==================== block 1
===== config.mk =====
export PLATFORM = sky130hd
export DESIGN_NAME = pipeline_hazard_ctrl_flat
export DESIGN_NICKNAME = d
export VERILOG_FILES = /design/src/rtl/pipeline_hazard_ctrl_if.sv /design/src/rtl/pipeline_hazard_ctrl.sv /design/src/flat_wrapper.sv
export SDC_FILE = /design/constraint.sdc
export NUM_CORES = 1
export LEC_CHECK = 0
export ABC_AREA = 0
export CAP_MARGIN = 20
export CORE_AREA = 8 8 85 87
export DETAILED_ROUTE_END_ITERATION = 10
export DIE_AREA = 0 0 93 95
export PLACE_DENSITY = 0.72
export SYNTH_ARGS = -nofsm -noshare
export SYNTH_HDL_FRONTEND = slang
export SYNTH_SLANG_ARGS = --single-unit

===== constraint.sdc =====
create_clock -name clk -period 5.7 [get_ports clk]
set_clock_uncertainty 0.2 [all_clocks]
set_input_delay 1.71 -clock clk [delete_from_list [all_inputs] [get_ports clk]]
set_output_delay 1.71 -clock clk [all_outputs]
set_load 0.05 [all_outputs]

===== src/rtl/pipeline_hazard_ctrl_if.sv =====
// Bundle between the pipeline datapath and the hazard controller.
// The pipeline side is the master; the controller side is the slave.
interface pipeline_hazard_ctrl_if #(
  parameter int unsigned CNT_W = 32
) ();
  logic [4:0]       id_rs1_i;
  logic [4:0]       id_rs2_i;
  logic             id_use_rs1_i;
  logic             id_use_rs2_i;
  logic [4:0]       ex_rd_i;
  logic             ex_is_load_i;
  logic             id_redirect_i;
  logic             mem_access_i;
  logic             dmem_ready_i;
  logic             pc_stall_o;
  logic             if_id_stall_o;
  logic             if_id_nop_o;
  logic             id_ex_nop_o;
  logic             freeze_o;
  logic             dmem_req_o;
  logic             mem_err_o;
  logic [CNT_W-1:0] stall_cnt_o;

  modport master (
    output id_rs1_i, id_rs2_i, id_use_rs1_i, id_use_rs2_i, ex_rd_i, ex_is_load_i,
           id_redirect_i, mem_access_i, dmem_ready_i,
    input  pc_stall_o, if_id_stall_o, if_id_nop_o, id_ex_nop_o, freeze_o,
           dmem_req_o, mem_err_o, stall_cnt_o
  );

  modport slave (
    input  id_rs1_i, id_rs2_i, id_use_rs1_i, id_use_rs2_i, ex_rd_i, ex_is_load_i,
           id_redirect_i, mem_access_i, dmem_ready_i,
    output pc_stall_o, if_id_stall_o, if_id_nop_o, id_ex_nop_o, freeze_o,
           dmem_req_o, mem_err_o, stall_cnt_o
  );
endinterface


===== src/rtl/pipeline_hazard_ctrl.sv =====
// Stall/flush sequencer: load-use interlock, ID redirect flush and a data-memory
// wait-state FSM with timeout watchdog, plus a saturating stall-cycle counter.
module pipeline_hazard_ctrl #(
  parameter int unsigned TIMEOUT = 16,
  parameter int unsigned CNT_W   = 32
) (
  input logic                  clk,
  input logic                  rst_n,
  pipeline_hazard_ctrl_if.slave bus
);

  localparam int unsigned TMR_W = $clog2(TIMEOUT + 1);

  typedef enum logic [1:0] {
    M_IDLE = 2'd0,
    M_WAIT = 2'd1,
    M_ERR  = 2'd2
  } mem_state_e;

  mem_state_e       state, state_nxt;
  logic [TMR_W-1:0] timer, timer_nxt;
  logic [CNT_W-1:0] stall_cnt;
  logic             freeze, dmem_req, mem_err;
  logic             load_use, pc_stall;
  logic             rs1_hit, rs2_hit;

  // Memory-wait FSM state and watchdog timer
  always_ff @(posedge clk or negedge rst_n) begin
    if (!rst_n) begin
      state <= M_IDLE;
      timer <= '0;
    end else begin
      state <= state_nxt;
      timer <= timer_nxt;
    end
  end

  // Next state and memory-side outputs; freeze lifts in the ack cycle
  always_comb begin
    state_nxt = state;
    timer_nxt = timer;
    dmem_req  = 1'b0;
    freeze    = 1'b0;
    mem_err   = 1'b0;
    case (state)
      M_IDLE: begin
        dmem_req = bus.mem_access_i;
        if (bus.mem_access_i && !bus.dmem_ready_i) begin
          freeze    = 1'b1;
          state_nxt = M_WAIT;
          timer_nxt = TMR_W'(1);
        end
      end
      M_WAIT: begin
        dmem_req = 1'b1;
        freeze   = !bus.dmem_ready_i;
        if (bus.dmem_ready_i) begin
          state_nxt = M_IDLE;
          timer_nxt = '0;
        end else if (timer == TMR_W'(TIMEOUT)) begin
          state_nxt = M_ERR;
        end else begin
          timer_nxt = timer + TMR_W'(1);
        end
      end
      M_ERR: begin
        freeze  = 1'b1;
        mem_err = 1'b1;
      end
      default: begin
        state_nxt = M_IDLE;
        timer_nxt = '0;
      end
    endcase
  end

  // A load writing x0 never creates a dependency
  assign rs1_hit  = bus.id_use_rs1_i && (bus.id_rs1_i == bus.ex_rd_i);
  assign rs2_hit  = bus.id_use_rs2_i && (bus.id_rs2_i == bus.ex_rd_i);
  assign load_use = bus.ex_is_load_i && (bus.ex_rd_i != 5'd0) && (rs1_hit || rs2_hit);
  assign pc_stall = freeze || load_use;

  // Saturating stall-cycle counter, independent of the FSM
  always_ff @(posedge clk or negedge rst_n) begin
    if (!rst_n) begin
      stall_cnt <= '0;
    end else if (pc_stall && (stall_cnt != {CNT_W{1'b1}})) begin
      stall_cnt <= stall_cnt + CNT_W'(1);
    end
  end

  assign bus.pc_stall_o    = pc_stall;
  assign bus.if_id_stall_o = pc_stall;
  assign bus.id_ex_nop_o   = load_use && !freeze;
  assign bus.if_id_nop_o   = bus.id_redirect_i && !load_use && !freeze;
  assign bus.freeze_o      = freeze;
  assign bus.dmem_req_o    = dmem_req;
  assign bus.mem_err_o     = mem_err;
  assign bus.stall_cnt_o   = stall_cnt;

endmodule


===== src/flat_wrapper.sv =====
// flat-port wrapper written by rule: the top's interface ports become plain ports
module pipeline_hazard_ctrl_flat 
#(
  parameter int unsigned TIMEOUT = 16,
  parameter int unsigned CNT_W   = 32
)
  (clk, rst_n, bus_id_rs1_i, bus_id_rs2_i, bus_id_use_rs1_i, bus_id_use_rs2_i, bus_ex_rd_i, bus_ex_is_load_i, bus_id_redirect_i, bus_mem_access_i, bus_dmem_ready_i, bus_pc_stall_o, bus_if_id_stall_o, bus_if_id_nop_o, bus_id_ex_nop_o, bus_freeze_o, bus_dmem_req_o, bus_mem_err_o, bus_stall_cnt_o);
  pipeline_hazard_ctrl_if #(.CNT_W(CNT_W)) bus_i ();
  input logic clk;
  input logic rst_n;
  input wire logic [$bits(bus_i.id_rs1_i)-1:0] bus_id_rs1_i;
  input wire logic [$bits(bus_i.id_rs2_i)-1:0] bus_id_rs2_i;
  input wire logic [$bits(bus_i.id_use_rs1_i)-1:0] bus_id_use_rs1_i;
  input wire logic [$bits(bus_i.id_use_rs2_i)-1:0] bus_id_use_rs2_i;
  input wire logic [$bits(bus_i.ex_rd_i)-1:0] bus_ex_rd_i;
  input wire logic [$bits(bus_i.ex_is_load_i)-1:0] bus_ex_is_load_i;
  input wire logic [$bits(bus_i.id_redirect_i)-1:0] bus_id_redirect_i;
  input wire logic [$bits(bus_i.mem_access_i)-1:0] bus_mem_access_i;
  input wire logic [$bits(bus_i.dmem_ready_i)-1:0] bus_dmem_ready_i;
  output wire logic [$bits(bus_i.pc_stall_o)-1:0] bus_pc_stall_o;
  output wire logic [$bits(bus_i.if_id_stall_o)-1:0] bus_if_id_stall_o;
  output wire logic [$bits(bus_i.if_id_nop_o)-1:0] bus_if_id_nop_o;
  output wire logic [$bits(bus_i.id_ex_nop_o)-1:0] bus_id_ex_nop_o;
  output wire logic [$bits(bus_i.freeze_o)-1:0] bus_freeze_o;
  output wire logic [$bits(bus_i.dmem_req_o)-1:0] bus_dmem_req_o;
  output wire logic [$bits(bus_i.mem_err_o)-1:0] bus_mem_err_o;
  output wire logic [$bits(bus_i.stall_cnt_o)-1:0] bus_stall_cnt_o;
  assign bus_i.id_rs1_i = bus_id_rs1_i;
  assign bus_i.id_rs2_i = bus_id_rs2_i;
  assign bus_i.id_use_rs1_i = bus_id_use_rs1_i;
  assign bus_i.id_use_rs2_i = bus_id_use_rs2_i;
  assign bus_i.ex_rd_i = bus_ex_rd_i;
  assign bus_i.ex_is_load_i = bus_ex_is_load_i;
  assign bus_i.id_redirect_i = bus_id_redirect_i;
  assign bus_i.mem_access_i = bus_mem_access_i;
  assign bus_i.dmem_ready_i = bus_dmem_ready_i;
  assign bus_pc_stall_o = bus_i.pc_stall_o;
  assign bus_if_id_stall_o = bus_i.if_id_stall_o;
  assign bus_if_id_nop_o = bus_i.if_id_nop_o;
  assign bus_id_ex_nop_o = bus_i.id_ex_nop_o;
  assign bus_freeze_o = bus_i.freeze_o;
  assign bus_dmem_req_o = bus_i.dmem_req_o;
  assign bus_mem_err_o = bus_i.mem_err_o;
  assign bus_stall_cnt_o = bus_i.stall_cnt_o;
  pipeline_hazard_ctrl #(.TIMEOUT(TIMEOUT), .CNT_W(CNT_W)) u_core (.clk(clk), .rst_n(rst_n), .bus(bus_i));
endmodule

Figure 1. Clock routing (block 1).
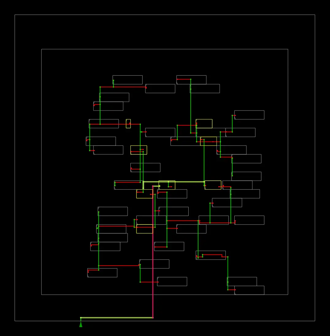
registers: 39
worst skew pair latency: 0.28 ns

Figure 2. Placement by cell class (block 1).
(3 px per um)
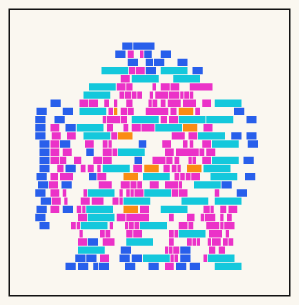
color	class	cells
cyan	sequential cells	39
blue	remaining buffers and delay cells	63
magenta	combinational and other logic	177
orange	clock drivers and dummy loads	8
Core Util, Final: 52.19%
Final Instance Area: 3035 um2
Core Area: 5816 um2

==> results.yml <==
# physical design summary
cells_and_area:
  final_cells: 362
  clock_area_share_pct: 3.298
  ff_latch_area_um2: 975.9
  bufAreaShareNonClock_pct: 20.45
  dominant_cells: "logic gates"
  inv_count: 9
drt:
  drt_iter0_drc: 102
  postRouteAntennaNets: 0
  met3WireLength_um: 428
critical_path:
  cp_max_fo: 3
outcome:
  status: "completed"
final_timing:
  relSlewSlack_pct: 32.73
  period_used_pct: 95.05
  grt_setup_unrepaired: "no"
power_and_ir_drop:
  p_per_area_nw_per_um2: 415.1
  comb_power_mw: 0.616
yosys:
  synth_flops: 39
clocking:
  cts_root_buf: "clkbuf_8"
Figure 3. Ports around the boundary (block 1).
(4 px per um) Pins as bars across the die edge, other pins in gray.
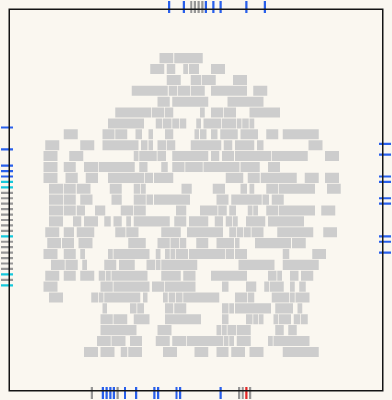
color	port	pins	direction	edge
blue	bus_stall_cnt_o	32	output	11 bottom, 9 right, 7 top, 5 left
cyan	bus_ex_rd_i	5	input	left
red	bus_mem_err_o	1	output	bottom
all pins by edge	25 left, 17 bottom, 11 top, 9 right
Die W: 93 um
die height: 95 um


==================== block 2
Figure 4. Ports around the boundary (block 2).
(3 px per um) Pins as bars across the die edge, other pins in gray.
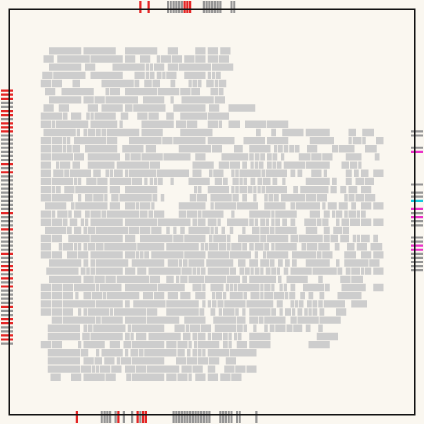
Figure 5. Placement by cell class (block 2).
(2 px per um)
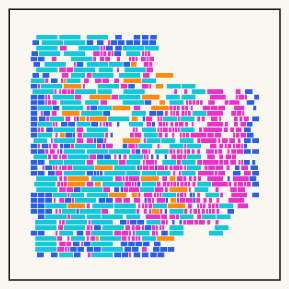
Figure 6. Clock routing (block 2).
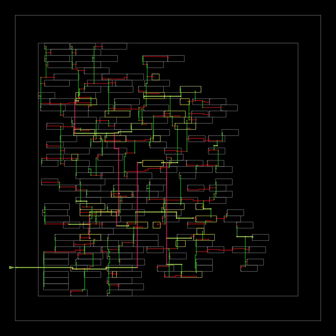
### src/rtl/eco32f_rf_wport_arbiter.sv
// ---------------------------------------------------------------------------
// eco32f_rf_wport_arbiter : RF write-port arbiter (pipeline vs. buffered LDU)
// Rev 1.0 : initial release
// ---------------------------------------------------------------------------
`default_nettype none

module eco32f_rf_wport_arbiter #(
  parameter int FIFO_DEPTH   = 2,
  parameter int STARVE_LIMIT = 4
) (
  input  logic        clk,
  input  logic        rst,
  input  logic        pipe_rf_we,
  input  logic [4:0]  pipe_rf_addr,
  input  logic [31:0] pipe_rf_data,
  output logic        pipe_hold,
  input  logic        ldu_issue,
  input  logic [4:0]  ldu_issue_addr,
  input  logic        ldu_valid,
  input  logic [4:0]  ldu_addr,
  input  logic [31:0] ldu_data,
  output logic        ldu_ready,
  input  logic [4:0]  dec_rs_addr,
  input  logic [4:0]  dec_rt_addr,
  input  logic [4:0]  dec_rd_addr,
  output logic        dec_hazard,
  output logic        rf_we,
  output logic [4:0]  rf_addr,
  output logic [31:0] rf_data
);

  localparam int PTR_W = $clog2(FIFO_DEPTH);
  localparam int CNT_W = $clog2(STARVE_LIMIT + 1);
  localparam logic [PTR_W:0]   DEPTH_C    = (PTR_W + 1)'(FIFO_DEPTH);
  localparam logic [CNT_W-1:0] LIMIT_M1_C = CNT_W'(STARVE_LIMIT - 1);

  logic [4:0]       fifo_addr_q [FIFO_DEPTH];
  logic [4:0]       fifo_addr_d [FIFO_DEPTH];
  logic [31:0]      fifo_data_q [FIFO_DEPTH];
  logic [31:0]      fifo_data_d [FIFO_DEPTH];
  logic [PTR_W-1:0] wr_ptr_q, wr_ptr_d, rd_ptr_q, rd_ptr_d;
  logic [PTR_W:0]   count_q, count_d;
  logic [CNT_W-1:0] starve_cnt_q, starve_cnt_d;
  logic             pipe_hold_q, pipe_hold_d;
  logic             rf_we_q, rf_we_d;
  logic [4:0]       rf_addr_q, rf_addr_d;
  logic [31:0]      rf_data_q, rf_data_d;
  logic             rf_src_ldu_q, rf_src_ldu_d;
  logic [31:0]      busy_q, busy_d;

  logic        fifo_empty, fifo_full, push;
  logic        grant_pipe, grant_fifo;
  logic [4:0]  gnt_addr;
  logic [31:0] gnt_data;

  assign fifo_empty = (count_q == '0);
  assign fifo_full  = (count_q == DEPTH_C);
  assign push       = ldu_valid && !fifo_full;

  always_comb begin
    grant_pipe   = 1'b0;
    grant_fifo   = 1'b0;
    gnt_addr     = fifo_addr_q[rd_ptr_q];
    gnt_data     = fifo_data_q[rd_ptr_q];
    fifo_addr_d  = fifo_addr_q;
    fifo_data_d  = fifo_data_q;
    starve_cnt_d = '0;
    pipe_hold_d  = 1'b0;
    busy_d       = busy_q;

    // A hold cycle belongs to the FIFO; the pipeline re-presents next cycle.
    if (pipe_hold_q) begin
      grant_fifo = 1'b1;
    end else if (pipe_rf_we) begin
      grant_pipe = 1'b1;
      gnt_addr   = pipe_rf_addr;
      gnt_data   = pipe_rf_data;
    end else if (!fifo_empty) begin
      grant_fifo = 1'b1;
    end

    rf_we_d      = (grant_pipe || grant_fifo) && (gnt_addr != 5'd0);
    rf_addr_d    = (grant_pipe || grant_fifo) ? gnt_addr : rf_addr_q;
    rf_data_d    = (grant_pipe || grant_fifo) ? gnt_data : rf_data_q;
    rf_src_ldu_d = grant_fifo;

    if (push) begin
      fifo_addr_d[wr_ptr_q] = ldu_addr;
      fifo_data_d[wr_ptr_q] = ldu_data;
    end
    wr_ptr_d = wr_ptr_q + PTR_W'(push);
    rd_ptr_d = rd_ptr_q + PTR_W'(grant_fifo);
    count_d  = count_q + (PTR_W + 1)'(push) - (PTR_W + 1)'(grant_fifo);

    if (grant_pipe && !fifo_empty) begin
      if (starve_cnt_q == LIMIT_M1_C) begin
        pipe_hold_d = 1'b1;
      end else begin
        starve_cnt_d = starve_cnt_q + CNT_W'(1);
      end
    end

    // Clear first so that a same-edge re-issue keeps the register busy.
    if (rf_we_q && rf_src_ldu_q) begin
      busy_d[rf_addr_q] = 1'b0;
    end
    if (ldu_issue && (ldu_issue_addr != 5'd0)) begin
      busy_d[ldu_issue_addr] = 1'b1;
    end
    busy_d[0] = 1'b0;
  end

  always_ff @(posedge clk) begin
    fifo_addr_q <= fifo_addr_d;
    fifo_data_q <= fifo_data_d;
  end

  always_ff @(posedge clk) begin
    if (rst) begin
      wr_ptr_q     <= '0;
      rd_ptr_q     <= '0;
      count_q      <= '0;
      starve_cnt_q <= '0;
      pipe_hold_q  <= 1'b0;
      rf_we_q      <= 1'b0;
      rf_addr_q    <= '0;
      rf_data_q    <= '0;
      rf_src_ldu_q <= 1'b0;
      busy_q       <= '0;
    end else begin
      wr_ptr_q     <= wr_ptr_d;
      rd_ptr_q     <= rd_ptr_d;
      count_q      <= count_d;
      starve_cnt_q <= starve_cnt_d;
      pipe_hold_q  <= pipe_hold_d;
      rf_we_q      <= rf_we_d;
      rf_addr_q    <= rf_addr_d;
      rf_data_q    <= rf_data_d;
      rf_src_ldu_q <= rf_src_ldu_d;
      busy_q       <= busy_d;
    end
  end

  assign pipe_hold  = pipe_hold_q;
  assign ldu_ready  = !fifo_full;
  assign rf_we      = rf_we_q;
  assign rf_addr    = rf_addr_q;
  assign rf_data    = rf_data_q;
  assign dec_hazard = busy_q[dec_rs_addr] || busy_q[dec_rt_addr] || busy_q[dec_rd_addr];

endmodule

`default_nettype wire
### config.mk
export PLATFORM = sky130hd
export DESIGN_NAME = eco32f_rf_wport_arbiter
export DESIGN_NICKNAME = d
export VERILOG_FILES = /design/src/rtl/eco32f_rf_wport_arbiter.sv
export SDC_FILE = /design/constraint.sdc
export NUM_CORES = 1
export LEC_CHECK = 0
export CORE_MARGIN = 10
export CORE_UTILIZATION = 52
export CTS_CLUSTER_DIAMETER = 80
export CTS_CLUSTER_SIZE = 24
export DETAILED_ROUTE_END_ITERATION = 10
export GPL_ROUTABILITY_DRIVEN = 0
export GPL_TIMING_DRIVEN = 0
export PLACE_DENSITY = 0.9
export SYNTH_ARGS = -nofsm -noshare
export SYNTH_HDL_FRONTEND = slang
export SYNTH_SLANG_ARGS = --single-unit
### constraint.sdc
create_clock -name clk -period 2.85 [get_ports clk]
set_clock_uncertainty 0.15 [all_clocks]
set_input_delay 0.4275 -clock clk [delete_from_list [all_inputs] [get_ports clk]]
set_output_delay 0.4275 -clock clk [all_outputs]
set_load 0.005 [all_outputs]
==> results.yml <==
# physical design summary
power_and_ir_drop:
  p_int_mw: 4.696
  p_sw_share_pct: 29.26
  top_power_group: "sequential cells"
drt:
  postRouteAntennaNets: 0
  met3WireLength_mm: 2.146
  drt_iter0_drc: 626
  dr_total_vias: 5701
  wl_per_cell_um: 21.02
final_timing:
  drv_slew: 0
cells_and_area:
  clock_area_share_pct: 6.631
  num-nonclk-buffers: 174
  sh_seq_area_pct: 42.22
  dominant_cells: "registers"
  ff_latch_area_um2: 3784
critical_path:
  r2r.worst_path.cells: 10
  reg2reg_slack_ns: 0.68
  cpLargestDelayFamily: "multiplexers"
place:
  hpwl_mm: 14.67
outcome:
  status: "completed"
yosys:
  ys_sh_mux_pct: 13.32
  synth.largest_area_cell: "edfxtp_1"
  yosys_warnings: 0
global_routing:
  grtUsageMet3_pct: 8.717
About Figure 4:
color	port	pins	direction	edge
magenta	dec_rd_addr	5	input	right
cyan	rf_we	1	output	right
red	ldu_data	32	input	22 left, 5 bottom, 5 top
Die W: 134.7 um
I/O Buffers: 131

About Figure 5:
color	class	cells
blue	remaining buffers and delay cells	174
orange	clock drivers and dummy loads	32
cyan	sequential cells	152
magenta	combinational and other logic	430
Rows: 41
Core Area: 12770 um2
Final Instance Area: 8962 um2

About Figure 6:
clk pwr: 2.25 mW
registers: 152
Num CTS Buffers: 17
Sink Count: 152


==================== block 3
Figure 7. Routed metal, one color a layer (block 3).
(1 px per um)
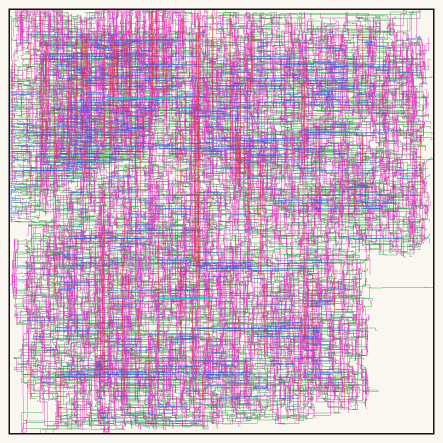
Figure 8. Clock routing (block 3).
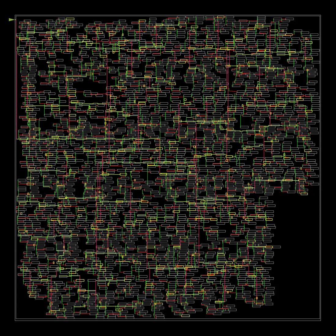
File: config.mk
export PLATFORM = sky130hd
export DESIGN_NAME = memory_responder_flat
export DESIGN_NICKNAME = d
export VERILOG_FILES = /design/src/rtl/memory_responder_if.sv /design/src/rtl/memory_responder.sv /design/src/flat_wrapper.sv
export SDC_FILE = /design/constraint.sdc
export NUM_CORES = 2
export LEC_CHECK = 0
export ABC_AREA = 1
export CAP_MARGIN = 10
export CORE_MARGIN = 1
export CORE_UTILIZATION = 53
export DETAILED_ROUTE_END_ITERATION = 7
export PLACE_DENSITY_LB_ADDON = 0.12
export SLEW_MARGIN = 20
export SYNTH_ARGS = -nofsm -noshare
export SYNTH_HDL_FRONTEND = slang
export SYNTH_SLANG_ARGS = --single-unit
File: constraint.sdc
create_clock -name Clk -period 18.8 [get_ports Clk]
set_input_delay 2.82 -clock Clk [delete_from_list [all_inputs] [get_ports Clk]]
set_output_delay 2.82 -clock Clk [all_outputs]
set_load 0.01 [all_outputs]
File: src/rtl/memory_responder_if.sv
// CPU bus, I/O port and loader signals between the CPU side and the memory responder.
// dbg_state mirrors the loader FSM state so checkers can bind to it.
interface memory_responder_if;
    logic [7:0]   address;
    logic [7:0]   data_in;
    logic         write;
    logic [7:0]   data_out;
    logic [127:0] port_in;
    logic [127:0] port_out;
    logic         wr_fault;
    logic         ld_start;
    logic         ld_valid;
    logic [7:0]   ld_data;
    logic         ld_last;
    logic         ld_ready;
    logic         ld_done;
    logic         ld_ovf;
    logic         cpu_hold;
    logic [1:0]   dbg_state;

    modport master (
        output address, data_in, write, port_in,
        output ld_start, ld_valid, ld_data, ld_last,
        input  data_out, port_out, wr_fault,
        input  ld_ready, ld_done, ld_ovf, cpu_hold, dbg_state
    );

    modport slave (
        input  address, data_in, write, port_in,
        input  ld_start, ld_valid, ld_data, ld_last,
        output data_out, port_out, wr_fault,
        output ld_ready, ld_done, ld_ovf, cpu_hold, dbg_state
    );
endinterface

File: src/rtl/memory_responder.sv
// Memory-side responder: ROM / RAM / output ports / synchronised input ports behind
// an 8-bit MAR, plus a byte-stream loader that fills ROM while the CPU is held.
module memory_responder #(
    parameter logic [7:0] RAM_BASE    = 8'h80,
    parameter logic [7:0] OUT_BASE    = 8'hE0,
    parameter logic [7:0] IN_BASE     = 8'hF0,
    parameter int         SYNC_STAGES = 2
) (
    input  logic          Clk,
    input  logic          Reset,
    memory_responder_if.slave bus
);

    localparam int ROM_DEPTH = int'(RAM_BASE);
    localparam int RAM_DEPTH = int'(OUT_BASE) - int'(RAM_BASE);
    localparam int ROM_AW    = $clog2(ROM_DEPTH);
    localparam int RAM_AW    = $clog2(RAM_DEPTH);
    localparam logic [ROM_AW-1:0] ROM_LAST = ROM_AW'(ROM_DEPTH - 1);

    typedef enum logic [1:0] {
        ST_IDLE = 2'd0,
        ST_LOAD = 2'd1,
        ST_DONE = 2'd2
    } state_t;

    state_t              state_q;
    logic [ROM_AW-1:0]   ptr_q;
    logic                ld_ready_q;
    logic                ld_done_q;
    logic                ld_ovf_q;
    logic                cpu_hold_q;
    logic                wr_fault_q;
    logic                wr_fault_d;
    logic [127:0]        port_out_q;
    logic [127:0]        port_out_d;
    logic [127:0]        sync_q [SYNC_STAGES];
    logic [7:0]          rom_q [ROM_DEPTH];
    logic [7:0]          ram_q [RAM_DEPTH];
    logic [7:0]          data_out_d;

    logic                in_rom;
    logic                in_ram;
    logic                in_out;
    logic                in_in;
    logic [ROM_AW-1:0]   rom_idx;
    logic [RAM_AW-1:0]   ram_idx;
    logic [3:0]          out_idx;
    logic [3:0]          in_idx;
    logic                cpu_wr;
    logic                ld_xfer;

    assign in_rom  = (bus.address < RAM_BASE);
    assign in_ram  = (bus.address >= RAM_BASE) && (bus.address < OUT_BASE);
    assign in_out  = (bus.address >= OUT_BASE) && (bus.address < IN_BASE);
    assign in_in   = (bus.address >= IN_BASE);
    assign rom_idx = ROM_AW'(bus.address);
    assign ram_idx = RAM_AW'(bus.address - RAM_BASE);
    assign out_idx = 4'(bus.address - OUT_BASE);
    assign in_idx  = 4'(bus.address - IN_BASE);

    // CPU strobes are dropped while the loader owns the memory, and during Reset.
    assign cpu_wr  = bus.write && !cpu_hold_q && !Reset;

    // Loader handshake: a byte transfers on a posedge where ld_valid and ld_ready
    // are both 1; ld_ready is 1 only in LOAD, ld_valid may toggle freely.
    assign ld_xfer = (state_q == ST_LOAD) && bus.ld_valid;

    always_comb begin
        data_out_d = 8'h00;
        if (!cpu_hold_q) begin
            if (in_rom) begin
                data_out_d = rom_q[rom_idx];
            end else if (in_ram) begin
                data_out_d = ram_q[ram_idx];
            end else if (in_out) begin
                data_out_d = port_out_q[out_idx*8 +: 8];
            end else begin
                data_out_d = sync_q[SYNC_STAGES-1][in_idx*8 +: 8];
            end
        end
    end

    always_comb begin
        port_out_d = port_out_q;
        wr_fault_d = wr_fault_q;
        if (cpu_wr && in_out) begin
            port_out_d[out_idx*8 +: 8] = bus.data_in;
        end
        if (cpu_wr && (in_rom || in_in)) begin
            wr_fault_d = 1'b1;
        end
    end

    // Storage arrays carry no reset so a mid-load Reset keeps bytes already written.
    always_ff @(posedge Clk) begin
        if (ld_xfer) begin
            rom_q[ptr_q] <= bus.ld_data;
        end
        if (cpu_wr && in_ram) begin
            ram_q[ram_idx] <= bus.data_in;
        end
    end

    always_ff @(posedge Clk or posedge Reset) begin
        if (Reset) begin
            state_q    <= ST_IDLE;
            ptr_q      <= '0;
            ld_ready_q <= 1'b0;
            ld_done_q  <= 1'b0;
            ld_ovf_q   <= 1'b0;
            cpu_hold_q <= 1'b0;
            wr_fault_q <= 1'b0;
            port_out_q <= '0;
            for (int s = 0; s < SYNC_STAGES; s++) begin
                sync_q[s] <= '0;
            end
        end else begin
            wr_fault_q <= wr_fault_d;
            port_out_q <= port_out_d;
            sync_q[0]  <= bus.port_in;
            for (int s = 1; s < SYNC_STAGES; s++) begin
                sync_q[s] <= sync_q[s-1];
            end

            case (state_q)
                ST_IDLE: begin
                    ld_done_q <= 1'b0;
                    if (bus.ld_start) begin
                        state_q    <= ST_LOAD;
                        ptr_q      <= '0;
                        ld_ovf_q   <= 1'b0;
                        ld_ready_q <= 1'b1;
                        cpu_hold_q <= 1'b1;
                    end
                end
                ST_LOAD: begin
                    if (bus.ld_valid) begin
                        ptr_q <= ptr_q + 1'b1;
                        // The last ROM slot closes the load even without ld_last.
                        if (bus.ld_last || (ptr_q == ROM_LAST)) begin
                            state_q    <= ST_DONE;
                            ld_ready_q <= 1'b0;
                            ld_done_q  <= 1'b1;
                            if (!bus.ld_last) begin
                                ld_ovf_q <= 1'b1;
                            end
                        end
                    end
                end
                ST_DONE: begin
                    state_q    <= ST_IDLE;
                    ld_done_q  <= 1'b0;
                    cpu_hold_q <= 1'b0;
                end
                default: begin
                    state_q    <= ST_IDLE;
                    ld_ready_q <= 1'b0;
                    ld_done_q  <= 1'b0;
                    cpu_hold_q <= 1'b0;
                end
            endcase
        end
    end

    assign bus.data_out  = data_out_d;
    assign bus.port_out  = port_out_q;
    assign bus.wr_fault  = wr_fault_q;
    assign bus.ld_ready  = ld_ready_q;
    assign bus.ld_done   = ld_done_q;
    assign bus.ld_ovf    = ld_ovf_q;
    assign bus.cpu_hold  = cpu_hold_q;
    assign bus.dbg_state = state_q;

endmodule
File: src/flat_wrapper.sv
// flat-port wrapper written by rule: the top's interface ports become plain ports
module memory_responder_flat 
#(
    parameter logic [7:0] RAM_BASE    = 8'h80,
    parameter logic [7:0] OUT_BASE    = 8'hE0,
    parameter logic [7:0] IN_BASE     = 8'hF0,
    parameter int         SYNC_STAGES = 2
)
  (Clk, Reset, bus_address, bus_data_in, bus_write, bus_port_in, bus_ld_start, bus_ld_valid, bus_ld_data, bus_ld_last, bus_data_out, bus_port_out, bus_wr_fault, bus_ld_ready, bus_ld_done, bus_ld_ovf, bus_cpu_hold, bus_dbg_state);
  memory_responder_if bus_i ();
  input  logic Clk;
  input  logic Reset;
  input wire logic [$bits(bus_i.address)-1:0] bus_address;
  input wire logic [$bits(bus_i.data_in)-1:0] bus_data_in;
  input wire logic [$bits(bus_i.write)-1:0] bus_write;
  input wire logic [$bits(bus_i.port_in)-1:0] bus_port_in;
  input wire logic [$bits(bus_i.ld_start)-1:0] bus_ld_start;
  input wire logic [$bits(bus_i.ld_valid)-1:0] bus_ld_valid;
  input wire logic [$bits(bus_i.ld_data)-1:0] bus_ld_data;
  input wire logic [$bits(bus_i.ld_last)-1:0] bus_ld_last;
  output wire logic [$bits(bus_i.data_out)-1:0] bus_data_out;
  output wire logic [$bits(bus_i.port_out)-1:0] bus_port_out;
  output wire logic [$bits(bus_i.wr_fault)-1:0] bus_wr_fault;
  output wire logic [$bits(bus_i.ld_ready)-1:0] bus_ld_ready;
  output wire logic [$bits(bus_i.ld_done)-1:0] bus_ld_done;
  output wire logic [$bits(bus_i.ld_ovf)-1:0] bus_ld_ovf;
  output wire logic [$bits(bus_i.cpu_hold)-1:0] bus_cpu_hold;
  output wire logic [$bits(bus_i.dbg_state)-1:0] bus_dbg_state;
  assign bus_i.address = bus_address;
  assign bus_i.data_in = bus_data_in;
  assign bus_i.write = bus_write;
  assign bus_i.port_in = bus_port_in;
  assign bus_i.ld_start = bus_ld_start;
  assign bus_i.ld_valid = bus_ld_valid;
  assign bus_i.ld_data = bus_ld_data;
  assign bus_i.ld_last = bus_ld_last;
  assign bus_data_out = bus_i.data_out;
  assign bus_port_out = bus_i.port_out;
  assign bus_wr_fault = bus_i.wr_fault;
  assign bus_ld_ready = bus_i.ld_ready;
  assign bus_ld_done = bus_i.ld_done;
  assign bus_ld_ovf = bus_i.ld_ovf;
  assign bus_cpu_hold = bus_i.cpu_hold;
  assign bus_dbg_state = bus_i.dbg_state;
  memory_responder #(.RAM_BASE(RAM_BASE), .OUT_BASE(OUT_BASE), .IN_BASE(IN_BASE), .SYNC_STAGES(SYNC_STAGES)) u_core (.Clk(Clk), .Reset(Reset), .bus(bus_i));
endmodule
==> results.yml <==
# physical design summary
power_and_ir_drop:
  p_int_mw: 8.109
  ir_worst_vdd_mv: 0.1036
  power_frac_comb_pct: 7.2
global_routing:
  grtUsageMet3_pct: 5.338
yosys:
  synthAoiAreaFrac_pct: 4.432
  synth_flops: 2190
  edf_count: 1792
  syn_inst: 9600
cells_and_area:
  top_register: "u_core.rom_q"
  design_area_um2: 105700
  ff_count: 2190
  lay_top_count: "nand2_1"
  largest_registers: "u_core.rom_q x1024, u_core.ram_q x768, u_core.sync_q x256"
  nets: 9886
  post-route-util_pct: 60.04
  drive_gt1_share_pct: 4.912
floorplan:
  fp-row-count: 154
  pin_count: 301
  n_tap_cell: 2340
drt:
  drt_iter0_drc: 7612
  detailedRoute.firstPassIterationCount: 6
  routed_wl_mm: 265.5
final_timing:
  period_used_pct: 60.26
  tns_ns: 0
place:
  io_buffers: 300
outcome:
  status: "completed"
critical_path:
  required_ns: 15.98
## Picture notes: Figure 7
color	layer	wire length
blue	metal 3	23.5 mm
red	metal 4	9720 um
magenta	metal 2	122 mm
green	metal 1	111 mm
cyan	metal 5	131 um
routed via count: 66350
DR WL/cell: 21.66 um
Tot GR Track Use: 29.43%

## Picture notes: Figure 8
Num CTS Buffers: 221
clk pwr: 4.51 mW
# clk buffers: 287


==================== block 4
$ cat config.mk
export PLATFORM = sky130hd
export DESIGN_NAME = apb_master_arb
export DESIGN_NICKNAME = d
export VERILOG_FILES = /design/src/rtl/apb_master_arb.sv
export SDC_FILE = /design/constraint.sdc
export NUM_CORES = 1
export LEC_CHECK = 0
export ABC_AREA = 1
export CORE_UTILIZATION = 40
export CTS_CLUSTER_DIAMETER = 60
export CTS_CLUSTER_SIZE = 10
export DETAILED_ROUTE_END_ITERATION = 16
export DONT_BUFFER_PORTS = 1
export PLACE_DENSITY = 0.58
export SLEW_MARGIN = 20
export SYNTH_ARGS = -nofsm -noshare
export SYNTH_HDL_FRONTEND = slang
export SYNTH_SLANG_ARGS = --single-unit
$ cat constraint.sdc
create_clock -name PCLK -period 2.2 [get_ports PCLK]
set_clock_uncertainty 0.15 [all_clocks]
set_input_delay 0.44 -clock PCLK [delete_from_list [all_inputs] [get_ports PCLK]]
set_output_delay 0.44 -clock PCLK [all_outputs]
set_load 0.05 [all_outputs]
$ cat src/rtl/apb_master_arb.sv
`timescale 1ns/1ps
// Purpose: two-requester round-robin arbiter driving a single APB master port.
// Latency: 3 cycles from valid sample to done with zero-wait slave; +1 per PREADY=0 cycle.
// Backpressure: requests hold valid until done; a waiting requester is arbitrated on the first IDLE edge.
//
// Ports:
//   PCLK, PRESETn                  clock (rising edge), async active-low reset
//   reqN_valid/write/addr/wdata    requester N transfer request (N = 0,1)
//   reqN_done                      one-cycle completion pulse to requester N
//   rsp_rdata, rsp_err             read data / error of the last completed transfer
//   busy                           high while in SETUP or ACCESS
//   PSEL, PENABLE, PWrite, PADDR, PWDATA, PREADY, PSLVERR, PRDATA   APB master side
// Optional feature: define ARB_TIMEOUT_EN to end an ACCESS phase after TIMEOUT_CYCLES
// cycles of PREADY=0 with rsp_err=1 and rsp_rdata=0.
module apb_master_arb #(
  parameter int ADDR_W         = 32,
  parameter int DATA_W         = 32,
  parameter int TIMEOUT_CYCLES = 16
) (
  input  logic              PCLK,
  input  logic              PRESETn,
  input  logic              req0_valid,
  input  logic              req0_write,
  input  logic [ADDR_W-1:0] req0_addr,
  input  logic [DATA_W-1:0] req0_wdata,
  input  logic              req1_valid,
  input  logic              req1_write,
  input  logic [ADDR_W-1:0] req1_addr,
  input  logic [DATA_W-1:0] req1_wdata,
  output logic              req0_done,
  output logic              req1_done,
  output logic [DATA_W-1:0] rsp_rdata,
  output logic              rsp_err,
  output logic              busy,
  output logic              PSEL,
  output logic              PENABLE,
  output logic              PWrite,
  output logic [ADDR_W-1:0] PADDR,
  output logic [DATA_W-1:0] PWDATA,
  input  logic              PREADY,
  input  logic              PSLVERR,
  input  logic [DATA_W-1:0] PRDATA
);

  typedef enum logic [1:0] {
    S_IDLE   = 2'd0,
    S_SETUP  = 2'd1,
    S_ACCESS = 2'd2
  } state_t;

  state_t              state_q, state_d;
  logic                last_grant_q, last_grant_d;
  logic                grant_q, grant_d;   // owner of the transfer in flight
  logic                psel_d, penable_d, pwrite_d;
  logic [ADDR_W-1:0]   paddr_d;
  logic [DATA_W-1:0]   pwdata_d, rdata_d;
  logic                err_d, done0_d, done1_d, busy_d;
  logic                win;
  logic                tmo_hit;

`ifdef ARB_TIMEOUT_EN
  localparam int TMO_W = $clog2(TIMEOUT_CYCLES + 1);
  logic [TMO_W-1:0]    tmo_q, tmo_d;
`endif

  always_comb begin
    state_d      = state_q;
    last_grant_d = last_grant_q;
    grant_d      = grant_q;
    psel_d       = PSEL;
    penable_d    = PENABLE;
    pwrite_d     = PWrite;
    paddr_d      = PADDR;
    pwdata_d     = PWDATA;
    rdata_d      = rsp_rdata;
    err_d        = rsp_err;
    done0_d      = 1'b0;
    done1_d      = 1'b0;
    win          = 1'b0;
    tmo_hit      = 1'b0;
`ifdef ARB_TIMEOUT_EN
    tmo_d        = tmo_q;
`endif

    case (state_q)
      S_IDLE: begin
        if (req0_valid || req1_valid) begin
          // Contention goes to whoever did not win last; a lone requester always wins.
          win          = (req0_valid && req1_valid) ? ~last_grant_q : req1_valid;
          grant_d      = win;
          last_grant_d = win;
          pwrite_d     = win ? req1_write : req0_write;
          paddr_d      = win ? req1_addr  : req0_addr;
          pwdata_d     = win ? req1_wdata : req0_wdata;
          psel_d       = 1'b1;
          penable_d    = 1'b0;
          state_d      = S_SETUP;
`ifdef ARB_TIMEOUT_EN
          tmo_d        = '0;
`endif
        end
      end

      S_SETUP: begin
        penable_d = 1'b1;
        state_d   = S_ACCESS;
      end

      S_ACCESS: begin
`ifdef ARB_TIMEOUT_EN
        // The edge that closes the TIMEOUT_CYCLES-th stalled cycle ends the transfer;
        // a PREADY in that same cycle wins and reports the slave's response.
        tmo_hit = !PREADY && (tmo_q == TMO_W'(TIMEOUT_CYCLES - 1));
        if (!PREADY && !tmo_hit)
          tmo_d = tmo_q + 1'b1;
`endif
        if (PREADY || tmo_hit) begin
          if (tmo_hit) begin
            rdata_d = '0;
            err_d   = 1'b1;
          end else begin
            if (!PWrite)
              rdata_d = PRDATA;
            err_d = PSLVERR;
          end
          done0_d   = ~grant_q;
          done1_d   = grant_q;
          psel_d    = 1'b0;
          penable_d = 1'b0;
          state_d   = S_IDLE;
        end
      end

      default: begin
        state_d   = S_IDLE;
        psel_d    = 1'b0;
        penable_d = 1'b0;
      end
    endcase

    busy_d = (state_d != S_IDLE);
  end

  always_ff @(posedge PCLK or negedge PRESETn) begin
    if (!PRESETn) begin
      state_q      <= S_IDLE;
      last_grant_q <= 1'b1;   // req0 wins the first contention
      grant_q      <= 1'b0;
      PSEL         <= 1'b0;
      PENABLE      <= 1'b0;
      PWrite       <= 1'b0;
      PADDR        <= '0;
      PWDATA       <= '0;
      rsp_rdata    <= '0;
      rsp_err      <= 1'b0;
      busy         <= 1'b0;
      req0_done    <= 1'b0;
      req1_done    <= 1'b0;
    end else begin
      state_q      <= state_d;
      last_grant_q <= last_grant_d;
      grant_q      <= grant_d;
      PSEL         <= psel_d;
      PENABLE      <= penable_d;
      PWrite       <= pwrite_d;
      PADDR        <= paddr_d;
      PWDATA       <= pwdata_d;
      rsp_rdata    <= rdata_d;
      rsp_err      <= err_d;
      busy         <= busy_d;
      req0_done    <= done0_d;
      req1_done    <= done1_d;
    end
  end

`ifdef ARB_TIMEOUT_EN
  always_ff @(posedge PCLK or negedge PRESETn) begin
    if (!PRESETn)
      tmo_q <= '0;
    else
      tmo_q <= tmo_d;
  end
`endif

endmodule
==> results.yml <==
# physical design summary
final_timing:
  hold_viol: 107
  holdWs_ns: -0.3632
  setup_violations: 0
critical_path:
  arrival_ns: 1.05
  worstSetupEndpoint: "PWDATA[1]"
yosys:
  synth.largest_area_cell: "dfrtp_1"
  synth.most_common_cell: "nand2_1"
  ys_sh_adder_pct: 0
place:
  routabilityCongestion: 0.7292
power_and_ir_drop:
  pwr-share-clk_pct: 14.5
  power_frac_comb_pct: 21.4
  comb_power_mw: 2.28
cells_and_area:
  combGateArea_um2: 1921
  clkbuf_count: 9
outcome:
  violations: "negative hold slack"
  status: "finished, violations left"
drt:
  vias_per_cell: 5.020
Figure 9. Local utilization (block 4).
(3 px per um) The die is cut into 12 by 12 equal tiles; black is low, pale yellow is high, 0 to 100% covered.
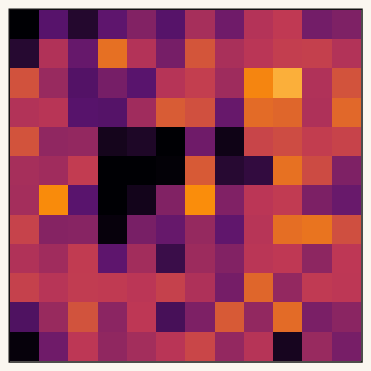
mean over tiles	40%
fullest tile	83%
densest ninth of the die	upper right
tiles over 75% full	1.4%
FP Core Util: 41.46%
Core Util, Final: 44.74%
Core Area: 12770 um2

Figure 10. Placement by cell class (block 4).
(2 px per um)
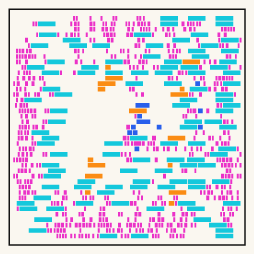
color	class	cells
cyan	sequential cells	107
magenta	combinational and other logic	586
orange	clock drivers and dummy loads	16
blue	remaining buffers and delay cells	11
Rows: 41
Final Instance Area: 5715 um2
sequential share of cell area: 46.87%

Figure 11. Routed metal, one color a layer (block 4).
(2 px per um)
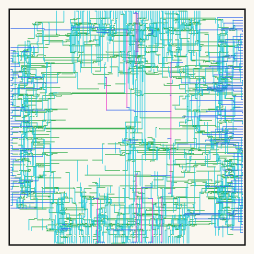
color	layer	wire length
blue	metal 3	1360 um
green	metal 1	5370 um
cyan	metal 2	6580 um
magenta	metal 4	293 um
Tot GR Track Use: 19.60%
routed via count: 4478
DR WL/cell: 15.24 um
final WL: 13.59 mm


==================== block 5
Figure 12. Ports around the boundary (block 5).
(4 px per um) Pins as bars across the die edge, other pins in gray.
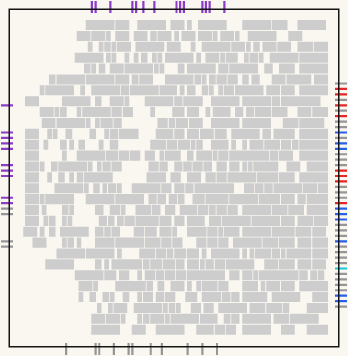
Figure 13. Clock routing (block 5).
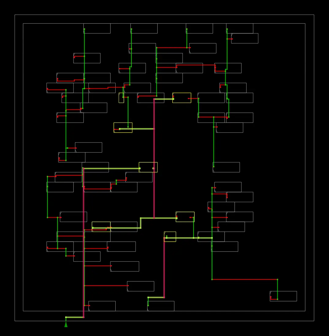
Figure 14. Routed metal, one color a layer (block 5).
(3 px per um)
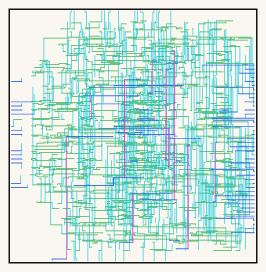
**src/rtl/spi_flash_read_seq_if.sv**
```systemverilog
// rtl/spi_flash_read_seq_if.sv - request, CPU write and engine register port bundle
// slave: the sequencer; master: the requester/CPU/engine side.
interface spi_flash_read_seq_if;
  logic        Req;
  logic [23:0] ReqAddr;
  logic [8:0]  ReqLen;
  logic        ReqSlow;
  logic        Ready;
  logic        Done;
  logic        CpuWriteTX;
  logic        CpuWriteCntLo;
  logic        CpuWriteCntHi;
  logic [8:0]  CpuAddr;
  logic [7:0]  CpuData;
  logic        CpuConflict;
  logic        EngWriteTX;
  logic        EngWriteCntLo;
  logic        EngWriteCntHi;
  logic [8:0]  EngAddr;
  logic [7:0]  EngData;
  logic        EngBusy;

  modport slave (
    input  Req, ReqAddr, ReqLen, ReqSlow,
    input  CpuWriteTX, CpuWriteCntLo, CpuWriteCntHi, CpuAddr, CpuData,
    input  EngBusy,
    output Ready, Done, CpuConflict,
    output EngWriteTX, EngWriteCntLo, EngWriteCntHi, EngAddr, EngData
  );

  modport master (
    output Req, ReqAddr, ReqLen, ReqSlow,
    output CpuWriteTX, CpuWriteCntLo, CpuWriteCntHi, CpuAddr, CpuData,
    output EngBusy,
    input  Ready, Done, CpuConflict,
    input  EngWriteTX, EngWriteCntLo, EngWriteCntHi, EngAddr, EngData
  );
endinterface

```
**src/rtl/spi_flash_read_seq.sv**
```systemverilog
// rtl/spi_flash_read_seq.sv - SPI flash read sequencer owning the engine register write port
// Define SPI_SEQ_FASTREAD_EN for the 0x0B fast-read command with a trailing dummy byte.
module spi_flash_read_seq #(
  parameter bit SLOW_CLK_DEFAULT = 1'b0
) (
  input logic                 FastClk,
  input logic                 Reset,
  spi_flash_read_seq_if.slave bus
);

`ifdef SPI_SEQ_FASTREAD_EN
  localparam int unsigned    N_TX     = 5;
  localparam logic [7:0]     CMD_BYTE = 8'h0B;
`else
  localparam int unsigned    N_TX     = 4;
  localparam logic [7:0]     CMD_BYTE = 8'h03;
`endif
  localparam logic [2:0]     LAST_IDX = 3'(N_TX - 1);

  typedef enum logic [3:0] {
    S_IDLE,
    S_LOAD_TX,
    S_CMD_LEN,
    S_CMD_GO,
    S_CMD_GUARD,
    S_CMD_WAIT,
    S_DAT_LEN,
    S_DAT_GO,
    S_DAT_GUARD,
    S_DAT_WAIT,
    S_RELEASE,
    S_DONE
  } state_t;

  state_t      r_state;
  logic [2:0]  r_idx;
  logic [23:0] r_addr;
  logic [8:0]  r_len;
  logic        r_slow;
  logic        r_conflict;
  logic        r_tx_we;
  logic        r_lo_we;
  logic        r_hi_we;
  logic [8:0]  r_eng_addr;
  logic [7:0]  r_eng_data;

  state_t      w_nxt_state;
  logic [2:0]  w_nxt_idx;
  logic        w_cpu_any;
  logic        w_accept;
  logic [7:0]  w_tx_byte;
  logic        w_nxt_tx_we;
  logic        w_nxt_lo_we;
  logic        w_nxt_hi_we;
  logic [8:0]  w_nxt_eng_addr;
  logic [7:0]  w_nxt_eng_data;

  assign w_cpu_any = bus.CpuWriteTX | bus.CpuWriteCntLo | bus.CpuWriteCntHi;
  // A CPU strobe owns the port in the cycle it appears; Req simply retries.
  assign w_accept  = (r_state == S_IDLE) & bus.Req & ~bus.EngBusy & ~w_cpu_any;

  always_comb begin
    w_nxt_state = r_state;
    w_nxt_idx   = r_idx;
    case (r_state)
      S_IDLE: begin
        if (w_accept) begin
          w_nxt_state = S_LOAD_TX;
          w_nxt_idx   = 3'd0;
        end
      end
      S_LOAD_TX: begin
        if (r_idx == LAST_IDX) begin
          w_nxt_state = S_CMD_LEN;
          w_nxt_idx   = 3'd0;
        end else begin
          w_nxt_idx   = r_idx + 3'd1;
        end
      end
      S_CMD_LEN:   w_nxt_state = S_CMD_GO;
      S_CMD_GO:    w_nxt_state = S_CMD_GUARD;
      S_CMD_GUARD: w_nxt_state = S_CMD_WAIT;
      S_CMD_WAIT:  if (!bus.EngBusy) w_nxt_state = S_DAT_LEN;
      S_DAT_LEN:   w_nxt_state = S_DAT_GO;
      S_DAT_GO:    w_nxt_state = S_DAT_GUARD;
      S_DAT_GUARD: w_nxt_state = S_DAT_WAIT;
      S_DAT_WAIT:  if (!bus.EngBusy) w_nxt_state = S_RELEASE;
      S_RELEASE:   w_nxt_state = S_DONE;
      S_DONE:      w_nxt_state = S_IDLE;
      default:     w_nxt_state = S_IDLE;
    endcase
  end

  // Any index past the address bytes is the fast-read dummy byte.
  always_comb begin
    w_tx_byte = 8'h00;
    case (w_nxt_idx)
      3'd0:    w_tx_byte = CMD_BYTE;
      3'd1:    w_tx_byte = r_addr[23:16];
      3'd2:    w_tx_byte = r_addr[15:8];
      3'd3:    w_tx_byte = r_addr[7:0];
      default: w_tx_byte = 8'h00;
    endcase
  end

  // Strobes are decoded from the next state so they leave a register.
  always_comb begin
    w_nxt_tx_we    = 1'b0;
    w_nxt_lo_we    = 1'b0;
    w_nxt_hi_we    = 1'b0;
    w_nxt_eng_addr = 9'd0;
    w_nxt_eng_data = 8'h00;
    case (w_nxt_state)
      S_LOAD_TX: begin
        w_nxt_tx_we    = 1'b1;
        w_nxt_eng_addr = {6'd0, w_nxt_idx};
        w_nxt_eng_data = w_tx_byte;
      end
      S_CMD_LEN: begin
        w_nxt_lo_we    = 1'b1;
        w_nxt_eng_data = 8'(N_TX - 1);
      end
      S_CMD_GO: begin
        w_nxt_hi_we    = 1'b1;
        w_nxt_eng_data = 8'hE0 | {4'd0, r_slow, 3'd0};
      end
      S_DAT_LEN: begin
        w_nxt_lo_we    = 1'b1;
        w_nxt_eng_data = r_len[7:0];
      end
      S_DAT_GO: begin
        w_nxt_hi_we    = 1'b1;
        w_nxt_eng_data = 8'hE2 | {4'd0, r_slow, 2'd0, r_len[8]};
      end
      S_RELEASE: begin
        w_nxt_hi_we    = 1'b1;
        w_nxt_eng_data = 8'h00;
      end
      default: ;
    endcase
  end

  always_ff @(posedge FastClk) begin
    if (Reset) begin
      r_state    <= S_IDLE;
      r_idx      <= 3'd0;
      r_addr     <= 24'd0;
      r_len      <= 9'd0;
      r_slow     <= 1'b0;
      r_conflict <= 1'b0;
      r_tx_we    <= 1'b0;
      r_lo_we    <= 1'b0;
      r_hi_we    <= 1'b0;
      r_eng_addr <= 9'd0;
      r_eng_data <= 8'h00;
    end else begin
      r_state    <= w_nxt_state;
      r_idx      <= w_nxt_idx;
      r_tx_we    <= w_nxt_tx_we;
      r_lo_we    <= w_nxt_lo_we;
      r_hi_we    <= w_nxt_hi_we;
      r_eng_addr <= w_nxt_eng_addr;
      r_eng_data <= w_nxt_eng_data;
      if (w_accept) begin
        r_addr     <= bus.ReqAddr;
        r_len      <= bus.ReqLen;
        r_slow     <= bus.ReqSlow | SLOW_CLK_DEFAULT;
        r_conflict <= 1'b0;
      end else if ((r_state != S_IDLE) && w_cpu_any) begin
        r_conflict <= 1'b1;
      end
    end
  end

  always_comb begin
    if (r_state == S_IDLE) begin
      bus.EngWriteTX    = bus.CpuWriteTX;
      bus.EngWriteCntLo = bus.CpuWriteCntLo;
      bus.EngWriteCntHi = bus.CpuWriteCntHi;
      bus.EngAddr       = w_cpu_any ? bus.CpuAddr : 9'd0;
      bus.EngData       = w_cpu_any ? bus.CpuData : 8'h00;
    end else begin
      bus.EngWriteTX    = r_tx_we;
      bus.EngWriteCntLo = r_lo_we;
      bus.EngWriteCntHi = r_hi_we;
      bus.EngAddr       = r_eng_addr;
      bus.EngData       = r_eng_data;
    end
  end

  assign bus.Ready       = (r_state == S_IDLE);
  assign bus.Done        = (r_state == S_DONE);
  assign bus.CpuConflict = r_conflict;

endmodule

```
**src/flat_wrapper.sv**
```systemverilog
// flat-port wrapper written by rule: the top's interface ports become plain ports
module spi_flash_read_seq_flat 
#(
  parameter bit SLOW_CLK_DEFAULT = 1'b0
)
  (FastClk, Reset, bus_Req, bus_ReqAddr, bus_ReqLen, bus_ReqSlow, bus_CpuWriteTX, bus_CpuWriteCntLo, bus_CpuWriteCntHi, bus_CpuAddr, bus_CpuData, bus_EngBusy, bus_Ready, bus_Done, bus_CpuConflict, bus_EngWriteTX, bus_EngWriteCntLo, bus_EngWriteCntHi, bus_EngAddr, bus_EngData);
  spi_flash_read_seq_if bus_i ();
  input logic FastClk;
  input logic Reset;
  input wire logic [$bits(bus_i.Req)-1:0] bus_Req;
  input wire logic [$bits(bus_i.ReqAddr)-1:0] bus_ReqAddr;
  input wire logic [$bits(bus_i.ReqLen)-1:0] bus_ReqLen;
  input wire logic [$bits(bus_i.ReqSlow)-1:0] bus_ReqSlow;
  input wire logic [$bits(bus_i.CpuWriteTX)-1:0] bus_CpuWriteTX;
  input wire logic [$bits(bus_i.CpuWriteCntLo)-1:0] bus_CpuWriteCntLo;
  input wire logic [$bits(bus_i.CpuWriteCntHi)-1:0] bus_CpuWriteCntHi;
  input wire logic [$bits(bus_i.CpuAddr)-1:0] bus_CpuAddr;
  input wire logic [$bits(bus_i.CpuData)-1:0] bus_CpuData;
  input wire logic [$bits(bus_i.EngBusy)-1:0] bus_EngBusy;
  output wire logic [$bits(bus_i.Ready)-1:0] bus_Ready;
  output wire logic [$bits(bus_i.Done)-1:0] bus_Done;
  output wire logic [$bits(bus_i.CpuConflict)-1:0] bus_CpuConflict;
  output wire logic [$bits(bus_i.EngWriteTX)-1:0] bus_EngWriteTX;
  output wire logic [$bits(bus_i.EngWriteCntLo)-1:0] bus_EngWriteCntLo;
  output wire logic [$bits(bus_i.EngWriteCntHi)-1:0] bus_EngWriteCntHi;
  output wire logic [$bits(bus_i.EngAddr)-1:0] bus_EngAddr;
  output wire logic [$bits(bus_i.EngData)-1:0] bus_EngData;
  assign bus_i.Req = bus_Req;
  assign bus_i.ReqAddr = bus_ReqAddr;
  assign bus_i.ReqLen = bus_ReqLen;
  assign bus_i.ReqSlow = bus_ReqSlow;
  assign bus_i.CpuWriteTX = bus_CpuWriteTX;
  assign bus_i.CpuWriteCntLo = bus_CpuWriteCntLo;
  assign bus_i.CpuWriteCntHi = bus_CpuWriteCntHi;
  assign bus_i.CpuAddr = bus_CpuAddr;
  assign bus_i.CpuData = bus_CpuData;
  assign bus_i.EngBusy = bus_EngBusy;
  assign bus_Ready = bus_i.Ready;
  assign bus_Done = bus_i.Done;
  assign bus_CpuConflict = bus_i.CpuConflict;
  assign bus_EngWriteTX = bus_i.EngWriteTX;
  assign bus_EngWriteCntLo = bus_i.EngWriteCntLo;
  assign bus_EngWriteCntHi = bus_i.EngWriteCntHi;
  assign bus_EngAddr = bus_i.EngAddr;
  assign bus_EngData = bus_i.EngData;
  spi_flash_read_seq #(.SLOW_CLK_DEFAULT(SLOW_CLK_DEFAULT)) u_core (.FastClk(FastClk), .Reset(Reset), .bus(bus_i));
endmodule
```
**config.mk**
```make
export PLATFORM = sky130hd
export DESIGN_NAME = spi_flash_read_seq_flat
export DESIGN_NICKNAME = d
export VERILOG_FILES = /design/src/rtl/spi_flash_read_seq_if.sv /design/src/rtl/spi_flash_read_seq.sv /design/src/flat_wrapper.sv
export SDC_FILE = /design/constraint.sdc
export NUM_CORES = 1
export LEC_CHECK = 0
export CORE_AREA = 2 2 80 82
export DETAILED_ROUTE_END_ITERATION = 7
export DIE_AREA = 0 0 82 84
export PLACE_DENSITY = 0.86
export SLEW_MARGIN = 5
export SYNTH_ARGS = -nofsm -noshare
export SYNTH_HDL_FRONTEND = slang
export SYNTH_SLANG_ARGS = --single-unit
```
**constraint.sdc**
```tcl
create_clock -name FastClk -period 2.4 [get_ports FastClk]
set_clock_uncertainty 0.2 [all_clocks]
set_input_delay 0.6 -clock FastClk [delete_from_list [all_inputs] [get_ports FastClk]]
set_output_delay 0.6 -clock FastClk [all_outputs]
set_load 0.05 [all_outputs]
```
==> results.yml <==
# physical design summary
outcome:
  status: "finished, violations left"
  violations: "negative setup slack"
yosys:
  yosys_warnings: 0
  ys_sh_mux_pct: 1.466
  synthAoiAreaFrac_pct: 20.75
  ys_area_um2: 2731
  synthArstFlopShare_pct: 0
place:
  place_area_um2: 4003
power_and_ir_drop:
  power_frac_comb_pct: 24.6
  comb_power_mw: 0.471
  p_seq_share_pct: 49.2
cells_and_area:
  design_area_um2: 4609
  num-nonclk-buffers: 131
  combGateArea_um2: 1809
  insertedDiodeCount: 0
  largest_register_ffs: 24
final_timing:
  setup_violations: 21
  setup_ws_ns: -0.1297
  period_used_pct: 105.4
critical_path:
  cpPeakStageDelay_ns: 0.46
  worstSetupEndpoint: "bus_EngAddr[4]"
  path_class: "in2out"
drt:
  vias_per_cell: 5.455
  postRouteAntennaNets: 0
global_routing:
  grt_pass1_vias: 3048
  use_met1_pct: 27.93
hold_path:
  holdCritStartpoint: "u_core.r_len[7]"
  min_to: "u_core.r_len[7]"
clocking:
  path_clk_slew_ns: 0.09
About Figure 12:
color	port	pins	direction	edge
red	bus_EngData	8	output	right
blue	bus_EngAddr	9	output	right
cyan	bus_EngWriteCntHi	1	output	right
purple	bus_ReqAddr	24	input	14 top, 10 left
all pins by edge	42 right, 14 top, 14 left, 11 bottom
die height: 84 um
Die W: 82 um

About Figure 13:
worst skew pair latency: 0.31 ns
Num CTS Buffers: 5
Sink Count: 56

About Figure 14:
color	layer	wire length
blue	metal 3	588 um
cyan	metal 2	4700 um
green	metal 1	3300 um
magenta	metal 4	255 um
Tot GR Track Use: 26.32%
DR WL/cell: 16.29 um
routed via count: 2962
final WL: 8.845 mm


==================== block 6
Figure 15. Routed metal, one color a layer (block 6).
(4 px per um)
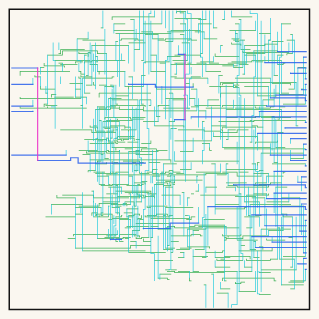
Figure 16. Clock routing (block 6).
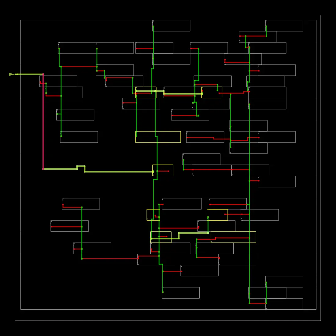
Figure 17. Placement by cell class (block 6).
(4 px per um)
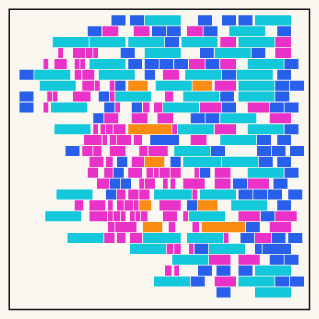
`config.mk`:
```
export PLATFORM = sky130hd
export DESIGN_NAME = sw_ctrl
export DESIGN_NICKNAME = d
export VERILOG_FILES = /design/src/rtl/sw_pkg.sv /design/src/rtl/sw_phase_cnt.sv /design/src/rtl/sw_ctrl.sv
export SDC_FILE = /design/constraint.sdc
export NUM_CORES = 1
export LEC_CHECK = 0
export ABC_CLOCK_PERIOD_IN_PS = 1680
export CORE_UTILIZATION = 41
export DETAILED_ROUTE_END_ITERATION = 10
export PLACE_DENSITY = 0.76
export SLEW_MARGIN = 15
export SYNTH_ARGS = -nofsm -noshare
export SYNTH_HDL_FRONTEND = slang
export SYNTH_SLANG_ARGS = --single-unit
```
`constraint.sdc`:
```
create_clock -name clk -period 1.68 [get_ports clk]
set_input_delay 0.168 -clock clk [delete_from_list [all_inputs] [get_ports clk]]
set_output_delay 0.168 -clock clk [all_outputs]
set_load 0.03 [all_outputs]
```
`src/rtl/sw_pkg.sv`:
```
// sw_pkg: shared state encoding, default widths and beat helper for the Smith-Waterman accelerator.
package sw_pkg;
  typedef enum logic [2:0] {IDLE, LOAD, CLEAR, COMPUTE, FLUSH, DONE} sw_ctrl_state_e;
  localparam int DEF_LETTER_WIDTH = 2;
  localparam int DEF_INPUT_WIDTH = 8;
  localparam int DEF_SCORE_WIDTH = 10;
  localparam int DEF_SEQ_LEN = 32;
  function automatic int letters_per_beat(input int input_width, input int letter_width);
    return input_width / letter_width;
  endfunction
endpackage

```
`src/rtl/sw_phase_cnt.sv`:
```
// sw_phase_cnt: loadable saturating down-counter with terminal-count flag.
module sw_phase_cnt #(
  parameter int W = 8,
  parameter logic [W-1:0] INIT = '0
) (
  input  logic         clk,
  input  logic         rst_n,
  input  logic         ld,
  input  logic         dec,
  input  logic [W-1:0] ld_val,
  output logic [W-1:0] cnt,
  output logic         tc
);
  always_ff @(posedge clk or negedge rst_n)
    if (!rst_n) cnt <= INIT;
    else if (ld) cnt <= ld_val;
    else if (dec && cnt != '0) cnt <= cnt - 1'b1;
  assign tc = cnt == '0;
endmodule

```
`src/rtl/sw_ctrl.sv`:
```
// sw_ctrl: job sequencer for the Smith-Waterman PE array (load, clear, step diagonals, flush, capture).
// Optional SW_CTRL_ABORT_EN adds an abort input that clears the array and returns to idle.
module sw_ctrl import sw_pkg::*; #(
  parameter int SEQ_LEN = DEF_SEQ_LEN,
  parameter int LETTER_WIDTH = DEF_LETTER_WIDTH,
  parameter int INPUT_WIDTH = DEF_INPUT_WIDTH,
  parameter int SCORE_WIDTH = DEF_SCORE_WIDTH,
  parameter int PE_LAT = 2,
  localparam int LPB = letters_per_beat(INPUT_WIDTH, LETTER_WIDTH),
  localparam int LOAD_BEATS = SEQ_LEN / LPB,
  localparam int DIAGS = 2 * SEQ_LEN - 1,
  localparam int AW = LOAD_BEATS > 1 ? $clog2(LOAD_BEATS) : 1,
  localparam int DW = $clog2(2 * SEQ_LEN)
) (
  input  logic                   clk,
  input  logic                   rst_n,
  input  logic                   start,
`ifdef SW_CTRL_ABORT_EN
  input  logic                   abort,
`endif
  input  logic [INPUT_WIDTH-1:0] query_seq_in,
  input  logic [INPUT_WIDTH-1:0] database_seq_in,
  output logic                   ready,
  output logic                   load_we,
  output logic [AW-1:0]          load_addr,
  output logic [INPUT_WIDTH-1:0] load_query_data,
  output logic [INPUT_WIDTH-1:0] load_db_data,
  output logic                   arr_clear,
  output logic                   arr_step,
  output logic [DW-1:0]          arr_diag,
  input  logic [SCORE_WIDTH-1:0] arr_max_score,
  output logic [SCORE_WIDTH-1:0] score,
  output logic                   output_valid
);
  localparam int CW = $clog2(DIAGS + LOAD_BEATS + PE_LAT + 1);
  if (INPUT_WIDTH % LETTER_WIDTH != 0 || SEQ_LEN % LPB != 0 || PE_LAT < 1 || SEQ_LEN < 1) begin : g_bad_params
    $error("sw_ctrl: illegal parameter combination");
  end
  sw_ctrl_state_e state, nxt;
  logic [CW-1:0] cnt, ld_val;
  logic tc, ld, dec, sample, abort_go, aborting;
`ifdef SW_CTRL_ABORT_EN
  assign abort_go = abort && state != IDLE;
  always_ff @(posedge clk or negedge rst_n)
    if (!rst_n) aborting <= 1'b0;
    else aborting <= abort_go || (aborting && state != CLEAR);
`else
  assign abort_go = 1'b0;
  assign aborting = 1'b0;
`endif
  // The counter idles at LOAD_BEATS-1 so beat 0 on the start cycle counts as the first load beat.
  always_comb begin
    nxt = state;
    case (state)
      IDLE:    nxt = !start ? IDLE : tc ? CLEAR : LOAD;
      LOAD:    nxt = tc ? CLEAR : LOAD;
      CLEAR:   nxt = aborting ? IDLE : COMPUTE;
      COMPUTE: nxt = tc ? FLUSH : COMPUTE;
      FLUSH:   nxt = tc ? DONE : FLUSH;
      default: nxt = IDLE;
    endcase
    if (abort_go) nxt = CLEAR;
  end
  assign sample = (state == IDLE && start) || (state == LOAD && !abort_go);
  assign ld = nxt != state && (nxt == IDLE || nxt == CLEAR || nxt == FLUSH);
  assign ld_val = nxt == IDLE ? CW'(LOAD_BEATS - 1) : nxt == CLEAR ? CW'(DIAGS - 1) : CW'(PE_LAT - 1);
  assign dec = sample || state == COMPUTE || state == FLUSH;
  assign ready = state == IDLE;
  sw_phase_cnt #(.W(CW), .INIT(CW'(LOAD_BEATS - 1))) u_cnt (
    .clk(clk), .rst_n(rst_n), .ld(ld), .dec(dec), .ld_val(ld_val), .cnt(cnt), .tc(tc)
  );
  always_ff @(posedge clk or negedge rst_n)
    if (!rst_n) begin
      state <= IDLE;
      load_we <= 1'b0;
      load_addr <= '0;
      load_query_data <= '0;
      load_db_data <= '0;
      arr_clear <= 1'b0;
      arr_step <= 1'b0;
      arr_diag <= '0;
      score <= '0;
      output_valid <= 1'b0;
    end else begin
      state <= nxt;
      load_we <= sample;
      if (sample) begin
        load_addr <= AW'(LOAD_BEATS - 1 - int'(cnt));
        load_query_data <= query_seq_in;
        load_db_data <= database_seq_in;
      end
      arr_clear <= nxt == CLEAR;
      arr_step <= nxt == COMPUTE;
      arr_diag <= nxt != COMPUTE ? '0 : state == COMPUTE ? arr_diag + 1'b1 : '0;
      output_valid <= state == DONE && !abort_go;
      if (state == DONE && !abort_go) score <= arr_max_score;
    end
endmodule
```
==> results.yml <==
# physical design summary
drt:
  wl_met1_mm: 2.025
  top_layer: "met4"
yosys:
  ys_sh_mux_pct: 16.12
  synthTopCellsByArea: "dfrtp_1 53%, mux2_4 8.3%, mux2_2 7.3%"
  synthAoiAreaFrac_pct: 8.377
place:
  place_area_um2: 3004
  pre_cts_ws_ns: -0.06859
global_routing:
  use_met1_pct: 22.98
  gr-usage-met2_pct: 29.83
final_timing:
  worst_pin_slew_ns: 0.4502
power_and_ir_drop:
  p_per_area_nw_per_um2: 839.9
  comb_power_mw: 0.414
floorplan:
  fp-row-count: 26
  n_tap_cell: 70
  die_y_um: 74.68
clocking:
  path_clk_slew_ns: 0.09
  clock_path_buffers: 2
  cts_tree: "built"
  cts_root_buf: "clkbuf_8"
cells_and_area:
  largest_registers: "score x10, load_db_data x8, load_query_data x8"
  areaGrowthSynthToFinish_pct: 47.14
outcome:
  status: "completed"
Notes on Figure 15 above:
color	layer	wire length
green	metal 1	2030 um
blue	metal 3	368 um
cyan	metal 2	2420 um
magenta	metal 4	39.4 um
DR WL/cell: 14.88 um
final WL: 4.851 mm
routed via count: 1618
Tot GR Track Use: 18.06%

Notes on Figure 16 above:
clk pwr: 0.998 mW
worst skew pair latency: 0.30 ns
Sink Count: 49

Notes on Figure 17 above:
color	class	cells
orange	clock drivers and dummy loads	8
magenta	combinational and other logic	115
blue	remaining buffers and delay cells	84
cyan	sequential cells	49
Final Instance Area: 3187 um2
sequential share of cell area: 38.59%
Core Area: 5107 um2
Core Util, Final: 62.40%


==================== block 7
Figure 18. Placement by cell class (block 7).
(2 px per um)
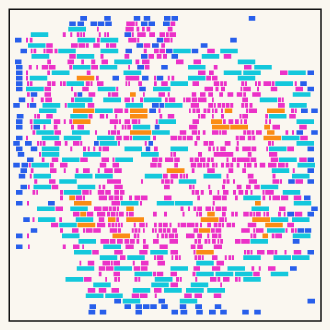
Figure 19. Ports around the boundary (block 7).
(2 px per um) Pins as bars across the die edge, other pins in gray.
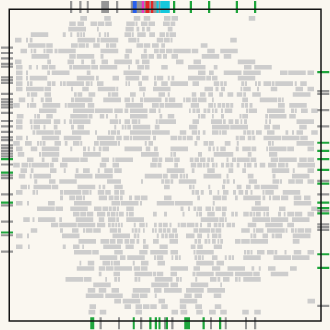
Figure 20. Clock routing (block 7).
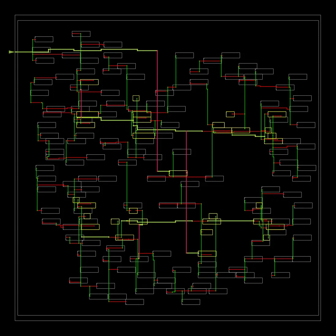
--- src/rtl/alu_pkg.sv ---
// Shared encodings for the EX-stage ALU control and its multiplier sequencer.
package alu_pkg;

    typedef enum logic [2:0] {
        AluAnd = 3'd0,
        AluOr  = 3'd1,
        AluAdd = 3'd2,
        AluSub = 3'd3,
        AluMul = 3'd4,
        AluSlt = 3'd5
    } alu_op_e;

    localparam logic [5:0] FunctAnd = 6'b100100;
    localparam logic [5:0] FunctOr  = 6'b100101;
    localparam logic [5:0] FunctAdd = 6'b100000;
    localparam logic [5:0] FunctSub = 6'b100010;
    localparam logic [5:0] FunctMul = 6'b011000;
    localparam logic [5:0] FunctSlt = 6'b101010;

    localparam logic [1:0] AluOpRtype = 2'b00;
    localparam logic [1:0] AluOpAdd   = 2'b01;
    localparam logic [1:0] AluOpSub   = 2'b10;
    localparam logic [1:0] AluOpOr    = 2'b11;

    typedef enum logic [1:0] {
        StIdle = 2'd0,
        StRun  = 2'd1,
        StDone = 2'd2
    } state_e;

endpackage

--- src/rtl/mul_shift_add.sv ---
// Iterative shift-add multiplier datapath: one multiplier bit per step, product kept mod 2^DATA_W.
module mul_shift_add #(
    parameter int unsigned DATA_W = 32
) (
    input  logic              clk,
    input  logic              rst_n,
    input  logic              load,
    input  logic              step,
    input  logic [DATA_W-1:0] mcand_in,
    input  logic [DATA_W-1:0] mplier_in,
    output logic [DATA_W-1:0] acc_next,
    output logic              cnt_one,
    output logic              zero
);

    localparam int unsigned CntW = $clog2(DATA_W + 1);

    logic [DATA_W-1:0] acc_q;
    logic [DATA_W-1:0] mcand_q;
    logic [DATA_W-1:0] mplier_q;
    logic [DATA_W-1:0] mplier_shift;
    logic [CntW-1:0]   cnt_q;

    always_comb begin
        acc_next     = mplier_q[0] ? (acc_q + mcand_q) : acc_q;
        mplier_shift = mplier_q >> 1;
        cnt_one      = (cnt_q == CntW'(1));
        // Looks at the multiplier as it will be after this step.
        zero         = (mplier_shift == '0);
    end

    always_ff @(posedge clk or negedge rst_n) begin
        if (!rst_n) begin
            acc_q    <= '0;
            mcand_q  <= '0;
            mplier_q <= '0;
            cnt_q    <= '0;
        end else if (load) begin
            acc_q    <= '0;
            mcand_q  <= mcand_in;
            mplier_q <= mplier_in;
            cnt_q    <= CntW'(DATA_W);
        end else if (step) begin
            acc_q    <= acc_next;
            mcand_q  <= mcand_q << 1;
            mplier_q <= mplier_shift;
            cnt_q    <= cnt_q - CntW'(1);
        end
    end

endmodule

--- src/rtl/alu_ctrl_seq.sv ---
// EX-stage ALU control decode plus the FSM that sequences multi-cycle MUL and stalls the pipe.
module alu_ctrl_seq
    import alu_pkg::*;
#(
    parameter int unsigned DATA_W     = 32,
    parameter bit          EARLY_EXIT = 1'b1
) (
    input  logic              clk_i,
    input  logic              rst_i,
    input  logic              valid_i,
    input  logic              flush_i,
    input  logic [1:0]        ALUOp_i,
    input  logic [5:0]        funct_i,
    input  logic [DATA_W-1:0] data1_i,
    input  logic [DATA_W-1:0] data2_i,
    output logic [2:0]        ALUCtrl_o,
    output logic              stall_o,
    output logic              mul_done_o,
    output logic [DATA_W-1:0] mul_data_o
);

    state_e            state_q;
    alu_op_e           alu_ctrl;
    logic              start;
    logic              step;
    logic              last;
    logic              cnt_one;
    logic              zero;
    logic [DATA_W-1:0] acc_next;
    logic [DATA_W-1:0] mul_data_q;

    always_comb begin
        alu_ctrl = AluAdd;
        unique case (ALUOp_i)
            AluOpAdd: alu_ctrl = AluAdd;
            AluOpSub: alu_ctrl = AluSub;
            AluOpOr:  alu_ctrl = AluOr;
            default: begin
                case (funct_i)
                    FunctAnd: alu_ctrl = AluAnd;
                    FunctOr:  alu_ctrl = AluOr;
                    FunctAdd: alu_ctrl = AluAdd;
                    FunctSub: alu_ctrl = AluSub;
                    FunctMul: alu_ctrl = AluMul;
                    FunctSlt: alu_ctrl = AluSlt;
                    default:  alu_ctrl = AluAdd;
                endcase
            end
        endcase
    end

    assign ALUCtrl_o = alu_ctrl;

    assign start = valid_i & ~flush_i & (ALUOp_i == AluOpRtype) & (funct_i == FunctMul)
                 & (state_q == StIdle);
    assign step  = (state_q == StRun) & ~flush_i;
    assign last  = cnt_one | (EARLY_EXIT & zero);

    // Gated by reset so the stall releases asynchronously even with a MUL still presented.
    assign stall_o    = rst_i & (start | step);
    assign mul_done_o = (state_q == StDone) & ~flush_i;
    assign mul_data_o = mul_data_q;

    mul_shift_add #(
        .DATA_W(DATA_W)
    ) u_mul (
        .clk      (clk_i),
        .rst_n    (rst_i),
        .load     (start),
        .step     (step),
        .mcand_in (data1_i),
        .mplier_in(data2_i),
        .acc_next (acc_next),
        .cnt_one  (cnt_one),
        .zero     (zero)
    );

    always_ff @(posedge clk_i or negedge rst_i) begin
        if (!rst_i) begin
            state_q    <= StIdle;
            mul_data_q <= '0;
        end else begin
            unique case (state_q)
                StIdle: if (start) state_q <= StRun;
                StRun: begin
                    if (flush_i) begin
                        state_q <= StIdle;
                    end else if (last) begin
                        state_q    <= StDone;
                        mul_data_q <= acc_next;
                    end
                end
                StDone:  state_q <= StIdle;
                default: state_q <= StIdle;
            endcase
        end
    end

endmodule

--- config.mk ---
export PLATFORM = sky130hd
export DESIGN_NAME = alu_ctrl_seq
export DESIGN_NICKNAME = d
export VERILOG_FILES = /design/src/rtl/alu_pkg.sv /design/src/rtl/mul_shift_add.sv /design/src/rtl/alu_ctrl_seq.sv
export SDC_FILE = /design/constraint.sdc
export NUM_CORES = 1
export LEC_CHECK = 0
export CAP_MARGIN = 20
export CORE_UTILIZATION = 35
export CTS_CLUSTER_SIZE = 24
export DETAILED_ROUTE_END_ITERATION = 6
export PLACE_DENSITY_LB_ADDON = 0.15
export SLEW_MARGIN = 15
export SYNTH_ARGS = -nofsm -noshare
export SYNTH_HDL_FRONTEND = slang
export SYNTH_HIERARCHICAL = 1
export SYNTH_SLANG_ARGS = --single-unit
--- constraint.sdc ---
create_clock -name clk_i -period 6.4 [get_ports clk_i]
set_input_delay 1.28 -clock clk_i [delete_from_list [all_inputs] [get_ports clk_i]]
set_output_delay 1.28 -clock clk_i [all_outputs]
set_load 0.005 [all_outputs]
==> results.yml <==
# physical design summary
outcome:
  status: "completed"
critical_path:
  required_ns: 5.12
yosys:
  avgSynthCellArea_um2: 9.619
  ys_cells: 853
  yosys_warnings: 6
clocking:
  cts_root_buf: "clkbuf_16"
  cts_tree: "built"
cells_and_area:
  sh_comb_area_pct: 44.45
  combGateArea_um2: 4528
  lay_top_count: "dfrtp_1"
  bufAreaShareNonClock_pct: 11.46
  sh_seq_area_pct: 33.41
final_timing:
  max_freq_mhz: 223.6
  setup_ws_ns: 1.927
  setup_violations: 0
place:
  hpwl_mm: 13.63
global_routing:
  grt_pass1_vias: 6512
  grtUsageMet3_pct: 3.733
  use_met1_pct: 22.75
power_and_ir_drop:
  power_frac_comb_pct: 6.2
job:
  warning_count: 30
Notes on Figure 18 above:
color	class	cells
orange	clock drivers and dummy loads	32
magenta	combinational and other logic	669
blue	remaining buffers and delay cells	118
cyan	sequential cells	136
Core Util, Final: 44.58%
Rows: 55

Notes on Figure 19 above:
color	port	pins	direction	edge
green	mul_data_o	32	output	12 bottom, 11 right, 5 top, 4 left
red	ALUCtrl_o	3	output	top
magenta	flush_i	1	input	top
blue	ALUOp_i	2	input	top
cyan	funct_i	6	input	top
die height: 155.1 um
I/O Buffers: 112
Die W: 155.1 um

Notes on Figure 20 above:
clk pwr: 1.06 mW
registers: 136
# clk buffers: 17
clk_skew: 0.01276 ns


==================== block 8
Figure 21. Local utilization (block 8).
(2 px per um) The die is cut into 22 by 12 equal tiles; black is low, pale yellow is high, 0 to 100% covered.
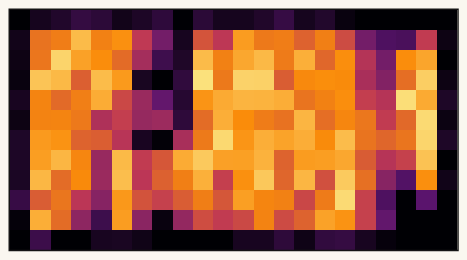
Figure 22. Ports around the boundary (block 8).
(2 px per um) Pins as bars across the die edge, other pins in gray.
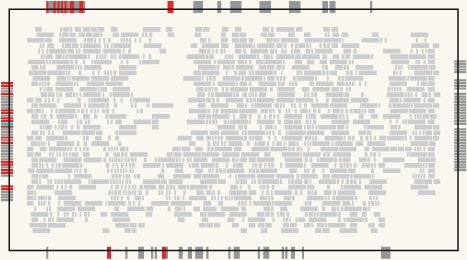
## src/rtl/rng_apb4_fetch_pkg.sv

```systemverilog
// Shared definitions for the RNG APB4 fetch engine: register map, CTRL
// enable value and the sequencer state encoding.
package rng_apb4_fetch_pkg;

    localparam logic [31:0] OFF_CTRL    = 32'h0000_0000;
    localparam logic [31:0] OFF_SEED    = 32'h0000_0004;
    localparam logic [31:0] OFF_VAL     = 32'h0000_0008;
    localparam logic [31:0] CTRL_ENABLE = 32'h0000_0001;

    typedef enum logic [2:0] {
        ST_IDLE       = 3'd0,
        ST_WR_CTRL    = 3'd1,
        ST_WR_SEED    = 3'd2,
        ST_RD_VAL     = 3'd3,
        ST_WAIT_SPACE = 3'd4
    } seq_state_e;

    function automatic logic [31:0] reg_addr(input logic [31:0] base, input logic [31:0] off);
        return base + off;
    endfunction

endpackage

```

## src/rtl/rng_fetch_fifo.sv

```systemverilog
// Power-of-two word buffer between the APB read path and the output stream.
// Push while full is accepted only when a pop happens in the same cycle.
module rng_fetch_fifo #(
    parameter int unsigned DEPTH = 4
) (
    input  logic                       clk_i,
    input  logic                       rst_i,
    input  logic                       push_i,
    input  logic [31:0]                push_data_i,
    input  logic                       pop_i,
    output logic [31:0]                data_o,
    output logic [$clog2(DEPTH):0]     count_o,
    output logic                       full_o,
    output logic                       empty_o
);

    localparam int unsigned AW = $clog2(DEPTH);
    localparam int unsigned CW = AW + 1;

    logic [31:0]   r_mem [DEPTH];
    logic [AW-1:0] r_wr_ptr;
    logic [AW-1:0] r_rd_ptr;
    logic [CW-1:0] r_count;
    logic          w_pop;
    logic          w_push;

    assign empty_o = (r_count == {CW{1'b0}});
    assign full_o  = (r_count == CW'(DEPTH));
    assign w_pop   = pop_i && !empty_o;
    assign w_push  = push_i && (!full_o || w_pop);
    assign count_o = r_count;
    assign data_o  = empty_o ? 32'h0000_0000 : r_mem[r_rd_ptr];

    // storage, pointers and occupancy
    always_ff @(posedge clk_i or posedge rst_i) begin
        if (rst_i) begin
            for (int i = 0; i < int'(DEPTH); i++) begin
                r_mem[i] <= 32'h0000_0000;
            end
            r_wr_ptr <= {AW{1'b0}};
            r_rd_ptr <= {AW{1'b0}};
            r_count  <= {CW{1'b0}};
        end else begin
            if (w_push) begin
                r_mem[r_wr_ptr] <= push_data_i;
                r_wr_ptr        <= r_wr_ptr + AW'(1);
            end
            if (w_pop) begin
                r_rd_ptr <= r_rd_ptr + AW'(1);
            end
            case ({w_push, w_pop})
                2'b10:   r_count <= r_count + CW'(1);
                2'b01:   r_count <= r_count - CW'(1);
                default: r_count <= r_count;
            endcase
        end
    end

endmodule

```

## src/rtl/rng_apb4_fetch.sv

```systemverilog
// APB4 initiator that enables an RNG, loads a seed and streams VAL reads into
// a FIFO. Define RNG_FETCH_TIMEOUT_EN to abort ACCESS phases after TIMEOUT_CYC cycles.
module rng_apb4_fetch
    import rng_apb4_fetch_pkg::*;
#(
    parameter logic [31:0] BASE_ADDR   = 32'h0000_0000,
    parameter int unsigned FIFO_DEPTH  = 4,
    parameter int unsigned TIMEOUT_CYC = 255
) (
    input  logic        clk_i,
    input  logic        rst_i,
    input  logic        start_i,
    input  logic        stop_i,
    input  logic [31:0] seed_i,
    output logic [31:0] paddr_o,
    output logic        psel_o,
    output logic        penable_o,
    output logic        pwrite_o,
    output logic [31:0] pwdata_o,
    input  logic        pready_i,
    input  logic [31:0] prdata_i,
    input  logic        pslverr_i,
    output logic [31:0] data_o,
    output logic        valid_o,
    input  logic        ready_i,
    output logic        busy_o,
    output logic        err_o
);

    localparam int unsigned   CW      = $clog2(FIFO_DEPTH) + 1;
    localparam logic [CW-1:0] L_DEPTH = CW'(FIFO_DEPTH);

    seq_state_e    r_state, w_state_nx;
    logic          r_psel, w_psel_nx;
    logic          r_penable, w_penable_nx;
    logic          r_pwrite, w_pwrite_nx;
    logic [31:0]   r_paddr, w_paddr_nx;
    logic [31:0]   r_pwdata, w_pwdata_nx;
    logic [31:0]   r_seed, w_seed_nx;
    logic          r_err, w_err_nx;
    logic          r_busy;

    logic [CW-1:0] w_count;
    logic          w_full;
    logic          w_empty;
    logic [31:0]   w_fifo_data;
    logic          w_complete;
    logic          w_push;
    logic          w_pop;
    logic          w_full_next;
    logic          w_timeout;

    assign w_complete  = r_psel && r_penable && pready_i;
    assign w_push      = w_complete && (r_state == ST_RD_VAL) && !pslverr_i;
    assign w_pop       = !w_empty && ready_i;
    // occupancy after this edge decides whether the next read may start
    assign w_full_next = (w_full && !w_pop) ||
                         ((w_count == (L_DEPTH - CW'(1))) && w_push && !w_pop);

`ifdef RNG_FETCH_TIMEOUT_EN
    logic [31:0] r_wait_cnt;

    assign w_timeout = r_psel && r_penable && !pready_i &&
                       (r_wait_cnt == 32'(TIMEOUT_CYC - 1));

    // counts consecutive ACCESS cycles without pready_i
    always_ff @(posedge clk_i or posedge rst_i) begin
        if (rst_i) begin
            r_wait_cnt <= 32'd0;
        end else if (r_psel && r_penable && !pready_i) begin
            r_wait_cnt <= r_wait_cnt + 32'd1;
        end else begin
            r_wait_cnt <= 32'd0;
        end
    end
`else
    logic w_unused_timeout;
    assign w_timeout        = 1'b0;
    assign w_unused_timeout = ^TIMEOUT_CYC;
`endif

    // sequencer next state and next APB drive values
    always_comb begin
        w_state_nx   = r_state;
        w_psel_nx    = r_psel;
        w_penable_nx = r_penable;
        w_pwrite_nx  = r_pwrite;
        w_paddr_nx   = r_paddr;
        w_pwdata_nx  = r_pwdata;
        w_seed_nx    = r_seed;
        w_err_nx     = r_err;
        case (r_state)
            ST_IDLE: begin
                if (start_i) begin
                    w_state_nx   = ST_WR_CTRL;
                    w_psel_nx    = 1'b1;
                    w_penable_nx = 1'b0;
                    w_pwrite_nx  = 1'b1;
                    w_paddr_nx   = reg_addr(BASE_ADDR, OFF_CTRL);
                    w_pwdata_nx  = CTRL_ENABLE;
                    w_seed_nx    = seed_i;
                    w_err_nx     = 1'b0;
                end else begin
                    w_psel_nx    = 1'b0;
                    w_penable_nx = 1'b0;
                end
            end
            ST_WR_CTRL, ST_WR_SEED, ST_RD_VAL: begin
                if (!r_penable) begin
                    w_penable_nx = 1'b1;
                end else if (w_timeout || (pready_i && pslverr_i)) begin
                    w_state_nx   = ST_IDLE;
                    w_psel_nx    = 1'b0;
                    w_penable_nx = 1'b0;
                    w_pwrite_nx  = 1'b0;
                    w_err_nx     = 1'b1;
                end else if (!pready_i) begin
                    w_penable_nx = 1'b1;
                end else if (stop_i) begin
                    w_state_nx   = ST_IDLE;
                    w_psel_nx    = 1'b0;
                    w_penable_nx = 1'b0;
                    w_pwrite_nx  = 1'b0;
                end else if (r_state == ST_WR_CTRL) begin
                    w_state_nx   = ST_WR_SEED;
                    w_penable_nx = 1'b0;
                    w_pwrite_nx  = 1'b1;
                    w_paddr_nx   = reg_addr(BASE_ADDR, OFF_SEED);
                    w_pwdata_nx  = r_seed;
                end else if (w_full_next) begin
                    w_state_nx   = ST_WAIT_SPACE;
                    w_psel_nx    = 1'b0;
                    w_penable_nx = 1'b0;
                    w_pwrite_nx  = 1'b0;
                end else begin
                    w_state_nx   = ST_RD_VAL;
                    w_penable_nx = 1'b0;
                    w_pwrite_nx  = 1'b0;
                    w_paddr_nx   = reg_addr(BASE_ADDR, OFF_VAL);
                    w_pwdata_nx  = 32'h0000_0000;
                end
            end
            ST_WAIT_SPACE: begin
                if (stop_i) begin
                    w_state_nx   = ST_IDLE;
                end else if (!w_full_next) begin
                    w_state_nx   = ST_RD_VAL;
                    w_psel_nx    = 1'b1;
                    w_penable_nx = 1'b0;
                    w_pwrite_nx  = 1'b0;
                    w_paddr_nx   = reg_addr(BASE_ADDR, OFF_VAL);
                    w_pwdata_nx  = 32'h0000_0000;
                end else begin
                    w_psel_nx    = 1'b0;
                end
            end
            default: begin
                w_state_nx   = ST_IDLE;
                w_psel_nx    = 1'b0;
                w_penable_nx = 1'b0;
                w_pwrite_nx  = 1'b0;
            end
        endcase
    end

    // sequencer and APB output registers
    always_ff @(posedge clk_i or posedge rst_i) begin
        if (rst_i) begin
            r_state   <= ST_IDLE;
            r_psel    <= 1'b0;
            r_penable <= 1'b0;
            r_pwrite  <= 1'b0;
            r_paddr   <= 32'h0000_0000;
            r_pwdata  <= 32'h0000_0000;
            r_seed    <= 32'h0000_0000;
            r_err     <= 1'b0;
            r_busy    <= 1'b0;
        end else begin
            r_state   <= w_state_nx;
            r_psel    <= w_psel_nx;
            r_penable <= w_penable_nx;
            r_pwrite  <= w_pwrite_nx;
            r_paddr   <= w_paddr_nx;
            r_pwdata  <= w_pwdata_nx;
            r_seed    <= w_seed_nx;
            r_err     <= w_err_nx;
            r_busy    <= (w_state_nx != ST_IDLE);
        end
    end

    rng_fetch_fifo #(
        .DEPTH (FIFO_DEPTH)
    ) u_fifo (
        .clk_i       (clk_i),
        .rst_i       (rst_i),
        .push_i      (w_push),
        .push_data_i (prdata_i),
        .pop_i       (w_pop),
        .data_o      (w_fifo_data),
        .count_o     (w_count),
        .full_o      (w_full),
        .empty_o     (w_empty)
    );

    assign paddr_o   = r_paddr;
    assign psel_o    = r_psel;
    assign penable_o = r_penable;
    assign pwrite_o  = r_pwrite;
    assign pwdata_o  = r_pwdata;
    assign data_o    = w_fifo_data;
    assign valid_o   = !w_empty;
    assign busy_o    = r_busy;
    assign err_o     = r_err;

endmodule

```

## config.mk

```make
export PLATFORM = sky130hd
export DESIGN_NAME = rng_apb4_fetch
export DESIGN_NICKNAME = d
export VERILOG_FILES = /design/src/rtl/rng_apb4_fetch_pkg.sv /design/src/rtl/rng_fetch_fifo.sv /design/src/rtl/rng_apb4_fetch.sv
export SDC_FILE = /design/constraint.sdc
export NUM_CORES = 1
export LEC_CHECK = 0
export ABC_AREA = 1
export ABC_CLOCK_PERIOD_IN_PS = 7000
export CAP_MARGIN = 20
export CORE_ASPECT_RATIO = 0.5
export CORE_MARGIN = 8
export CORE_UTILIZATION = 48
export DETAILED_ROUTE_END_ITERATION = 7
export GPL_TIMING_DRIVEN = 0
export PLACE_DENSITY = 0.74
export SLEW_MARGIN = 0
export SYNTH_ARGS = -nofsm -noshare
export SYNTH_HDL_FRONTEND = slang
export SYNTH_SLANG_ARGS = --single-unit
```

## constraint.sdc

```tcl
create_clock -name clk_i -period 7 [get_ports clk_i]
set_input_delay 0.7 -clock clk_i [delete_from_list [all_inputs] [get_ports clk_i]]
set_output_delay 0.7 -clock clk_i [all_outputs]
set_load 0.005 [all_outputs]
```

==> results.yml <==
# physical design summary
outcome:
  status: "completed"
yosys:
  synth_cell_types: 33
  synthTopCellsByArea: "dfrtp_1 58%, nand2_1 10%, mux2_1 6.3%"
  ys_sh_xor_pct: 0.4231
  yosys_warnings: 0
final_timing:
  drv_slew: 0
  final.setup_skew_ns: 0.008481
job:
  cap_viol_max_count: 0
power_and_ir_drop:
  ir_worst_vdd_mv: 0.2149
  p_clk_mw: 1.27
  power_frac_comb_pct: 39.7
drt:
  vias_per_cell: 5.228
global_routing:
  grt_pass1_wl_mm: 44.99
hold_path:
  min_to: "pwdata_o[4]"
floorplan:
  fp-row-count: 38
About Figure 21:
tiles over 75% full	27%
densest ninth of the die	center
nearly empty tiles	11%
mean over tiles	48%
Core Area: 21400 um2
Core Util, Final: 62.19%
FP Core Util: 48.38%

About Figure 22:
color	port	pins	direction	edge
red	pwdata_o	32	output	16 left, 12 top, 4 bottom
cyan	err_o	1	output	left
die height: 119.8 um
I/O Buffers: 172
Die W: 223.7 um


==================== block 9
--- config.mk ---
export PLATFORM = sky130hd
export DESIGN_NAME = text_console_writer_flat
export DESIGN_NICKNAME = d
export VERILOG_FILES = /design/src/rtl/text_console_writer_pkg.sv /design/src/rtl/text_console_writer_if.sv /design/src/rtl/text_console_writer_vblank_sync.sv /design/src/rtl/text_console_writer.sv /design/src/flat_wrapper.sv
export SDC_FILE = /design/constraint.sdc
export NUM_CORES = 1
export LEC_CHECK = 0
export CAP_MARGIN = 10
export CORE_UTILIZATION = 55
export CTS_CLUSTER_DIAMETER = 80
export DETAILED_ROUTE_END_ITERATION = 8
export PLACE_DENSITY = 0.8
export SKIP_LAST_GASP = 1
export SLEW_MARGIN = 40
export SYNTH_ARGS = -nofsm -noshare
export SYNTH_HDL_FRONTEND = slang
export SYNTH_SLANG_ARGS = --single-unit
--- constraint.sdc ---
create_clock -name cpu_clk -period 8.8 [get_ports cpu_clk]
set_clock_uncertainty 0.2 [all_clocks]
set_input_delay 0.88 -clock cpu_clk [delete_from_list [all_inputs] [get_ports cpu_clk]]
set_output_delay 0.88 -clock cpu_clk [all_outputs]
set_load 0.01 [all_outputs]
--- src/rtl/text_console_writer_pkg.sv ---
// Shared constants, FSM encoding and cell packing for the text console writer.
// Build option: define VBLANK_SYNC_EN to hold RAM writes until vertical blanking.
package vga_text_pkg;

  localparam logic [7:0] CC_BS      = 8'h08;
  localparam logic [7:0] CC_LF      = 8'h0A;
  localparam logic [7:0] CC_FF      = 8'h0C;
  localparam logic [7:0] CC_CR      = 8'h0D;
  localparam logic [7:0] SPACE_CHAR = 8'h20;

  typedef enum logic [2:0] {
    ST_IDLE,
    ST_PUT,
    ST_CLEAR_ALL,
    ST_SCROLL_RD,
    ST_SCROLL_WAIT,
    ST_SCROLL_WR,
    ST_CLEAR_ROW
  } state_t;

  function automatic logic [15:0] pack_cell(input logic [7:0] attr, input logic [7:0] ch);
    return {attr, ch};
  endfunction

endpackage

--- src/rtl/text_console_writer_if.sv ---
// Byte-stream handshake plus the CPU-side text RAM port of the console writer.
// master = the writer (stream sink, RAM bus owner); slave = feeder and RAM.
interface text_console_writer_if;
  logic        char_valid;
  logic        char_ready;
  logic [7:0]  char_data;
  logic [7:0]  char_attr;
  logic [15:0] cpu_addr;
  logic        cpu_we;
  logic        cpu_oe;
  logic [15:0] cpu_dataOut;
  logic [15:0] cpu_dataIn;

  modport master (
    input  char_valid, char_data, char_attr, cpu_dataIn,
    output char_ready, cpu_addr, cpu_we, cpu_oe, cpu_dataOut
  );

  modport slave (
    output char_valid, char_data, char_attr, cpu_dataIn,
    input  char_ready, cpu_addr, cpu_we, cpu_oe, cpu_dataOut
  );
endinterface

--- src/rtl/text_console_writer_vblank_sync.sv ---
// Two-flop synchroniser bringing the pixel-domain vBlank into cpu_clk.
module vblank_sync (
  input  logic clk,
  input  logic d,
  output logic q
);
  logic vblank_p0;
  logic vblank_p1;

  always_ff @(posedge clk) begin
    vblank_p0 <= d;
    vblank_p1 <= vblank_p0;
  end

  assign q = vblank_p1;
endmodule

--- src/rtl/text_console_writer.sv ---
// Text console writer: byte stream in, cursor tracking, control codes and hardware scroll
// through the text RAM CPU port. Build option: VBLANK_SYNC_EN gates writes to vBlank.
module text_console_writer
  import vga_text_pkg::*;
#(
  parameter int         N_COL        = 80,
  parameter int         N_ROW        = 30,
  parameter logic [7:0] CLEAR_ATTR   = 8'h07,
  parameter int         READ_LATENCY = 1
) (
  input  logic                   cpu_clk,
  input  logic                   rst_p,
  text_console_writer_if.master  bus,
  input  logic                   vBlank,
  output logic [6:0]             cursor_col,
  output logic [4:0]             cursor_row,
  output logic                   busy
);

  localparam logic [15:0] N_COL16       = 16'(N_COL);
  localparam logic [15:0] COL_LAST16    = 16'(N_COL - 1);
  localparam logic [15:0] LAST_CELL     = 16'(N_COL * N_ROW - 1);
  localparam logic [15:0] LAST_ROW_BASE = 16'((N_ROW - 1) * N_COL);
  localparam logic [6:0]  COL_LAST      = 7'(N_COL - 1);
  localparam logic [4:0]  ROW_LAST      = 5'(N_ROW - 1);
  localparam logic [7:0]  WAIT_LAST     = 8'((READ_LATENCY > 1) ? READ_LATENCY - 2 : 0);
  localparam logic [15:0] CLEAR_CELL    = pack_cell(CLEAR_ATTR, SPACE_CHAR);

  state_t      state, state_n;
  logic [15:0] ptr, ptr_n;
  logic [15:0] lin, lin_n;
  logic [6:0]  col, col_n;
  logic [4:0]  row, row_n;
  logic        hold, hold_n;
  logic [7:0]  wait_cnt, wait_n;
  logic [7:0]  byte_q, attr_q;
  logic [15:0] rd_q;
  logic        latch;
  logic        wr_go;
  logic        rdy, we, oe;
  logic [15:0] addr, dout;

`ifdef VBLANK_SYNC_EN
  logic vb_sync;
  vblank_sync u_vblank_sync (.clk(cpu_clk), .d(vBlank), .q(vb_sync));
  assign wr_go = vb_sync;
`else
  logic unused_vblank;
  assign unused_vblank = vBlank;
  assign wr_go = 1'b1;
`endif

  always_ff @(posedge cpu_clk) begin
    if (rst_p) begin
      state    <= ST_CLEAR_ALL;
      ptr      <= '0;
      lin      <= '0;
      col      <= '0;
      row      <= '0;
      hold     <= 1'b0;
      wait_cnt <= '0;
    end else begin
      state    <= state_n;
      ptr      <= ptr_n;
      lin      <= lin_n;
      col      <= col_n;
      row      <= row_n;
      hold     <= hold_n;
      wait_cnt <= wait_n;
    end
  end

  // Read data is captured on the first write attempt so a stalled write keeps it stable.
  always_ff @(posedge cpu_clk) begin
    if (latch) begin
      byte_q <= bus.char_data;
      attr_q <= bus.char_attr;
    end
    if (state == ST_SCROLL_WR && !hold) rd_q <= bus.cpu_dataIn;
  end

  always_comb begin
    state_n = state;
    ptr_n   = ptr;
    lin_n   = lin;
    col_n   = col;
    row_n   = row;
    hold_n  = hold;
    wait_n  = wait_cnt;
    latch   = 1'b0;
    rdy     = 1'b0;
    we      = 1'b0;
    oe      = 1'b0;
    addr    = '0;
    dout    = '0;
    case (state)
      ST_IDLE: begin
        rdy = 1'b1;
        if (bus.char_valid) begin
          latch   = 1'b1;
          state_n = ST_PUT;
        end
      end
      ST_PUT: begin
        addr = lin;
        if (byte_q >= SPACE_CHAR) begin
          dout = pack_cell(attr_q, byte_q);
          we   = wr_go;
          if (wr_go) begin
            state_n = ST_IDLE;
            if (col == COL_LAST) begin
              col_n = '0;
              if (row == ROW_LAST) begin
                lin_n   = lin - COL_LAST16;
                ptr_n   = N_COL16;
                state_n = ST_SCROLL_RD;
              end else begin
                lin_n = lin + 16'd1;
                row_n = row + 5'd1;
              end
            end else begin
              col_n = col + 7'd1;
              lin_n = lin + 16'd1;
            end
          end
        end else begin
          state_n = ST_IDLE;
          case (byte_q)
            CC_CR: begin
              col_n = '0;
              lin_n = lin - {9'b0, col};
            end
            CC_LF: begin
              if (row == ROW_LAST) begin
                ptr_n   = N_COL16;
                state_n = ST_SCROLL_RD;
              end else begin
                row_n = row + 5'd1;
                lin_n = lin + N_COL16;
              end
            end
            CC_BS: begin
              if (col != '0) begin
                addr = lin - 16'd1;
                dout = CLEAR_CELL;
                we   = wr_go;
                if (wr_go) begin
                  col_n = col - 7'd1;
                  lin_n = lin - 16'd1;
                end else begin
                  state_n = ST_PUT;
                end
              end
            end
            CC_FF: begin
              ptr_n   = '0;
              state_n = ST_CLEAR_ALL;
            end
            default: ;
          endcase
        end
      end
      ST_CLEAR_ALL: begin
        addr = ptr;
        dout = CLEAR_CELL;
        we   = wr_go;
        if (wr_go) begin
          if (ptr == LAST_CELL) begin
            ptr_n   = '0;
            lin_n   = '0;
            col_n   = '0;
            row_n   = '0;
            state_n = ST_IDLE;
          end else begin
            ptr_n = ptr + 16'd1;
          end
        end
      end
      ST_SCROLL_RD: begin
        oe      = 1'b1;
        addr    = ptr;
        hold_n  = 1'b0;
        wait_n  = '0;
        state_n = (READ_LATENCY > 1) ? ST_SCROLL_WAIT : ST_SCROLL_WR;
      end
      ST_SCROLL_WAIT: begin
        addr = ptr;
        if (wait_cnt == WAIT_LAST) state_n = ST_SCROLL_WR;
        else                       wait_n  = wait_cnt + 8'd1;
      end
      ST_SCROLL_WR: begin
        addr = ptr - N_COL16;
        dout = hold ? rd_q : bus.cpu_dataIn;
        we   = wr_go;
        if (wr_go) begin
          hold_n = 1'b0;
          if (ptr == LAST_CELL) begin
            ptr_n   = LAST_ROW_BASE;
            state_n = ST_CLEAR_ROW;
          end else begin
            ptr_n   = ptr + 16'd1;
            state_n = ST_SCROLL_RD;
          end
        end else begin
          hold_n = 1'b1;
        end
      end
      ST_CLEAR_ROW: begin
        addr = ptr;
        dout = CLEAR_CELL;
        we   = wr_go;
        if (wr_go) begin
          if (ptr == LAST_CELL) begin
            ptr_n   = '0;
            state_n = ST_IDLE;
          end else begin
            ptr_n = ptr + 16'd1;
          end
        end
      end
      default: state_n = ST_CLEAR_ALL;
    endcase
    // The bus stays quiet for as long as reset is held.
    if (rst_p) begin
      rdy  = 1'b0;
      we   = 1'b0;
      oe   = 1'b0;
      addr = '0;
      dout = '0;
    end
  end

  assign bus.char_ready  = rdy;
  assign bus.cpu_we      = we;
  assign bus.cpu_oe      = oe;
  assign bus.cpu_addr    = addr;
  assign bus.cpu_dataOut = dout;
  assign cursor_col      = col;
  assign cursor_row      = row;
  assign busy            = rst_p || (state != ST_IDLE);

endmodule

--- src/flat_wrapper.sv ---
// flat-port wrapper written by rule: the top's interface ports become plain ports
module text_console_writer_flat import vga_text_pkg::*;
#(
  parameter int         N_COL        = 80,
  parameter int         N_ROW        = 30,
  parameter logic [7:0] CLEAR_ATTR   = 8'h07,
  parameter int         READ_LATENCY = 1
)
  (cpu_clk, rst_p, vBlank, cursor_col, cursor_row, busy, bus_char_valid, bus_char_data, bus_char_attr, bus_cpu_dataIn, bus_char_ready, bus_cpu_addr, bus_cpu_we, bus_cpu_oe, bus_cpu_dataOut);
  text_console_writer_if bus_i ();
  input  logic cpu_clk;
  input  logic rst_p;
  input  logic vBlank;
  output logic [6:0] cursor_col;
  output logic [4:0] cursor_row;
  output logic busy;
  input wire logic [$bits(bus_i.char_valid)-1:0] bus_char_valid;
  input wire logic [$bits(bus_i.char_data)-1:0] bus_char_data;
  input wire logic [$bits(bus_i.char_attr)-1:0] bus_char_attr;
  input wire logic [$bits(bus_i.cpu_dataIn)-1:0] bus_cpu_dataIn;
  output wire logic [$bits(bus_i.char_ready)-1:0] bus_char_ready;
  output wire logic [$bits(bus_i.cpu_addr)-1:0] bus_cpu_addr;
  output wire logic [$bits(bus_i.cpu_we)-1:0] bus_cpu_we;
  output wire logic [$bits(bus_i.cpu_oe)-1:0] bus_cpu_oe;
  output wire logic [$bits(bus_i.cpu_dataOut)-1:0] bus_cpu_dataOut;
  assign bus_i.char_valid = bus_char_valid;
  assign bus_i.char_data = bus_char_data;
  assign bus_i.char_attr = bus_char_attr;
  assign bus_i.cpu_dataIn = bus_cpu_dataIn;
  assign bus_char_ready = bus_i.char_ready;
  assign bus_cpu_addr = bus_i.cpu_addr;
  assign bus_cpu_we = bus_i.cpu_we;
  assign bus_cpu_oe = bus_i.cpu_oe;
  assign bus_cpu_dataOut = bus_i.cpu_dataOut;
  text_console_writer #(.N_COL(N_COL), .N_ROW(N_ROW), .CLEAR_ATTR(CLEAR_ATTR), .READ_LATENCY(READ_LATENCY)) u_core (.cpu_clk(cpu_clk), .rst_p(rst_p), .bus(bus_i), .vBlank(vBlank), .cursor_col(cursor_col), .cursor_row(cursor_row), .busy(busy));
endmodule
Figure 23. Clock routing (block 9).
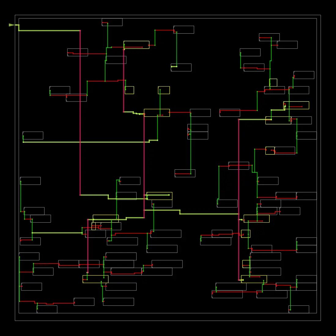
worst skew pair latency: 0.35 ns
clk pwr: 0.359 mW
registers: 71

==> results.yml <==
# physical design summary
outcome:
  status: "completed"
yosys:
  yosys_warnings: 0
  synth_cell_types: 80
  netlist.area_leader.share_pct: 17.16
critical_path:
  arrival_ns: 4.01
  r2r_start: "u_core.byte_q[1]"
  cpPeakStageDelay_ns: 0.68
  cpLargestDelayFamily: "simple AND/OR/NAND/NOR gates"
  cp-end-kind: "primary output"
  crit_chain: "nor3_1 -> nand3_2 -> nor2_2 -> nand2_1 -> xnor2_1 -> a221oi_1 -> nor2_1 -> clkdlybuf4s50_1"
global_routing:
  overflow: 0
  grt_most_used_layer: "met2"
  use_met1_pct: 42.89
final_timing:
  relSlewSlack_pct: 40.67
floorplan:
  n_tap_cell: 143
  die_area_um2: 12100
  dieWidth_um: 110.0
power_and_ir_drop:
  p_seq_share_pct: 33.8
  pwr-share-clk_pct: 32.8
  p_per_area_nw_per_um2: 145.7
drt:
  wl_met1_mm: 8.245
  top_layer: "met4"
  postRouteAntennaNets: 0
cells_and_area:
  clock_area_share_pct: 3.746

==================== block 10
**src/rtl/load_buffer.sv**
```systemverilog
// Load execution unit: in-order FIFO of address-resolved loads, one outstanding
// memory read at a time, size-extended result broadcast on the load CDB lane.

`ifndef AddressWidth
`define AddressWidth 32
`endif
`ifndef ROBWidth
`define ROBWidth 4
`endif
`ifndef InstTypeWidth
`define InstTypeWidth 6
`endif
`ifndef IDWidth
`define IDWidth 32
`endif
`ifndef LB
`define LB 6'd11
`endif
`ifndef LH
`define LH 6'd12
`endif
`ifndef LW
`define LW 6'd13
`endif
`ifndef LBU
`define LBU 6'd14
`endif
`ifndef LHU
`define LHU 6'd15
`endif

module load_buffer #(
    parameter int DEPTH     = 4,
    parameter int PTR_WIDTH = 2
) (
    input  logic                      clk_in,
    input  logic                      rst_in,
    input  logic                      rdy_in,
    input  logic                      rob_lbuffer_rst_in,
    input  logic                      addrunit_lbuffer_en_in,
    input  logic [`AddressWidth-1:0]  addrunit_lbuffer_addr_in,
    input  logic [`ROBWidth-1:0]      addrunit_lbuffer_dest_in,
    input  logic [`InstTypeWidth-1:0] addrunit_lbuffer_opcode_in,
    output logic                      lbuffer_rs_rdy_out,
    output logic                      lbuffer_mem_req_out,
    output logic [`AddressWidth-1:0]  lbuffer_mem_addr_out,
    output logic [1:0]                lbuffer_mem_size_out,
    input  logic                      mem_lbuffer_valid_in,
    input  logic [`IDWidth-1:0]       mem_lbuffer_data_in,
    output logic [`ROBWidth-1:0]      lbuffer_cdb_b_out,
    output logic [`IDWidth-1:0]       lbuffer_cdb_result_out
);

    typedef enum logic [1:0] {S_IDLE, S_WAIT, S_DRAIN} state_t;

    localparam logic [PTR_WIDTH:0]   CNT_FULL = (PTR_WIDTH+1)'(DEPTH);
    localparam logic [PTR_WIDTH:0]   CNT_ONE  = (PTR_WIDTH+1)'(1);
    localparam logic [PTR_WIDTH:0]   CNT_RDY  = (PTR_WIDTH+1)'(DEPTH - 2);
    localparam logic [PTR_WIDTH-1:0] PTR_ONE  = PTR_WIDTH'(1);

    logic [`AddressWidth-1:0]  r_addr_mem [DEPTH];
    logic [`ROBWidth-1:0]      r_dest_mem [DEPTH];
    logic [`InstTypeWidth-1:0] r_op_mem   [DEPTH];

    state_t                    r_state;
    logic [PTR_WIDTH-1:0]      r_head;
    logic [PTR_WIDTH-1:0]      r_tail;
    logic [PTR_WIDTH:0]        r_count;
    logic                      r_req;
    logic [`AddressWidth-1:0]  r_addr;
    logic [1:0]                r_size;
    logic [`ROBWidth-1:0]      r_cdb_b;
    logic [`IDWidth-1:0]       r_cdb_result;

    state_t                    w_state_next;
    logic [PTR_WIDTH-1:0]      w_head_next;
    logic [PTR_WIDTH-1:0]      w_tail_next;
    logic [PTR_WIDTH:0]        w_count_next;
    logic                      w_req_next;
    logic [`AddressWidth-1:0]  w_addr_next;
    logic [1:0]                w_size_next;
    logic [`ROBWidth-1:0]      w_cdb_b_next;
    logic [`IDWidth-1:0]       w_cdb_result_next;

    logic                      w_is_load;
    logic                      w_enq;
    logic                      w_pop;
    logic [`AddressWidth-1:0]  w_head_addr;
    logic [`ROBWidth-1:0]      w_head_dest;
    logic [`InstTypeWidth-1:0] w_head_op;

    function automatic logic [1:0] size_of(input logic [`InstTypeWidth-1:0] op);
        logic [1:0] s;
        s = 2'd2;
        if (op == `LB || op == `LBU)
            s = 2'd0;
        else if (op == `LH || op == `LHU)
            s = 2'd1;
        return s;
    endfunction

    function automatic logic [`IDWidth-1:0] extend(input logic [`InstTypeWidth-1:0] op,
                                                   input logic [`IDWidth-1:0] d);
        logic [`IDWidth-1:0] v;
        v = d;
        case (op)
            `LB:     v = {{(`IDWidth-8){d[7]}}, d[7:0]};
            `LBU:    v = {{(`IDWidth-8){1'b0}}, d[7:0]};
            `LH:     v = {{(`IDWidth-16){d[15]}}, d[15:0]};
            `LHU:    v = {{(`IDWidth-16){1'b0}}, d[15:0]};
            default: v = d;
        endcase
        return v;
    endfunction

    assign w_is_load = (addrunit_lbuffer_opcode_in == `LB)  || (addrunit_lbuffer_opcode_in == `LH)
                    || (addrunit_lbuffer_opcode_in == `LW)  || (addrunit_lbuffer_opcode_in == `LBU)
                    || (addrunit_lbuffer_opcode_in == `LHU);
    assign w_enq = addrunit_lbuffer_en_in && w_is_load && (r_count < CNT_FULL) && !rob_lbuffer_rst_in;

    assign w_head_addr = r_addr_mem[r_head];
    assign w_head_dest = r_dest_mem[r_head];
    assign w_head_op   = r_op_mem[r_head];

    // Two free slots: one for a load the RS may already have released upstream.
    assign lbuffer_rs_rdy_out     = (r_count <= CNT_RDY);
    assign lbuffer_mem_req_out    = r_req;
    assign lbuffer_mem_addr_out   = r_addr;
    assign lbuffer_mem_size_out   = r_size;
    assign lbuffer_cdb_b_out      = r_cdb_b;
    assign lbuffer_cdb_result_out = r_cdb_result;

    always_comb begin
        w_state_next      = r_state;
        w_req_next        = r_req;
        w_addr_next       = r_addr;
        w_size_next       = r_size;
        w_cdb_b_next      = '0;
        w_cdb_result_next = r_cdb_result;
        w_pop             = 1'b0;
        if (rob_lbuffer_rst_in) begin
            // A read already in flight cannot be cancelled, so its reply is drained.
            w_state_next = (r_state == S_WAIT) ? S_DRAIN : S_IDLE;
            w_req_next   = 1'b0;
        end else begin
            case (r_state)
                S_IDLE: begin
                    if (r_count != '0) begin
                        w_req_next   = 1'b1;
                        w_addr_next  = w_head_addr;
                        w_size_next  = size_of(w_head_op);
                        w_state_next = S_WAIT;
                    end
                end
                S_WAIT: begin
                    if (mem_lbuffer_valid_in) begin
                        w_req_next        = 1'b0;
                        w_cdb_b_next      = w_head_dest;
                        w_cdb_result_next = extend(w_head_op, mem_lbuffer_data_in);
                        w_pop             = 1'b1;
                        w_state_next      = S_IDLE;
                    end
                end
                S_DRAIN: begin
                    if (mem_lbuffer_valid_in)
                        w_state_next = S_IDLE;
                end
                default: w_state_next = S_IDLE;
            endcase
        end
    end

    always_comb begin
        w_head_next  = r_head;
        w_tail_next  = r_tail;
        w_count_next = r_count;
        if (rob_lbuffer_rst_in) begin
            w_head_next  = '0;
            w_tail_next  = '0;
            w_count_next = '0;
        end else begin
            if (w_enq)
                w_tail_next = r_tail + PTR_ONE;
            if (w_pop)
                w_head_next = r_head + PTR_ONE;
            if (w_enq && !w_pop)
                w_count_next = r_count + CNT_ONE;
            else if (!w_enq && w_pop)
                w_count_next = r_count - CNT_ONE;
        end
    end

    always_ff @(posedge clk_in) begin
        if (rdy_in && w_enq) begin
            r_addr_mem[r_tail] <= addrunit_lbuffer_addr_in;
            r_dest_mem[r_tail] <= addrunit_lbuffer_dest_in;
            r_op_mem[r_tail]   <= addrunit_lbuffer_opcode_in;
        end
    end

    always_ff @(posedge clk_in or posedge rst_in) begin
        if (rst_in) begin
            r_state      <= S_IDLE;
            r_head       <= '0;
            r_tail       <= '0;
            r_count      <= '0;
            r_req        <= 1'b0;
            r_addr       <= '0;
            r_size       <= '0;
            r_cdb_b      <= '0;
            r_cdb_result <= '0;
        end else if (rdy_in) begin
            r_state      <= w_state_next;
            r_head       <= w_head_next;
            r_tail       <= w_tail_next;
            r_count      <= w_count_next;
            r_req        <= w_req_next;
            r_addr       <= w_addr_next;
            r_size       <= w_size_next;
            r_cdb_b      <= w_cdb_b_next;
            r_cdb_result <= w_cdb_result_next;
        end
    end

endmodule

```
**config.mk**
```make
export PLATFORM = sky130hd
export DESIGN_NAME = load_buffer
export DESIGN_NICKNAME = d
export VERILOG_FILES = /design/src/rtl/load_buffer.sv
export SDC_FILE = /design/constraint.sdc
export NUM_CORES = 1
export LEC_CHECK = 0
export CAP_MARGIN = 5
export CORE_UTILIZATION = 53
export DETAILED_ROUTE_END_ITERATION = 10
export PLACE_DENSITY = 0.85
export SLEW_MARGIN = 10
export SYNTH_ARGS = -nofsm -noshare
export SYNTH_HDL_FRONTEND = slang
export SYNTH_SLANG_ARGS = --single-unit
```
**constraint.sdc**
```tcl
create_clock -name clk_in -period 3.1 [get_ports clk_in]
set_clock_uncertainty 0.15 [all_clocks]
set_input_delay 0.62 -clock clk_in [delete_from_list [all_inputs] [get_ports clk_in]]
set_output_delay 0.62 -clock clk_in [all_outputs]
set_load 0.1 [all_outputs]
```
==> results.yml <==
# physical design summary
outcome:
  status: "completed"
critical_path:
  crit_buf_inv: 0
cells_and_area:
  drive_gt1_share_pct: 30.79
  combGateArea_um2: 2404
  areaGrowthSynthToFinish_pct: 26.12
  insertedDiodeCount: 0
drt:
  drc: 0
  wl_met1_mm: 7.990
global_routing:
  antenna_found_initial: 0
  grtUsageMet3_pct: 5.000
  gr-usage-met2_pct: 37.73
power_and_ir_drop:
  p_sw_share_pct: 44.82
  p_leak_nw: 4.441
place:
  routabilityCongestion: 0.8200
  dp_cells: 901
clocking:
  path_clk_slew_ns: 0.06
floorplan:
  initCoreUtil_pct: 54.87
yosys:
  synthTopCellsByArea: "edfxtp_1 52%, dfrtp_1 21%, mux4_2 8.9%"
  synth_cell_types: 46
  avgSynthCellArea_um2: 18.05
final_timing:
  grt_setup_unrepaired: "no"
Figure 24. Clock routing (block 10).
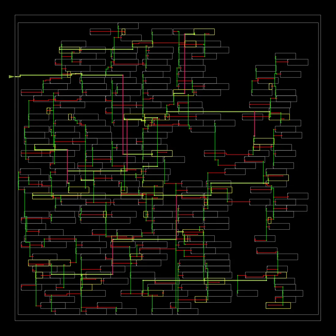
Num CTS Buffers: 25
Sink Count: 248
worst skew pair latency: 0.52 ns
clk pwr: 2.86 mW
registers: 248

Figure 25. Placement by cell class (block 10).
(2 px per um)
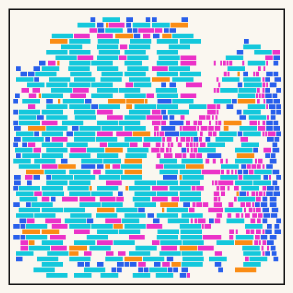
color	class	cells
blue	remaining buffers and delay cells	169
magenta	combinational and other logic	259
cyan	sequential cells	248
orange	clock drivers and dummy loads	45
Final Instance Area: 12140 um2
Core Area: 17540 um2
sequential share of cell area: 58.11%
Rows: 48

Figure 26. Routed metal, one color a layer (block 10).
(2 px per um)
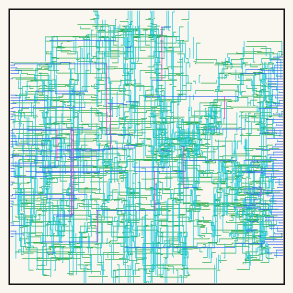
color	layer	wire length
blue	metal 3	1640 um
magenta	metal 4	257 um
green	metal 1	7990 um
cyan	metal 2	9990 um
routed via count: 5419
Tot GR Track Use: 21.93%
final WL: 19.88 mm
DR WL/cell: 21.01 um


==================== block 11
$ cat src/rtl/program_loader.sv
// Host-side loader for the stack-machine processor: streams a program into its memory,
// appends a halt if missing, starts it and returns the result word with a status code.
module program_loader #(
  parameter int                ADDR_W    = 10,
  parameter int                DATA_W    = 16,
  parameter int                TIMEOUT   = 65535,
  parameter logic [DATA_W-1:0] HALT_WORD = 16'hC000
) (
  input  logic              clk,
  input  logic              rst,
  input  logic              in_valid,
  output logic              in_ready,
  input  logic [DATA_W-1:0] in_data,
  input  logic              in_last,
  output logic              p_wr,
  output logic [ADDR_W-1:0] p_addr,
  output logic [DATA_W-1:0] p_datain,
  output logic              p_start,
  input  logic              p_ready,
  input  logic [DATA_W-1:0] p_out,
  output logic              done,
  output logic [DATA_W-1:0] result,
  output logic [1:0]        status,
  output logic [ADDR_W:0]   words_loaded
);

  localparam int CAP   = 2 ** ADDR_W;
  localparam int CYC_W = (TIMEOUT > 1) ? $clog2(TIMEOUT + 1) : 1;

  typedef enum logic [3:0] {
    S_IDLE, S_LOAD, S_APPEND, S_SETTLE, S_START, S_WAIT_BUSY, S_RUN, S_DRAIN, S_DONE
  } state_t;

  typedef enum logic [1:0] {
    ST_OK       = 2'd0,
    ST_TIMEOUT  = 2'd1,
    ST_OVERFLOW = 2'd2
  } status_t;

  state_t           state, state_n;
  logic [ADDR_W:0]  cnt;
  logic [ADDR_W:0]  cnt_inc;
  logic [CYC_W-1:0] cyc;
  logic [1:0]       wait_cnt;
  logic             retried;
  logic             accept;
  logic             is_halt;
  logic             at_last_addr;
  logic             loading;

  // DRAIN is overflow discard mode: it takes words without needing the processor.
  assign loading      = (state == S_IDLE) || (state == S_LOAD);
  assign in_ready     = (loading && p_ready) || (state == S_DRAIN);
  assign accept       = in_valid && in_ready;
  assign is_halt      = (in_data[DATA_W-1 -: 2] == 2'b11);
  assign cnt_inc      = cnt + 1'b1;
  assign at_last_addr = (cnt == (ADDR_W+1)'(CAP - 1));
  assign p_start      = (state == S_START);
  assign done         = (state == S_DONE);

  // NOTE: every path through an always_comb block must assign each target, so the
  // default goes first; a missing branch would otherwise infer a latch.
  always_comb begin
    state_n = state;
    case (state)
      S_IDLE, S_LOAD: begin
        if (accept) begin
          if (in_last) begin
            if (is_halt)                          state_n = S_SETTLE;
            else if (cnt_inc < (ADDR_W+1)'(CAP))  state_n = S_APPEND;
            else                                  state_n = S_DONE;
          end else if (at_last_addr) begin
            state_n = S_DRAIN;
          end else begin
            state_n = S_LOAD;
          end
        end
      end
      S_APPEND:    state_n = S_SETTLE;
      S_SETTLE:    state_n = S_START;
      S_START:     state_n = S_WAIT_BUSY;
      S_WAIT_BUSY: begin
        if (!p_ready)               state_n = S_RUN;
        else if (wait_cnt == 2'd3)  state_n = retried ? S_DONE : S_START;
      end
      S_RUN: begin
        if (p_ready || (cyc == CYC_W'(TIMEOUT - 1))) state_n = S_DONE;
      end
      S_DRAIN: begin
        if (accept && in_last) state_n = S_DONE;
      end
      S_DONE:  state_n = S_IDLE;
      default: state_n = S_IDLE;
    endcase
  end

  // NOTE: the memory itself lives in the processor; every register here is small
  // control state, so all of it is cleared by the synchronous reset.
  always_ff @(posedge clk) begin
    if (rst) begin
      state        <= S_IDLE;
      p_wr         <= 1'b0;
      p_addr       <= '0;
      p_datain     <= '0;
      result       <= '0;
      status       <= ST_OK;
      words_loaded <= '0;
      cnt          <= '0;
      cyc          <= '0;
      wait_cnt     <= '0;
      retried      <= 1'b0;
    end else begin
      state <= state_n;
      // NOTE: non-blocking assignment lets this default be overridden later in the
      // same block without creating an intermediate value other processes could see.
      p_wr  <= 1'b0;
      case (state)
        S_IDLE, S_LOAD: begin
          if (accept) begin
            p_wr         <= 1'b1;
            p_addr       <= cnt[ADDR_W-1:0];
            p_datain     <= in_data;
            cnt          <= cnt_inc;
            words_loaded <= cnt_inc;
            if (state_n == S_DONE) status <= ST_OVERFLOW;
          end
        end
        S_APPEND: begin
          p_wr         <= 1'b1;
          p_addr       <= cnt[ADDR_W-1:0];
          p_datain     <= HALT_WORD;
          cnt          <= cnt_inc;
          words_loaded <= cnt_inc;
        end
        S_SETTLE: retried  <= 1'b0;
        S_START:  wait_cnt <= '0;
        S_WAIT_BUSY: begin
          if (!p_ready) begin
            cyc <= '0;
          end else begin
            wait_cnt <= wait_cnt + 2'd1;
            if (state_n == S_START) retried <= 1'b1;
            if (state_n == S_DONE)  status  <= ST_TIMEOUT;
          end
        end
        S_RUN: begin
          cyc <= cyc + 1'b1;
          if (p_ready) begin
            result <= p_out;
            status <= ST_OK;
          end else if (state_n == S_DONE) begin
            result <= p_out;
            status <= ST_TIMEOUT;
          end
        end
        S_DRAIN: begin
          if (state_n == S_DONE) status <= ST_OVERFLOW;
        end
        S_DONE:  cnt <= '0;
        default: ;
      endcase
    end
  end

endmodule

$ cat config.mk
export PLATFORM = sky130hd
export DESIGN_NAME = program_loader
export DESIGN_NICKNAME = d
export VERILOG_FILES = /design/src/rtl/program_loader.sv
export SDC_FILE = /design/constraint.sdc
export NUM_CORES = 1
export LEC_CHECK = 0
export ABC_AREA = 1
export CORE_ASPECT_RATIO = 0.6
export CORE_MARGIN = 10
export CORE_UTILIZATION = 49
export CTS_CLUSTER_DIAMETER = 150
export DETAILED_ROUTE_END_ITERATION = 10
export PLACE_DENSITY = 0.78
export SETUP_SLACK_MARGIN = 0.1
export SLEW_MARGIN = 40
export SYNTH_ARGS = -nofsm -noshare
export SYNTH_HDL_FRONTEND = slang
export SYNTH_SLANG_ARGS = --single-unit
export TNS_END_PERCENT = 5
$ cat constraint.sdc
create_clock -name clk -period 2.05 [get_ports clk]
set_clock_uncertainty 0.1 [all_clocks]
set_input_delay 0.41 -clock clk [delete_from_list [all_inputs] [get_ports clk]]
set_output_delay 0.41 -clock clk [all_outputs]
set_load 0.03 [all_outputs]
Figure 27. Local utilization (block 11).
(3 px per um) The die is cut into 14 by 9 equal tiles; black is low, pale yellow is high, 0 to 100% covered.
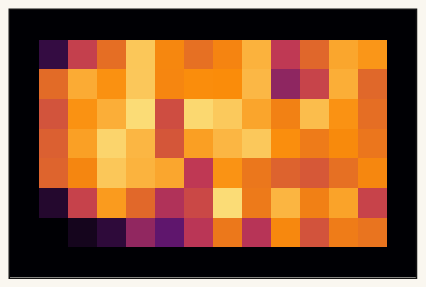
tiles over 75% full	27%
nearly empty tiles	34%
densest ninth of the die	center
fullest tile	93%
emptiest ninth of the die	lower left
mean over tiles	45%
FP Core Util: 49.94%
Core Area: 7820 um2
Core Util, Final: 70.43%

Figure 28. Ports around the boundary (block 11).
(3 px per um) Pins as bars across the die edge, other pins in gray.
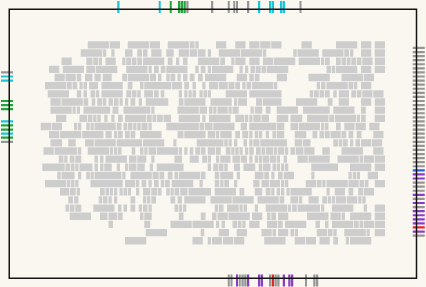
color	port	pins	direction	edge
green	p_addr	10	output	6 left, 4 top
cyan	words_loaded	11	output	7 top, 4 left
blue	p_ready	1	input	right
purple	result	16	output	9 right, 7 bottom
red	status	2	output	1 right, 1 bottom
Die W: 135.3 um
I/O Buffers: 95

==> results.yml <==
# physical design summary
outcome:
  status: "completed"
global_routing:
  antenna_found_initial: 0
  grt_pass1_wl_mm: 18.44
  grt_pass1_vias: 3690
final_timing:
  drv_slew: 0
  hold_viol: 0
  setup_ws_ns: 0.1084
  worst_pin_slew_ns: 0.5880
critical_path:
  worstSetupEndpoint: "in_ready"
  crit_chain: "clkdlybuf4s50_1 -> nand3_1 -> nand2_4 -> buf_4 -> buf_4"
  regToRegEndpoint: "retried"
  cpLargestDelayFamily: "buffers and inverters"
yosys:
  ys_area_um2: 3905
  synthAoiAreaFrac_pct: 17.33
  ys_cells: 525
  ys_sh_xor_pct: 0.6729
  synth.most_common_cell: "nand2_1"
floorplan:
  n_tap_cell: 108
cells_and_area:
  nets: 681
  inv_count: 42
  drive_gt1_share_pct: 15.19
drt:
  vias_per_cell: 5.230
  drc: 0
place:
  routabilityCongestion: 0.8727
clocking:
  postCtsResizedCells: 7
  numCtsBuffers: 9
power_and_ir_drop:
  p_sw_share_pct: 24.25
  p_leak_nw: 2.086
  power_frac_comb_pct: 14.7
job:
  cap_viol_max_count: 0

==================== block 12
===== config.mk =====
export PLATFORM = sky130hd
export DESIGN_NAME = dsp_pipe_ctrl
export DESIGN_NICKNAME = d
export VERILOG_FILES = /design/src/rtl/dsp_pipe_ctrl.sv
export SDC_FILE = /design/constraint.sdc
export NUM_CORES = 1
export LEC_CHECK = 0
export ABC_AREA = 0
export CORE_MARGIN = 3
export CORE_UTILIZATION = 46
export CTS_CLUSTER_SIZE = 40
export DETAILED_ROUTE_END_ITERATION = 8
export HOLD_SLACK_MARGIN = 0.15
export PLACE_DENSITY_LB_ADDON = 0.25
export SKIP_LAST_GASP = 1
export SLEW_MARGIN = 25
export SYNTH_ARGS = -nofsm -noshare
export SYNTH_HDL_FRONTEND = slang
export SYNTH_SLANG_ARGS = --single-unit

===== constraint.sdc =====
create_clock -name CLK -period 3.07 [get_ports CLK]
set_clock_uncertainty 0.05 [all_clocks]
set_input_delay 0.614 -clock CLK [delete_from_list [all_inputs] [get_ports CLK]]
set_output_delay 0.614 -clock CLK [all_outputs]
set_load 0.02 [all_outputs]

===== src/rtl/dsp_pipe_ctrl.sv =====
// dsp_pipe_ctrl: control side of a chain of pipeline register stages.
// It produces the per-stage clock enables (CE) and stage resets (RST_STG),
// keeps one valid bit per stage and wraps the chain in a valid/ready handshake.
// Bubbles collapse because an empty stage always advances. A flush request
// discards every in-flight sample and holds the stage resets for FLUSH_LEN cycles.
//
//   state   | meaning
//   --------+-------------------------------------------------------------
//   S_IDLE  | pipe empty, waiting for the first accepted sample
//   S_RUN   | at least one stage holds a valid sample
//   S_FLUSH | stage resets held asserted, handshake closed, FLUSH_LEN cycles
module dsp_pipe_ctrl #(
  parameter int STAGES    = 4,
  parameter int FLUSH_LEN = 2
) (
  input  logic              CLK,
  input  logic              rst,
  input  logic              in_valid,
  output logic              in_ready,
  output logic              out_valid,
  input  logic              out_ready,
  input  logic              flush,
  output logic [STAGES-1:0] CE,
  output logic [STAGES-1:0] RST_STG,
  output logic [3:0]        occupancy,
  output logic              busy
);

  typedef enum logic [1:0] {
    S_IDLE  = 2'd0,
    S_RUN   = 2'd1,
    S_FLUSH = 2'd2
  } state_t;

  state_t            state, state_nxt;
  logic [STAGES-1:0] v, v_nxt, adv;
  logic [3:0]        fcnt, fcnt_nxt;
  logic [3:0]        occ_nxt;

  function automatic logic [3:0] popcnt(input logic [STAGES-1:0] x);
    logic [3:0] n;
    n = 4'd0;
    for (int i = 0; i < STAGES; i++) n = n + 4'(x[i]);
    return n;
  endfunction

  // Advance chain: a stage may move when it is empty or everything downstream moves.
  always_comb begin
    logic carry;
    adv   = '0;
    carry = ~v[STAGES-1] | out_ready;
    adv[STAGES-1] = carry;
    for (int i = STAGES - 2; i >= 0; i--) begin
      carry  = ~v[i] | carry;
      adv[i] = carry;
    end
  end

  // Next-state, valid-bit update and output decode; reset forces outputs safe.
  always_comb begin
    state_nxt = state;
    fcnt_nxt  = fcnt;
    v_nxt     = v;
    CE        = '0;
    RST_STG   = '1;
    in_ready  = 1'b0;
    out_valid = 1'b0;
    busy      = (state != S_IDLE);

    case (state)
      S_IDLE, S_RUN: begin
        CE        = adv;
        in_ready  = adv[0];
        out_valid = v[STAGES-1];
        RST_STG   = '0;
        if (flush) begin
          // Flush takes priority over any transfer in this cycle.
          v_nxt     = '0;
          state_nxt = S_FLUSH;
          fcnt_nxt  = 4'(FLUSH_LEN - 1);
        end else begin
          if (adv[0]) v_nxt[0] = in_valid;
          for (int i = 1; i < STAGES; i++) begin
            if (adv[i]) v_nxt[i] = v[i-1];
          end
          if (state == S_IDLE && in_valid && adv[0]) state_nxt = S_RUN;
          if (state == S_RUN && popcnt(v_nxt) == 4'd0) state_nxt = S_IDLE;
        end
      end
      S_FLUSH: begin
        v_nxt = '0;
        if (fcnt == 4'd0) state_nxt = S_IDLE;
        else              fcnt_nxt  = fcnt - 4'd1;
      end
      default: begin
        v_nxt     = '0;
        state_nxt = S_IDLE;
      end
    endcase

    if (rst) begin
      in_ready  = 1'b0;
      CE        = '0;
      RST_STG   = '1;
      out_valid = 1'b0;
      busy      = 1'b0;
    end
  end

  assign occ_nxt = popcnt(v_nxt);

  // State, valid bits, flush down-counter and registered occupancy.
  always_ff @(posedge CLK) begin
    if (rst) begin
      state     <= S_IDLE;
      v         <= '0;
      fcnt      <= 4'd0;
      occupancy <= 4'd0;
    end else begin
      state     <= state_nxt;
      v         <= v_nxt;
      fcnt      <= fcnt_nxt;
      occupancy <= occ_nxt;
    end
  end

endmodule


Figure 29. Placement by cell class (block 12).
(6 px per um)
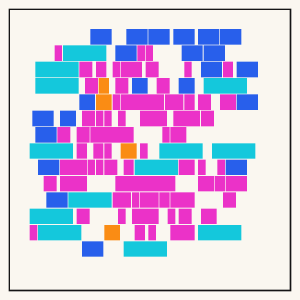
color	class	cells
cyan	sequential cells	13
blue	remaining buffers and delay cells	22
magenta	combinational and other logic	65
orange	clock drivers and dummy loads	4
Final Instance Area: 972.2 um2
sequential share of cell area: 26.77%
Rows: 14
Core Area: 1524 um2

Figure 30. Routed metal, one color a layer (block 12).
(6 px per um)
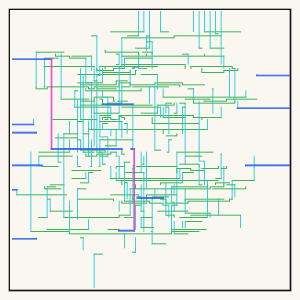
color	layer	wire length
blue	metal 3	67.8 um
green	metal 1	727 um
cyan	metal 2	543 um
magenta	metal 4	28.6 um
final WL: 1.366 mm
DR WL/cell: 11.38 um
Tot GR Track Use: 15.07%

==> results.yml <==
# physical design summary
critical_path:
  crit_chain: "clkdlybuf4s50_1 -> and4b_1 -> buf_4 -> a21oi_1 -> clkdlybuf4s50_1"
  crit_buf_inv: 3
  cp_slowest_cell: "clkdlybuf4s50_1"
  crit_start: "out_ready"
power_and_ir_drop:
  p_int_mw: 0.2660
  p_seq_share_pct: 47.2
  p_leak_nw: 0.4357
global_routing:
  grt_most_used_layer: "met1"
  grt_start_max_net_pins: 13
  gr-usage-met2_pct: 20.33
yosys:
  synth.largest_area_cell: "dfxtp_1"
  simple_gate_share_pct: 28.17
  synth_area_um2: 759.5
outcome:
  status: "completed"
cells_and_area:
  fillers: 124
  nets: 117
  bufAreaShareNonClock_pct: 21.62
  inv_count: 6
final_timing:
  hold_viol: 0
clocking:
  ctsHoldBuffers: 0
  cts_tree: "built"
  path_clk_slew_ns: 0.09
place:
  dp_cells: 116
Figure 31. Clock routing (block 12).
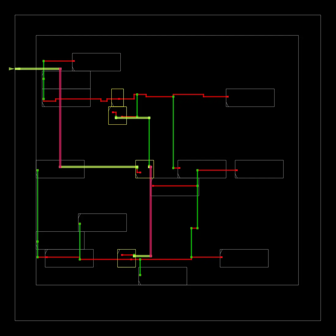
clk pwr: 0.110 mW
Num CTS Buffers: 3


==================== block 13
Figure 32. Routed metal, one color a layer (block 13).
(2 px per um)
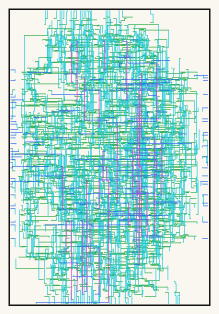
Figure 33. Local utilization (block 13).
(2 px per um) The die is cut into 10 by 15 equal tiles; black is low, pale yellow is high, 0 to 100% covered.
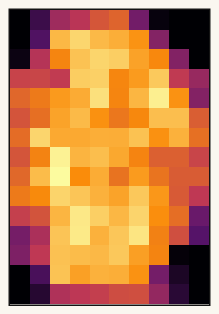
==> src/rtl/mcycle_flag_unit_if.sv <==
// Bus between the controller and the multi-cycle multiply/divide flag unit.
// The controller side uses the master modport and the arithmetic unit uses the slave modport.
interface mcycle_flag_unit_if #(
    parameter int unsigned WIDTH = 32
);
    logic             Start;
    logic             MCycleOp;
    logic             S;
    logic             CarryIn;
    logic             OverflowIn;
    logic [WIDTH-1:0] Operand1;
    logic [WIDTH-1:0] Operand2;
    logic [WIDTH-1:0] Result;
    logic             Busy;
    logic             Done;
    logic [3:0]       ALUFlags;
    logic [1:0]       FlagW;

    modport master (
        output Start, MCycleOp, S, CarryIn, OverflowIn, Operand1, Operand2,
        input  Result, Busy, Done, ALUFlags, FlagW
    );

    modport slave (
        input  Start, MCycleOp, S, CarryIn, OverflowIn, Operand1, Operand2,
        output Result, Busy, Done, ALUFlags, FlagW
    );
endinterface

==> src/rtl/mcycle_flag_unit.sv <==
// Iterative unsigned multiply (low word) / restoring divide, one bit per cycle.
// The unit produces the {N,Z,C,V} flags and the FlagW enables for the condition unit.
// C and V are passed through from the values latched at Start, and only N/Z are ever enabled.
// Build option MCYCLE_DIV_EN: when it is defined, the restoring divider is compiled in.
// When it is undefined, a UDIV request completes in one cycle with a quotient of 0.
module mcycle_flag_unit #(
    parameter int unsigned WIDTH = 32
) (
    input logic                CLK,
    input logic                Reset,
    mcycle_flag_unit_if.slave  bus
);
    localparam int unsigned    CntW    = (WIDTH > 1) ? $clog2(WIDTH) : 1;
    localparam logic [CntW-1:0] LastCnt = CntW'(WIDTH - 1);

    typedef enum logic [1:0] {StIdle, StRun, StDone} state_e;

    state_e           state_q, state_d;
    logic             s_q, s_d;
    logic             c_q, c_d;
    logic             v_q, v_d;
    // a: multiplicand (MUL) or dividend/quotient shift register (UDIV)
    logic [WIDTH-1:0] a_q, a_d;
    // b: multiplier (MUL, shifted right) or divisor (UDIV)
    logic [WIDTH-1:0] b_q, b_d;
    logic [WIDTH-1:0] acc_q, acc_d;
    logic [WIDTH-1:0] result_q, result_d;
    logic [CntW-1:0]  count_q, count_d;
    logic [3:0]       flags_q, flags_d;
    logic [1:0]       flagw_q, flagw_d;

    logic [WIDTH-1:0] mul_next;
    logic [WIDTH-1:0] final_val;

`ifdef MCYCLE_DIV_EN
    logic             op_q, op_d;
    logic [WIDTH:0]   rem_q, rem_d;
    logic [WIDTH+1:0] rem_sh;
    logic [WIDTH+1:0] diff;
    logic             qbit;
`endif

    // One iteration of each datapath, evaluated from the current registers
    always_comb begin
        mul_next = acc_q + (b_q[0] ? a_q : '0);
`ifdef MCYCLE_DIV_EN
        rem_sh = {rem_q, a_q[WIDTH-1]};
        diff   = rem_sh - {2'b00, b_q};
        // No borrow means the divisor fits, so the quotient bit is 1
        qbit   = ~diff[WIDTH+1];
`endif
    end

    // Next-state logic, operand latching and flag generation
    always_comb begin
        state_d   = state_q;
        s_d       = s_q;
        c_d       = c_q;
        v_d       = v_q;
        a_d       = a_q;
        b_d       = b_q;
        acc_d     = acc_q;
        result_d  = result_q;
        count_d   = count_q;
        flags_d   = flags_q;
        flagw_d   = 2'b00;
        final_val = mul_next;
`ifdef MCYCLE_DIV_EN
        op_d      = op_q;
        rem_d     = rem_q;
`endif

        unique case (state_q)
            StIdle, StDone: begin
                state_d = StIdle;
                if (bus.Start) begin
                    s_d     = bus.S;
                    c_d     = bus.CarryIn;
                    v_d     = bus.OverflowIn;
                    a_d     = bus.Operand1;
                    b_d     = bus.Operand2;
                    acc_d   = '0;
                    count_d = '0;
                    state_d = StRun;
`ifdef MCYCLE_DIV_EN
                    op_d    = bus.MCycleOp;
                    rem_d   = '0;
`else
                    // Without a divider, UDIV completes immediately with a zero quotient
                    if (bus.MCycleOp) begin
                        state_d  = StDone;
                        result_d = '0;
                        flags_d  = {1'b0, 1'b1, bus.CarryIn, bus.OverflowIn};
                        flagw_d  = bus.S ? 2'b10 : 2'b00;
                    end
`endif
                end
            end

            StRun: begin
                count_d = count_q + CntW'(1);
`ifdef MCYCLE_DIV_EN
                if (op_q) begin
                    rem_d     = qbit ? diff[WIDTH:0] : rem_sh[WIDTH:0];
                    a_d       = {a_q[WIDTH-2:0], qbit};
                    final_val = {a_q[WIDTH-2:0], qbit};
                end else
`endif
                begin
                    acc_d     = mul_next;
                    a_d       = a_q << 1;
                    b_d       = b_q >> 1;
                    final_val = mul_next;
                end
                if (count_q == LastCnt) begin
                    state_d  = StDone;
                    count_d  = '0;
                    result_d = final_val;
                    flags_d  = {final_val[WIDTH-1], final_val == '0, c_q, v_q};
                    flagw_d  = s_q ? 2'b10 : 2'b00;
                end
            end

            default: state_d = StIdle;
        endcase
    end

    // State registers; reset wins over any operation in flight
    always_ff @(posedge CLK) begin
        if (Reset) begin
            state_q  <= StIdle;
            s_q      <= 1'b0;
            c_q      <= 1'b0;
            v_q      <= 1'b0;
            a_q      <= '0;
            b_q      <= '0;
            acc_q    <= '0;
            result_q <= '0;
            count_q  <= '0;
            flags_q  <= '0;
            flagw_q  <= '0;
`ifdef MCYCLE_DIV_EN
            op_q     <= 1'b0;
            rem_q    <= '0;
`endif
        end else begin
            state_q  <= state_d;
            s_q      <= s_d;
            c_q      <= c_d;
            v_q      <= v_d;
            a_q      <= a_d;
            b_q      <= b_d;
            acc_q    <= acc_d;
            result_q <= result_d;
            count_q  <= count_d;
            flags_q  <= flags_d;
            flagw_q  <= flagw_d;
`ifdef MCYCLE_DIV_EN
            op_q     <= op_d;
            rem_q    <= rem_d;
`endif
        end
    end

    assign bus.Result   = result_q;
    assign bus.Busy     = (state_q == StRun);
    assign bus.Done     = (state_q == StDone);
    assign bus.ALUFlags = flags_q;
    assign bus.FlagW    = flagw_q;
endmodule

==> src/flat_wrapper.sv <==
// flat-port wrapper written by rule: the top's interface ports become plain ports
module mcycle_flag_unit_flat 
#(
    parameter int unsigned WIDTH = 32
)
  (CLK, Reset, bus_Start, bus_MCycleOp, bus_S, bus_CarryIn, bus_OverflowIn, bus_Operand1, bus_Operand2, bus_Result, bus_Busy, bus_Done, bus_ALUFlags, bus_FlagW);
  mcycle_flag_unit_if #(.WIDTH(WIDTH)) bus_i ();
  input logic CLK;
  input logic Reset;
  input wire logic [$bits(bus_i.Start)-1:0] bus_Start;
  input wire logic [$bits(bus_i.MCycleOp)-1:0] bus_MCycleOp;
  input wire logic [$bits(bus_i.S)-1:0] bus_S;
  input wire logic [$bits(bus_i.CarryIn)-1:0] bus_CarryIn;
  input wire logic [$bits(bus_i.OverflowIn)-1:0] bus_OverflowIn;
  input wire logic [$bits(bus_i.Operand1)-1:0] bus_Operand1;
  input wire logic [$bits(bus_i.Operand2)-1:0] bus_Operand2;
  output wire logic [$bits(bus_i.Result)-1:0] bus_Result;
  output wire logic [$bits(bus_i.Busy)-1:0] bus_Busy;
  output wire logic [$bits(bus_i.Done)-1:0] bus_Done;
  output wire logic [$bits(bus_i.ALUFlags)-1:0] bus_ALUFlags;
  output wire logic [$bits(bus_i.FlagW)-1:0] bus_FlagW;
  assign bus_i.Start = bus_Start;
  assign bus_i.MCycleOp = bus_MCycleOp;
  assign bus_i.S = bus_S;
  assign bus_i.CarryIn = bus_CarryIn;
  assign bus_i.OverflowIn = bus_OverflowIn;
  assign bus_i.Operand1 = bus_Operand1;
  assign bus_i.Operand2 = bus_Operand2;
  assign bus_Result = bus_i.Result;
  assign bus_Busy = bus_i.Busy;
  assign bus_Done = bus_i.Done;
  assign bus_ALUFlags = bus_i.ALUFlags;
  assign bus_FlagW = bus_i.FlagW;
  mcycle_flag_unit #(.WIDTH(WIDTH)) u_core (.CLK(CLK), .Reset(Reset), .bus(bus_i));
endmodule
==> config.mk <==
export PLATFORM = sky130hd
export DESIGN_NAME = mcycle_flag_unit_flat
export DESIGN_NICKNAME = d
export VERILOG_FILES = /design/src/rtl/mcycle_flag_unit_if.sv /design/src/rtl/mcycle_flag_unit.sv /design/src/flat_wrapper.sv
export SDC_FILE = /design/constraint.sdc
export NUM_CORES = 1
export LEC_CHECK = 0
export ABC_CLOCK_PERIOD_IN_PS = 5300
export CAP_MARGIN = 20
export CORE_ASPECT_RATIO = 1.5
export CORE_MARGIN = 2
export CORE_UTILIZATION = 55
export DETAILED_ROUTE_END_ITERATION = 7
export PLACE_DENSITY = 0.92
export SLEW_MARGIN = 20
export SYNTH_ARGS = -nofsm -noshare
export SYNTH_HDL_FRONTEND = slang
export SYNTH_SLANG_ARGS = --single-unit
==> constraint.sdc <==
create_clock -name CLK -period 5.3 [get_ports CLK]
set_clock_uncertainty 0.2 [all_clocks]
set_input_delay 1.06 -clock CLK [delete_from_list [all_inputs] [get_ports CLK]]
set_output_delay 1.06 -clock CLK [all_outputs]
set_load 0.01 [all_outputs]
==> results.yml <==
# physical design summary
power_and_ir_drop:
  top_power_group: "the clock network"
  p_sw_share_pct: 25.80
  p_int_mw: 2.043
  power_frac_comb_pct: 11.8
place:
  io_buffers: 109
cells_and_area:
  largest_registers: "u_core.a_q x32, u_core.acc_q x32, u_core.b_q x32"
  drive_gt1_share_pct: 5.587
  num-nonclk-buffers: 119
  nets: 1148
  bufAreaShareNonClock_pct: 12.77
critical_path:
  cpPeakStageDelay_ns: 0.68
  required_ns: 5.45
  regToRegEndpoint: "u_core.bus.ALUFlags[2]"
yosys:
  ys_top_logic_family: "simple AND/OR/NAND/NOR gates"
outcome:
  status: "completed"
final_timing:
  holdWs_ns: 0.2479
  relSlewSlack_pct: 32.12
clocking:
  clock_sink_count: 142
Notes on Figure 32 above:
color	layer	wire length
magenta	metal 4	888 um
green	metal 1	7930 um
cyan	metal 2	10100 um
blue	metal 3	1180 um
final WL: 20.11 mm
DR WL/cell: 16.51 um
Tot GR Track Use: 27.81%
routed via count: 7417

Notes on Figure 33 above:
nearly empty tiles	8.7%
tiles over 75% full	45%
mean over tiles	62%
fullest tile	99%
FP Core Util: 56.11%
Core Util, Final: 69.16%
Core Area: 13400 um2


==================== block 14
`src/rtl/bw_seq_mult_ctrl_pkg.sv`:
```
// Shared types and helpers for the sequential Baugh-Wooley multiplier.
// Row and constant generators work on a wide vector; callers truncate to BW.
package bw_seq_mult_ctrl_pkg;

  localparam int MAXW = 64;

  typedef enum logic [1:0] {
    ST_IDLE = 2'd0,
    ST_ROW  = 2'd1,
    ST_FIX  = 2'd2,
    ST_DONE = 2'd3
  } state_t;

  // Partial-product row j: a & b_j, with the sign-position bits inverted (Baugh-Wooley).
  function automatic logic [MAXW-1:0] pp_row(input logic [MAXW-1:0] a, input logic b_bit,
                                             input int j, input int bw);
    logic [MAXW-1:0] top_s;
    logic [MAXW-1:0] keep_s;
    logic [MAXW-1:0] inv_s;
    top_s  = MAXW'(1) << (bw - 1);
    keep_s = (top_s << 1) - MAXW'(1);
    if (j == bw - 1) begin
      inv_s = top_s - MAXW'(1);
    end else begin
      inv_s = top_s;
    end
    return ((a & {MAXW{b_bit}}) ^ inv_s) & keep_s;
  endfunction

  // Added to the high half: 2^(bw-1) + 1, i.e. 2^(2bw-1) + 2^bw on the full product.
  function automatic logic [MAXW-1:0] fix_const(input int bw);
    return (MAXW'(1) << (bw - 1)) | MAXW'(1);
  endfunction

endpackage

```
`src/rtl/bw_seq_mult_ctrl_row_adder.sv`:
```
// BW-bit ripple-carry adder built from full-adder cells; shared by every row
// and by the final sign-correction add.
module bw_row_adder #(
  parameter int BW = 8
) (
  input  logic [BW-1:0] a,
  input  logic [BW-1:0] b,
  input  logic          cin,
  output logic [BW-1:0] sum,
  output logic          cout
);

  logic [BW:0] c_s;

  assign c_s[0] = cin;

  for (genvar i = 0; i < BW; i++) begin : g_fa
    assign sum[i]     = a[i] ^ b[i] ^ c_s[i];
    assign c_s[i + 1] = (a[i] & b[i]) | (c_s[i] & (a[i] ^ b[i]));
  end

  assign cout = c_s[BW];

endmodule

```
`src/rtl/bw_seq_mult_ctrl.sv`:
```
// Sequential signed BWxBW Baugh-Wooley multiplier: one partial-product row per
// cycle through a shared row adder, then one sign-correction add.
module bw_seq_mult_ctrl
  import bw_seq_mult_ctrl_pkg::*;
#(
  parameter int BW = 8
) (
  input  logic            clk,
  input  logic            rst_n,
  input  logic            in_valid,
  output logic            in_ready,
  input  logic [BW-1:0]   a_in,
  input  logic [BW-1:0]   b_in,
  input  logic            abort,
  output logic            busy,
  output logic            out_valid,
  input  logic            out_ready,
  output logic [2*BW-1:0] product
);

  localparam int CW = $clog2(BW);
  localparam logic [CW-1:0] J_LAST = CW'(BW - 1);

  state_t            state_r;
  logic [BW-1:0]     a_r;
  logic [BW-1:0]     b_r;
  logic [BW-1:0]     hi_r;
  logic [BW-1:0]     lo_r;
  logic [CW-1:0]     j_r;
  logic              in_ready_r;
  logic              busy_r;
  logic              out_valid_r;
  logic [2*BW-1:0]   product_r;

  logic [BW-1:0]     add_b_s;
  logic [BW-1:0]     sum_s;
  logic              cout_s;

  // Adder operand select: current partial-product row, or the sign-correction constant.
  always_comb begin
    add_b_s = '0;
    if (state_r == ST_FIX) begin
      add_b_s = BW'(fix_const(BW));
    end else begin
      add_b_s = BW'(pp_row(MAXW'(a_r), b_r[j_r], int'(j_r), BW));
    end
  end

  bw_row_adder #(.BW(BW)) u_row_adder (
    .a    (hi_r),
    .b    (add_b_s),
    .cin  (1'b0),
    .sum  (sum_s),
    .cout (cout_s)
  );

  // Control FSM plus datapath registers; all handshake outputs are registered.
  always_ff @(posedge clk or negedge rst_n) begin
    if (!rst_n) begin
      state_r     <= ST_IDLE;
      a_r         <= '0;
      b_r         <= '0;
      hi_r        <= '0;
      lo_r        <= '0;
      j_r         <= '0;
      in_ready_r  <= 1'b1;
      busy_r      <= 1'b0;
      out_valid_r <= 1'b0;
      product_r   <= '0;
    end else begin
      case (state_r)
        ST_IDLE: begin
          // abort in IDLE blocks acceptance of the offered operands
          if (!abort && in_valid) begin
            a_r        <= a_in;
            b_r        <= b_in;
            hi_r       <= '0;
            lo_r       <= '0;
            j_r        <= '0;
            in_ready_r <= 1'b0;
            busy_r     <= 1'b1;
            state_r    <= ST_ROW;
          end
        end
        ST_ROW: begin
          if (abort) begin
            j_r        <= '0;
            in_ready_r <= 1'b1;
            busy_r     <= 1'b0;
            state_r    <= ST_IDLE;
          end else begin
            hi_r <= {cout_s, sum_s[BW-1:1]};
            lo_r <= {sum_s[0], lo_r[BW-1:1]};
            if (j_r == J_LAST) begin
              j_r     <= '0;
              state_r <= ST_FIX;
            end else begin
              j_r <= j_r + CW'(1);
            end
          end
        end
        ST_FIX: begin
          if (abort) begin
            in_ready_r <= 1'b1;
            busy_r     <= 1'b0;
            state_r    <= ST_IDLE;
          end else begin
            hi_r        <= sum_s;
            product_r   <= {sum_s, lo_r};
            out_valid_r <= 1'b1;
            busy_r      <= 1'b0;
            state_r     <= ST_DONE;
          end
        end
        ST_DONE: begin
          if (out_ready || abort) begin
            out_valid_r <= 1'b0;
            in_ready_r  <= 1'b1;
            state_r     <= ST_IDLE;
          end
        end
        default: begin
          j_r         <= '0;
          in_ready_r  <= 1'b1;
          busy_r      <= 1'b0;
          out_valid_r <= 1'b0;
          state_r     <= ST_IDLE;
        end
      endcase
    end
  end

  assign in_ready  = in_ready_r;
  assign busy      = busy_r;
  assign out_valid = out_valid_r;
  assign product   = product_r;

endmodule

```
`config.mk`:
```
export PLATFORM = sky130hd
export DESIGN_NAME = bw_seq_mult_ctrl
export DESIGN_NICKNAME = d
export VERILOG_FILES = /design/src/rtl/bw_seq_mult_ctrl_pkg.sv /design/src/rtl/bw_seq_mult_ctrl_row_adder.sv /design/src/rtl/bw_seq_mult_ctrl.sv
export SDC_FILE = /design/constraint.sdc
export NUM_CORES = 1
export LEC_CHECK = 0
export CAP_MARGIN = 20
export CORE_MARGIN = 2
export CORE_UTILIZATION = 35
export CTS_CLUSTER_SIZE = 20
export DETAILED_ROUTE_END_ITERATION = 8
export GPL_ROUTABILITY_DRIVEN = 0
export PLACE_DENSITY = 0.52
export SLEW_MARGIN = 20
export SYNTH_ARGS = -nofsm -noshare
export SYNTH_HDL_FRONTEND = slang
export SYNTH_SLANG_ARGS = --single-unit
```
`constraint.sdc`:
```
create_clock -name clk -period 6.3 [get_ports clk]
set_input_delay 1.26 -clock clk [delete_from_list [all_inputs] [get_ports clk]]
set_output_delay 1.26 -clock clk [all_outputs]
set_load 0.01 [all_outputs]
```
Figure 34. Placement by cell class (block 14).
(3 px per um)
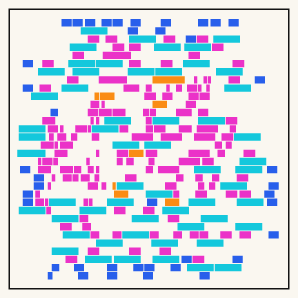
color	class	cells
magenta	combinational and other logic	138
blue	remaining buffers and delay cells	41
cyan	sequential cells	56
orange	clock drivers and dummy loads	8
sequential share of cell area: 41.89%
Final Instance Area: 3348 um2
Rows: 32
Core Area: 7687 um2

==> results.yml <==
# physical design summary
clocking:
  path_clk_slew_ns: 0.10
  htreeDepth: 2
  numCtsBuffers: 5
yosys:
  synth.most_common_cell: "dfrtp_1"
  yosys_warnings: 0
  ys_cells: 203
place:
  place_area_um2: 3241
  hpwl_mm: 3.691
power_and_ir_drop:
  comb_power_mw: 0.567
critical_path:
  crit_start: "j_r[0]"
  reg2reg_slack_ns: 0.97
  worstSetupEndpoint: "hi_r[6]"
cells_and_area:
  bufAreaShareNonClock_pct: 11.96
  final_cells: 345
outcome:
  status: "completed"
final_timing:
  drv_slew: 0
  fin_crit_ns: 5.329
global_routing:
  grt_most_used_layer: "met2"
drt:
  routed_wl_mm: 5.092
  met3WireLength_um: 123
floorplan:
  die_area_um2: 8586
Figure 35. Ports around the boundary (block 14).
(4 px per um) Pins as bars across the die edge, other pins in gray.
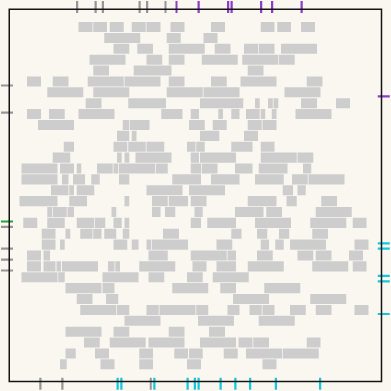
color	port	pins	direction	edge
cyan	product	16	output	11 bottom, 5 right
green	abort	1	input	left
purple	a_in	8	input	7 top, 1 right
all pins by edge	14 bottom, 13 top, 7 left, 6 right
I/O Buffers: 39
Die W: 92.66 um
die height: 92.66 um


==================== block 15
Figure 36. Routed metal, one color a layer (block 15).
(1 px per um)
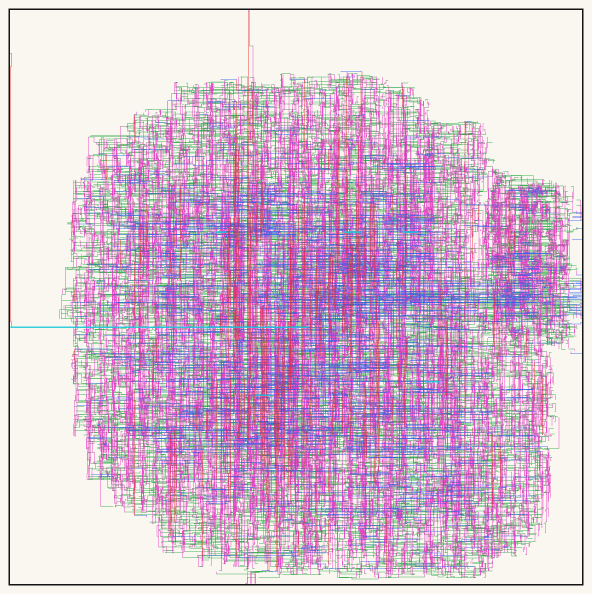
Figure 37. Ports around the boundary (block 15).
(0.5 px per um) Pins as bars across the die edge, other pins in gray.
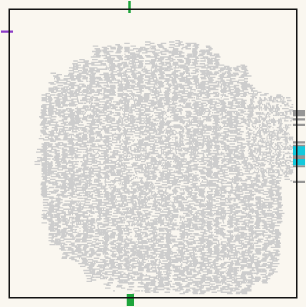
Figure 38. Local utilization (block 15).
(0.5 px per um) The die is cut into 29 by 29 equal tiles; black is low, pale yellow is high, 0 to 100% covered.
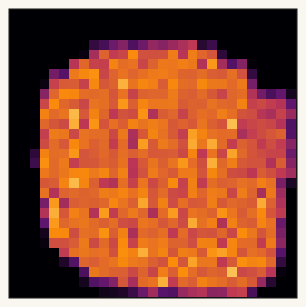
[config.mk]
export PLATFORM = sky130hd
export DESIGN_NAME = sap2_mini_cpu
export DESIGN_NICKNAME = d
export VERILOG_FILES = /design/src/rtl/sap2_mini_pkg.sv /design/src/rtl/sap2_mini_alu.sv /design/src/rtl/sap2_mini_cpu.sv
export SDC_FILE = /design/constraint.sdc
export NUM_CORES = 2
export LEC_CHECK = 0
export CAP_MARGIN = 25
export CORE_AREA = 5 5 567 569
export CTS_CLUSTER_DIAMETER = 100
export DETAILED_ROUTE_END_ITERATION = 16
export DIE_AREA = 0 0 572 574
export GPL_ROUTABILITY_DRIVEN = 0
export SKIP_LAST_GASP = 1
export SYNTH_ARGS = -nofsm -noshare
export SYNTH_HDL_FRONTEND = slang
export SYNTH_SLANG_ARGS = --single-unit
[constraint.sdc]
create_clock -name clk -period 38.9 [get_ports clk]
set_input_delay 3.89 -clock clk [delete_from_list [all_inputs] [get_ports clk]]
set_output_delay 3.89 -clock clk [all_outputs]
set_load 0.005 [all_outputs]
[src/rtl/sap2_mini_pkg.sv]
// rtl/sap2_mini_pkg.sv - shared widths, opcodes, T-states and datapath selects for sap2_mini
package sap2_mini_pkg;

    localparam int DATA_W = 12;
    localparam int ADDR_W = 8;

    typedef enum logic [3:0] {
        OP_LDA = 4'h0, OP_ADD = 4'h1, OP_SUB = 4'h2, OP_STA = 4'h3,
        OP_LDB = 4'h4, OP_LDX = 4'h5, OP_JMP = 4'h6, OP_JAN = 4'h7,
        OP_JAZ = 4'h8, OP_JIN = 4'h9, OP_JIZ = 4'hA, OP_JMS = 4'hB,
        OP_NPC = 4'hC, OP_NPD = 4'hD, OP_NPE = 4'hE, OP_REG = 4'hF
    } opcode_t;

    typedef enum logic [3:0] {
        RG_NOP = 4'h0, RG_CLA = 4'h1, RG_XCH = 4'h2, RG_DEX = 4'h3,
        RG_INX = 4'h4, RG_CMA = 4'h5, RG_CMB = 4'h6, RG_IOR = 4'h7,
        RG_AND = 4'h8, RG_NOR = 4'h9, RG_NAN = 4'hA, RG_XOR = 4'hB,
        RG_BRB = 4'hC, RG_INP = 4'hD, RG_OUT = 4'hE, RG_HLT = 4'hF
    } regop_t;

    // One-hot ring counter, one bit per machine cycle
    typedef enum logic [5:0] {
        T1 = 6'b000001, T2 = 6'b000010, T3 = 6'b000100,
        T4 = 6'b001000, T5 = 6'b010000, T6 = 6'b100000
    } tstate_t;

    typedef enum logic [3:0] {
        ALU_ADD, ALU_SUB, ALU_IOR, ALU_AND, ALU_NOR,
        ALU_NAN, ALU_XOR, ALU_CMA, ALU_CMB
    } alu_op_t;

    typedef enum logic [1:0] {BUS_MEM, BUS_PC, BUS_IN, BUS_A} bus_sel_t;
    typedef enum logic [1:0] {A_ALU, A_BUS, A_ZERO, A_X} a_sel_t;
    typedef enum logic [1:0] {X_BUS, X_A, X_DEC, X_INC} x_sel_t;
    typedef enum logic {B_BUS, B_ALU} b_sel_t;

endpackage

[src/rtl/sap2_mini_alu.sv]
// rtl/sap2_mini_alu.sv - combinational arithmetic/logic unit for the sap2_mini accumulator
module sap2_mini_alu
    import sap2_mini_pkg::*;
(
    input  logic [DATA_W-1:0] a,
    input  logic [DATA_W-1:0] b,
    input  alu_op_t           op,
    output logic [DATA_W-1:0] y
);

    always_comb begin
        case (op)
            ALU_ADD: y = a + b;
            ALU_SUB: y = a - b;
            ALU_IOR: y = a | b;
            ALU_AND: y = a & b;
            ALU_NOR: y = ~(a | b);
            ALU_NAN: y = ~(a & b);
            ALU_XOR: y = a ^ b;
            ALU_CMA: y = ~a;
            ALU_CMB: y = ~b;
            default: y = a + b;
        endcase
    end

endmodule

[src/rtl/sap2_mini_cpu.sv]
// rtl/sap2_mini_cpu.sv - 12-bit six-cycle accumulator CPU with 256x12 program/data RAM
module sap2_mini_cpu
    import sap2_mini_pkg::*;
(
    input  logic              clk,
    input  logic              clr,
    input  logic              prog,
    input  logic [ADDR_W-1:0] a,
    input  logic [DATA_W-1:0] d,
    input  logic [DATA_W-1:0] i,
    output logic [DATA_W-1:0] out
);

    logic [DATA_W-1:0] mem [0:(1<<ADDR_W)-1];
    logic [DATA_W-1:0] areg, breg, xreg, ir;
    logic [DATA_W-1:0] bus, mem_rd, alu_b, alu_y, a_next, b_next, x_next;
    logic [ADDR_W-1:0] pc, mar, r;
    logic              halt, run;

    tstate_t  state, state_next;
    opcode_t  op;
    regop_t   rop;
    alu_op_t  alu_op;
    bus_sel_t bus_sel;
    a_sel_t   a_sel;
    b_sel_t   b_sel;
    x_sel_t   x_sel;
    logic ld_mar_pc, ld_mar_ir, inc_pc, ld_ir, jmp_pc, ret_pc, ld_r;
    logic ld_a, ld_b, ld_x, ld_out, set_halt, mem_we;

    assign op     = opcode_t'(ir[11:8]);
    assign rop    = regop_t'(ir[7:4]);
    assign run    = !prog && !halt;
    assign mem_rd = mem[mar];

    always_ff @(posedge clk or posedge clr) begin
        if (clr) state <= T1;
        else     state <= state_next;
    end

    // Programming pins the counter at T1; halt freezes it where it stands
    always_comb begin
        state_next = state;
        if (prog) begin
            state_next = T1;
        end else if (!halt) begin
            case (state)
                T1:      state_next = T2;
                T2:      state_next = T3;
                T3:      state_next = T4;
                T4:      state_next = T5;
                T5:      state_next = T6;
                default: state_next = T1;
            endcase
        end
    end

    always_comb begin
        ld_mar_pc = 1'b0; ld_mar_ir = 1'b0; inc_pc = 1'b0; ld_ir = 1'b0;
        jmp_pc    = 1'b0; ret_pc    = 1'b0; ld_r   = 1'b0;
        ld_a      = 1'b0; ld_b      = 1'b0; ld_x   = 1'b0; ld_out = 1'b0;
        set_halt  = 1'b0; mem_we    = 1'b0;
        alu_op = ALU_ADD; bus_sel = BUS_MEM; a_sel = A_ALU; b_sel = B_BUS; x_sel = X_BUS;
        case (state)
            T1: begin bus_sel = BUS_PC; ld_mar_pc = 1'b1; end
            T2: inc_pc = 1'b1;
            T3: ld_ir = 1'b1;
            T4: begin
                case (op)
                    OP_LDA, OP_ADD, OP_SUB, OP_STA, OP_LDB, OP_LDX: ld_mar_ir = 1'b1;
                    OP_JMP: jmp_pc = 1'b1;
                    OP_JAN: jmp_pc = areg[DATA_W-1];
                    OP_JAZ: jmp_pc = (areg == '0);
                    OP_JIN: jmp_pc = xreg[DATA_W-1];
                    OP_JIZ: jmp_pc = (xreg == '0);
                    OP_JMS: begin ld_r = 1'b1; jmp_pc = 1'b1; end
                    OP_REG: begin
                        case (rop)
                            RG_CLA: begin ld_a = 1'b1; a_sel = A_ZERO; end
                            RG_XCH: begin ld_a = 1'b1; a_sel = A_X; ld_x = 1'b1; x_sel = X_A; end
                            RG_DEX: begin ld_x = 1'b1; x_sel = X_DEC; end
                            RG_INX: begin ld_x = 1'b1; x_sel = X_INC; end
                            RG_CMA: begin ld_a = 1'b1; alu_op = ALU_CMA; end
                            RG_CMB: begin ld_b = 1'b1; b_sel = B_ALU; alu_op = ALU_CMB; end
                            RG_IOR: begin ld_a = 1'b1; alu_op = ALU_IOR; end
                            RG_AND: begin ld_a = 1'b1; alu_op = ALU_AND; end
                            RG_NOR: begin ld_a = 1'b1; alu_op = ALU_NOR; end
                            RG_NAN: begin ld_a = 1'b1; alu_op = ALU_NAN; end
                            RG_XOR: begin ld_a = 1'b1; alu_op = ALU_XOR; end
                            RG_BRB: ret_pc = 1'b1;
                            RG_INP: begin bus_sel = BUS_IN; ld_a = 1'b1; a_sel = A_BUS; end
                            RG_OUT: ld_out = 1'b1;
                            RG_HLT: set_halt = 1'b1;
                            default: ;
                        endcase
                    end
                    default: ;
                endcase
            end
            T5: begin
                case (op)
                    OP_LDA: begin ld_a = 1'b1; a_sel = A_BUS; end
                    OP_ADD: ld_a = 1'b1;
                    OP_SUB: begin ld_a = 1'b1; alu_op = ALU_SUB; end
                    OP_STA: begin bus_sel = BUS_A; mem_we = 1'b1; end
                    OP_LDB: ld_b = 1'b1;
                    OP_LDX: ld_x = 1'b1;
                    default: ;
                endcase
            end
            default: ;
        endcase
    end

    always_comb begin
        case (bus_sel)
            BUS_PC:  bus = {{(DATA_W-ADDR_W){1'b0}}, pc};
            BUS_IN:  bus = i;
            BUS_A:   bus = areg;
            default: bus = mem_rd;
        endcase
    end

    // ADD/SUB take their operand from memory over the bus; logic ops use B
    assign alu_b = (alu_op == ALU_ADD || alu_op == ALU_SUB) ? bus : breg;

    sap2_mini_alu u_alu (
        .a  (areg),
        .b  (alu_b),
        .op (alu_op),
        .y  (alu_y)
    );

    always_comb begin
        case (a_sel)
            A_BUS:   a_next = bus;
            A_ZERO:  a_next = '0;
            A_X:     a_next = xreg;
            default: a_next = alu_y;
        endcase
        case (x_sel)
            X_A:     x_next = areg;
            X_DEC:   x_next = xreg - DATA_W'(1);
            X_INC:   x_next = xreg + DATA_W'(1);
            default: x_next = bus;
        endcase
        b_next = (b_sel == B_ALU) ? alu_y : bus;
    end

    always_ff @(posedge clk or posedge clr) begin
        if (clr) begin
            areg <= '0; breg <= '0; xreg <= '0; ir <= '0;
            pc   <= '0; mar  <= '0; r    <= '0;
            out  <= '0; halt <= 1'b0;
        end else if (run) begin
            if (ld_mar_pc) mar  <= bus[ADDR_W-1:0];
            if (ld_mar_ir) mar  <= ir[ADDR_W-1:0];
            if (inc_pc)    pc   <= pc + ADDR_W'(1);
            if (jmp_pc)    pc   <= ir[ADDR_W-1:0];
            if (ret_pc)    pc   <= r;
            if (ld_r)      r    <= pc;
            if (ld_ir)     ir   <= bus;
            if (ld_a)      areg <= a_next;
            if (ld_b)      breg <= b_next;
            if (ld_x)      xreg <= x_next;
            if (ld_out)    out  <= areg;
            if (set_halt)  halt <= 1'b1;
        end
    end

    // RAM has no reset so programs survive clr; the programming port writes even under clr
    always_ff @(posedge clk) begin
        if (prog)
            mem[a] <= d;
        else if (mem_we && run)
            mem[mar] <= bus;
    end

endmodule

==> results.yml <==
# physical design summary
outcome:
  status: "completed"
yosys:
  ys_sh_mux_pct: 15.00
  avgSynthCellArea_um2: 19.97
  ys_cells: 6288
  synth_cell_types: 82
cells_and_area:
  lay_top_cells: "3072 x edfxtp_1, 751 x mux4_2, 415 x nor2_1, 340 x clkbuf_16, 294 x buf_4"
  fillers: 26200
  lay_top_count: "edfxtp_1"
critical_path:
  crit_buf_inv: 6
  critPathMostFrequentCell: "buf_4"
  crit_path_start_kind: "flip-flop"
  r2r_start: "mar[0]"
  required_ns: 39.67
  arrival_ns: 11.61
  regToRegEndpoint: "areg[11]"
job:
  cap_viol_max_count: 0
global_routing:
  overflow: 0
power_and_ir_drop:
  p_sw_share_pct: 22.04
  p_seq_share_pct: 52.2
  p_clk_mw: 3.05
  p_leak_nw: 45.19
hold_path:
  hold_path_depth: 2
  min_to: "breg[7]"
clocking:
  cts_root_buf: "clkbuf_16"
  post_cts_buffers: 0
floorplan:
  die_area_um2: 328300
final_timing:
  holdWs_ns: 0.4896
  relSlewSlack_pct: 13.56
  max_freq_mhz: 92.27
drt:
  top_layer: "met5"
About Figure 36:
color	layer	wire length
green	metal 1	146 mm
magenta	metal 2	177 mm
blue	metal 3	44.4 mm
red	metal 4	19100 um
cyan	metal 5	361 um
Tot GR Track Use: 23.24%
DR WL/cell: 34.52 um
routed via count: 68880

About Figure 37:
color	port	pins	direction	edge
purple	clk	1	input	left
green	a	8	input	6 bottom, 2 top
cyan	i	12	input	right
all pins by edge	38 right, 6 bottom, 2 top, 1 left
Die W: 572 um
I/O Buffers: 46
die height: 574 um

About Figure 38:
nearly empty tiles	28%
mean over tiles	42%
fullest tile	87%
tiles over 75% full	4.5%
FP Core Util: 39.70%
Core Area: 316200 um2
Core Util, Final: 45.63%


==================== block 16
Figure 39. Ports around the boundary (block 16).
(3 px per um) Pins as bars across the die edge, other pins in gray.
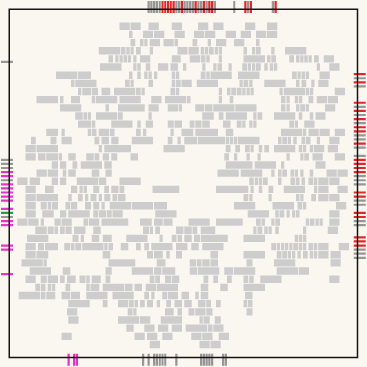
Figure 40. Placement by cell class (block 16).
(2 px per um)
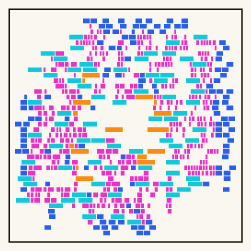
===== src/rtl/fetch_ctrl_pkg.sv =====
`default_nettype none
// ============================================================================
// Module      : fetch_ctrl_pkg
// Description : Shared types and constants for the fetch controller: the
//               controller state enumeration and the statistics counter width.
// Revision    : 1.0 - initial release
// ============================================================================
package fetch_ctrl_pkg;

  // Width of both statistics counters.
  localparam int STAT_W = 16;

  // Controller states.
  typedef enum logic [1:0] {
    BOOT = 2'd0,
    RUN  = 2'd1,
    HALT = 2'd2,
    STEP = 2'd3
  } fetch_state_t;

endpackage
`default_nettype wire


===== src/rtl/fetch_ctrl_if.sv =====
`default_nettype none
// ============================================================================
// Module      : fetch_ctrl_if
// Description : Bundle of pipeline-control signals between the hazard / EX /
//               debug logic (master) and the fetch controller (slave).
//   master -> slave : hazard_stall, redirect_req, redirect_target,
//                     halt_req, step_req
//   slave -> master : pc_write, ifid_write, ifid_flush, pc_src, redirect_pc,
//                     halted, stat_stall_cnt, stat_flush_cnt
// Revision    : 1.0 - initial release
// ============================================================================
interface fetch_ctrl_if
  import fetch_ctrl_pkg::*;
#(
  parameter int XLEN = 32
);
  logic              hazard_stall;
  logic              redirect_req;
  logic [XLEN-1:0]   redirect_target;
  logic              halt_req;
  logic              step_req;
  logic              pc_write;
  logic              ifid_write;
  logic              ifid_flush;
  logic              pc_src;
  logic [XLEN-1:0]   redirect_pc;
  logic              halted;
  logic [STAT_W-1:0] stat_stall_cnt;
  logic [STAT_W-1:0] stat_flush_cnt;

  modport master (
    output hazard_stall, redirect_req, redirect_target, halt_req, step_req,
    input  pc_write, ifid_write, ifid_flush, pc_src, redirect_pc, halted,
           stat_stall_cnt, stat_flush_cnt
  );

  modport slave (
    input  hazard_stall, redirect_req, redirect_target, halt_req, step_req,
    output pc_write, ifid_write, ifid_flush, pc_src, redirect_pc, halted,
           stat_stall_cnt, stat_flush_cnt
  );
endinterface
`default_nettype wire


===== src/rtl/fetch_ctrl_sat_counter.sv =====
`default_nettype none
// ============================================================================
// Module      : sat_counter
// Description : Up-counter that sticks at its all-ones value.
//   clk   - clock
//   clear - synchronous clear (highest priority)
//   inc   - increment enable
//   count - current count
// Revision    : 1.0 - initial release
// ============================================================================
module sat_counter #(
  parameter int WIDTH = 16
) (
  input  wire logic             clk,
  input  wire logic             clear,
  input  wire logic             inc,
  output logic      [WIDTH-1:0] count
);

  always_ff @(posedge clk) begin
    if (clear) begin
      count <= '0;
    end else if (inc && (count != {WIDTH{1'b1}})) begin
      count <= count + 1'b1;
    end
  end

endmodule
`default_nettype wire


===== src/rtl/fetch_ctrl.sv =====
`default_nettype none
// ============================================================================
// Module      : fetch_ctrl
// Description : Front-end fetch controller. Sequences boot hold, normal fetch,
//               debug halt and single-step; arbitrates redirects against
//               load-use stalls and keeps stall / flush statistics.
//   clk  - clock, rising edge
//   rst  - synchronous active-high reset
//   bus  - fetch_ctrl_if slave modport (control inputs, fetch enables,
//          redirect target, halted flag, statistics)
// Revision    : 1.0 - initial release
// ============================================================================
module fetch_ctrl
  import fetch_ctrl_pkg::*;
#(
  parameter int XLEN        = 32,
  parameter int BOOT_CYCLES = 2
) (
  input wire logic  clk,
  input wire logic  rst,
  fetch_ctrl_if.slave bus
);

  localparam logic [3:0] BOOT_LAST = 4'(BOOT_CYCLES - 1);

  fetch_state_t    state, state_nx;
  logic [3:0]      boot_cnt, boot_cnt_nx;
  logic            pending_valid, pending_valid_nx;
  logic [XLEN-1:0] pending_pc, pending_pc_nx;
  logic            stall_inc;
  logic            flush_inc;

  always_ff @(posedge clk) begin
    if (rst) begin
      state         <= BOOT;
      boot_cnt      <= '0;
      pending_valid <= 1'b0;
      pending_pc    <= '0;
    end else begin
      state         <= state_nx;
      boot_cnt      <= boot_cnt_nx;
      pending_valid <= pending_valid_nx;
      pending_pc    <= pending_pc_nx;
    end
  end

  always_comb begin
    state_nx         = state;
    boot_cnt_nx      = boot_cnt;
    pending_valid_nx = pending_valid;
    pending_pc_nx    = pending_pc;
    bus.pc_write     = 1'b0;
    bus.ifid_write   = 1'b0;
    bus.ifid_flush   = 1'b0;
    bus.pc_src       = 1'b0;
    bus.redirect_pc  = '0;
    bus.halted       = 1'b0;
    stall_inc        = 1'b0;

    if (rst) begin
      // The state register may still hold anything while reset is first
      // sampled, so present the boot outputs directly.
      bus.ifid_flush = 1'b1;
    end else begin
      case (state)
        BOOT: begin
          bus.ifid_flush = 1'b1;
          boot_cnt_nx    = boot_cnt + 1'b1;
          if (bus.redirect_req) begin
            pending_valid_nx = 1'b1;
            pending_pc_nx    = bus.redirect_target;
          end
          if (boot_cnt == BOOT_LAST) begin
            state_nx = RUN;
          end
        end

        HALT: begin
          bus.halted = 1'b1;
          if (bus.redirect_req) begin
            pending_valid_nx = 1'b1;
            pending_pc_nx    = bus.redirect_target;
          end
          if (bus.step_req) begin
            state_nx = STEP;
          end else if (!bus.halt_req) begin
            state_nx = RUN;
          end
        end

        default: begin // RUN or STEP: one fetch cycle
          if (pending_valid) begin
            // Redirect parked while halted/booting wins over a live one.
            bus.pc_write     = 1'b1;
            bus.ifid_write   = 1'b1;
            bus.ifid_flush   = 1'b1;
            bus.pc_src       = 1'b1;
            bus.redirect_pc  = pending_pc;
            pending_valid_nx = 1'b0;
          end else if (bus.redirect_req) begin
            bus.pc_write    = 1'b1;
            bus.ifid_write  = 1'b1;
            bus.ifid_flush  = 1'b1;
            bus.pc_src      = 1'b1;
            bus.redirect_pc = bus.redirect_target;
          end else if (bus.hazard_stall) begin
            stall_inc = 1'b1;
          end else begin
            bus.pc_write   = 1'b1;
            bus.ifid_write = 1'b1;
          end

          if ((state == STEP) || bus.halt_req) begin
            state_nx = HALT;
          end
        end
      endcase
    end
  end

  assign flush_inc = bus.ifid_flush & ~rst;

  sat_counter #(.WIDTH(STAT_W)) u_stall_cnt (
    .clk   (clk),
    .clear (rst),
    .inc   (stall_inc),
    .count (bus.stat_stall_cnt)
  );

  sat_counter #(.WIDTH(STAT_W)) u_flush_cnt (
    .clk   (clk),
    .clear (rst),
    .inc   (flush_inc),
    .count (bus.stat_flush_cnt)
  );

endmodule
`default_nettype wire


===== src/flat_wrapper.sv =====
// flat-port wrapper written by rule: the top's interface ports become plain ports
module fetch_ctrl_flat import fetch_ctrl_pkg::*;
#(
  parameter int XLEN        = 32,
  parameter int BOOT_CYCLES = 2
)
  (clk, rst, bus_hazard_stall, bus_redirect_req, bus_redirect_target, bus_halt_req, bus_step_req, bus_pc_write, bus_ifid_write, bus_ifid_flush, bus_pc_src, bus_redirect_pc, bus_halted, bus_stat_stall_cnt, bus_stat_flush_cnt);
  fetch_ctrl_if #(.XLEN(XLEN)) bus_i ();
  input wire logic clk;
  input wire logic rst;
  input wire logic [$bits(bus_i.hazard_stall)-1:0] bus_hazard_stall;
  input wire logic [$bits(bus_i.redirect_req)-1:0] bus_redirect_req;
  input wire logic [$bits(bus_i.redirect_target)-1:0] bus_redirect_target;
  input wire logic [$bits(bus_i.halt_req)-1:0] bus_halt_req;
  input wire logic [$bits(bus_i.step_req)-1:0] bus_step_req;
  output wire logic [$bits(bus_i.pc_write)-1:0] bus_pc_write;
  output wire logic [$bits(bus_i.ifid_write)-1:0] bus_ifid_write;
  output wire logic [$bits(bus_i.ifid_flush)-1:0] bus_ifid_flush;
  output wire logic [$bits(bus_i.pc_src)-1:0] bus_pc_src;
  output wire logic [$bits(bus_i.redirect_pc)-1:0] bus_redirect_pc;
  output wire logic [$bits(bus_i.halted)-1:0] bus_halted;
  output wire logic [$bits(bus_i.stat_stall_cnt)-1:0] bus_stat_stall_cnt;
  output wire logic [$bits(bus_i.stat_flush_cnt)-1:0] bus_stat_flush_cnt;
  assign bus_i.hazard_stall = bus_hazard_stall;
  assign bus_i.redirect_req = bus_redirect_req;
  assign bus_i.redirect_target = bus_redirect_target;
  assign bus_i.halt_req = bus_halt_req;
  assign bus_i.step_req = bus_step_req;
  assign bus_pc_write = bus_i.pc_write;
  assign bus_ifid_write = bus_i.ifid_write;
  assign bus_ifid_flush = bus_i.ifid_flush;
  assign bus_pc_src = bus_i.pc_src;
  assign bus_redirect_pc = bus_i.redirect_pc;
  assign bus_halted = bus_i.halted;
  assign bus_stat_stall_cnt = bus_i.stat_stall_cnt;
  assign bus_stat_flush_cnt = bus_i.stat_flush_cnt;
  fetch_ctrl #(.XLEN(XLEN), .BOOT_CYCLES(BOOT_CYCLES)) u_core (.clk(clk), .rst(rst), .bus(bus_i));
endmodule

===== config.mk =====
export PLATFORM = sky130hd
export DESIGN_NAME = fetch_ctrl_flat
export DESIGN_NICKNAME = d
export VERILOG_FILES = /design/src/rtl/fetch_ctrl_pkg.sv /design/src/rtl/fetch_ctrl_if.sv /design/src/rtl/fetch_ctrl_sat_counter.sv /design/src/rtl/fetch_ctrl.sv /design/src/flat_wrapper.sv
export SDC_FILE = /design/constraint.sdc
export NUM_CORES = 1
export LEC_CHECK = 0
export CAP_MARGIN = 20
export CORE_MARGIN = 2
export CORE_UTILIZATION = 30
export CTS_CLUSTER_SIZE = 24
export DETAILED_ROUTE_END_ITERATION = 12
export SYNTH_ARGS = -nofsm -noshare
export SYNTH_HDL_FRONTEND = slang
export SYNTH_SLANG_ARGS = --single-unit

===== constraint.sdc =====
create_clock -name clk -period 2.7 [get_ports clk]
set_input_delay 0.54 -clock clk [delete_from_list [all_inputs] [get_ports clk]]
set_output_delay 0.54 -clock clk [all_outputs]
set_load 0.01 [all_outputs]

==> results.yml <==
# physical design summary
cells_and_area:
  clock_area_share_pct: 5.643
  largest_register_ffs: 32
  bufAreaShareNonClock_pct: 22.74
  clkbuf_count: 10
  drive_gt1_share_pct: 8.889
hold_path:
  min_to: "u_core.pending_pc[7]"
  hp-class: "reg2reg"
critical_path:
  crit_chain: "buf_4 -> nand2b_1 -> buf_4 -> nor2_1 -> clkdlybuf4s50_1"
  cp-end-kind: "primary output"
  required_ns: 2.16
floorplan:
  die_area_um2: 13360
place:
  hpwl_mm: 7.367
  pre_cts_ws_ns: -0.2547
clocking:
  ctsHoldBuffers: 0
  cts_root_buf: "clkbuf_16"
  clock_path_buffers: 2
yosys:
  synth_flops: 71
  syn_inst: 526
  netlist.area_leader.share_pct: 38.06
  synth.largest_area_cell: "dfxtp_1"
global_routing:
  grt_pass1_wl_mm: 16.80
  use_met1_pct: 20.31
outcome:
  status: "completed"
power_and_ir_drop:
  p_sw_share_pct: 30.35
  pwr-share-clk_pct: 36.8
drt:
  top_layer: "met4"
  wl_met1_mm: 4.938
  drt_iter0_drc: 247
  vias_per_cell: 4.964
final_timing:
  worst_pin_slew_ns: 0.7671
Notes on Figure 39 above:
color	port	pins	direction	edge
magenta	bus_stat_flush_cnt	16	output	13 left, 3 bottom
red	bus_redirect_pc	32	output	19 right, 13 top
green	bus_ifid_flush	1	output	left
all pins by edge	38 right, 31 top, 20 left, 18 bottom
Die W: 115.6 um
I/O Buffers: 106

Notes on Figure 40 above:
color	class	cells
cyan	sequential cells	71
orange	clock drivers and dummy loads	16
blue	remaining buffers and delay cells	126
magenta	combinational and other logic	417
Final Instance Area: 5299 um2
Core Area: 12060 um2
sequential share of cell area: 26.85%
Rows: 40


==================== block 17
<file path="config.mk">
export PLATFORM = sky130hd
export DESIGN_NAME = fetch_unit
export DESIGN_NICKNAME = d
export VERILOG_FILES = /design/src/rtl/fetch_unit.sv
export SDC_FILE = /design/constraint.sdc
export NUM_CORES = 1
export LEC_CHECK = 0
export CORE_UTILIZATION = 48
export CTS_BUF_LIST = sky130_fd_sc_hd__clkbuf_4 sky130_fd_sc_hd__clkbuf_8 sky130_fd_sc_hd__clkbuf_16
export DETAILED_ROUTE_END_ITERATION = 6
export PLACE_DENSITY = 0.84
export SKIP_LAST_GASP = 1
export SYNTH_ARGS = -nofsm -noshare
export SYNTH_HDL_FRONTEND = slang
export SYNTH_SLANG_ARGS = --single-unit
</file>
<file path="constraint.sdc">
create_clock -name clk -period 2.3 [get_ports clk]
set_clock_uncertainty 0.05 [all_clocks]
set_input_delay 0.46 -clock clk [delete_from_list [all_inputs] [get_ports clk]]
set_output_delay 0.46 -clock clk [all_outputs]
set_load 0.02 [all_outputs]
</file>
<file path="src/rtl/fetch_unit.sv">
// ---------------------------------------------------------------------------
// fetch_unit
//   Instruction-fetch stage sitting directly upstream of instruction_memory.
//   Owns the program counter, drives the (combinational-read) memory address,
//   captures the returned byte into the instruction register (IR) and hands
//   the IR to decode over a valid/ready handshake. Supports redirect with
//   flush and, optionally, a halt-opcode stop.
//
// Configuration macro:
//   FETCH_HALT_DETECT_EN - when defined, capturing HALT_OPCODE moves fetch to
//                          HALT. When undefined, HALT_OPCODE is an ordinary
//                          instruction and halted is tied to 0.
//
// Ports:
//   clk           in   rising-edge clock
//   rst           in   asynchronous active-low reset
//   start         in   pulse: leave IDLE and begin fetching
//   imem_addr     out  [ADDR_W] memory address, equals pc
//   imem_data     in   [DATA_W] instruction byte at imem_addr (same cycle)
//   ir            out  [DATA_W] captured instruction
//   ir_pc         out  [ADDR_W] address ir was fetched from
//   ir_valid      out  ir holds an unconsumed instruction
//   ir_ready      in   decode accepts ir this cycle
//   redirect_en   in   jump/branch taken this cycle
//   redirect_addr in   [ADDR_W] jump/branch target
//   halted        out  fetch is in HALT
//   fetch_count   out  [CNT_W] captures since reset, saturating
// ---------------------------------------------------------------------------
module fetch_unit #(
  parameter int                ADDR_W      = 4,
  parameter int                DATA_W      = 8,
  parameter logic [ADDR_W-1:0] RESET_PC    = 4'h0,
  parameter logic [DATA_W-1:0] HALT_OPCODE = 8'hFF,
  parameter int                CNT_W       = 8
) (
  input  logic              clk,
  input  logic              rst,
  input  logic              start,
  output logic [ADDR_W-1:0] imem_addr,
  input  logic [DATA_W-1:0] imem_data,
  output logic [DATA_W-1:0] ir,
  output logic [ADDR_W-1:0] ir_pc,
  output logic              ir_valid,
  input  logic              ir_ready,
  input  logic              redirect_en,
  input  logic [ADDR_W-1:0] redirect_addr,
  output logic              halted,
  output logic [CNT_W-1:0]  fetch_count
);

`ifdef FETCH_HALT_DETECT_EN
  localparam logic HALT_EN = 1'b1;
`else
  localparam logic HALT_EN = 1'b0;
`endif

  typedef enum logic [1:0] {
    IDLE = 2'd0,
    RUN  = 2'd1,
    HALT = 2'd2
  } state_t;

  state_t            state_r, state_n;
  logic [ADDR_W-1:0] pc_r, pc_n;
  logic [DATA_W-1:0] ir_r, ir_n;
  logic [ADDR_W-1:0] ir_pc_r, ir_pc_n;
  logic              ir_valid_r, ir_valid_n;
  logic [CNT_W-1:0]  cnt_r, cnt_n;
  logic              halted_r, halted_n;
  logic              advance_s;
  logic              redirect_take_s;

  // Capture may happen when running and the IR is empty or being drained.
  assign advance_s       = (state_r == RUN) && (!ir_valid_r || ir_ready);
  // Redirect is honoured in RUN and HALT only; IDLE ignores it.
  assign redirect_take_s = redirect_en && (state_r != IDLE);

  // Next-state and datapath selection in priority order: redirect, capture, drain, hold.
  always_comb begin
    state_n    = state_r;
    pc_n       = pc_r;
    ir_n       = ir_r;
    ir_pc_n    = ir_pc_r;
    ir_valid_n = ir_valid_r;
    cnt_n      = cnt_r;

    if (redirect_take_s) begin
      // Flush: the in-flight IR is dropped even if decode is ready this cycle.
      pc_n       = redirect_addr;
      ir_valid_n = 1'b0;
      state_n    = RUN;
    end else if (advance_s) begin
      ir_n       = imem_data;
      ir_pc_n    = pc_r;
      ir_valid_n = 1'b1;
      // pc steps past the captured address; in HALT it then stays put.
      pc_n       = pc_r + ADDR_W'(1);
      if (cnt_r != {CNT_W{1'b1}}) begin
        cnt_n = cnt_r + CNT_W'(1);
      end else begin
        cnt_n = cnt_r;
      end
      if (HALT_EN && (imem_data == HALT_OPCODE)) begin
        state_n = HALT;
      end else begin
        state_n = RUN;
      end
    end else if (ir_valid_r && ir_ready) begin
      ir_valid_n = 1'b0;
    end else begin
      ir_valid_n = ir_valid_r;
    end

    if ((state_r == IDLE) && start) begin
      state_n = RUN;
    end else begin
      state_n = state_n;
    end

    halted_n = (state_n == HALT);
  end

  // State and datapath registers with asynchronous active-low reset.
  always_ff @(posedge clk or negedge rst) begin
    if (!rst) begin
      state_r    <= IDLE;
      pc_r       <= RESET_PC;
      ir_r       <= {DATA_W{1'b0}};
      ir_pc_r    <= {ADDR_W{1'b0}};
      ir_valid_r <= 1'b0;
      cnt_r      <= {CNT_W{1'b0}};
      halted_r   <= 1'b0;
    end else begin
      state_r    <= state_n;
      pc_r       <= pc_n;
      ir_r       <= ir_n;
      ir_pc_r    <= ir_pc_n;
      ir_valid_r <= ir_valid_n;
      cnt_r      <= cnt_n;
      halted_r   <= halted_n;
    end
  end

  assign imem_addr   = pc_r;
  assign ir          = ir_r;
  assign ir_pc       = ir_pc_r;
  assign ir_valid    = ir_valid_r;
  assign fetch_count = cnt_r;
  assign halted      = HALT_EN ? halted_r : 1'b0;

endmodule
</file>
==> results.yml <==
# physical design summary
floorplan:
  die_area_um2: 2817
cells_and_area:
  dominant_cells: "registers"
  insertedDiodeCount: 0
final_timing:
  setup_ws_ns: 0.3689
power_and_ir_drop:
  finalPower_mw: 1.459
  pwr-share-clk_pct: 12.6
  p_seq_share_pct: 45.3
yosys:
  yosys_warnings: 0
  avgSynthCellArea_um2: 13.18
  synth_flops: 26
  synth.most_common_cell: "dfrtp_1"
place:
  hpwl_mm: 1.773
outcome:
  status: "completed"
drt:
  wl_per_cell_um: 14.11
  met3WireLength_um: 177
Figure 41. Local utilization (block 17).
(8 px per um) The die is cut into 11 by 11 equal tiles; black is low, pale yellow is high, 0 to 100% covered.
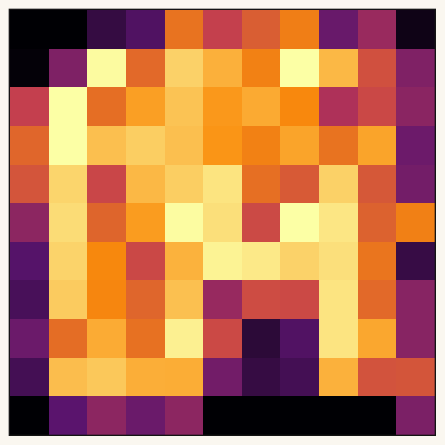
emptiest ninth of the die	bottom center
tiles over 75% full	38%
mean over tiles	59%
densest ninth of the die	center
nearly empty tiles	7.4%
Core Util, Final: 69.09%
FP Core Util: 50.56%
Core Area: 2477 um2

Figure 42. Ports around the boundary (block 17).
(8 px per um) Pins as bars across the die edge, other pins in gray.
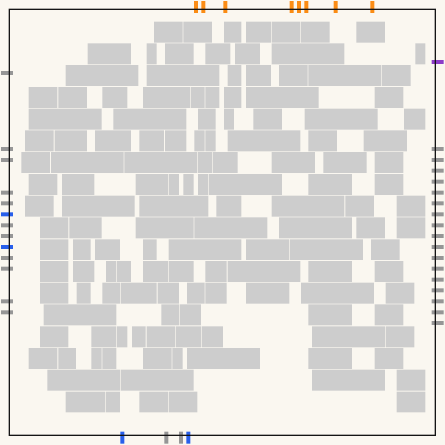
color	port	pins	direction	edge
blue	imem_addr	4	output	2 bottom, 2 left
purple	halted	1	output	right
orange	fetch_count	8	output	top
Die W: 53.08 um
I/O Buffers: 41


==================== block 18
Figure 43. Ports around the boundary (block 18).
(4 px per um) Pins as bars across the die edge, other pins in gray.
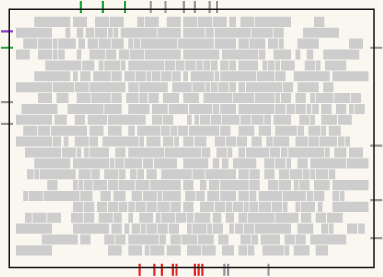
Figure 44. Routed metal, one color a layer (block 18).
(3 px per um)
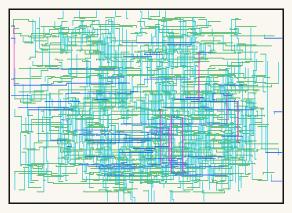
<file path="src/rtl/seq_gen_pkg.sv">
// +----------------------------------------------------------------------+
// | seq_gen_pkg                                                          |
// | Shared state encoding and default detector test pattern.             |
// | Rev 1.0                                                              |
// +----------------------------------------------------------------------+
`default_nettype none

package seq_gen_pkg;

  typedef enum logic [1:0] {
    IDLE = 2'd0,
    SEND = 2'd1,
    GAP  = 2'd2,
    DONE = 2'd3
  } state_t;

  localparam logic [2:0] PAT_101     = 3'b101;
  localparam int         PAT_101_LEN = 3;

endpackage

`default_nettype wire

</file>
<file path="src/rtl/seq_piso.sv">
// +----------------------------------------------------------------------+
// | seq_piso                                                             |
// | Parallel-in serial-out shift register, MSB first, zero fill.         |
// | Rev 1.0                                                              |
// +----------------------------------------------------------------------+
`default_nettype none

module seq_piso #(
  parameter int W = 8
) (
  input  logic         clk,
  input  logic         rst,
  input  logic         load,
  input  logic         shift,
  input  logic [W-1:0] din,
  output logic         msb
);

  logic [W-1:0] sr_q;
  logic [W-1:0] sr_d;

  always_comb begin
    sr_d = sr_q;
    if (load) begin
      sr_d = din;
    end else if (shift) begin
      sr_d = {sr_q[W-2:0], 1'b0};
    end
  end

  always_ff @(posedge clk or negedge rst) begin
    if (!rst) begin
      sr_q <= '0;
    end else begin
      sr_q <= sr_d;
    end
  end

  assign msb = sr_q[W-1];

endmodule

`default_nettype wire

</file>
<file path="src/rtl/seq_pattern_gen.sv">
// +----------------------------------------------------------------------+
// | seq_pattern_gen                                                      |
// | Serial pattern transmitter with repeat and inter-frame gap control.  |
// | Rev 1.0                                                              |
// +----------------------------------------------------------------------+
`default_nettype none

module seq_pattern_gen
  import seq_gen_pkg::*;
#(
  parameter int PAT_W = 8,
  parameter int LEN_W = 4,
  parameter int CNT_W = 4
) (
  input  logic             clk,
  input  logic             rst,
  input  logic             start,
  input  logic [PAT_W-1:0] pattern,
  input  logic [LEN_W-1:0] len,
  input  logic [CNT_W-1:0] repeat_n,
  input  logic [CNT_W-1:0] gap,
  output logic             data,
  output logic             data_valid,
  output logic             busy,
  output logic             done,
  output logic             err
);

  localparam logic [LEN_W-1:0] c_max_len = LEN_W'(PAT_W);

  // Left-align the used bits so the shifter's MSB is always pattern[len-1]
  // and every bit below the frame is zero, keeping the line low afterwards.
  function automatic logic [PAT_W-1:0] align_msb(input logic [PAT_W-1:0] p,
                                                 input logic [LEN_W-1:0] l);
    logic [PAT_W-1:0] keep;
    keep = {PAT_W{1'b1}} >> (PAT_W - int'(l));
    return (p & keep) << (PAT_W - int'(l));
  endfunction

  state_t           state_q,   state_d;
  logic [PAT_W-1:0] pat_q,     pat_d;
  logic [LEN_W-1:0] len_q,     len_d;
  logic [CNT_W-1:0] rep_q,     rep_d;
  logic [CNT_W-1:0] gap_q,     gap_d;
  logic [LEN_W-1:0] bit_cnt_q, bit_cnt_d;
  logic [CNT_W-1:0] gap_cnt_q, gap_cnt_d;
  logic             valid_q,   valid_d;
  logic             busy_q,    busy_d;
  logic             done_q,    done_d;
  logic             err_q,     err_d;

  logic             w_len_ok;
  logic             w_load;
  logic             w_shift;
  logic [PAT_W-1:0] w_load_val;
  logic             w_msb;

  assign w_len_ok = (len != '0) && (len <= c_max_len);

  always_comb begin
    state_d    = state_q;
    pat_d      = pat_q;
    len_d      = len_q;
    rep_d      = rep_q;
    gap_d      = gap_q;
    bit_cnt_d  = bit_cnt_q;
    gap_cnt_d  = gap_cnt_q;
    valid_d    = valid_q;
    busy_d     = busy_q;
    done_d     = 1'b0;
    err_d      = 1'b0;
    w_load     = 1'b0;
    w_shift    = 1'b0;
    w_load_val = pat_q;

    case (state_q)
      IDLE: begin
        if (start) begin
          if (w_len_ok) begin
            pat_d      = align_msb(pattern, len);
            len_d      = len;
            rep_d      = repeat_n;
            gap_d      = gap;
            bit_cnt_d  = len - 1'b1;
            w_load     = 1'b1;
            w_load_val = align_msb(pattern, len);
            valid_d    = 1'b1;
            busy_d     = 1'b1;
            state_d    = SEND;
          end else begin
            err_d = 1'b1;
          end
        end
      end

      SEND: begin
        if (bit_cnt_q != '0) begin
          w_shift   = 1'b1;
          bit_cnt_d = bit_cnt_q - 1'b1;
        end else if (rep_q != '0) begin
          rep_d = rep_q - 1'b1;
          if (gap_q != '0) begin
            w_shift   = 1'b1;
            gap_cnt_d = gap_q;
            valid_d   = 1'b0;
            state_d   = GAP;
          end else begin
            w_load    = 1'b1;
            bit_cnt_d = len_q - 1'b1;
          end
        end else begin
          w_shift = 1'b1;
          valid_d = 1'b0;
          busy_d  = 1'b0;
          done_d  = 1'b1;
          state_d = DONE;
        end
      end

      GAP: begin
        if (gap_cnt_q == CNT_W'(1)) begin
          w_load    = 1'b1;
          bit_cnt_d = len_q - 1'b1;
          valid_d   = 1'b1;
          state_d   = SEND;
        end else begin
          gap_cnt_d = gap_cnt_q - 1'b1;
        end
      end

      DONE: begin
        state_d = IDLE;
      end

      default: begin
        state_d = IDLE;
        valid_d = 1'b0;
        busy_d  = 1'b0;
      end
    endcase
  end

  always_ff @(posedge clk or negedge rst) begin
    if (!rst) begin
      state_q   <= IDLE;
      pat_q     <= '0;
      len_q     <= '0;
      rep_q     <= '0;
      gap_q     <= '0;
      bit_cnt_q <= '0;
      gap_cnt_q <= '0;
      valid_q   <= 1'b0;
      busy_q    <= 1'b0;
      done_q    <= 1'b0;
      err_q     <= 1'b0;
    end else begin
      state_q   <= state_d;
      pat_q     <= pat_d;
      len_q     <= len_d;
      rep_q     <= rep_d;
      gap_q     <= gap_d;
      bit_cnt_q <= bit_cnt_d;
      gap_cnt_q <= gap_cnt_d;
      valid_q   <= valid_d;
      busy_q    <= busy_d;
      done_q    <= done_d;
      err_q     <= err_d;
    end
  end

  seq_piso #(
    .W (PAT_W)
  ) u_piso (
    .clk   (clk),
    .rst   (rst),
    .load  (w_load),
    .shift (w_shift),
    .din   (w_load_val),
    .msb   (w_msb)
  );

  assign data       = w_msb;
  assign data_valid = valid_q;
  assign busy       = busy_q;
  assign done       = done_q;
  assign err        = err_q;

endmodule

`default_nettype wire

</file>
<file path="config.mk">
export PLATFORM = sky130hd
export DESIGN_NAME = seq_pattern_gen
export DESIGN_NICKNAME = d
export VERILOG_FILES = /design/src/rtl/seq_gen_pkg.sv /design/src/rtl/seq_piso.sv /design/src/rtl/seq_pattern_gen.sv
export SDC_FILE = /design/constraint.sdc
export NUM_CORES = 1
export LEC_CHECK = 0
export ABC_CLOCK_PERIOD_IN_PS = 1940
export CORE_ASPECT_RATIO = 0.7
export CORE_MARGIN = 1
export CORE_UTILIZATION = 52
export CTS_CLUSTER_DIAMETER = 60
export CTS_CLUSTER_SIZE = 25
export DETAILED_ROUTE_END_ITERATION = 7
export GPL_ROUTABILITY_DRIVEN = 0
export PLACE_DENSITY_LB_ADDON = 0.15
export SETUP_SLACK_MARGIN = 0.2
export SLEW_MARGIN = 20
export SYNTH_ARGS = -nofsm -noshare
export SYNTH_HDL_FRONTEND = slang
export SYNTH_SLANG_ARGS = --single-unit
</file>
<file path="constraint.sdc">
create_clock -name clk -period 1.94 [get_ports clk]
set_input_delay 0.291 -clock clk [delete_from_list [all_inputs] [get_ports clk]]
set_output_delay 0.291 -clock clk [all_outputs]
set_load 0.005 [all_outputs]
</file>
==> results.yml <==
# physical design summary
yosys:
  synth.most_common_cell: "dfrtp_1"
  netlist.area_leader.share_pct: 36.60
  synth_area_um2: 2872
  common_cells: "42 x dfrtp_1, 28 x nand2_1, 21 x nor2_1, 21 x o21ai_0, 20 x inv_1"
  yosys_warnings: 0
drt:
  met3WireLength_um: 677
  wl_met2_mm: 3.978
outcome:
  status: "finished, violations left"
  violations: "negative setup slack"
floorplan:
  pin_count: 28
power_and_ir_drop:
  finalPower_mw: 5.884
  seq_cell_power_mw: 1.50
cells_and_area:
  comb_cells: 234
  inv_count: 21
  fillers: 296
place:
  place_area_um2: 3765
  dp_cells: 463
critical_path:
  cp_slowest_cell: "or4_4"
  crit_start: "gap_q[2]"
  reg2reg_slack_ns: -0.15
global_routing:
  grt_pass1_vias: 2762
  grt_pass1_wl_mm: 13.31
  grtUsageMet3_pct: 5.952
final_timing:
  setup_ws_ns: -0.1499
  setup_violations: 12
hold_path:
  hp-class: "in2async"
## Picture notes: Figure 43
color	port	pins	direction	edge
green	repeat_n	4	input	3 top, 1 left
red	pattern	8	input	bottom
purple	clk	1	input	left
all pins by edge	11 bottom, 9 top, 4 left, 4 right
die height: 64.18 um
Die W: 90.82 um

## Picture notes: Figure 44
color	layer	wire length
green	metal 1	3990 um
blue	metal 3	678 um
magenta	metal 4	125 um
cyan	metal 2	3980 um
Tot GR Track Use: 28.95%
DR WL/cell: 17.71 um
final WL: 8.766 mm


==================== block 19
Figure 45. Placement by cell class (block 19).
(6 px per um)
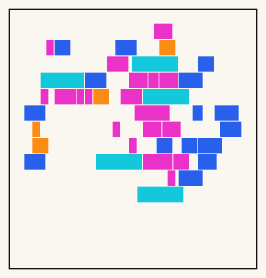
Figure 46. Local utilization (block 19).
(8 px per um) The die is cut into 8 by 9 equal tiles; black is low, pale yellow is high, 0 to 100% covered.
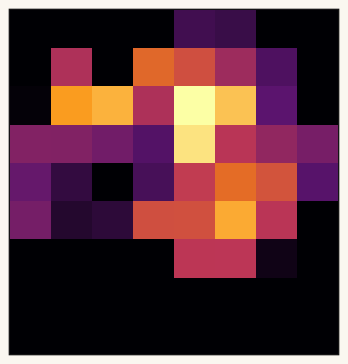
Figure 47. Routed metal, one color a layer (block 19).
(6 px per um)
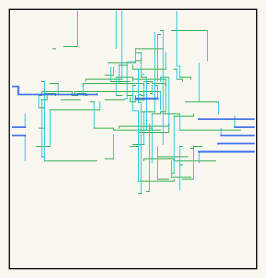
**config.mk**
```make
export PLATFORM = sky130hd
export DESIGN_NAME = gray_demux
export DESIGN_NICKNAME = d
export VERILOG_FILES = /design/src/rtl/gray_demux_pkg.sv /design/src/rtl/gray_demux_mux.sv /design/src/rtl/gray_demux.sv
export SDC_FILE = /design/constraint.sdc
export NUM_CORES = 1
export LEC_CHECK = 0
export ABC_AREA = 0
export CORE_AREA = 2 2 39 41
export CTS_CLUSTER_SIZE = 24
export DETAILED_ROUTE_END_ITERATION = 7
export DIE_AREA = 0 0 41 43
export GPL_TIMING_DRIVEN = 0
export PLACE_DENSITY = 0.45
export SYNTH_ARGS = -nofsm -noshare
export SYNTH_HDL_FRONTEND = slang
export SYNTH_SLANG_ARGS = --single-unit
```
**constraint.sdc**
```tcl
create_clock -name clk -period 0.8 [get_ports clk]
set_input_delay 0.16 -clock clk [delete_from_list [all_inputs] [get_ports clk]]
set_output_delay 0.16 -clock clk [all_outputs]
set_load 0.01 [all_outputs]
```
**src/rtl/gray_demux_pkg.sv**
```systemverilog
// Shared Gray/binary conversion helpers so encoder and decoder agree on one definition.
package gray_demux_pkg;

  localparam int unsigned WORD_W = 32;
  typedef logic [WORD_W-1:0] word_t;

  // Prefix-XOR decode; bits of g at or above width must be zero.
  function automatic word_t gray2bin(input word_t g, input int unsigned width);
    word_t b;
    b = g;
    for (int s = 1; s < int'(WORD_W); s++) begin
      if (s < int'(width)) b = b ^ (g >> s);
    end
    return b;
  endfunction

  function automatic word_t bin2gray(input word_t i);
    return i ^ (i >> 1);
  endfunction

endpackage

```
**src/rtl/gray_demux_mux.sv**
```systemverilog
// Keyed lookup: returns the data field of the entry whose key field equals sel, else def.
module Mux #(
  parameter int NR_ENTRY = 2,
  parameter int KEY_W    = 1,
  parameter int DATA_W   = 1
) (
  input  logic [KEY_W-1:0]                 sel,
  input  logic [NR_ENTRY*(KEY_W+DATA_W)-1:0] lut,
  input  logic [DATA_W-1:0]                def,
  output logic [DATA_W-1:0]                out
);

  localparam int ENT_W = KEY_W + DATA_W;

  always_comb begin
    out = def;
    for (int i = 0; i < NR_ENTRY; i++) begin
      if (lut[i*ENT_W + DATA_W +: KEY_W] == sel) out = lut[i*ENT_W +: DATA_W];
    end
  end

endmodule

```
**src/rtl/gray_demux.sv**
```systemverilog
// Two-stage Gray-index decoder and key-table lookup on a valid/ready stream.
// Latency 2 cycles, full throughput; in_ready falls only when both stages hold data and out_ready is low.
module gray_demux
  import gray_demux_pkg::*;
#(
  parameter int NR_KEY     = 2,
  parameter int KEY_WIDTH  = 1,
  parameter int DATA_WIDTH = 1
) (
  input  logic                         clk,
  input  logic                         rst_n,
  input  logic                         in_valid,
  output logic                         in_ready,
  input  logic [DATA_WIDTH-1:0]        in_gray,
  input  logic [NR_KEY*KEY_WIDTH-1:0]  keys,
  input  logic [KEY_WIDTH-1:0]         def,
  output logic                         out_valid,
  input  logic                         out_ready,
  output logic [KEY_WIDTH-1:0]         out_key,
  output logic [DATA_WIDTH-1:0]        out_index,
  output logic                         out_miss
);

  localparam int ENT_W = DATA_WIDTH + KEY_WIDTH;

  logic                    s1_v_q, s1_v_d;
  logic [DATA_WIDTH-1:0]   s1_idx_q, s1_idx_d;
  logic                    s2_v_q, s2_v_d;
  logic [KEY_WIDTH-1:0]    key_q, key_d;
  logic [DATA_WIDTH-1:0]   idx_q, idx_d;
  logic                    miss_q, miss_d;

  logic                    adv2;
  logic                    accept;
  logic [NR_KEY*ENT_W-1:0] lut;
  logic [KEY_WIDTH-1:0]    lut_key;

  // Each entry carries its own index as the match key, so out-of-range indices fall to def.
  for (genvar i = 0; i < NR_KEY; i++) begin : g_lut
    assign lut[i*ENT_W +: ENT_W] = {DATA_WIDTH'(i), keys[i*KEY_WIDTH +: KEY_WIDTH]};
  end

  Mux #(
    .NR_ENTRY (NR_KEY),
    .KEY_W    (DATA_WIDTH),
    .DATA_W   (KEY_WIDTH)
  ) u_lookup (
    .sel (s1_idx_q),
    .lut (lut),
    .def (def),
    .out (lut_key)
  );

  assign adv2      = s1_v_q && (!s2_v_q || out_ready);
  assign in_ready  = !s1_v_q || adv2;
  assign accept    = in_valid && in_ready;
  assign out_valid = s2_v_q;
  assign out_key   = key_q;
  assign out_index = idx_q;
  assign out_miss  = miss_q;

  always_comb begin
    s1_idx_d = s1_idx_q;
    key_d    = key_q;
    idx_d    = idx_q;
    miss_d   = miss_q;
    if (accept) s1_idx_d = DATA_WIDTH'(gray2bin(word_t'(in_gray), DATA_WIDTH));
    // keys/def are sampled only here, so a stalled output cannot change under the consumer.
    if (adv2) begin
      idx_d  = s1_idx_q;
      miss_d = (word_t'(s1_idx_q) >= word_t'(NR_KEY));
      key_d  = lut_key;
    end
    s1_v_d = accept || (s1_v_q && !adv2);
    s2_v_d = adv2 || (s2_v_q && !out_ready);
  end

  always_ff @(posedge clk) begin
    if (!rst_n) begin
      s1_v_q   <= 1'b0;
      s1_idx_q <= '0;
      s2_v_q   <= 1'b0;
      key_q    <= '0;
      idx_q    <= '0;
      miss_q   <= 1'b0;
    end else begin
      s1_v_q   <= s1_v_d;
      s1_idx_q <= s1_idx_d;
      s2_v_q   <= s2_v_d;
      key_q    <= key_d;
      idx_q    <= idx_d;
      miss_q   <= miss_d;
    end
  end

endmodule

```
==> results.yml <==
# physical design summary
outcome:
  status: "finished, violations left"
  violations: "negative setup slack"
critical_path:
  worstSetupEndpoint: "in_ready"
  crit_path_start_kind: "flip-flop"
  required_ns: 0.64
place:
  io_buffers: 10
  place_area_um2: 349.1
power_and_ir_drop:
  seq_cell_power_mw: 0.281
  top_power_group: "the clock network"
  comb_power_mw: 0.125
  p_sw_share_pct: 25.08
  p_leak_nw: 0.1816
  power_frac_comb_pct: 17.6
yosys:
  synthAoiAreaFrac_pct: 20.44
  ys_seq_share_pct: 44.20
job:
  cap_viol_max_count: 0
drt:
  postRouteAntennaNets: 0
cells_and_area:
  comb_cells: 17
clocking:
  path_clk_slew_ns: 0.05
  ctsHoldBuffers: 0
  numCtsBuffers: 3
  clock_path_buffers: 2
final_timing:
  hold_viol: 0
  setup_ws_ns: -0.2695
  holdWs_ns: 0.3955
  setup_violations: 9
global_routing:
  antenna_found_initial: 0
  gr-usage-met2_pct: 10.63
Notes on Figure 45 above:
color	class	cells
blue	remaining buffers and delay cells	15
cyan	sequential cells	5
magenta	combinational and other logic	19
orange	clock drivers and dummy loads	4
Core Util, Final: 31.28%
Final Instance Area: 432.9 um2

Notes on Figure 46 above:
nearly empty tiles	47%
mean over tiles	23%
emptiest ninth of the die	lower left
FP Core Util: 16.37%
Core Area: 1384 um2

Notes on Figure 47 above:
color	layer	wire length
blue	metal 3	55.8 um
cyan	metal 2	302 um
green	metal 1	231 um
final WL: 588 um
DR WL/cell: 9.966 um


==================== block 20
Figure 48. Routed metal, one color a layer (block 20).
(1.5 px per um)
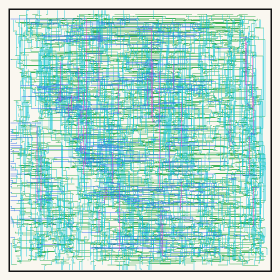
==> config.mk <==
export PLATFORM = sky130hd
export DESIGN_NAME = seq_gen_lrr_flat
export DESIGN_NICKNAME = d
export VERILOG_FILES = /design/src/rtl/seq_gen_lrr_if.sv /design/src/rtl/seq_gen_lrr.sv /design/src/flat_wrapper.sv
export SDC_FILE = /design/constraint.sdc
export NUM_CORES = 1
export LEC_CHECK = 0
export ABC_AREA = 1
export ABC_CLOCK_PERIOD_IN_PS = 14400
export CORE_MARGIN = 2
export CORE_UTILIZATION = 50
export CTS_CLUSTER_SIZE = 20
export DETAILED_ROUTE_END_ITERATION = 6
export HOLD_SLACK_MARGIN = 0.02
export PLACE_DENSITY = 0.68
export SLEW_MARGIN = 5
export SYNTH_ARGS = -nofsm -noshare
export SYNTH_HDL_FRONTEND = slang
export SYNTH_SLANG_ARGS = --single-unit
==> constraint.sdc <==
create_clock -name clk -period 14.4 [get_ports clk]
set_clock_uncertainty 0.2 [all_clocks]
set_input_delay 2.16 -clock clk [delete_from_list [all_inputs] [get_ports clk]]
set_output_delay 2.16 -clock clk [all_outputs]
set_load 0.01 [all_outputs]
==> src/rtl/seq_gen_lrr_if.sv <==
// Stream and control bundle for the linear-recurrence sequence generator.
interface seq_gen_lrr_if #(
    parameter int DataBus = 32,
    parameter int Order   = 4,
    parameter int CntW    = 16
) ();
    logic                 start_i;
    logic [Order-1:0]     taps_i;
    logic [CntW-1:0]      term_limit_i;
    logic                 ready_i;
    logic                 valid_o;
    logic [DataBus-1:0]   seq_o;
    logic                 done_o;
    logic                 overflow_o;
    logic [CntW-1:0]      term_cnt_o;

    modport master (
        output start_i, taps_i, term_limit_i, ready_i,
        input  valid_o, seq_o, done_o, overflow_o, term_cnt_o
    );

    modport slave (
        input  start_i, taps_i, term_limit_i, ready_i,
        output valid_o, seq_o, done_o, overflow_o, term_cnt_o
    );
endinterface

==> src/rtl/seq_gen_lrr.sv <==
// Linear-recurrence generator: each term is the sum of the tapped previous terms,
// emitted on a valid/ready stream with a per-run term limit and overflow handling.
//
//  state  | meaning
//  S_IDLE | after reset, no run configured, outputs quiet
//  S_RUN  | presenting h[0]; advances on every accepted term
//  S_DONE | term limit reached, counters frozen until the next start
module seq_gen_lrr #(
    parameter int DataBus  = 32,
    parameter int Order    = 4,
    parameter int CntW     = 16,
    parameter int Saturate = 0
) (
    input  logic          clk,
    input  logic          reset,
    seq_gen_lrr_if.slave  bus
);
    localparam int SumW = DataBus + $clog2(Order) + 1;

    typedef enum logic [1:0] {S_IDLE, S_RUN, S_DONE} state_t;

    state_t               r_state;
    state_t               w_state_nxt;
    logic [DataBus-1:0]   r_hist [Order];
    logic [Order-1:0]     r_taps;
    logic [CntW-1:0]      r_limit;
    logic [CntW-1:0]      r_cnt;
    logic                 r_ovf;

    logic [SumW-1:0]      w_sum;
    logic                 w_over;
    logic [DataBus-1:0]   w_next;
    logic                 w_accept;
    logic [CntW-1:0]      w_cnt_inc;
    logic                 w_terminal;
    logic                 w_valid;
    logic                 w_done;

    always_comb begin
        w_sum = '0;
        for (int k = 0; k < Order; k++) begin
            if (r_taps[k]) w_sum = w_sum + SumW'(r_hist[k]);
        end
    end

    assign w_over     = |w_sum[SumW-1:DataBus];
    assign w_next     = (w_over && (Saturate != 0)) ? '1 : w_sum[DataBus-1:0];
    assign w_accept   = (r_state == S_RUN) && bus.ready_i;
    assign w_cnt_inc  = r_cnt + CntW'(1);
    assign w_terminal = w_accept && (r_limit != '0) && (w_cnt_inc == r_limit);

    always_ff @(posedge clk or posedge reset) begin
        if (reset) r_state <= S_IDLE;
        else       r_state <= w_state_nxt;
    end

    always_comb begin
        w_state_nxt = r_state;
        w_valid     = 1'b0;
        w_done      = 1'b0;
        case (r_state)
            S_RUN:   w_valid = 1'b1;
            S_DONE:  w_done  = 1'b1;
            default: ;
        endcase
        // A restart overrides whatever the current term was doing.
        if (bus.start_i)      w_state_nxt = S_RUN;
        else if (w_terminal)  w_state_nxt = S_DONE;
    end

    always_ff @(posedge clk or posedge reset) begin
        if (reset) begin
            for (int k = 0; k < Order; k++) r_hist[k] <= '0;
            r_taps  <= '0;
            r_limit <= '0;
            r_cnt   <= '0;
            r_ovf   <= 1'b0;
        end else if (bus.start_i) begin
            r_hist[0] <= DataBus'(1);
            for (int k = 1; k < Order; k++) r_hist[k] <= '0;
            r_taps  <= bus.taps_i;
            r_limit <= bus.term_limit_i;
            r_cnt   <= '0;
            r_ovf   <= 1'b0;
        end else if (w_accept) begin
            r_cnt <= w_cnt_inc;
            // The terminal term leaves the history untouched, so no new term is formed.
            if (!w_terminal) begin
                for (int k = 1; k < Order; k++) r_hist[k] <= r_hist[k-1];
                r_hist[0] <= w_next;
                if (w_over) r_ovf <= 1'b1;
            end
        end
    end

    assign bus.valid_o    = w_valid;
    assign bus.seq_o      = w_valid ? r_hist[0] : '0;
    assign bus.done_o     = w_done;
    assign bus.overflow_o = r_ovf;
    assign bus.term_cnt_o = r_cnt;
endmodule

==> src/flat_wrapper.sv <==
// flat-port wrapper written by rule: the top's interface ports become plain ports
module seq_gen_lrr_flat 
#(
    parameter int DataBus  = 32,
    parameter int Order    = 4,
    parameter int CntW     = 16,
    parameter int Saturate = 0
)
  (clk, reset, bus_start_i, bus_taps_i, bus_term_limit_i, bus_ready_i, bus_valid_o, bus_seq_o, bus_done_o, bus_overflow_o, bus_term_cnt_o);
  seq_gen_lrr_if #(.DataBus(DataBus), .Order(Order), .CntW(CntW)) bus_i ();
  input  logic clk;
  input  logic reset;
  input wire logic [$bits(bus_i.start_i)-1:0] bus_start_i;
  input wire logic [$bits(bus_i.taps_i)-1:0] bus_taps_i;
  input wire logic [$bits(bus_i.term_limit_i)-1:0] bus_term_limit_i;
  input wire logic [$bits(bus_i.ready_i)-1:0] bus_ready_i;
  output wire logic [$bits(bus_i.valid_o)-1:0] bus_valid_o;
  output wire logic [$bits(bus_i.seq_o)-1:0] bus_seq_o;
  output wire logic [$bits(bus_i.done_o)-1:0] bus_done_o;
  output wire logic [$bits(bus_i.overflow_o)-1:0] bus_overflow_o;
  output wire logic [$bits(bus_i.term_cnt_o)-1:0] bus_term_cnt_o;
  assign bus_i.start_i = bus_start_i;
  assign bus_i.taps_i = bus_taps_i;
  assign bus_i.term_limit_i = bus_term_limit_i;
  assign bus_i.ready_i = bus_ready_i;
  assign bus_valid_o = bus_i.valid_o;
  assign bus_seq_o = bus_i.seq_o;
  assign bus_done_o = bus_i.done_o;
  assign bus_overflow_o = bus_i.overflow_o;
  assign bus_term_cnt_o = bus_i.term_cnt_o;
  seq_gen_lrr #(.DataBus(DataBus), .Order(Order), .CntW(CntW), .Saturate(Saturate)) u_core (.clk(clk), .reset(reset), .bus(bus_i));
endmodule
==> results.yml <==
# physical design summary
drt:
  met3WireLength_mm: 4.491
  top_layer: "met4"
  wl_met1_mm: 23.66
  drc: 4
floorplan:
  die_area_um2: 30150
yosys:
  common_cells: "805 x nand2_1, 294 x inv_1, 211 x nor2_1"
  ys_area_um2: 14390
  fp_nets: 2412
  yosys_warnings: 0
  ys_sh_mux_pct: 0
  ys_sh_adder_pct: 8.418
  syn_inst: 2293
critical_path:
  arrival_ns: 7.75
  cpLargestDelayFamily: "simple AND/OR/NAND/NOR gates"
hold_path:
  holdCritStartpoint: "u_core.r_hist[21]"
cells_and_area:
  design_area_um2: 16040
  inv_count: 300
  nets: 2457
  bufAreaShareNonClock_pct: 5.227
  post-route-util_pct: 56.18
outcome:
  status: "finished, violations left"
  violations: "design-rule violations"
global_routing:
  grtUsageMet3_pct: 5.439
  grt_pass1_wl_mm: 79.49
place:
  dp_cells: 2703
final_timing:
  setup_violations: 0
## Picture notes: Figure 48
color	layer	wire length
cyan	metal 2	21.2 mm
green	metal 1	23.7 mm
blue	metal 3	4490 um
magenta	metal 4	997 um
routed via count: 15170
DR WL/cell: 18.40 um
Tot GR Track Use: 33.52%
final WL: 50.32 mm


==================== block 21
Figure 49. Local utilization (block 21).
(3 px per um) The die is cut into 11 by 11 equal tiles; black is low, pale yellow is high, 0 to 100% covered.
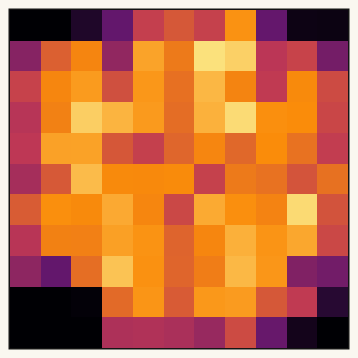
`config.mk`:
```
export PLATFORM = sky130hd
export DESIGN_NAME = snn_timestep_scheduler
export DESIGN_NICKNAME = d
export VERILOG_FILES = /design/src/rtl/snn_timestep_scheduler.sv
export SDC_FILE = /design/constraint.sdc
export NUM_CORES = 1
export LEC_CHECK = 0
export CORE_UTILIZATION = 44
export DETAILED_ROUTE_END_ITERATION = 10
export GPL_ROUTABILITY_DRIVEN = 0
export GPL_TIMING_DRIVEN = 0
export PLACE_DENSITY = 0.72
export SLEW_MARGIN = 5
export SYNTH_ARGS = -nofsm -noshare
export SYNTH_HDL_FRONTEND = slang
export SYNTH_SLANG_ARGS = --single-unit
```
`constraint.sdc`:
```
create_clock -name clk -period 5.08 [get_ports clk]
set_input_delay 0.762 -clock clk [delete_from_list [all_inputs] [get_ports clk]]
set_output_delay 0.762 -clock clk [all_outputs]
set_load 0.02 [all_outputs]
```
`src/rtl/snn_timestep_scheduler.sv`:
```
`default_nettype none
// ============================================================================
// Module   : snn_timestep_scheduler
// Brief    : Sequences one SNN inference over a row of integrate-and-fire PEs,
//            one input row per cycle, with per-PE saturating spike counters.
// Revision : 1.0 - initial release
// ============================================================================
module snn_timestep_scheduler #(
    parameter int N_IN    = 16,
    parameter int N_OUT   = 8,
    parameter int T_STEPS = 8,
    parameter int LAT     = 2,
    parameter int CW      = 8,
    localparam int AW     = (N_IN > 1) ? $clog2(N_IN) : 1,
    localparam int TW     = (T_STEPS > 1) ? $clog2(T_STEPS) : 1
) (
    input  logic                  clk,
    input  logic                  rstn,
    input  logic                  start,
    output logic                  busy,
    output logic                  done,
    input  logic                  spk_valid,
    output logic                  spk_ready,
    input  logic [2*N_IN-1:0]     spk_data,
    output logic [AW-1:0]         w_rd_addr,
    output logic                  pe_rstn,
    output logic                  pe_in_spike,
    output logic                  pe_in_polarity,
    input  logic [N_OUT-1:0]      pe_out_spike,
    output logic                  out_valid,
    output logic [N_OUT-1:0]      out_spikes,
    output logic [N_OUT*CW-1:0]   spike_counts,
    output logic [TW-1:0]         timestep
);

    localparam int LCW = (LAT > 1) ? $clog2(LAT) : 1;

    localparam logic [2:0] S_IDLE   = 3'd0;
    localparam logic [2:0] S_CLEAR  = 3'd1;
    localparam logic [2:0] S_WAIT   = 3'd2;
    localparam logic [2:0] S_ISSUE  = 3'd3;
    localparam logic [2:0] S_DRAIN  = 3'd4;
    localparam logic [2:0] S_SAMPLE = 3'd5;
    localparam logic [2:0] S_FINISH = 3'd6;

    logic [2:0]       r_state;
    logic [AW-1:0]    r_row;
    logic [LCW-1:0]   r_lat;
    logic [N_IN-1:0]  r_spk;
    logic [N_IN-1:0]  r_pol;
    logic             r_pe_in_spike;
    logic             r_pe_in_pol;
    logic             r_out_valid;
    logic [N_OUT-1:0] r_out_spikes;
    logic [TW-1:0]    r_timestep;

    always_ff @(posedge clk) begin
        if (!rstn) begin
            r_state       <= S_IDLE;
            r_row         <= '0;
            r_lat         <= '0;
            r_spk         <= '0;
            r_pol         <= '0;
            r_pe_in_spike <= 1'b0;
            r_pe_in_pol   <= 1'b0;
            r_out_valid   <= 1'b0;
            r_out_spikes  <= '0;
            r_timestep    <= '0;
        end else begin
            r_pe_in_spike <= 1'b0;
            r_pe_in_pol   <= 1'b0;
            r_out_valid   <= 1'b0;
            case (r_state)
                S_IDLE: begin
                    if (start) r_state <= S_CLEAR;
                end
                S_CLEAR: begin
                    r_timestep   <= '0;
                    r_out_spikes <= '0;
                    r_state      <= S_WAIT;
                end
                S_WAIT: begin
                    if (spk_valid) begin
                        r_spk   <= spk_data[N_IN-1:0];
                        r_pol   <= spk_data[2*N_IN-1:N_IN];
                        r_row   <= '0;
                        r_state <= S_ISSUE;
                    end
                end
                S_ISSUE: begin
                    // Registered one cycle so the PE sees the spike alongside SRAM data
                    r_pe_in_spike <= r_spk[r_row];
                    r_pe_in_pol   <= r_pol[r_row];
                    if (r_row == AW'(N_IN - 1)) begin
                        r_lat   <= '0;
                        r_state <= (LAT == 0) ? S_SAMPLE : S_DRAIN;
                    end else begin
                        r_row <= r_row + AW'(1);
                    end
                end
                S_DRAIN: begin
                    if (r_lat == LCW'(LAT - 1)) r_state <= S_SAMPLE;
                    else                        r_lat   <= r_lat + LCW'(1);
                end
                S_SAMPLE: begin
                    r_out_spikes <= pe_out_spike;
                    r_out_valid  <= 1'b1;
                    if (r_timestep == TW'(T_STEPS - 1)) begin
                        r_state <= S_FINISH;
                    end else begin
                        r_timestep <= r_timestep + TW'(1);
                        r_state    <= S_WAIT;
                    end
                end
                S_FINISH: begin
                    r_state <= S_IDLE;
                end
                default: begin
                    r_state <= S_IDLE;
                end
            endcase
        end
    end

    generate
        for (genvar k = 0; k < N_OUT; k++) begin : g_cnt
            logic [CW-1:0] r_cnt;
            always_ff @(posedge clk) begin
                if (!rstn || r_state == S_CLEAR) begin
                    r_cnt <= '0;
                end else if (r_state == S_SAMPLE && pe_out_spike[k] && !(&r_cnt)) begin
                    r_cnt <= r_cnt + CW'(1);
                end
            end
            assign spike_counts[k*CW +: CW] = r_cnt;
        end
    endgenerate

    assign busy           = (r_state != S_IDLE);
    assign done           = (r_state == S_FINISH);
    assign spk_ready      = (r_state == S_WAIT);
    assign w_rd_addr      = (r_state == S_ISSUE) ? r_row : '0;
    assign pe_rstn        = rstn & (r_state != S_CLEAR);
    assign pe_in_spike    = r_pe_in_spike;
    assign pe_in_polarity = r_pe_in_pol;
    assign out_valid      = r_out_valid;
    assign out_spikes     = r_out_spikes;
    assign timestep       = r_timestep;

endmodule
`default_nettype wire

```
==> results.yml <==
# physical design summary
cells_and_area:
  dominant_cells: "logic gates"
  inv_count: 16
  lay_top_count: "clkdlybuf4s50_1"
  combGateArea_um2: 2839
  fillers: 997
power_and_ir_drop:
  p_switching_mw: 0.5123
  p_seq_share_pct: 39.9
  top_power_group: "the clock network"
  finalPower_mw: 2.368
  power_frac_comb_pct: 5.6
drt:
  drc: 0
clocking:
  cts_tree: "built"
yosys:
  ys_sh_adder_pct: 2.553
outcome:
  status: "completed"
hold_path:
  hold_path_depth: 2
critical_path:
  crit_chain: "clkdlybuf4s50_1 -> o21ai_1 -> inv_2 -> buf_1 -> clkdlybuf4s50_1"
  crit_buf_inv: 4
  required_ns: 4.32
  regToRegEndpoint: "pe_in_polarity"
  r2r.worst_path.cells: 4
global_routing:
  grt_pass1_vias: 4874
## Picture notes: Figure 49
mean over tiles	58%
nearly empty tiles	7.4%
fullest tile	93%
FP Core Util: 45.07%
Core Area: 11960 um2


==================== block 22
Figure 50. Clock routing (block 22).
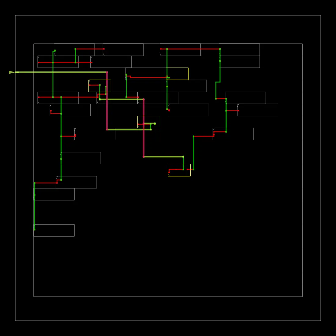
<file path="src/rtl/ffs_rr_arbiter.sv">
// Round-robin arbiter with MSB-first numbering: requester k sits on
// i_req[N_CANDIDATES-1-k]. A rotating search pointer picks the winner,
// and a grant lasts until release, request drop, or MAX_HOLD cycles.
//
// state   | meaning
// --------+-----------------------------------------------------------
// S_IDLE  | no owner; arbitrate on any request at the next edge
// S_GRANT | owner holds the resource; watch release/drop/hold limit
module ffs_rr_arbiter #(
   parameter int N_CANDIDATES = 8,
   parameter int MAX_HOLD     = 16
) (
   input  logic                            i_clk,
   input  logic                            i_rst,
   input  logic [N_CANDIDATES-1:0]         i_req,
   input  logic                            i_release,
   output logic                            o_grant_valid,
   output logic [$clog2(N_CANDIDATES)-1:0] o_grant_idx,
   output logic [N_CANDIDATES-1:0]         o_grant_onehot,
   output logic                            o_timeout
);

   localparam int IDX_W  = $clog2(N_CANDIDATES);
   localparam int HOLD_W = $clog2(MAX_HOLD + 1);

   if ((N_CANDIDATES < 2) || ((N_CANDIDATES & (N_CANDIDATES - 1)) != 0)) begin : g_bad_n
      $fatal(1, "ffs_rr_arbiter: N_CANDIDATES must be a power of 2 and at least 2");
   end
   if (MAX_HOLD < 1) begin : g_bad_hold
      $fatal(1, "ffs_rr_arbiter: MAX_HOLD must be at least 1");
   end

   typedef enum logic {S_IDLE, S_GRANT} state_t;

   state_t                  state_q, state_d;
   logic [IDX_W-1:0]        ptr_q, ptr_d;
   logic [HOLD_W-1:0]       hold_q, hold_d;
   logic                    valid_q, valid_d;
   logic [IDX_W-1:0]        idx_q, idx_d;
   logic [N_CANDIDATES-1:0] onehot_q, onehot_d;
   logic                    timeout_q, timeout_d;

   // Requests re-indexed so that bit k belongs to requester k.
   logic [N_CANDIDATES-1:0] req_idx;
   logic [IDX_W-1:0]        win_idx;
   logic                    any_req;
   logic [N_CANDIDATES-1:0] win_onehot;

   // Reorder the request vector into index order.
   always_comb begin
      req_idx = '0;
      for (int k = 0; k < N_CANDIDATES; k++) begin
         req_idx[k] = i_req[N_CANDIDATES-1-k];
      end
   end

   // First-set search starting at the pointer, wrapping at IDX_W bits.
   always_comb begin
      logic [IDX_W-1:0] cand;
      win_idx = '0;
      any_req = 1'b0;
      cand    = '0;
      for (int i = 0; i < N_CANDIDATES; i++) begin
         cand = ptr_q + IDX_W'(i);
         if (!any_req && req_idx[cand]) begin
            any_req = 1'b1;
            win_idx = cand;
         end
      end
   end

   // Decode the winner back into i_req bit positions.
   always_comb begin
      win_onehot = '0;
      for (int k = 0; k < N_CANDIDATES; k++) begin
         win_onehot[N_CANDIDATES-1-k] = (win_idx == IDX_W'(k));
      end
   end

   // State and registered outputs.
   always_ff @(posedge i_clk or posedge i_rst) begin
      if (i_rst) begin
         state_q   <= S_IDLE;
         ptr_q     <= '0;
         hold_q    <= '0;
         valid_q   <= 1'b0;
         idx_q     <= '0;
         onehot_q  <= '0;
         timeout_q <= 1'b0;
      end else begin
         state_q   <= state_d;
         ptr_q     <= ptr_d;
         hold_q    <= hold_d;
         valid_q   <= valid_d;
         idx_q     <= idx_d;
         onehot_q  <= onehot_d;
         timeout_q <= timeout_d;
      end
   end

   // Next-state logic; release/drop outranks the hold limit.
   always_comb begin
      state_d   = state_q;
      ptr_d     = ptr_q;
      hold_d    = hold_q;
      valid_d   = valid_q;
      idx_d     = idx_q;
      onehot_d  = onehot_q;
      timeout_d = 1'b0;
      case (state_q)
         S_IDLE: begin
            if (any_req) begin
               state_d  = S_GRANT;
               valid_d  = 1'b1;
               idx_d    = win_idx;
               onehot_d = win_onehot;
               ptr_d    = win_idx + IDX_W'(1);
               hold_d   = HOLD_W'(1);
            end else begin
               valid_d  = 1'b0;
               idx_d    = '0;
               onehot_d = '0;
               hold_d   = '0;
            end
         end
         S_GRANT: begin
            if (i_release || !req_idx[idx_q]) begin
               state_d  = S_IDLE;
               valid_d  = 1'b0;
               idx_d    = '0;
               onehot_d = '0;
               hold_d   = '0;
            end else if (hold_q == HOLD_W'(MAX_HOLD)) begin
               state_d   = S_IDLE;
               valid_d   = 1'b0;
               idx_d     = '0;
               onehot_d  = '0;
               hold_d    = '0;
               timeout_d = 1'b1;
            end else begin
               hold_d = hold_q + HOLD_W'(1);
            end
         end
         default: begin
            state_d  = S_IDLE;
            valid_d  = 1'b0;
            idx_d    = '0;
            onehot_d = '0;
            hold_d   = '0;
         end
      endcase
   end

   // Outputs come straight from registers.
   always_comb begin
      o_grant_valid  = valid_q;
      o_grant_idx    = idx_q;
      o_grant_onehot = onehot_q;
      o_timeout      = timeout_q;
   end

endmodule

</file>
<file path="config.mk">
export PLATFORM = sky130hd
export DESIGN_NAME = ffs_rr_arbiter
export DESIGN_NICKNAME = d
export VERILOG_FILES = /design/src/rtl/ffs_rr_arbiter.sv
export SDC_FILE = /design/constraint.sdc
export NUM_CORES = 1
export LEC_CHECK = 0
export CORE_MARGIN = 4
export CORE_UTILIZATION = 50
export CTS_CLUSTER_DIAMETER = 100
export CTS_CLUSTER_SIZE = 28
export DETAILED_ROUTE_END_ITERATION = 12
export MAX_ROUTING_LAYER = met4
export PLACE_DENSITY = 0.73
export SYNTH_ARGS = -nofsm -noshare
export SYNTH_HDL_FRONTEND = slang
export SYNTH_SLANG_ARGS = --single-unit
</file>
<file path="constraint.sdc">
create_clock -name i_clk -period 3.2 [get_ports i_clk]
set_clock_uncertainty 0.05 [all_clocks]
set_input_delay 0.32 -clock i_clk [delete_from_list [all_inputs] [get_ports i_clk]]
set_output_delay 0.32 -clock i_clk [all_outputs]
set_load 0.005 [all_outputs]
</file>
==> results.yml <==
# physical design summary
yosys:
  edf_count: 0
  synth.most_common_cell: "nand2_1"
  simple_gate_share_pct: 13.59
hold_path:
  hp-class: "reg2reg"
  holdCritStartpoint: "o_grant_valid"
  hold_path_depth: 2
  min_to: "o_grant_valid"
critical_path:
  crit_path_start_kind: "flip-flop"
drt:
  top_layer: "met4"
cells_and_area:
  ff_latch_area_um2: 550.5
  sh_seq_area_pct: 20.57
  final_cells: 296
  sh_comb_area_pct: 52.45
final_timing:
  period_used_pct: 99.65
global_routing:
  grtUsageMet3_pct: 3.728
  antenna_found_initial: 0
clocking:
  post_cts_buffers: 0
outcome:
  status: "completed"
floorplan:
  dieWidth_um: 68.98
About Figure 50:
# clk buffers: 4
worst skew pair latency: 0.26 ns


==================== block 23
Figure 51. Routed metal, one color a layer (block 23).
(6 px per um)
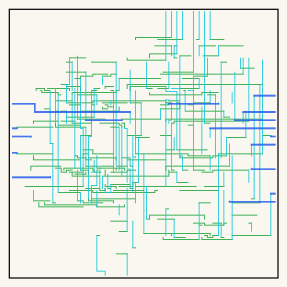
Figure 52. Local utilization (block 23).
(8 px per um) The die is cut into 9 by 9 equal tiles; black is low, pale yellow is high, 0 to 100% covered.
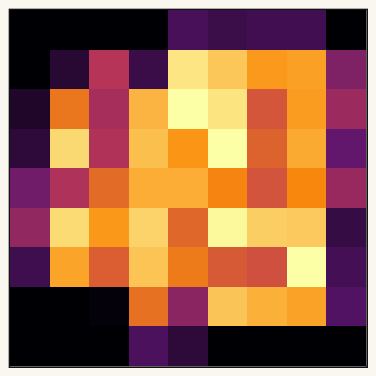
Figure 53. Ports around the boundary (block 23).
(8 px per um) Pins as bars across the die edge, other pins in gray.
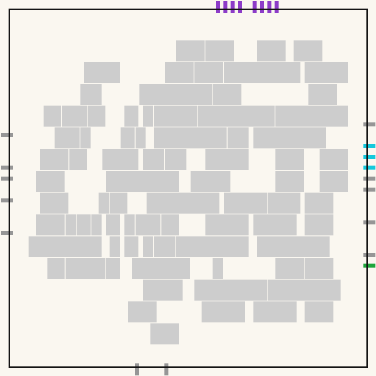
$ cat config.mk
export PLATFORM = sky130hd
export DESIGN_NAME = mux_nto1_seq
export DESIGN_NICKNAME = d
export VERILOG_FILES = /design/src/rtl/mux_pkg.sv /design/src/rtl/mux_nto1_comb.sv /design/src/rtl/mux_nto1_seq.sv
export SDC_FILE = /design/constraint.sdc
export NUM_CORES = 1
export LEC_CHECK = 0
export CAP_MARGIN = 20
export CORE_MARGIN = 2
export CORE_UTILIZATION = 43
export DETAILED_ROUTE_END_ITERATION = 10
export PLACE_DENSITY = 0.88
export SYNTH_ARGS = -nofsm -noshare
export SYNTH_HDL_FRONTEND = slang
export SYNTH_HIERARCHICAL = 1
export SYNTH_SLANG_ARGS = --single-unit
$ cat constraint.sdc
create_clock -name clk -period 2.5 [get_ports clk]
set_clock_uncertainty 0.1 [all_clocks]
set_input_delay 0.375 -clock clk [delete_from_list [all_inputs] [get_ports clk]]
set_output_delay 0.375 -clock clk [all_outputs]
set_load 0.01 [all_outputs]
$ cat src/rtl/mux_pkg.sv
// Shared types and helpers for the registered N:1 channel multiplexer.
package mux_pkg;

  typedef enum logic [1:0] {
    IDLE,
    SCAN,
    DRAIN
  } state_e;

  // Select width for n channels, never below one bit (n = 2 still needs a bit,
  // and $clog2 of 1 would give a zero-width field).
  function automatic int unsigned sel_width(input int unsigned n);
    return (n <= 32'd2) ? 32'd1 : 32'($clog2(n));
  endfunction

endpackage

$ cat src/rtl/mux_nto1_comb.sv
// Purely combinational N:1 select with range check.
// Out-of-range indices yield zero data and a raised error flag.
module mux_nto1_comb
  import mux_pkg::*;
#(
  parameter int unsigned N_CH  = 8,
  parameter int unsigned W     = 1,
  parameter int unsigned SEL_W = sel_width(N_CH)
) (
  input  logic [N_CH*W-1:0] in_data_i,
  input  logic [SEL_W-1:0]  idx_i,
  output logic [W-1:0]      data_o,
  output logic              err_o
);

  // Scan every channel slot; indices matching none of them fall through as errors.
  always_comb begin
    data_o = '0;
    err_o  = 1'b1;
    for (int unsigned k = 0; k < N_CH; k++) begin
      if (32'(idx_i) == k) begin
        data_o = in_data_i[k*W +: W];
        err_o  = 1'b0;
      end
    end
  end

endmodule

$ cat src/rtl/mux_nto1_seq.sv
// Registered N:1 channel multiplexer with manual (per-request) and scan
// (full sweep) modes, presenting a valid/ready beat to a single consumer.
module mux_nto1_seq
  import mux_pkg::*;
#(
  parameter int unsigned N_CH  = 8,
  parameter int unsigned W     = 1,
  parameter int unsigned SEL_W = sel_width(N_CH)
) (
  input  logic              clk,
  input  logic              rst_n,
  input  logic [N_CH*W-1:0] in_data,
  input  logic [SEL_W-1:0]  sel,
  input  logic              req,
  input  logic              start,
  output logic [W-1:0]      out_data,
  output logic [SEL_W-1:0]  out_ch,
  output logic              out_err,
  output logic              out_valid,
  input  logic              out_ready,
  output logic              busy,
  output logic              done
);

  localparam logic [SEL_W-1:0] LAST_CH = SEL_W'(N_CH - 1);

  state_e           state_q;
  logic [SEL_W-1:0] cnt_q;
  logic [W-1:0]     out_data_q;
  logic [SEL_W-1:0] out_ch_q;
  logic             out_err_q;
  logic             out_valid_q;

  logic             slot_free;
  logic             issue;
  logic [SEL_W-1:0] mux_idx;
  logic [W-1:0]     mux_data;
  logic             mux_err;

  assign slot_free = !out_valid_q || out_ready;
  assign mux_idx   = (state_q == SCAN) ? cnt_q : sel;

  // A beat is issued in SCAN whenever the slot frees up, or in IDLE on a
  // request that is not pre-empted by start.
  assign issue = slot_free &&
                 ((state_q == SCAN) || ((state_q == IDLE) && !start && req));

  mux_nto1_comb #(
    .N_CH  (N_CH),
    .W     (W),
    .SEL_W (SEL_W)
  ) u_sel (
    .in_data_i (in_data),
    .idx_i     (mux_idx),
    .data_o    (mux_data),
    .err_o     (mux_err)
  );

  // Sequencer state, scan counter and output beat register.
  always_ff @(posedge clk or negedge rst_n) begin
    if (!rst_n) begin
      state_q     <= IDLE;
      cnt_q       <= '0;
      out_data_q  <= '0;
      out_ch_q    <= '0;
      out_err_q   <= 1'b0;
      out_valid_q <= 1'b0;
    end else begin
      case (state_q)
        IDLE: begin
          if (start) begin
            state_q <= SCAN;
            cnt_q   <= '0;
          end
        end
        SCAN: begin
          if (slot_free) begin
            if (cnt_q == LAST_CH) begin
              cnt_q   <= '0;
              state_q <= DRAIN;
            end else begin
              cnt_q <= cnt_q + 1'b1;
            end
          end
        end
        DRAIN: begin
          if (out_valid_q && out_ready) begin
            state_q <= IDLE;
          end
        end
        default: state_q <= IDLE;
      endcase

      if (issue) begin
        out_data_q  <= mux_data;
        out_ch_q    <= mux_idx;
        out_err_q   <= mux_err;
        out_valid_q <= 1'b1;
      end else if (out_ready) begin
        out_valid_q <= 1'b0;
      end
    end
  end

  // done marks the cycle the final scan beat is taken, so the next start is
  // honoured one cycle later once the state is back in IDLE.
  assign done      = (state_q == DRAIN) && out_valid_q && out_ready;
  assign busy      = (state_q != IDLE);
  assign out_data  = out_data_q;
  assign out_ch    = out_ch_q;
  assign out_err   = out_err_q;
  assign out_valid = out_valid_q;

endmodule

==> results.yml <==
# physical design summary
final_timing:
  relSlewSlack_pct: 66.61
yosys:
  synthAoiAreaFrac_pct: 10.62
  ys_area_um2: 706.9
  ff_type: "dfrtp_1"
  synth.most_common_cell: "dfrtp_1"
  fp_nets: 74
cells_and_area:
  lay_top_cells: "23 x clkdlybuf4s50_1, 11 x dfrtp_1, 8 x mux2_4, 6 x nand2_1"
  design_area_um2: 964.7
  final_cells: 97
  nets: 100
  clkbuf_count: 4
outcome:
  status: "completed"
drt:
  drt_iter0_drc: 6
job:
  warning_count: 26
place:
  hpwl_mm: 1.186
critical_path:
  r2r_start: "state_q[0]"
Notes on Figure 51 above:
color	layer	wire length
green	metal 1	672 um
blue	metal 3	88.6 um
cyan	metal 2	701 um
routed via count: 518
DR WL/cell: 15.05 um
final WL: 1.460 mm
Tot GR Track Use: 17.60%

Notes on Figure 52 above:
mean over tiles	48%
nearly empty tiles	20%
fullest tile	100%
densest ninth of the die	center
tiles over 75% full	33%
Core Area: 1524 um2
FP Core Util: 46.39%
Core Util, Final: 63.30%

Notes on Figure 53 above:
color	port	pins	direction	edge
green	out_err	1	output	right
purple	in_data	8	input	top
cyan	sel	3	input	right
all pins by edge	9 right, 8 top, 5 left, 2 bottom
Die W: 44.55 um
I/O Buffers: 23
die height: 44.55 um


==================== block 24
Figure 54. Local utilization (block 24).
(4 px per um) The die is cut into 8 by 8 equal tiles; black is low, pale yellow is high, 0 to 100% covered.
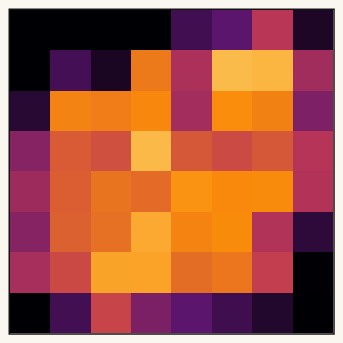
Figure 55. Routed metal, one color a layer (block 24).
(3 px per um)
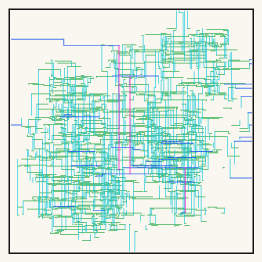
`config.mk`:
```
export PLATFORM = sky130hd
export DESIGN_NAME = ps2_host_tx
export DESIGN_NICKNAME = d
export VERILOG_FILES = /design/src/rtl/ps2_host_tx.sv
export SDC_FILE = /design/constraint.sdc
export NUM_CORES = 1
export LEC_CHECK = 0
export ABC_CLOCK_PERIOD_IN_PS = 2750
export CAP_MARGIN = 15
export CORE_MARGIN = 2
export CORE_UTILIZATION = 45
export CTS_CLUSTER_DIAMETER = 60
export DETAILED_ROUTE_END_ITERATION = 6
export PLACE_DENSITY = 0.71
export RECOVER_POWER = 25
export SLEW_MARGIN = 20
export SYNTH_ARGS = -nofsm -noshare
export SYNTH_HDL_FRONTEND = slang
export SYNTH_SLANG_ARGS = --single-unit
```
`constraint.sdc`:
```
create_clock -name CLK -period 2.75 [get_ports CLK]
set_clock_uncertainty 0.1 [all_clocks]
set_input_delay 0.825 -clock CLK [delete_from_list [all_inputs] [get_ports CLK]]
set_output_delay 0.825 -clock CLK [all_outputs]
set_load 0.03 [all_outputs]
```
`src/rtl/ps2_host_tx.sv`:
```
// Host-to-device PS/2 transmitter: inhibits the bus, issues a request-to-send, shifts out
// start/data/parity/stop on device clock falling edges and checks the device acknowledge.
module ps2_host_tx #(
    parameter int unsigned INHIBIT_CYC = 10000,
    parameter int unsigned TIMEOUT_CYC = 1500000
) (
    input  logic       CLK,
    input  logic       RST,
    input  logic [7:0] tx_data,
    input  logic       tx_start,
    output logic       tx_busy,
    output logic       tx_done,
    output logic       tx_err,
    input  logic       ps2_clk_in,
    input  logic       ps2_data_in,
    output logic       ps2_clk_oe,
    output logic       ps2_data_oe
);

    localparam int unsigned CNT_MAX = (INHIBIT_CYC > TIMEOUT_CYC) ? INHIBIT_CYC : TIMEOUT_CYC;
    localparam int unsigned CNT_W   = $clog2(CNT_MAX + 1);
    localparam int unsigned FRAME_W = 10;
    localparam int unsigned EDGE_W  = 4;

    typedef enum logic [2:0] {
        S_IDLE,
        S_INHIBIT,
        S_REQ,
        S_SEND,
        S_ACK,
        S_WAIT_IDLE,
        S_DONE,
        S_ERR
    } state_t;

    state_t               state_q, state_d;
    logic [CNT_W-1:0]     cnt_q, cnt_d;
    logic [EDGE_W-1:0]    edge_q, edge_d;
    logic [FRAME_W-1:0]   frame_q, frame_d;
    logic                 clk_oe_q, clk_oe_d;
    logic                 data_oe_q, data_oe_d;
    logic                 busy_q, busy_d;
    logic                 done_q, done_d;
    logic                 err_q, err_d;

    logic clk_meta_q, clk_sync_q, clk_prev_q, fe_q;
    logic data_meta_q, data_sync_q;
    logic timeout_c;

    // Pin synchronizers; the falling-edge strobe is registered so the FSM acts one cycle later.
    always_ff @(posedge CLK) begin
        if (RST) begin
            clk_meta_q  <= 1'b1;
            clk_sync_q  <= 1'b1;
            clk_prev_q  <= 1'b1;
            data_meta_q <= 1'b1;
            data_sync_q <= 1'b1;
            fe_q        <= 1'b0;
        end else begin
            clk_meta_q  <= ps2_clk_in;
            clk_sync_q  <= clk_meta_q;
            clk_prev_q  <= clk_sync_q;
            data_meta_q <= ps2_data_in;
            data_sync_q <= data_meta_q;
            fe_q        <= clk_prev_q & ~clk_sync_q;
        end
    end

    assign timeout_c = (cnt_q == CNT_W'(TIMEOUT_CYC - 1));

    always_comb begin
        state_d   = state_q;
        cnt_d     = cnt_q;
        edge_d    = edge_q;
        frame_d   = frame_q;
        clk_oe_d  = 1'b0;
        data_oe_d = 1'b0;
        busy_d    = 1'b1;
        done_d    = 1'b0;
        err_d     = 1'b0;

        case (state_q)
            S_IDLE, S_DONE, S_ERR: begin
                busy_d  = 1'b0;
                state_d = S_IDLE;
                if (tx_start) begin
                    state_d  = S_INHIBIT;
                    cnt_d    = '0;
                    frame_d  = {1'b1, ~^tx_data, tx_data};
                    clk_oe_d = 1'b1;
                    busy_d   = 1'b1;
                end
            end
            S_INHIBIT: begin
                clk_oe_d = 1'b1;
                cnt_d    = cnt_q + CNT_W'(1);
                if (cnt_q == CNT_W'(INHIBIT_CYC - 1)) begin
                    state_d   = S_REQ;
                    cnt_d     = '0;
                    data_oe_d = 1'b1;
                end
            end
            S_REQ: begin
                clk_oe_d  = 1'b1;
                data_oe_d = 1'b1;
                cnt_d     = cnt_q + CNT_W'(1);
                if (cnt_q == CNT_W'(1)) begin
                    state_d  = S_SEND;
                    cnt_d    = '0;
                    clk_oe_d = 1'b0;
                    edge_d   = '0;
                end
            end
            S_SEND: begin
                data_oe_d = data_oe_q;
                cnt_d     = cnt_q + CNT_W'(1);
                if (fe_q) begin
                    cnt_d     = '0;
                    data_oe_d = ~frame_q[0];
                    frame_d   = {1'b0, frame_q[FRAME_W-1:1]};
                    edge_d    = edge_q + EDGE_W'(1);
                    if (edge_q == EDGE_W'(FRAME_W - 1)) begin
                        state_d = S_ACK;
                    end
                end else if (timeout_c) begin
                    state_d   = S_ERR;
                    err_d     = 1'b1;
                    busy_d    = 1'b0;
                    data_oe_d = 1'b0;
                end
            end
            S_ACK: begin
                cnt_d = cnt_q + CNT_W'(1);
                if (fe_q) begin
                    cnt_d = '0;
                    if (data_sync_q) begin
                        state_d = S_ERR;
                        err_d   = 1'b1;
                        busy_d  = 1'b0;
                    end else begin
                        state_d = S_WAIT_IDLE;
                    end
                end else if (timeout_c) begin
                    state_d = S_ERR;
                    err_d   = 1'b1;
                    busy_d  = 1'b0;
                end
            end
            S_WAIT_IDLE: begin
                cnt_d = cnt_q + CNT_W'(1);
                if (clk_sync_q && data_sync_q) begin
                    state_d = S_DONE;
                    done_d  = 1'b1;
                    busy_d  = 1'b0;
                end else if (fe_q) begin
                    cnt_d = '0;
                end else if (timeout_c) begin
                    state_d = S_ERR;
                    err_d   = 1'b1;
                    busy_d  = 1'b0;
                end
            end
            default: begin
                state_d = S_IDLE;
                busy_d  = 1'b0;
            end
        endcase
    end

    always_ff @(posedge CLK) begin
        if (RST) begin
            state_q   <= S_IDLE;
            cnt_q     <= '0;
            edge_q    <= '0;
            frame_q   <= '0;
            clk_oe_q  <= 1'b0;
            data_oe_q <= 1'b0;
            busy_q    <= 1'b0;
            done_q    <= 1'b0;
            err_q     <= 1'b0;
        end else begin
            state_q   <= state_d;
            cnt_q     <= cnt_d;
            edge_q    <= edge_d;
            frame_q   <= frame_d;
            clk_oe_q  <= clk_oe_d;
            data_oe_q <= data_oe_d;
            busy_q    <= busy_d;
            done_q    <= done_d;
            err_q     <= err_d;
        end
    end

    assign tx_busy     = busy_q;
    assign tx_done     = done_q;
    assign tx_err      = err_q;
    assign ps2_clk_oe  = clk_oe_q;
    assign ps2_data_oe = data_oe_q;

endmodule

```
==> results.yml <==
# physical design summary
drt:
  drt_iter0_drc: 115
  wl_met1_mm: 2.822
outcome:
  status: "completed"
cells_and_area:
  top_register: "cnt_q"
  ff_latch_area_um2: 980.9
  inv_count: 17
critical_path:
  required_ns: 2.85
  r2r.worst_path.cells: 6
  arrival_ns: 2.74
  crit_chain: "or4_4 -> or4b_1 -> o31ai_2 -> a31o_2 -> o21ai_0 -> a21o_1"
  crit_path_start_kind: "flip-flop"
  crit_cells: 6
  cp_slowest_cell: "or4_4"
  crit_start: "cnt_q[19]"
yosys:
  ys_sh_mux_pct: 1.178
  synth_area_um2: 2655
  syn_inst: 343
floorplan:
  die_y_um: 80.81
  fp-row-count: 27
  die_area_um2: 6530
clocking:
  clock_path_buffers: 2
power_and_ir_drop:
  power_frac_comb_pct: 37.4
final_timing:
  hold_viol: 0
global_routing:
  grt_start_max_net_pins: 20
  grtUsageMet3_pct: 3.778
## Picture notes: Figure 54
emptiest ninth of the die	upper left
mean over tiles	46%
fullest tile	85%
densest ninth of the die	center
tiles over 75% full	13%
FP Core Util: 47.34%
Core Util, Final: 55.00%
Core Area: 5608 um2

## Picture notes: Figure 55
color	layer	wire length
cyan	metal 2	2890 um
magenta	metal 4	89.1 um
blue	metal 3	259 um
green	metal 1	2820 um
DR WL/cell: 13.85 um
routed via count: 2486
final WL: 6.065 mm


==================== block 25
Figure 56. Clock routing (block 25).
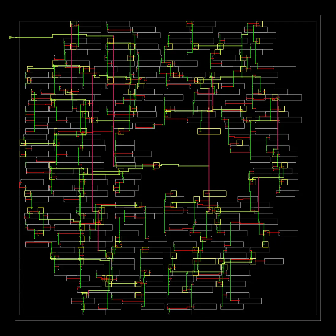
Figure 57. Ports around the boundary (block 25).
(2 px per um) Pins as bars across the die edge, other pins in gray.
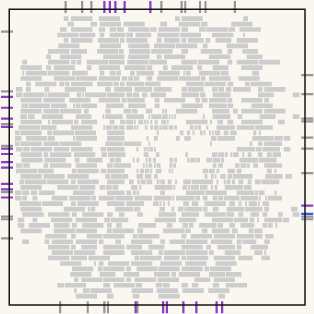
Figure 58. Routed metal, one color a layer (block 25).
(2 px per um)
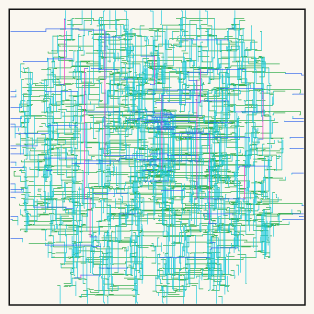
<file path="src/rtl/audio_i2s_tx.sv">
// I2S master transmitter: stereo FIFO, BCLK/LRCLK generation, MSB-first serializer.
// Define AUDIO_TX_HOLD_LAST_EN to repeat the last pair on underrun instead of silence.
module audio_i2s_tx #(
  parameter int DATA_WIDTH = 24,
  parameter int CLK_DIV    = 8,
  parameter int FIFO_DEPTH = 4
) (
  input  logic                  clk,
  input  logic                  reset_n,
  input  logic [DATA_WIDTH-1:0] left_in,
  input  logic [DATA_WIDTH-1:0] right_in,
  input  logic                  valid,
  output logic                  ready,
  output logic                  bclk,
  output logic                  lrclk,
  output logic                  sdata,
  output logic                  underrun
);

  localparam int DIV_W = (CLK_DIV > 2) ? $clog2(CLK_DIV) : 1;
  localparam int PTR_W = $clog2(FIFO_DEPTH);
  localparam int CNT_W = PTR_W + 1;
  localparam logic [DIV_W-1:0] DIV_LAST = DIV_W'(CLK_DIV - 1);
  localparam logic [CNT_W-1:0] FULL_CNT = CNT_W'(FIFO_DEPTH);

  logic [DIV_W-1:0]      div_q, div_d;
  logic                  bclk_q, bclk_d;
  logic [5:0]            bit_q, bit_d;
  logic                  lrclk_q, lrclk_d;
  logic                  sdata_q, sdata_d;
  logic                  underrun_q, underrun_d;
  logic                  ready_q, ready_d;
  logic [DATA_WIDTH-1:0] hold_l_q, hold_l_d;
  logic [DATA_WIDTH-1:0] hold_r_q, hold_r_d;
  logic [PTR_W-1:0]      wr_q, wr_d;
  logic [PTR_W-1:0]      rd_q, rd_d;
  logic [CNT_W-1:0]      cnt_q, cnt_d;

  logic [DATA_WIDTH-1:0] mem_l_q [FIFO_DEPTH];
  logic [DATA_WIDTH-1:0] mem_r_q [FIFO_DEPTH];

  logic                  tick;
  logic                  fall;
  logic                  wrap;
  logic                  empty;
  logic                  push;
  logic                  pop;
  logic [5:0]            bit_nx;
  logic [DATA_WIDTH-1:0] ch;
  logic [31:0]           word;

  assign tick   = (div_q == DIV_LAST);
  assign fall   = tick & bclk_q;
  assign wrap   = fall & (bit_q == 6'd63);
  assign empty  = (cnt_q == '0);
  assign push   = valid & ready_q;
  assign pop    = wrap & ~empty;
  assign bit_nx = bit_q + 6'd1;

  // Slot s of the 32-bit half frame maps to word bit 31-s; the sample sits
  // just below the leading zero that gives I2S its one-bit delay.
  assign ch   = bit_nx[5] ? hold_r_q : hold_l_q;
  assign word = 32'(ch) << (31 - DATA_WIDTH);

  always_comb begin
    div_d      = tick ? '0 : div_q + DIV_W'(1);
    bclk_d     = tick ? ~bclk_q : bclk_q;
    bit_d      = bit_q;
    lrclk_d    = lrclk_q;
    sdata_d    = sdata_q;
    underrun_d = 1'b0;
    hold_l_d   = hold_l_q;
    hold_r_d   = hold_r_q;
    wr_d       = wr_q;
    rd_d       = rd_q;
    cnt_d      = cnt_q + CNT_W'(push) - CNT_W'(pop);
    ready_d    = (cnt_d != FULL_CNT);
    if (push) begin
      wr_d = wr_q + PTR_W'(1);
    end
    if (fall) begin
      bit_d   = bit_nx;
      lrclk_d = bit_nx[5];
      sdata_d = word[5'd31 - bit_nx[4:0]];
    end
    if (wrap) begin
      if (empty) begin
        underrun_d = 1'b1;
`ifdef AUDIO_TX_HOLD_LAST_EN
        hold_l_d = hold_l_q;
        hold_r_d = hold_r_q;
`else
        hold_l_d = '0;
        hold_r_d = '0;
`endif
      end else begin
        hold_l_d = mem_l_q[rd_q];
        hold_r_d = mem_r_q[rd_q];
        rd_d     = rd_q + PTR_W'(1);
      end
    end
  end

  always_ff @(posedge clk or negedge reset_n) begin
    if (!reset_n) begin
      div_q      <= '0;
      bclk_q     <= 1'b0;
      bit_q      <= 6'd63;
      lrclk_q    <= 1'b0;
      sdata_q    <= 1'b0;
      underrun_q <= 1'b0;
      ready_q    <= 1'b0;
      hold_l_q   <= '0;
      hold_r_q   <= '0;
      wr_q       <= '0;
      rd_q       <= '0;
      cnt_q      <= '0;
    end else begin
      div_q      <= div_d;
      bclk_q     <= bclk_d;
      bit_q      <= bit_d;
      lrclk_q    <= lrclk_d;
      sdata_q    <= sdata_d;
      underrun_q <= underrun_d;
      ready_q    <= ready_d;
      hold_l_q   <= hold_l_d;
      hold_r_q   <= hold_r_d;
      wr_q       <= wr_d;
      rd_q       <= rd_d;
      cnt_q      <= cnt_d;
    end
  end

  // Storage needs no reset: pointers and count define what is valid.
  always_ff @(posedge clk) begin
    if (push) begin
      mem_l_q[wr_q] <= left_in;
      mem_r_q[wr_q] <= right_in;
    end
  end

  assign ready    = ready_q;
  assign bclk     = bclk_q;
  assign lrclk    = lrclk_q;
  assign sdata    = sdata_q;
  assign underrun = underrun_q;

endmodule

</file>
<file path="config.mk">
export PLATFORM = sky130hd
export DESIGN_NAME = audio_i2s_tx
export DESIGN_NICKNAME = d
export VERILOG_FILES = /design/src/rtl/audio_i2s_tx.sv
export SDC_FILE = /design/constraint.sdc
export NUM_CORES = 1
export LEC_CHECK = 0
export CAP_MARGIN = 20
export CORE_MARGIN = 2
export CORE_UTILIZATION = 50
export CTS_BUF_LIST = sky130_fd_sc_hd__clkbuf_4
export CTS_CLUSTER_SIZE = 40
export DETAILED_ROUTE_END_ITERATION = 8
export GPL_TIMING_DRIVEN = 0
export PLACE_DENSITY = 0.72
export SETUP_SLACK_MARGIN = 0.4
export SYNTH_ARGS = -nofsm -noshare
export SYNTH_HDL_FRONTEND = slang
export SYNTH_SLANG_ARGS = --single-unit
export TNS_END_PERCENT = 50
</file>
<file path="constraint.sdc">
create_clock -name clk -period 3.8 [get_ports clk]
set_input_delay 0.38 -clock clk [delete_from_list [all_inputs] [get_ports clk]]
set_output_delay 0.38 -clock clk [all_outputs]
set_load 0.02 [all_outputs]
</file>
==> results.yml <==
# physical design summary
outcome:
  status: "completed"
floorplan:
  n_tap_cell: 270
cells_and_area:
  bufAreaShareNonClock_pct: 6.587
  final_cells: 1000
  comb_cells: 245
  insertedDiodeCount: 1
  areaGrowthSynthToFinish_pct: 19.05
  fillers: 1515
  clock_area_share_pct: 7.705
  sh_comb_area_pct: 21.21
critical_path:
  cpLargestDelayFamily: "adder cells"
  crit_buf_inv: 3
  cp_slowest_cell: "dfstp_2"
  crit_path_start_kind: "flip-flop"
power_and_ir_drop:
  ir_worst_vdd_mv: 0.3215
  p_clk_mw: 2.54
final_timing:
  final.setup_skew_ns: 0.02442
hold_path:
  holdCritStartpoint: "left_in[5]"
  hp-class: "in2reg"
global_routing:
  overflow: 0
yosys:
  synth_cell_types: 48
  synthAoiAreaFrac_pct: 6.083
  synthArstFlopShare_pct: 26.44
  fp_nets: 607
place:
  hpwl_mm: 13.38
About Figure 56:
Sink Count: 261
worst skew pair latency: 0.63 ns

About Figure 57:
color	port	pins	direction	edge
blue	reset_n	1	input	right
purple	left_in	24	input	11 left, 7 bottom, 5 top, 1 right
I/O Buffers: 55
Die W: 147.1 um

About Figure 58:
color	layer	wire length
blue	metal 3	1120 um
cyan	metal 2	10200 um
green	metal 1	8830 um
magenta	metal 4	392 um
routed via count: 5551
DR WL/cell: 20.49 um
Tot GR Track Use: 19.92%
final WL: 20.49 mm


==================== block 26
Figure 59. Ports around the boundary (block 26).
(4 px per um) Pins as bars across the die edge, other pins in gray.
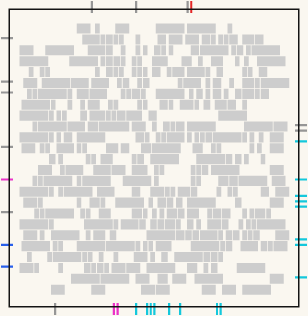
Figure 60. Local utilization (block 26).
(4 px per um) The die is cut into 7 by 7 equal tiles; black is low, pale yellow is high, 0 to 100% covered.
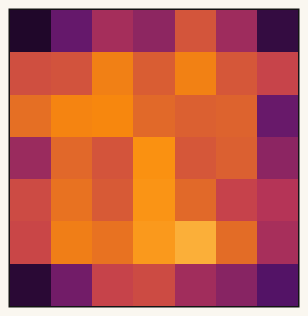
`config.mk`:
```
export PLATFORM = sky130hd
export DESIGN_NAME = phase_sync_ctrl
export DESIGN_NICKNAME = d
export VERILOG_FILES = /design/src/rtl/phase_sync_ctrl.sv
export SDC_FILE = /design/constraint.sdc
export NUM_CORES = 1
export LEC_CHECK = 0
export ABC_AREA = 1
export CORE_AREA = 2 2 70 72
export CTS_BUF_LIST = sky130_fd_sc_hd__clkbuf_4
export DETAILED_ROUTE_END_ITERATION = 6
export DIE_AREA = 0 0 72 74
export PLACE_DENSITY_LB_ADDON = 0.1
export SLEW_MARGIN = 20
export SYNTH_ARGS = -nofsm -noshare
export SYNTH_HDL_FRONTEND = slang
export SYNTH_SLANG_ARGS = --single-unit
```
`constraint.sdc`:
```
create_clock -name clk -period 4.9 [get_ports clk]
set_clock_uncertainty 0.05 [all_clocks]
set_input_delay 0.98 -clock clk [delete_from_list [all_inputs] [get_ports clk]]
set_output_delay 0.98 -clock clk [all_outputs]
set_load 0.01 [all_outputs]
```
`src/rtl/phase_sync_ctrl.sv`:
```
// Synchronous consumer for the dual-rail PH0/PH1/PH2 tokens of the asynchronous phase ring.
// It resynchronises the rails, filters them for stability, decodes each token and returns a four-phase ack.
module phase_sync_ctrl #(
    parameter int SYNC_STAGES = 2,
    parameter int STABLE_CYC  = 2,
    parameter int TIMEOUT     = 255,
    parameter int CNT_W       = 16
) (
    input  logic             clk,
    input  logic             rst,
    input  logic [1:0]       ph0,
    input  logic [1:0]       ph1,
    input  logic [1:0]       ph2,
    input  logic             clear_err,
    output logic             ack,
    output logic [2:0]       phase_word,
    output logic             word_valid,
    output logic             busy,
    output logic             err_illegal,
    output logic             err_timeout,
    output logic [CNT_W-1:0] token_cnt
);

    localparam int SCW = $clog2(STABLE_CYC + 1);
    localparam int TOW = $clog2(TIMEOUT + 1);

    typedef enum logic [1:0] {
        S_IDLE,
        S_CAPTURE,
        S_WAIT_NULL,
        S_ERR
    } state_t;

    state_t r_state, w_state_next;

    logic [5:0]       w_rails_in;
    logic [5:0]       w_sync;
    logic [5:0]       r_prev_sync;
    logic [SCW-1:0]   r_stab_cnt;
    logic [TOW-1:0]   r_to_cnt;
    logic [2:0]       r_phase_word;
    logic [CNT_W-1:0] r_token_cnt;
    logic             r_err_illegal;
    logic             r_err_timeout;

    logic [2:0] w_is_null;
    logic [2:0] w_is_data;
    logic [2:0] w_is_illegal;
    logic [2:0] w_word;
    logic       w_same;
    logic       w_stable;
    logic       w_acc_data;
    logic       w_acc_null;
    logic       w_acc_illegal;
    logic       w_to_inc;
    logic       w_to_hit;
    logic       w_capture;
    logic       w_set_illegal;
    logic       w_set_timeout;

    assign w_rails_in = {ph2, ph1, ph0};

    // One independent synchronizer chain per rail; rails are only combined after this point.
    genvar gi;
    generate
        for (gi = 0; gi < 6; gi++) begin : g_sync
            logic [SYNC_STAGES-1:0] r_chain;
            always_ff @(posedge clk) begin
                if (rst) begin
                    r_chain <= '0;
                end else begin
                    r_chain <= {r_chain[SYNC_STAGES-2:0], w_rails_in[gi]};
                end
            end
            assign w_sync[gi] = r_chain[SYNC_STAGES-1];
        end

        for (gi = 0; gi < 3; gi++) begin : g_decode
            assign w_is_null[gi]    = (w_sync[2*gi+1 -: 2] == 2'b00);
            assign w_is_illegal[gi] = (w_sync[2*gi+1 -: 2] == 2'b11);
            assign w_is_data[gi]    = ^w_sync[2*gi+1 -: 2];
            assign w_word[gi]       = w_sync[2*gi+1];
        end
    endgenerate

    // The current vector counts as one stable cycle; r_stab_cnt holds the cycles it was seen before.
    assign w_same = (w_sync == r_prev_sync);

    generate
        if (STABLE_CYC <= 1) begin : g_stab_trivial
            assign w_stable = 1'b1;
        end else begin : g_stab_cnt
            assign w_stable = w_same && (r_stab_cnt >= SCW'(STABLE_CYC - 1));
        end
    endgenerate

    always_ff @(posedge clk) begin
        if (rst) begin
            r_prev_sync <= '0;
            r_stab_cnt  <= '0;
        end else begin
            r_prev_sync <= w_sync;
            if (!w_same) begin
                r_stab_cnt <= SCW'(1);
            end else if (r_stab_cnt < SCW'(STABLE_CYC)) begin
                r_stab_cnt <= r_stab_cnt + 1'b1;
            end
        end
    end

    assign w_acc_data    = w_stable && (&w_is_data);
    assign w_acc_null    = w_stable && (&w_is_null);
    assign w_acc_illegal = w_stable && (|w_is_illegal);

    assign w_to_inc = ((r_state == S_IDLE) && !(&w_is_null) && !w_acc_data) ||
                      ((r_state == S_WAIT_NULL) && !w_acc_null);
    assign w_to_hit = w_to_inc && (r_to_cnt == TOW'(TIMEOUT - 1));

    always_ff @(posedge clk) begin
        if (rst) begin
            r_state <= S_IDLE;
        end else begin
            r_state <= w_state_next;
        end
    end

    always_comb begin
        w_state_next  = r_state;
        w_capture     = 1'b0;
        w_set_illegal = 1'b0;
        w_set_timeout = 1'b0;
        ack           = 1'b0;
        word_valid    = 1'b0;
        busy          = (r_state != S_IDLE);
        case (r_state)
            S_IDLE: begin
                if (w_acc_illegal) begin
                    w_state_next  = S_ERR;
                    w_set_illegal = 1'b1;
                end else if (w_acc_data) begin
                    w_state_next = S_CAPTURE;
                    w_capture    = 1'b1;
                end else if (w_to_hit) begin
                    w_state_next  = S_ERR;
                    w_set_timeout = 1'b1;
                end
            end
            S_CAPTURE: begin
                ack          = 1'b1;
                word_valid   = 1'b1;
                w_state_next = S_WAIT_NULL;
            end
            S_WAIT_NULL: begin
                ack = 1'b1;
                if (w_acc_null) begin
                    w_state_next = S_IDLE;
                end else if (w_acc_illegal) begin
                    w_state_next  = S_ERR;
                    w_set_illegal = 1'b1;
                end else if (w_to_hit) begin
                    w_state_next  = S_ERR;
                    w_set_timeout = 1'b1;
                end
            end
            S_ERR: begin
                if (clear_err && w_acc_null) begin
                    w_state_next = S_IDLE;
                end
            end
            default: w_state_next = S_IDLE;
        endcase
    end

    // phase_word and token_cnt update on entry to CAPTURE so they are valid with word_valid.
    always_ff @(posedge clk) begin
        if (rst) begin
            r_to_cnt      <= '0;
            r_phase_word  <= '0;
            r_token_cnt   <= '0;
            r_err_illegal <= 1'b0;
            r_err_timeout <= 1'b0;
        end else begin
            if ((w_state_next != r_state) || ((r_state == S_IDLE) && (&w_is_null))) begin
                r_to_cnt <= '0;
            end else if (w_to_inc) begin
                r_to_cnt <= r_to_cnt + 1'b1;
            end

            if (w_capture) begin
                r_phase_word <= w_word;
                r_token_cnt  <= r_token_cnt + 1'b1;
            end

            if (w_set_illegal) begin
                r_err_illegal <= 1'b1;
            end else if (clear_err) begin
                r_err_illegal <= 1'b0;
            end

            if (w_set_timeout) begin
                r_err_timeout <= 1'b1;
            end else if (clear_err) begin
                r_err_timeout <= 1'b0;
            end
        end
    end

    assign phase_word  = r_phase_word;
    assign token_cnt   = r_token_cnt;
    assign err_illegal = r_err_illegal;
    assign err_timeout = r_err_timeout;

endmodule

```
==> results.yml <==
# physical design summary
cells_and_area:
  areaGrowthSynthToFinish_pct: 17.52
  ff_count: 51
  lay_top_count: "inv_1"
final_timing:
  holdWs_ns: 0.3619
  fin_crit_ns: 2.929
  tns_ns: 0
  drv_slew: 0
  setup_violations: 0
yosys:
  yosys_warnings: 0
  synth_area_um2: 2500
  synth.largest_area_cell: "dfxtp_1"
  netlist.area_leader.share_pct: 40.84
  synthArstFlopShare_pct: 0
  simple_gate_share_pct: 29.98
global_routing:
  grt_most_used_layer: "met2"
  grt_pass1_wl_mm: 7.886
critical_path:
  cp_max_fo: 6
  cp-end-kind: "primary output"
  cpPeakStageDelay_ns: 0.58
clocking:
  numCtsBuffers: 5
  postCtsResizedCells: 0
  htreeDepth: 2
  clock_latency_ns: 0.37
drt:
  routed_wl_mm: 4.505
  met3WireLength_um: 103
floorplan:
  pin_count: 33
power_and_ir_drop:
  top_power_group: "sequential cells"
outcome:
  status: "completed"
## Picture notes: Figure 59
color	port	pins	direction	edge
blue	ph2	2	input	left
magenta	phase_word	3	output	2 bottom, 1 left
red	clear_err	1	input	top
cyan	token_cnt	16	output	8 bottom, 8 right
die height: 74 um
I/O Buffers: 32
Die W: 72 um

## Picture notes: Figure 60
mean over tiles	54%
fullest tile	83%
tiles over 75% full	8.2%
FP Core Util: 54.37%
Core Area: 4598 um2



## Gallery

Placement by cell class.
shot_01.png
(2 px per um)
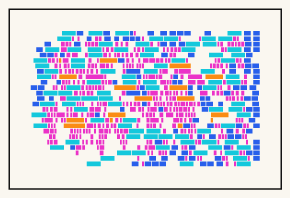
shot_02.png
(1.5 px per um)
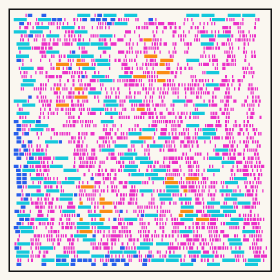
shot_03.png
(4 px per um)
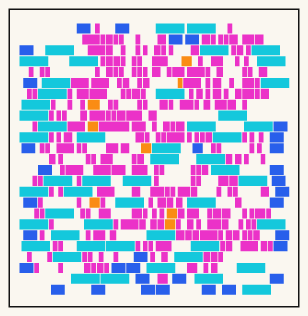
shot_04.png
(4 px per um)
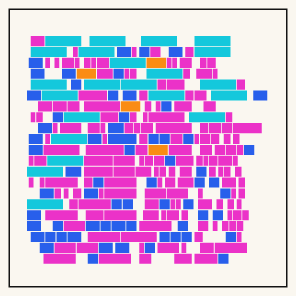
shot_05.png
(2 px per um)
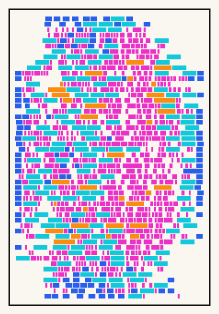
shot_06.png
(3 px per um)
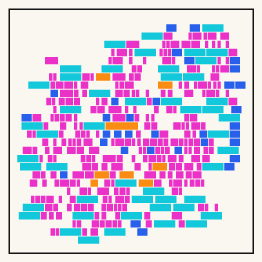
Of these, most sequential cells: shot_02.png
Of these, largest die: shot_02.png
| from | picture |
|---|---|
| block 20 | shot_02.png |
| block 11 | shot_01.png |
| block 22 | shot_04.png |
| block 24 | shot_06.png |
| block 26 | shot_03.png |
| block 13 | shot_05.png |

Key to shot_05.png:
color	class	cells
blue	remaining buffers and delay cells	119
cyan	sequential cells	142
orange	clock drivers and dummy loads	32
magenta	combinational and other logic	763


==> notes/layouts.md <==
Pictures saved along the way, in no particular order.

Placement by cell class.
panel A
(1 px per um)
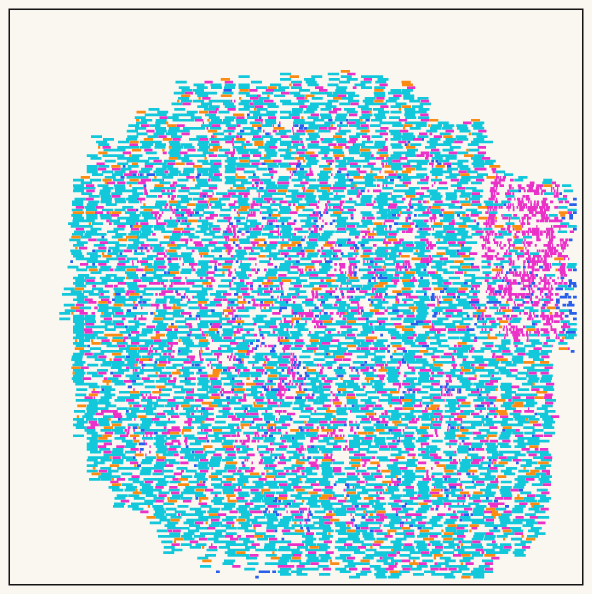
panel B
(6 px per um)
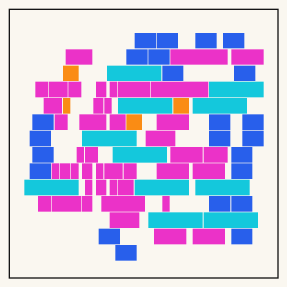
panel C
(3 px per um)
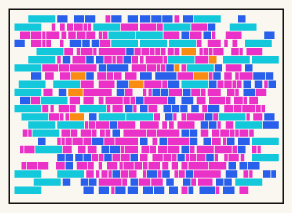
panel D
(2 px per um)
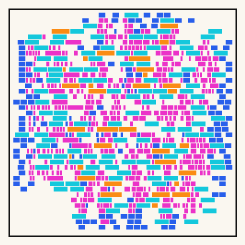
panel E
(2 px per um)
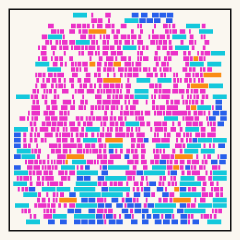
panel F
(4 px per um)
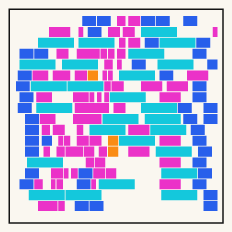
For block 18, see panel C.
For block 23, see panel B.
For block 21, see panel D.
For block 15, see panel A.
For block 17, see panel F.
For block 9, see panel E.
Of these, fewest cells: panel B

No activity file was given, so power comes from the tool's default toggle rates.
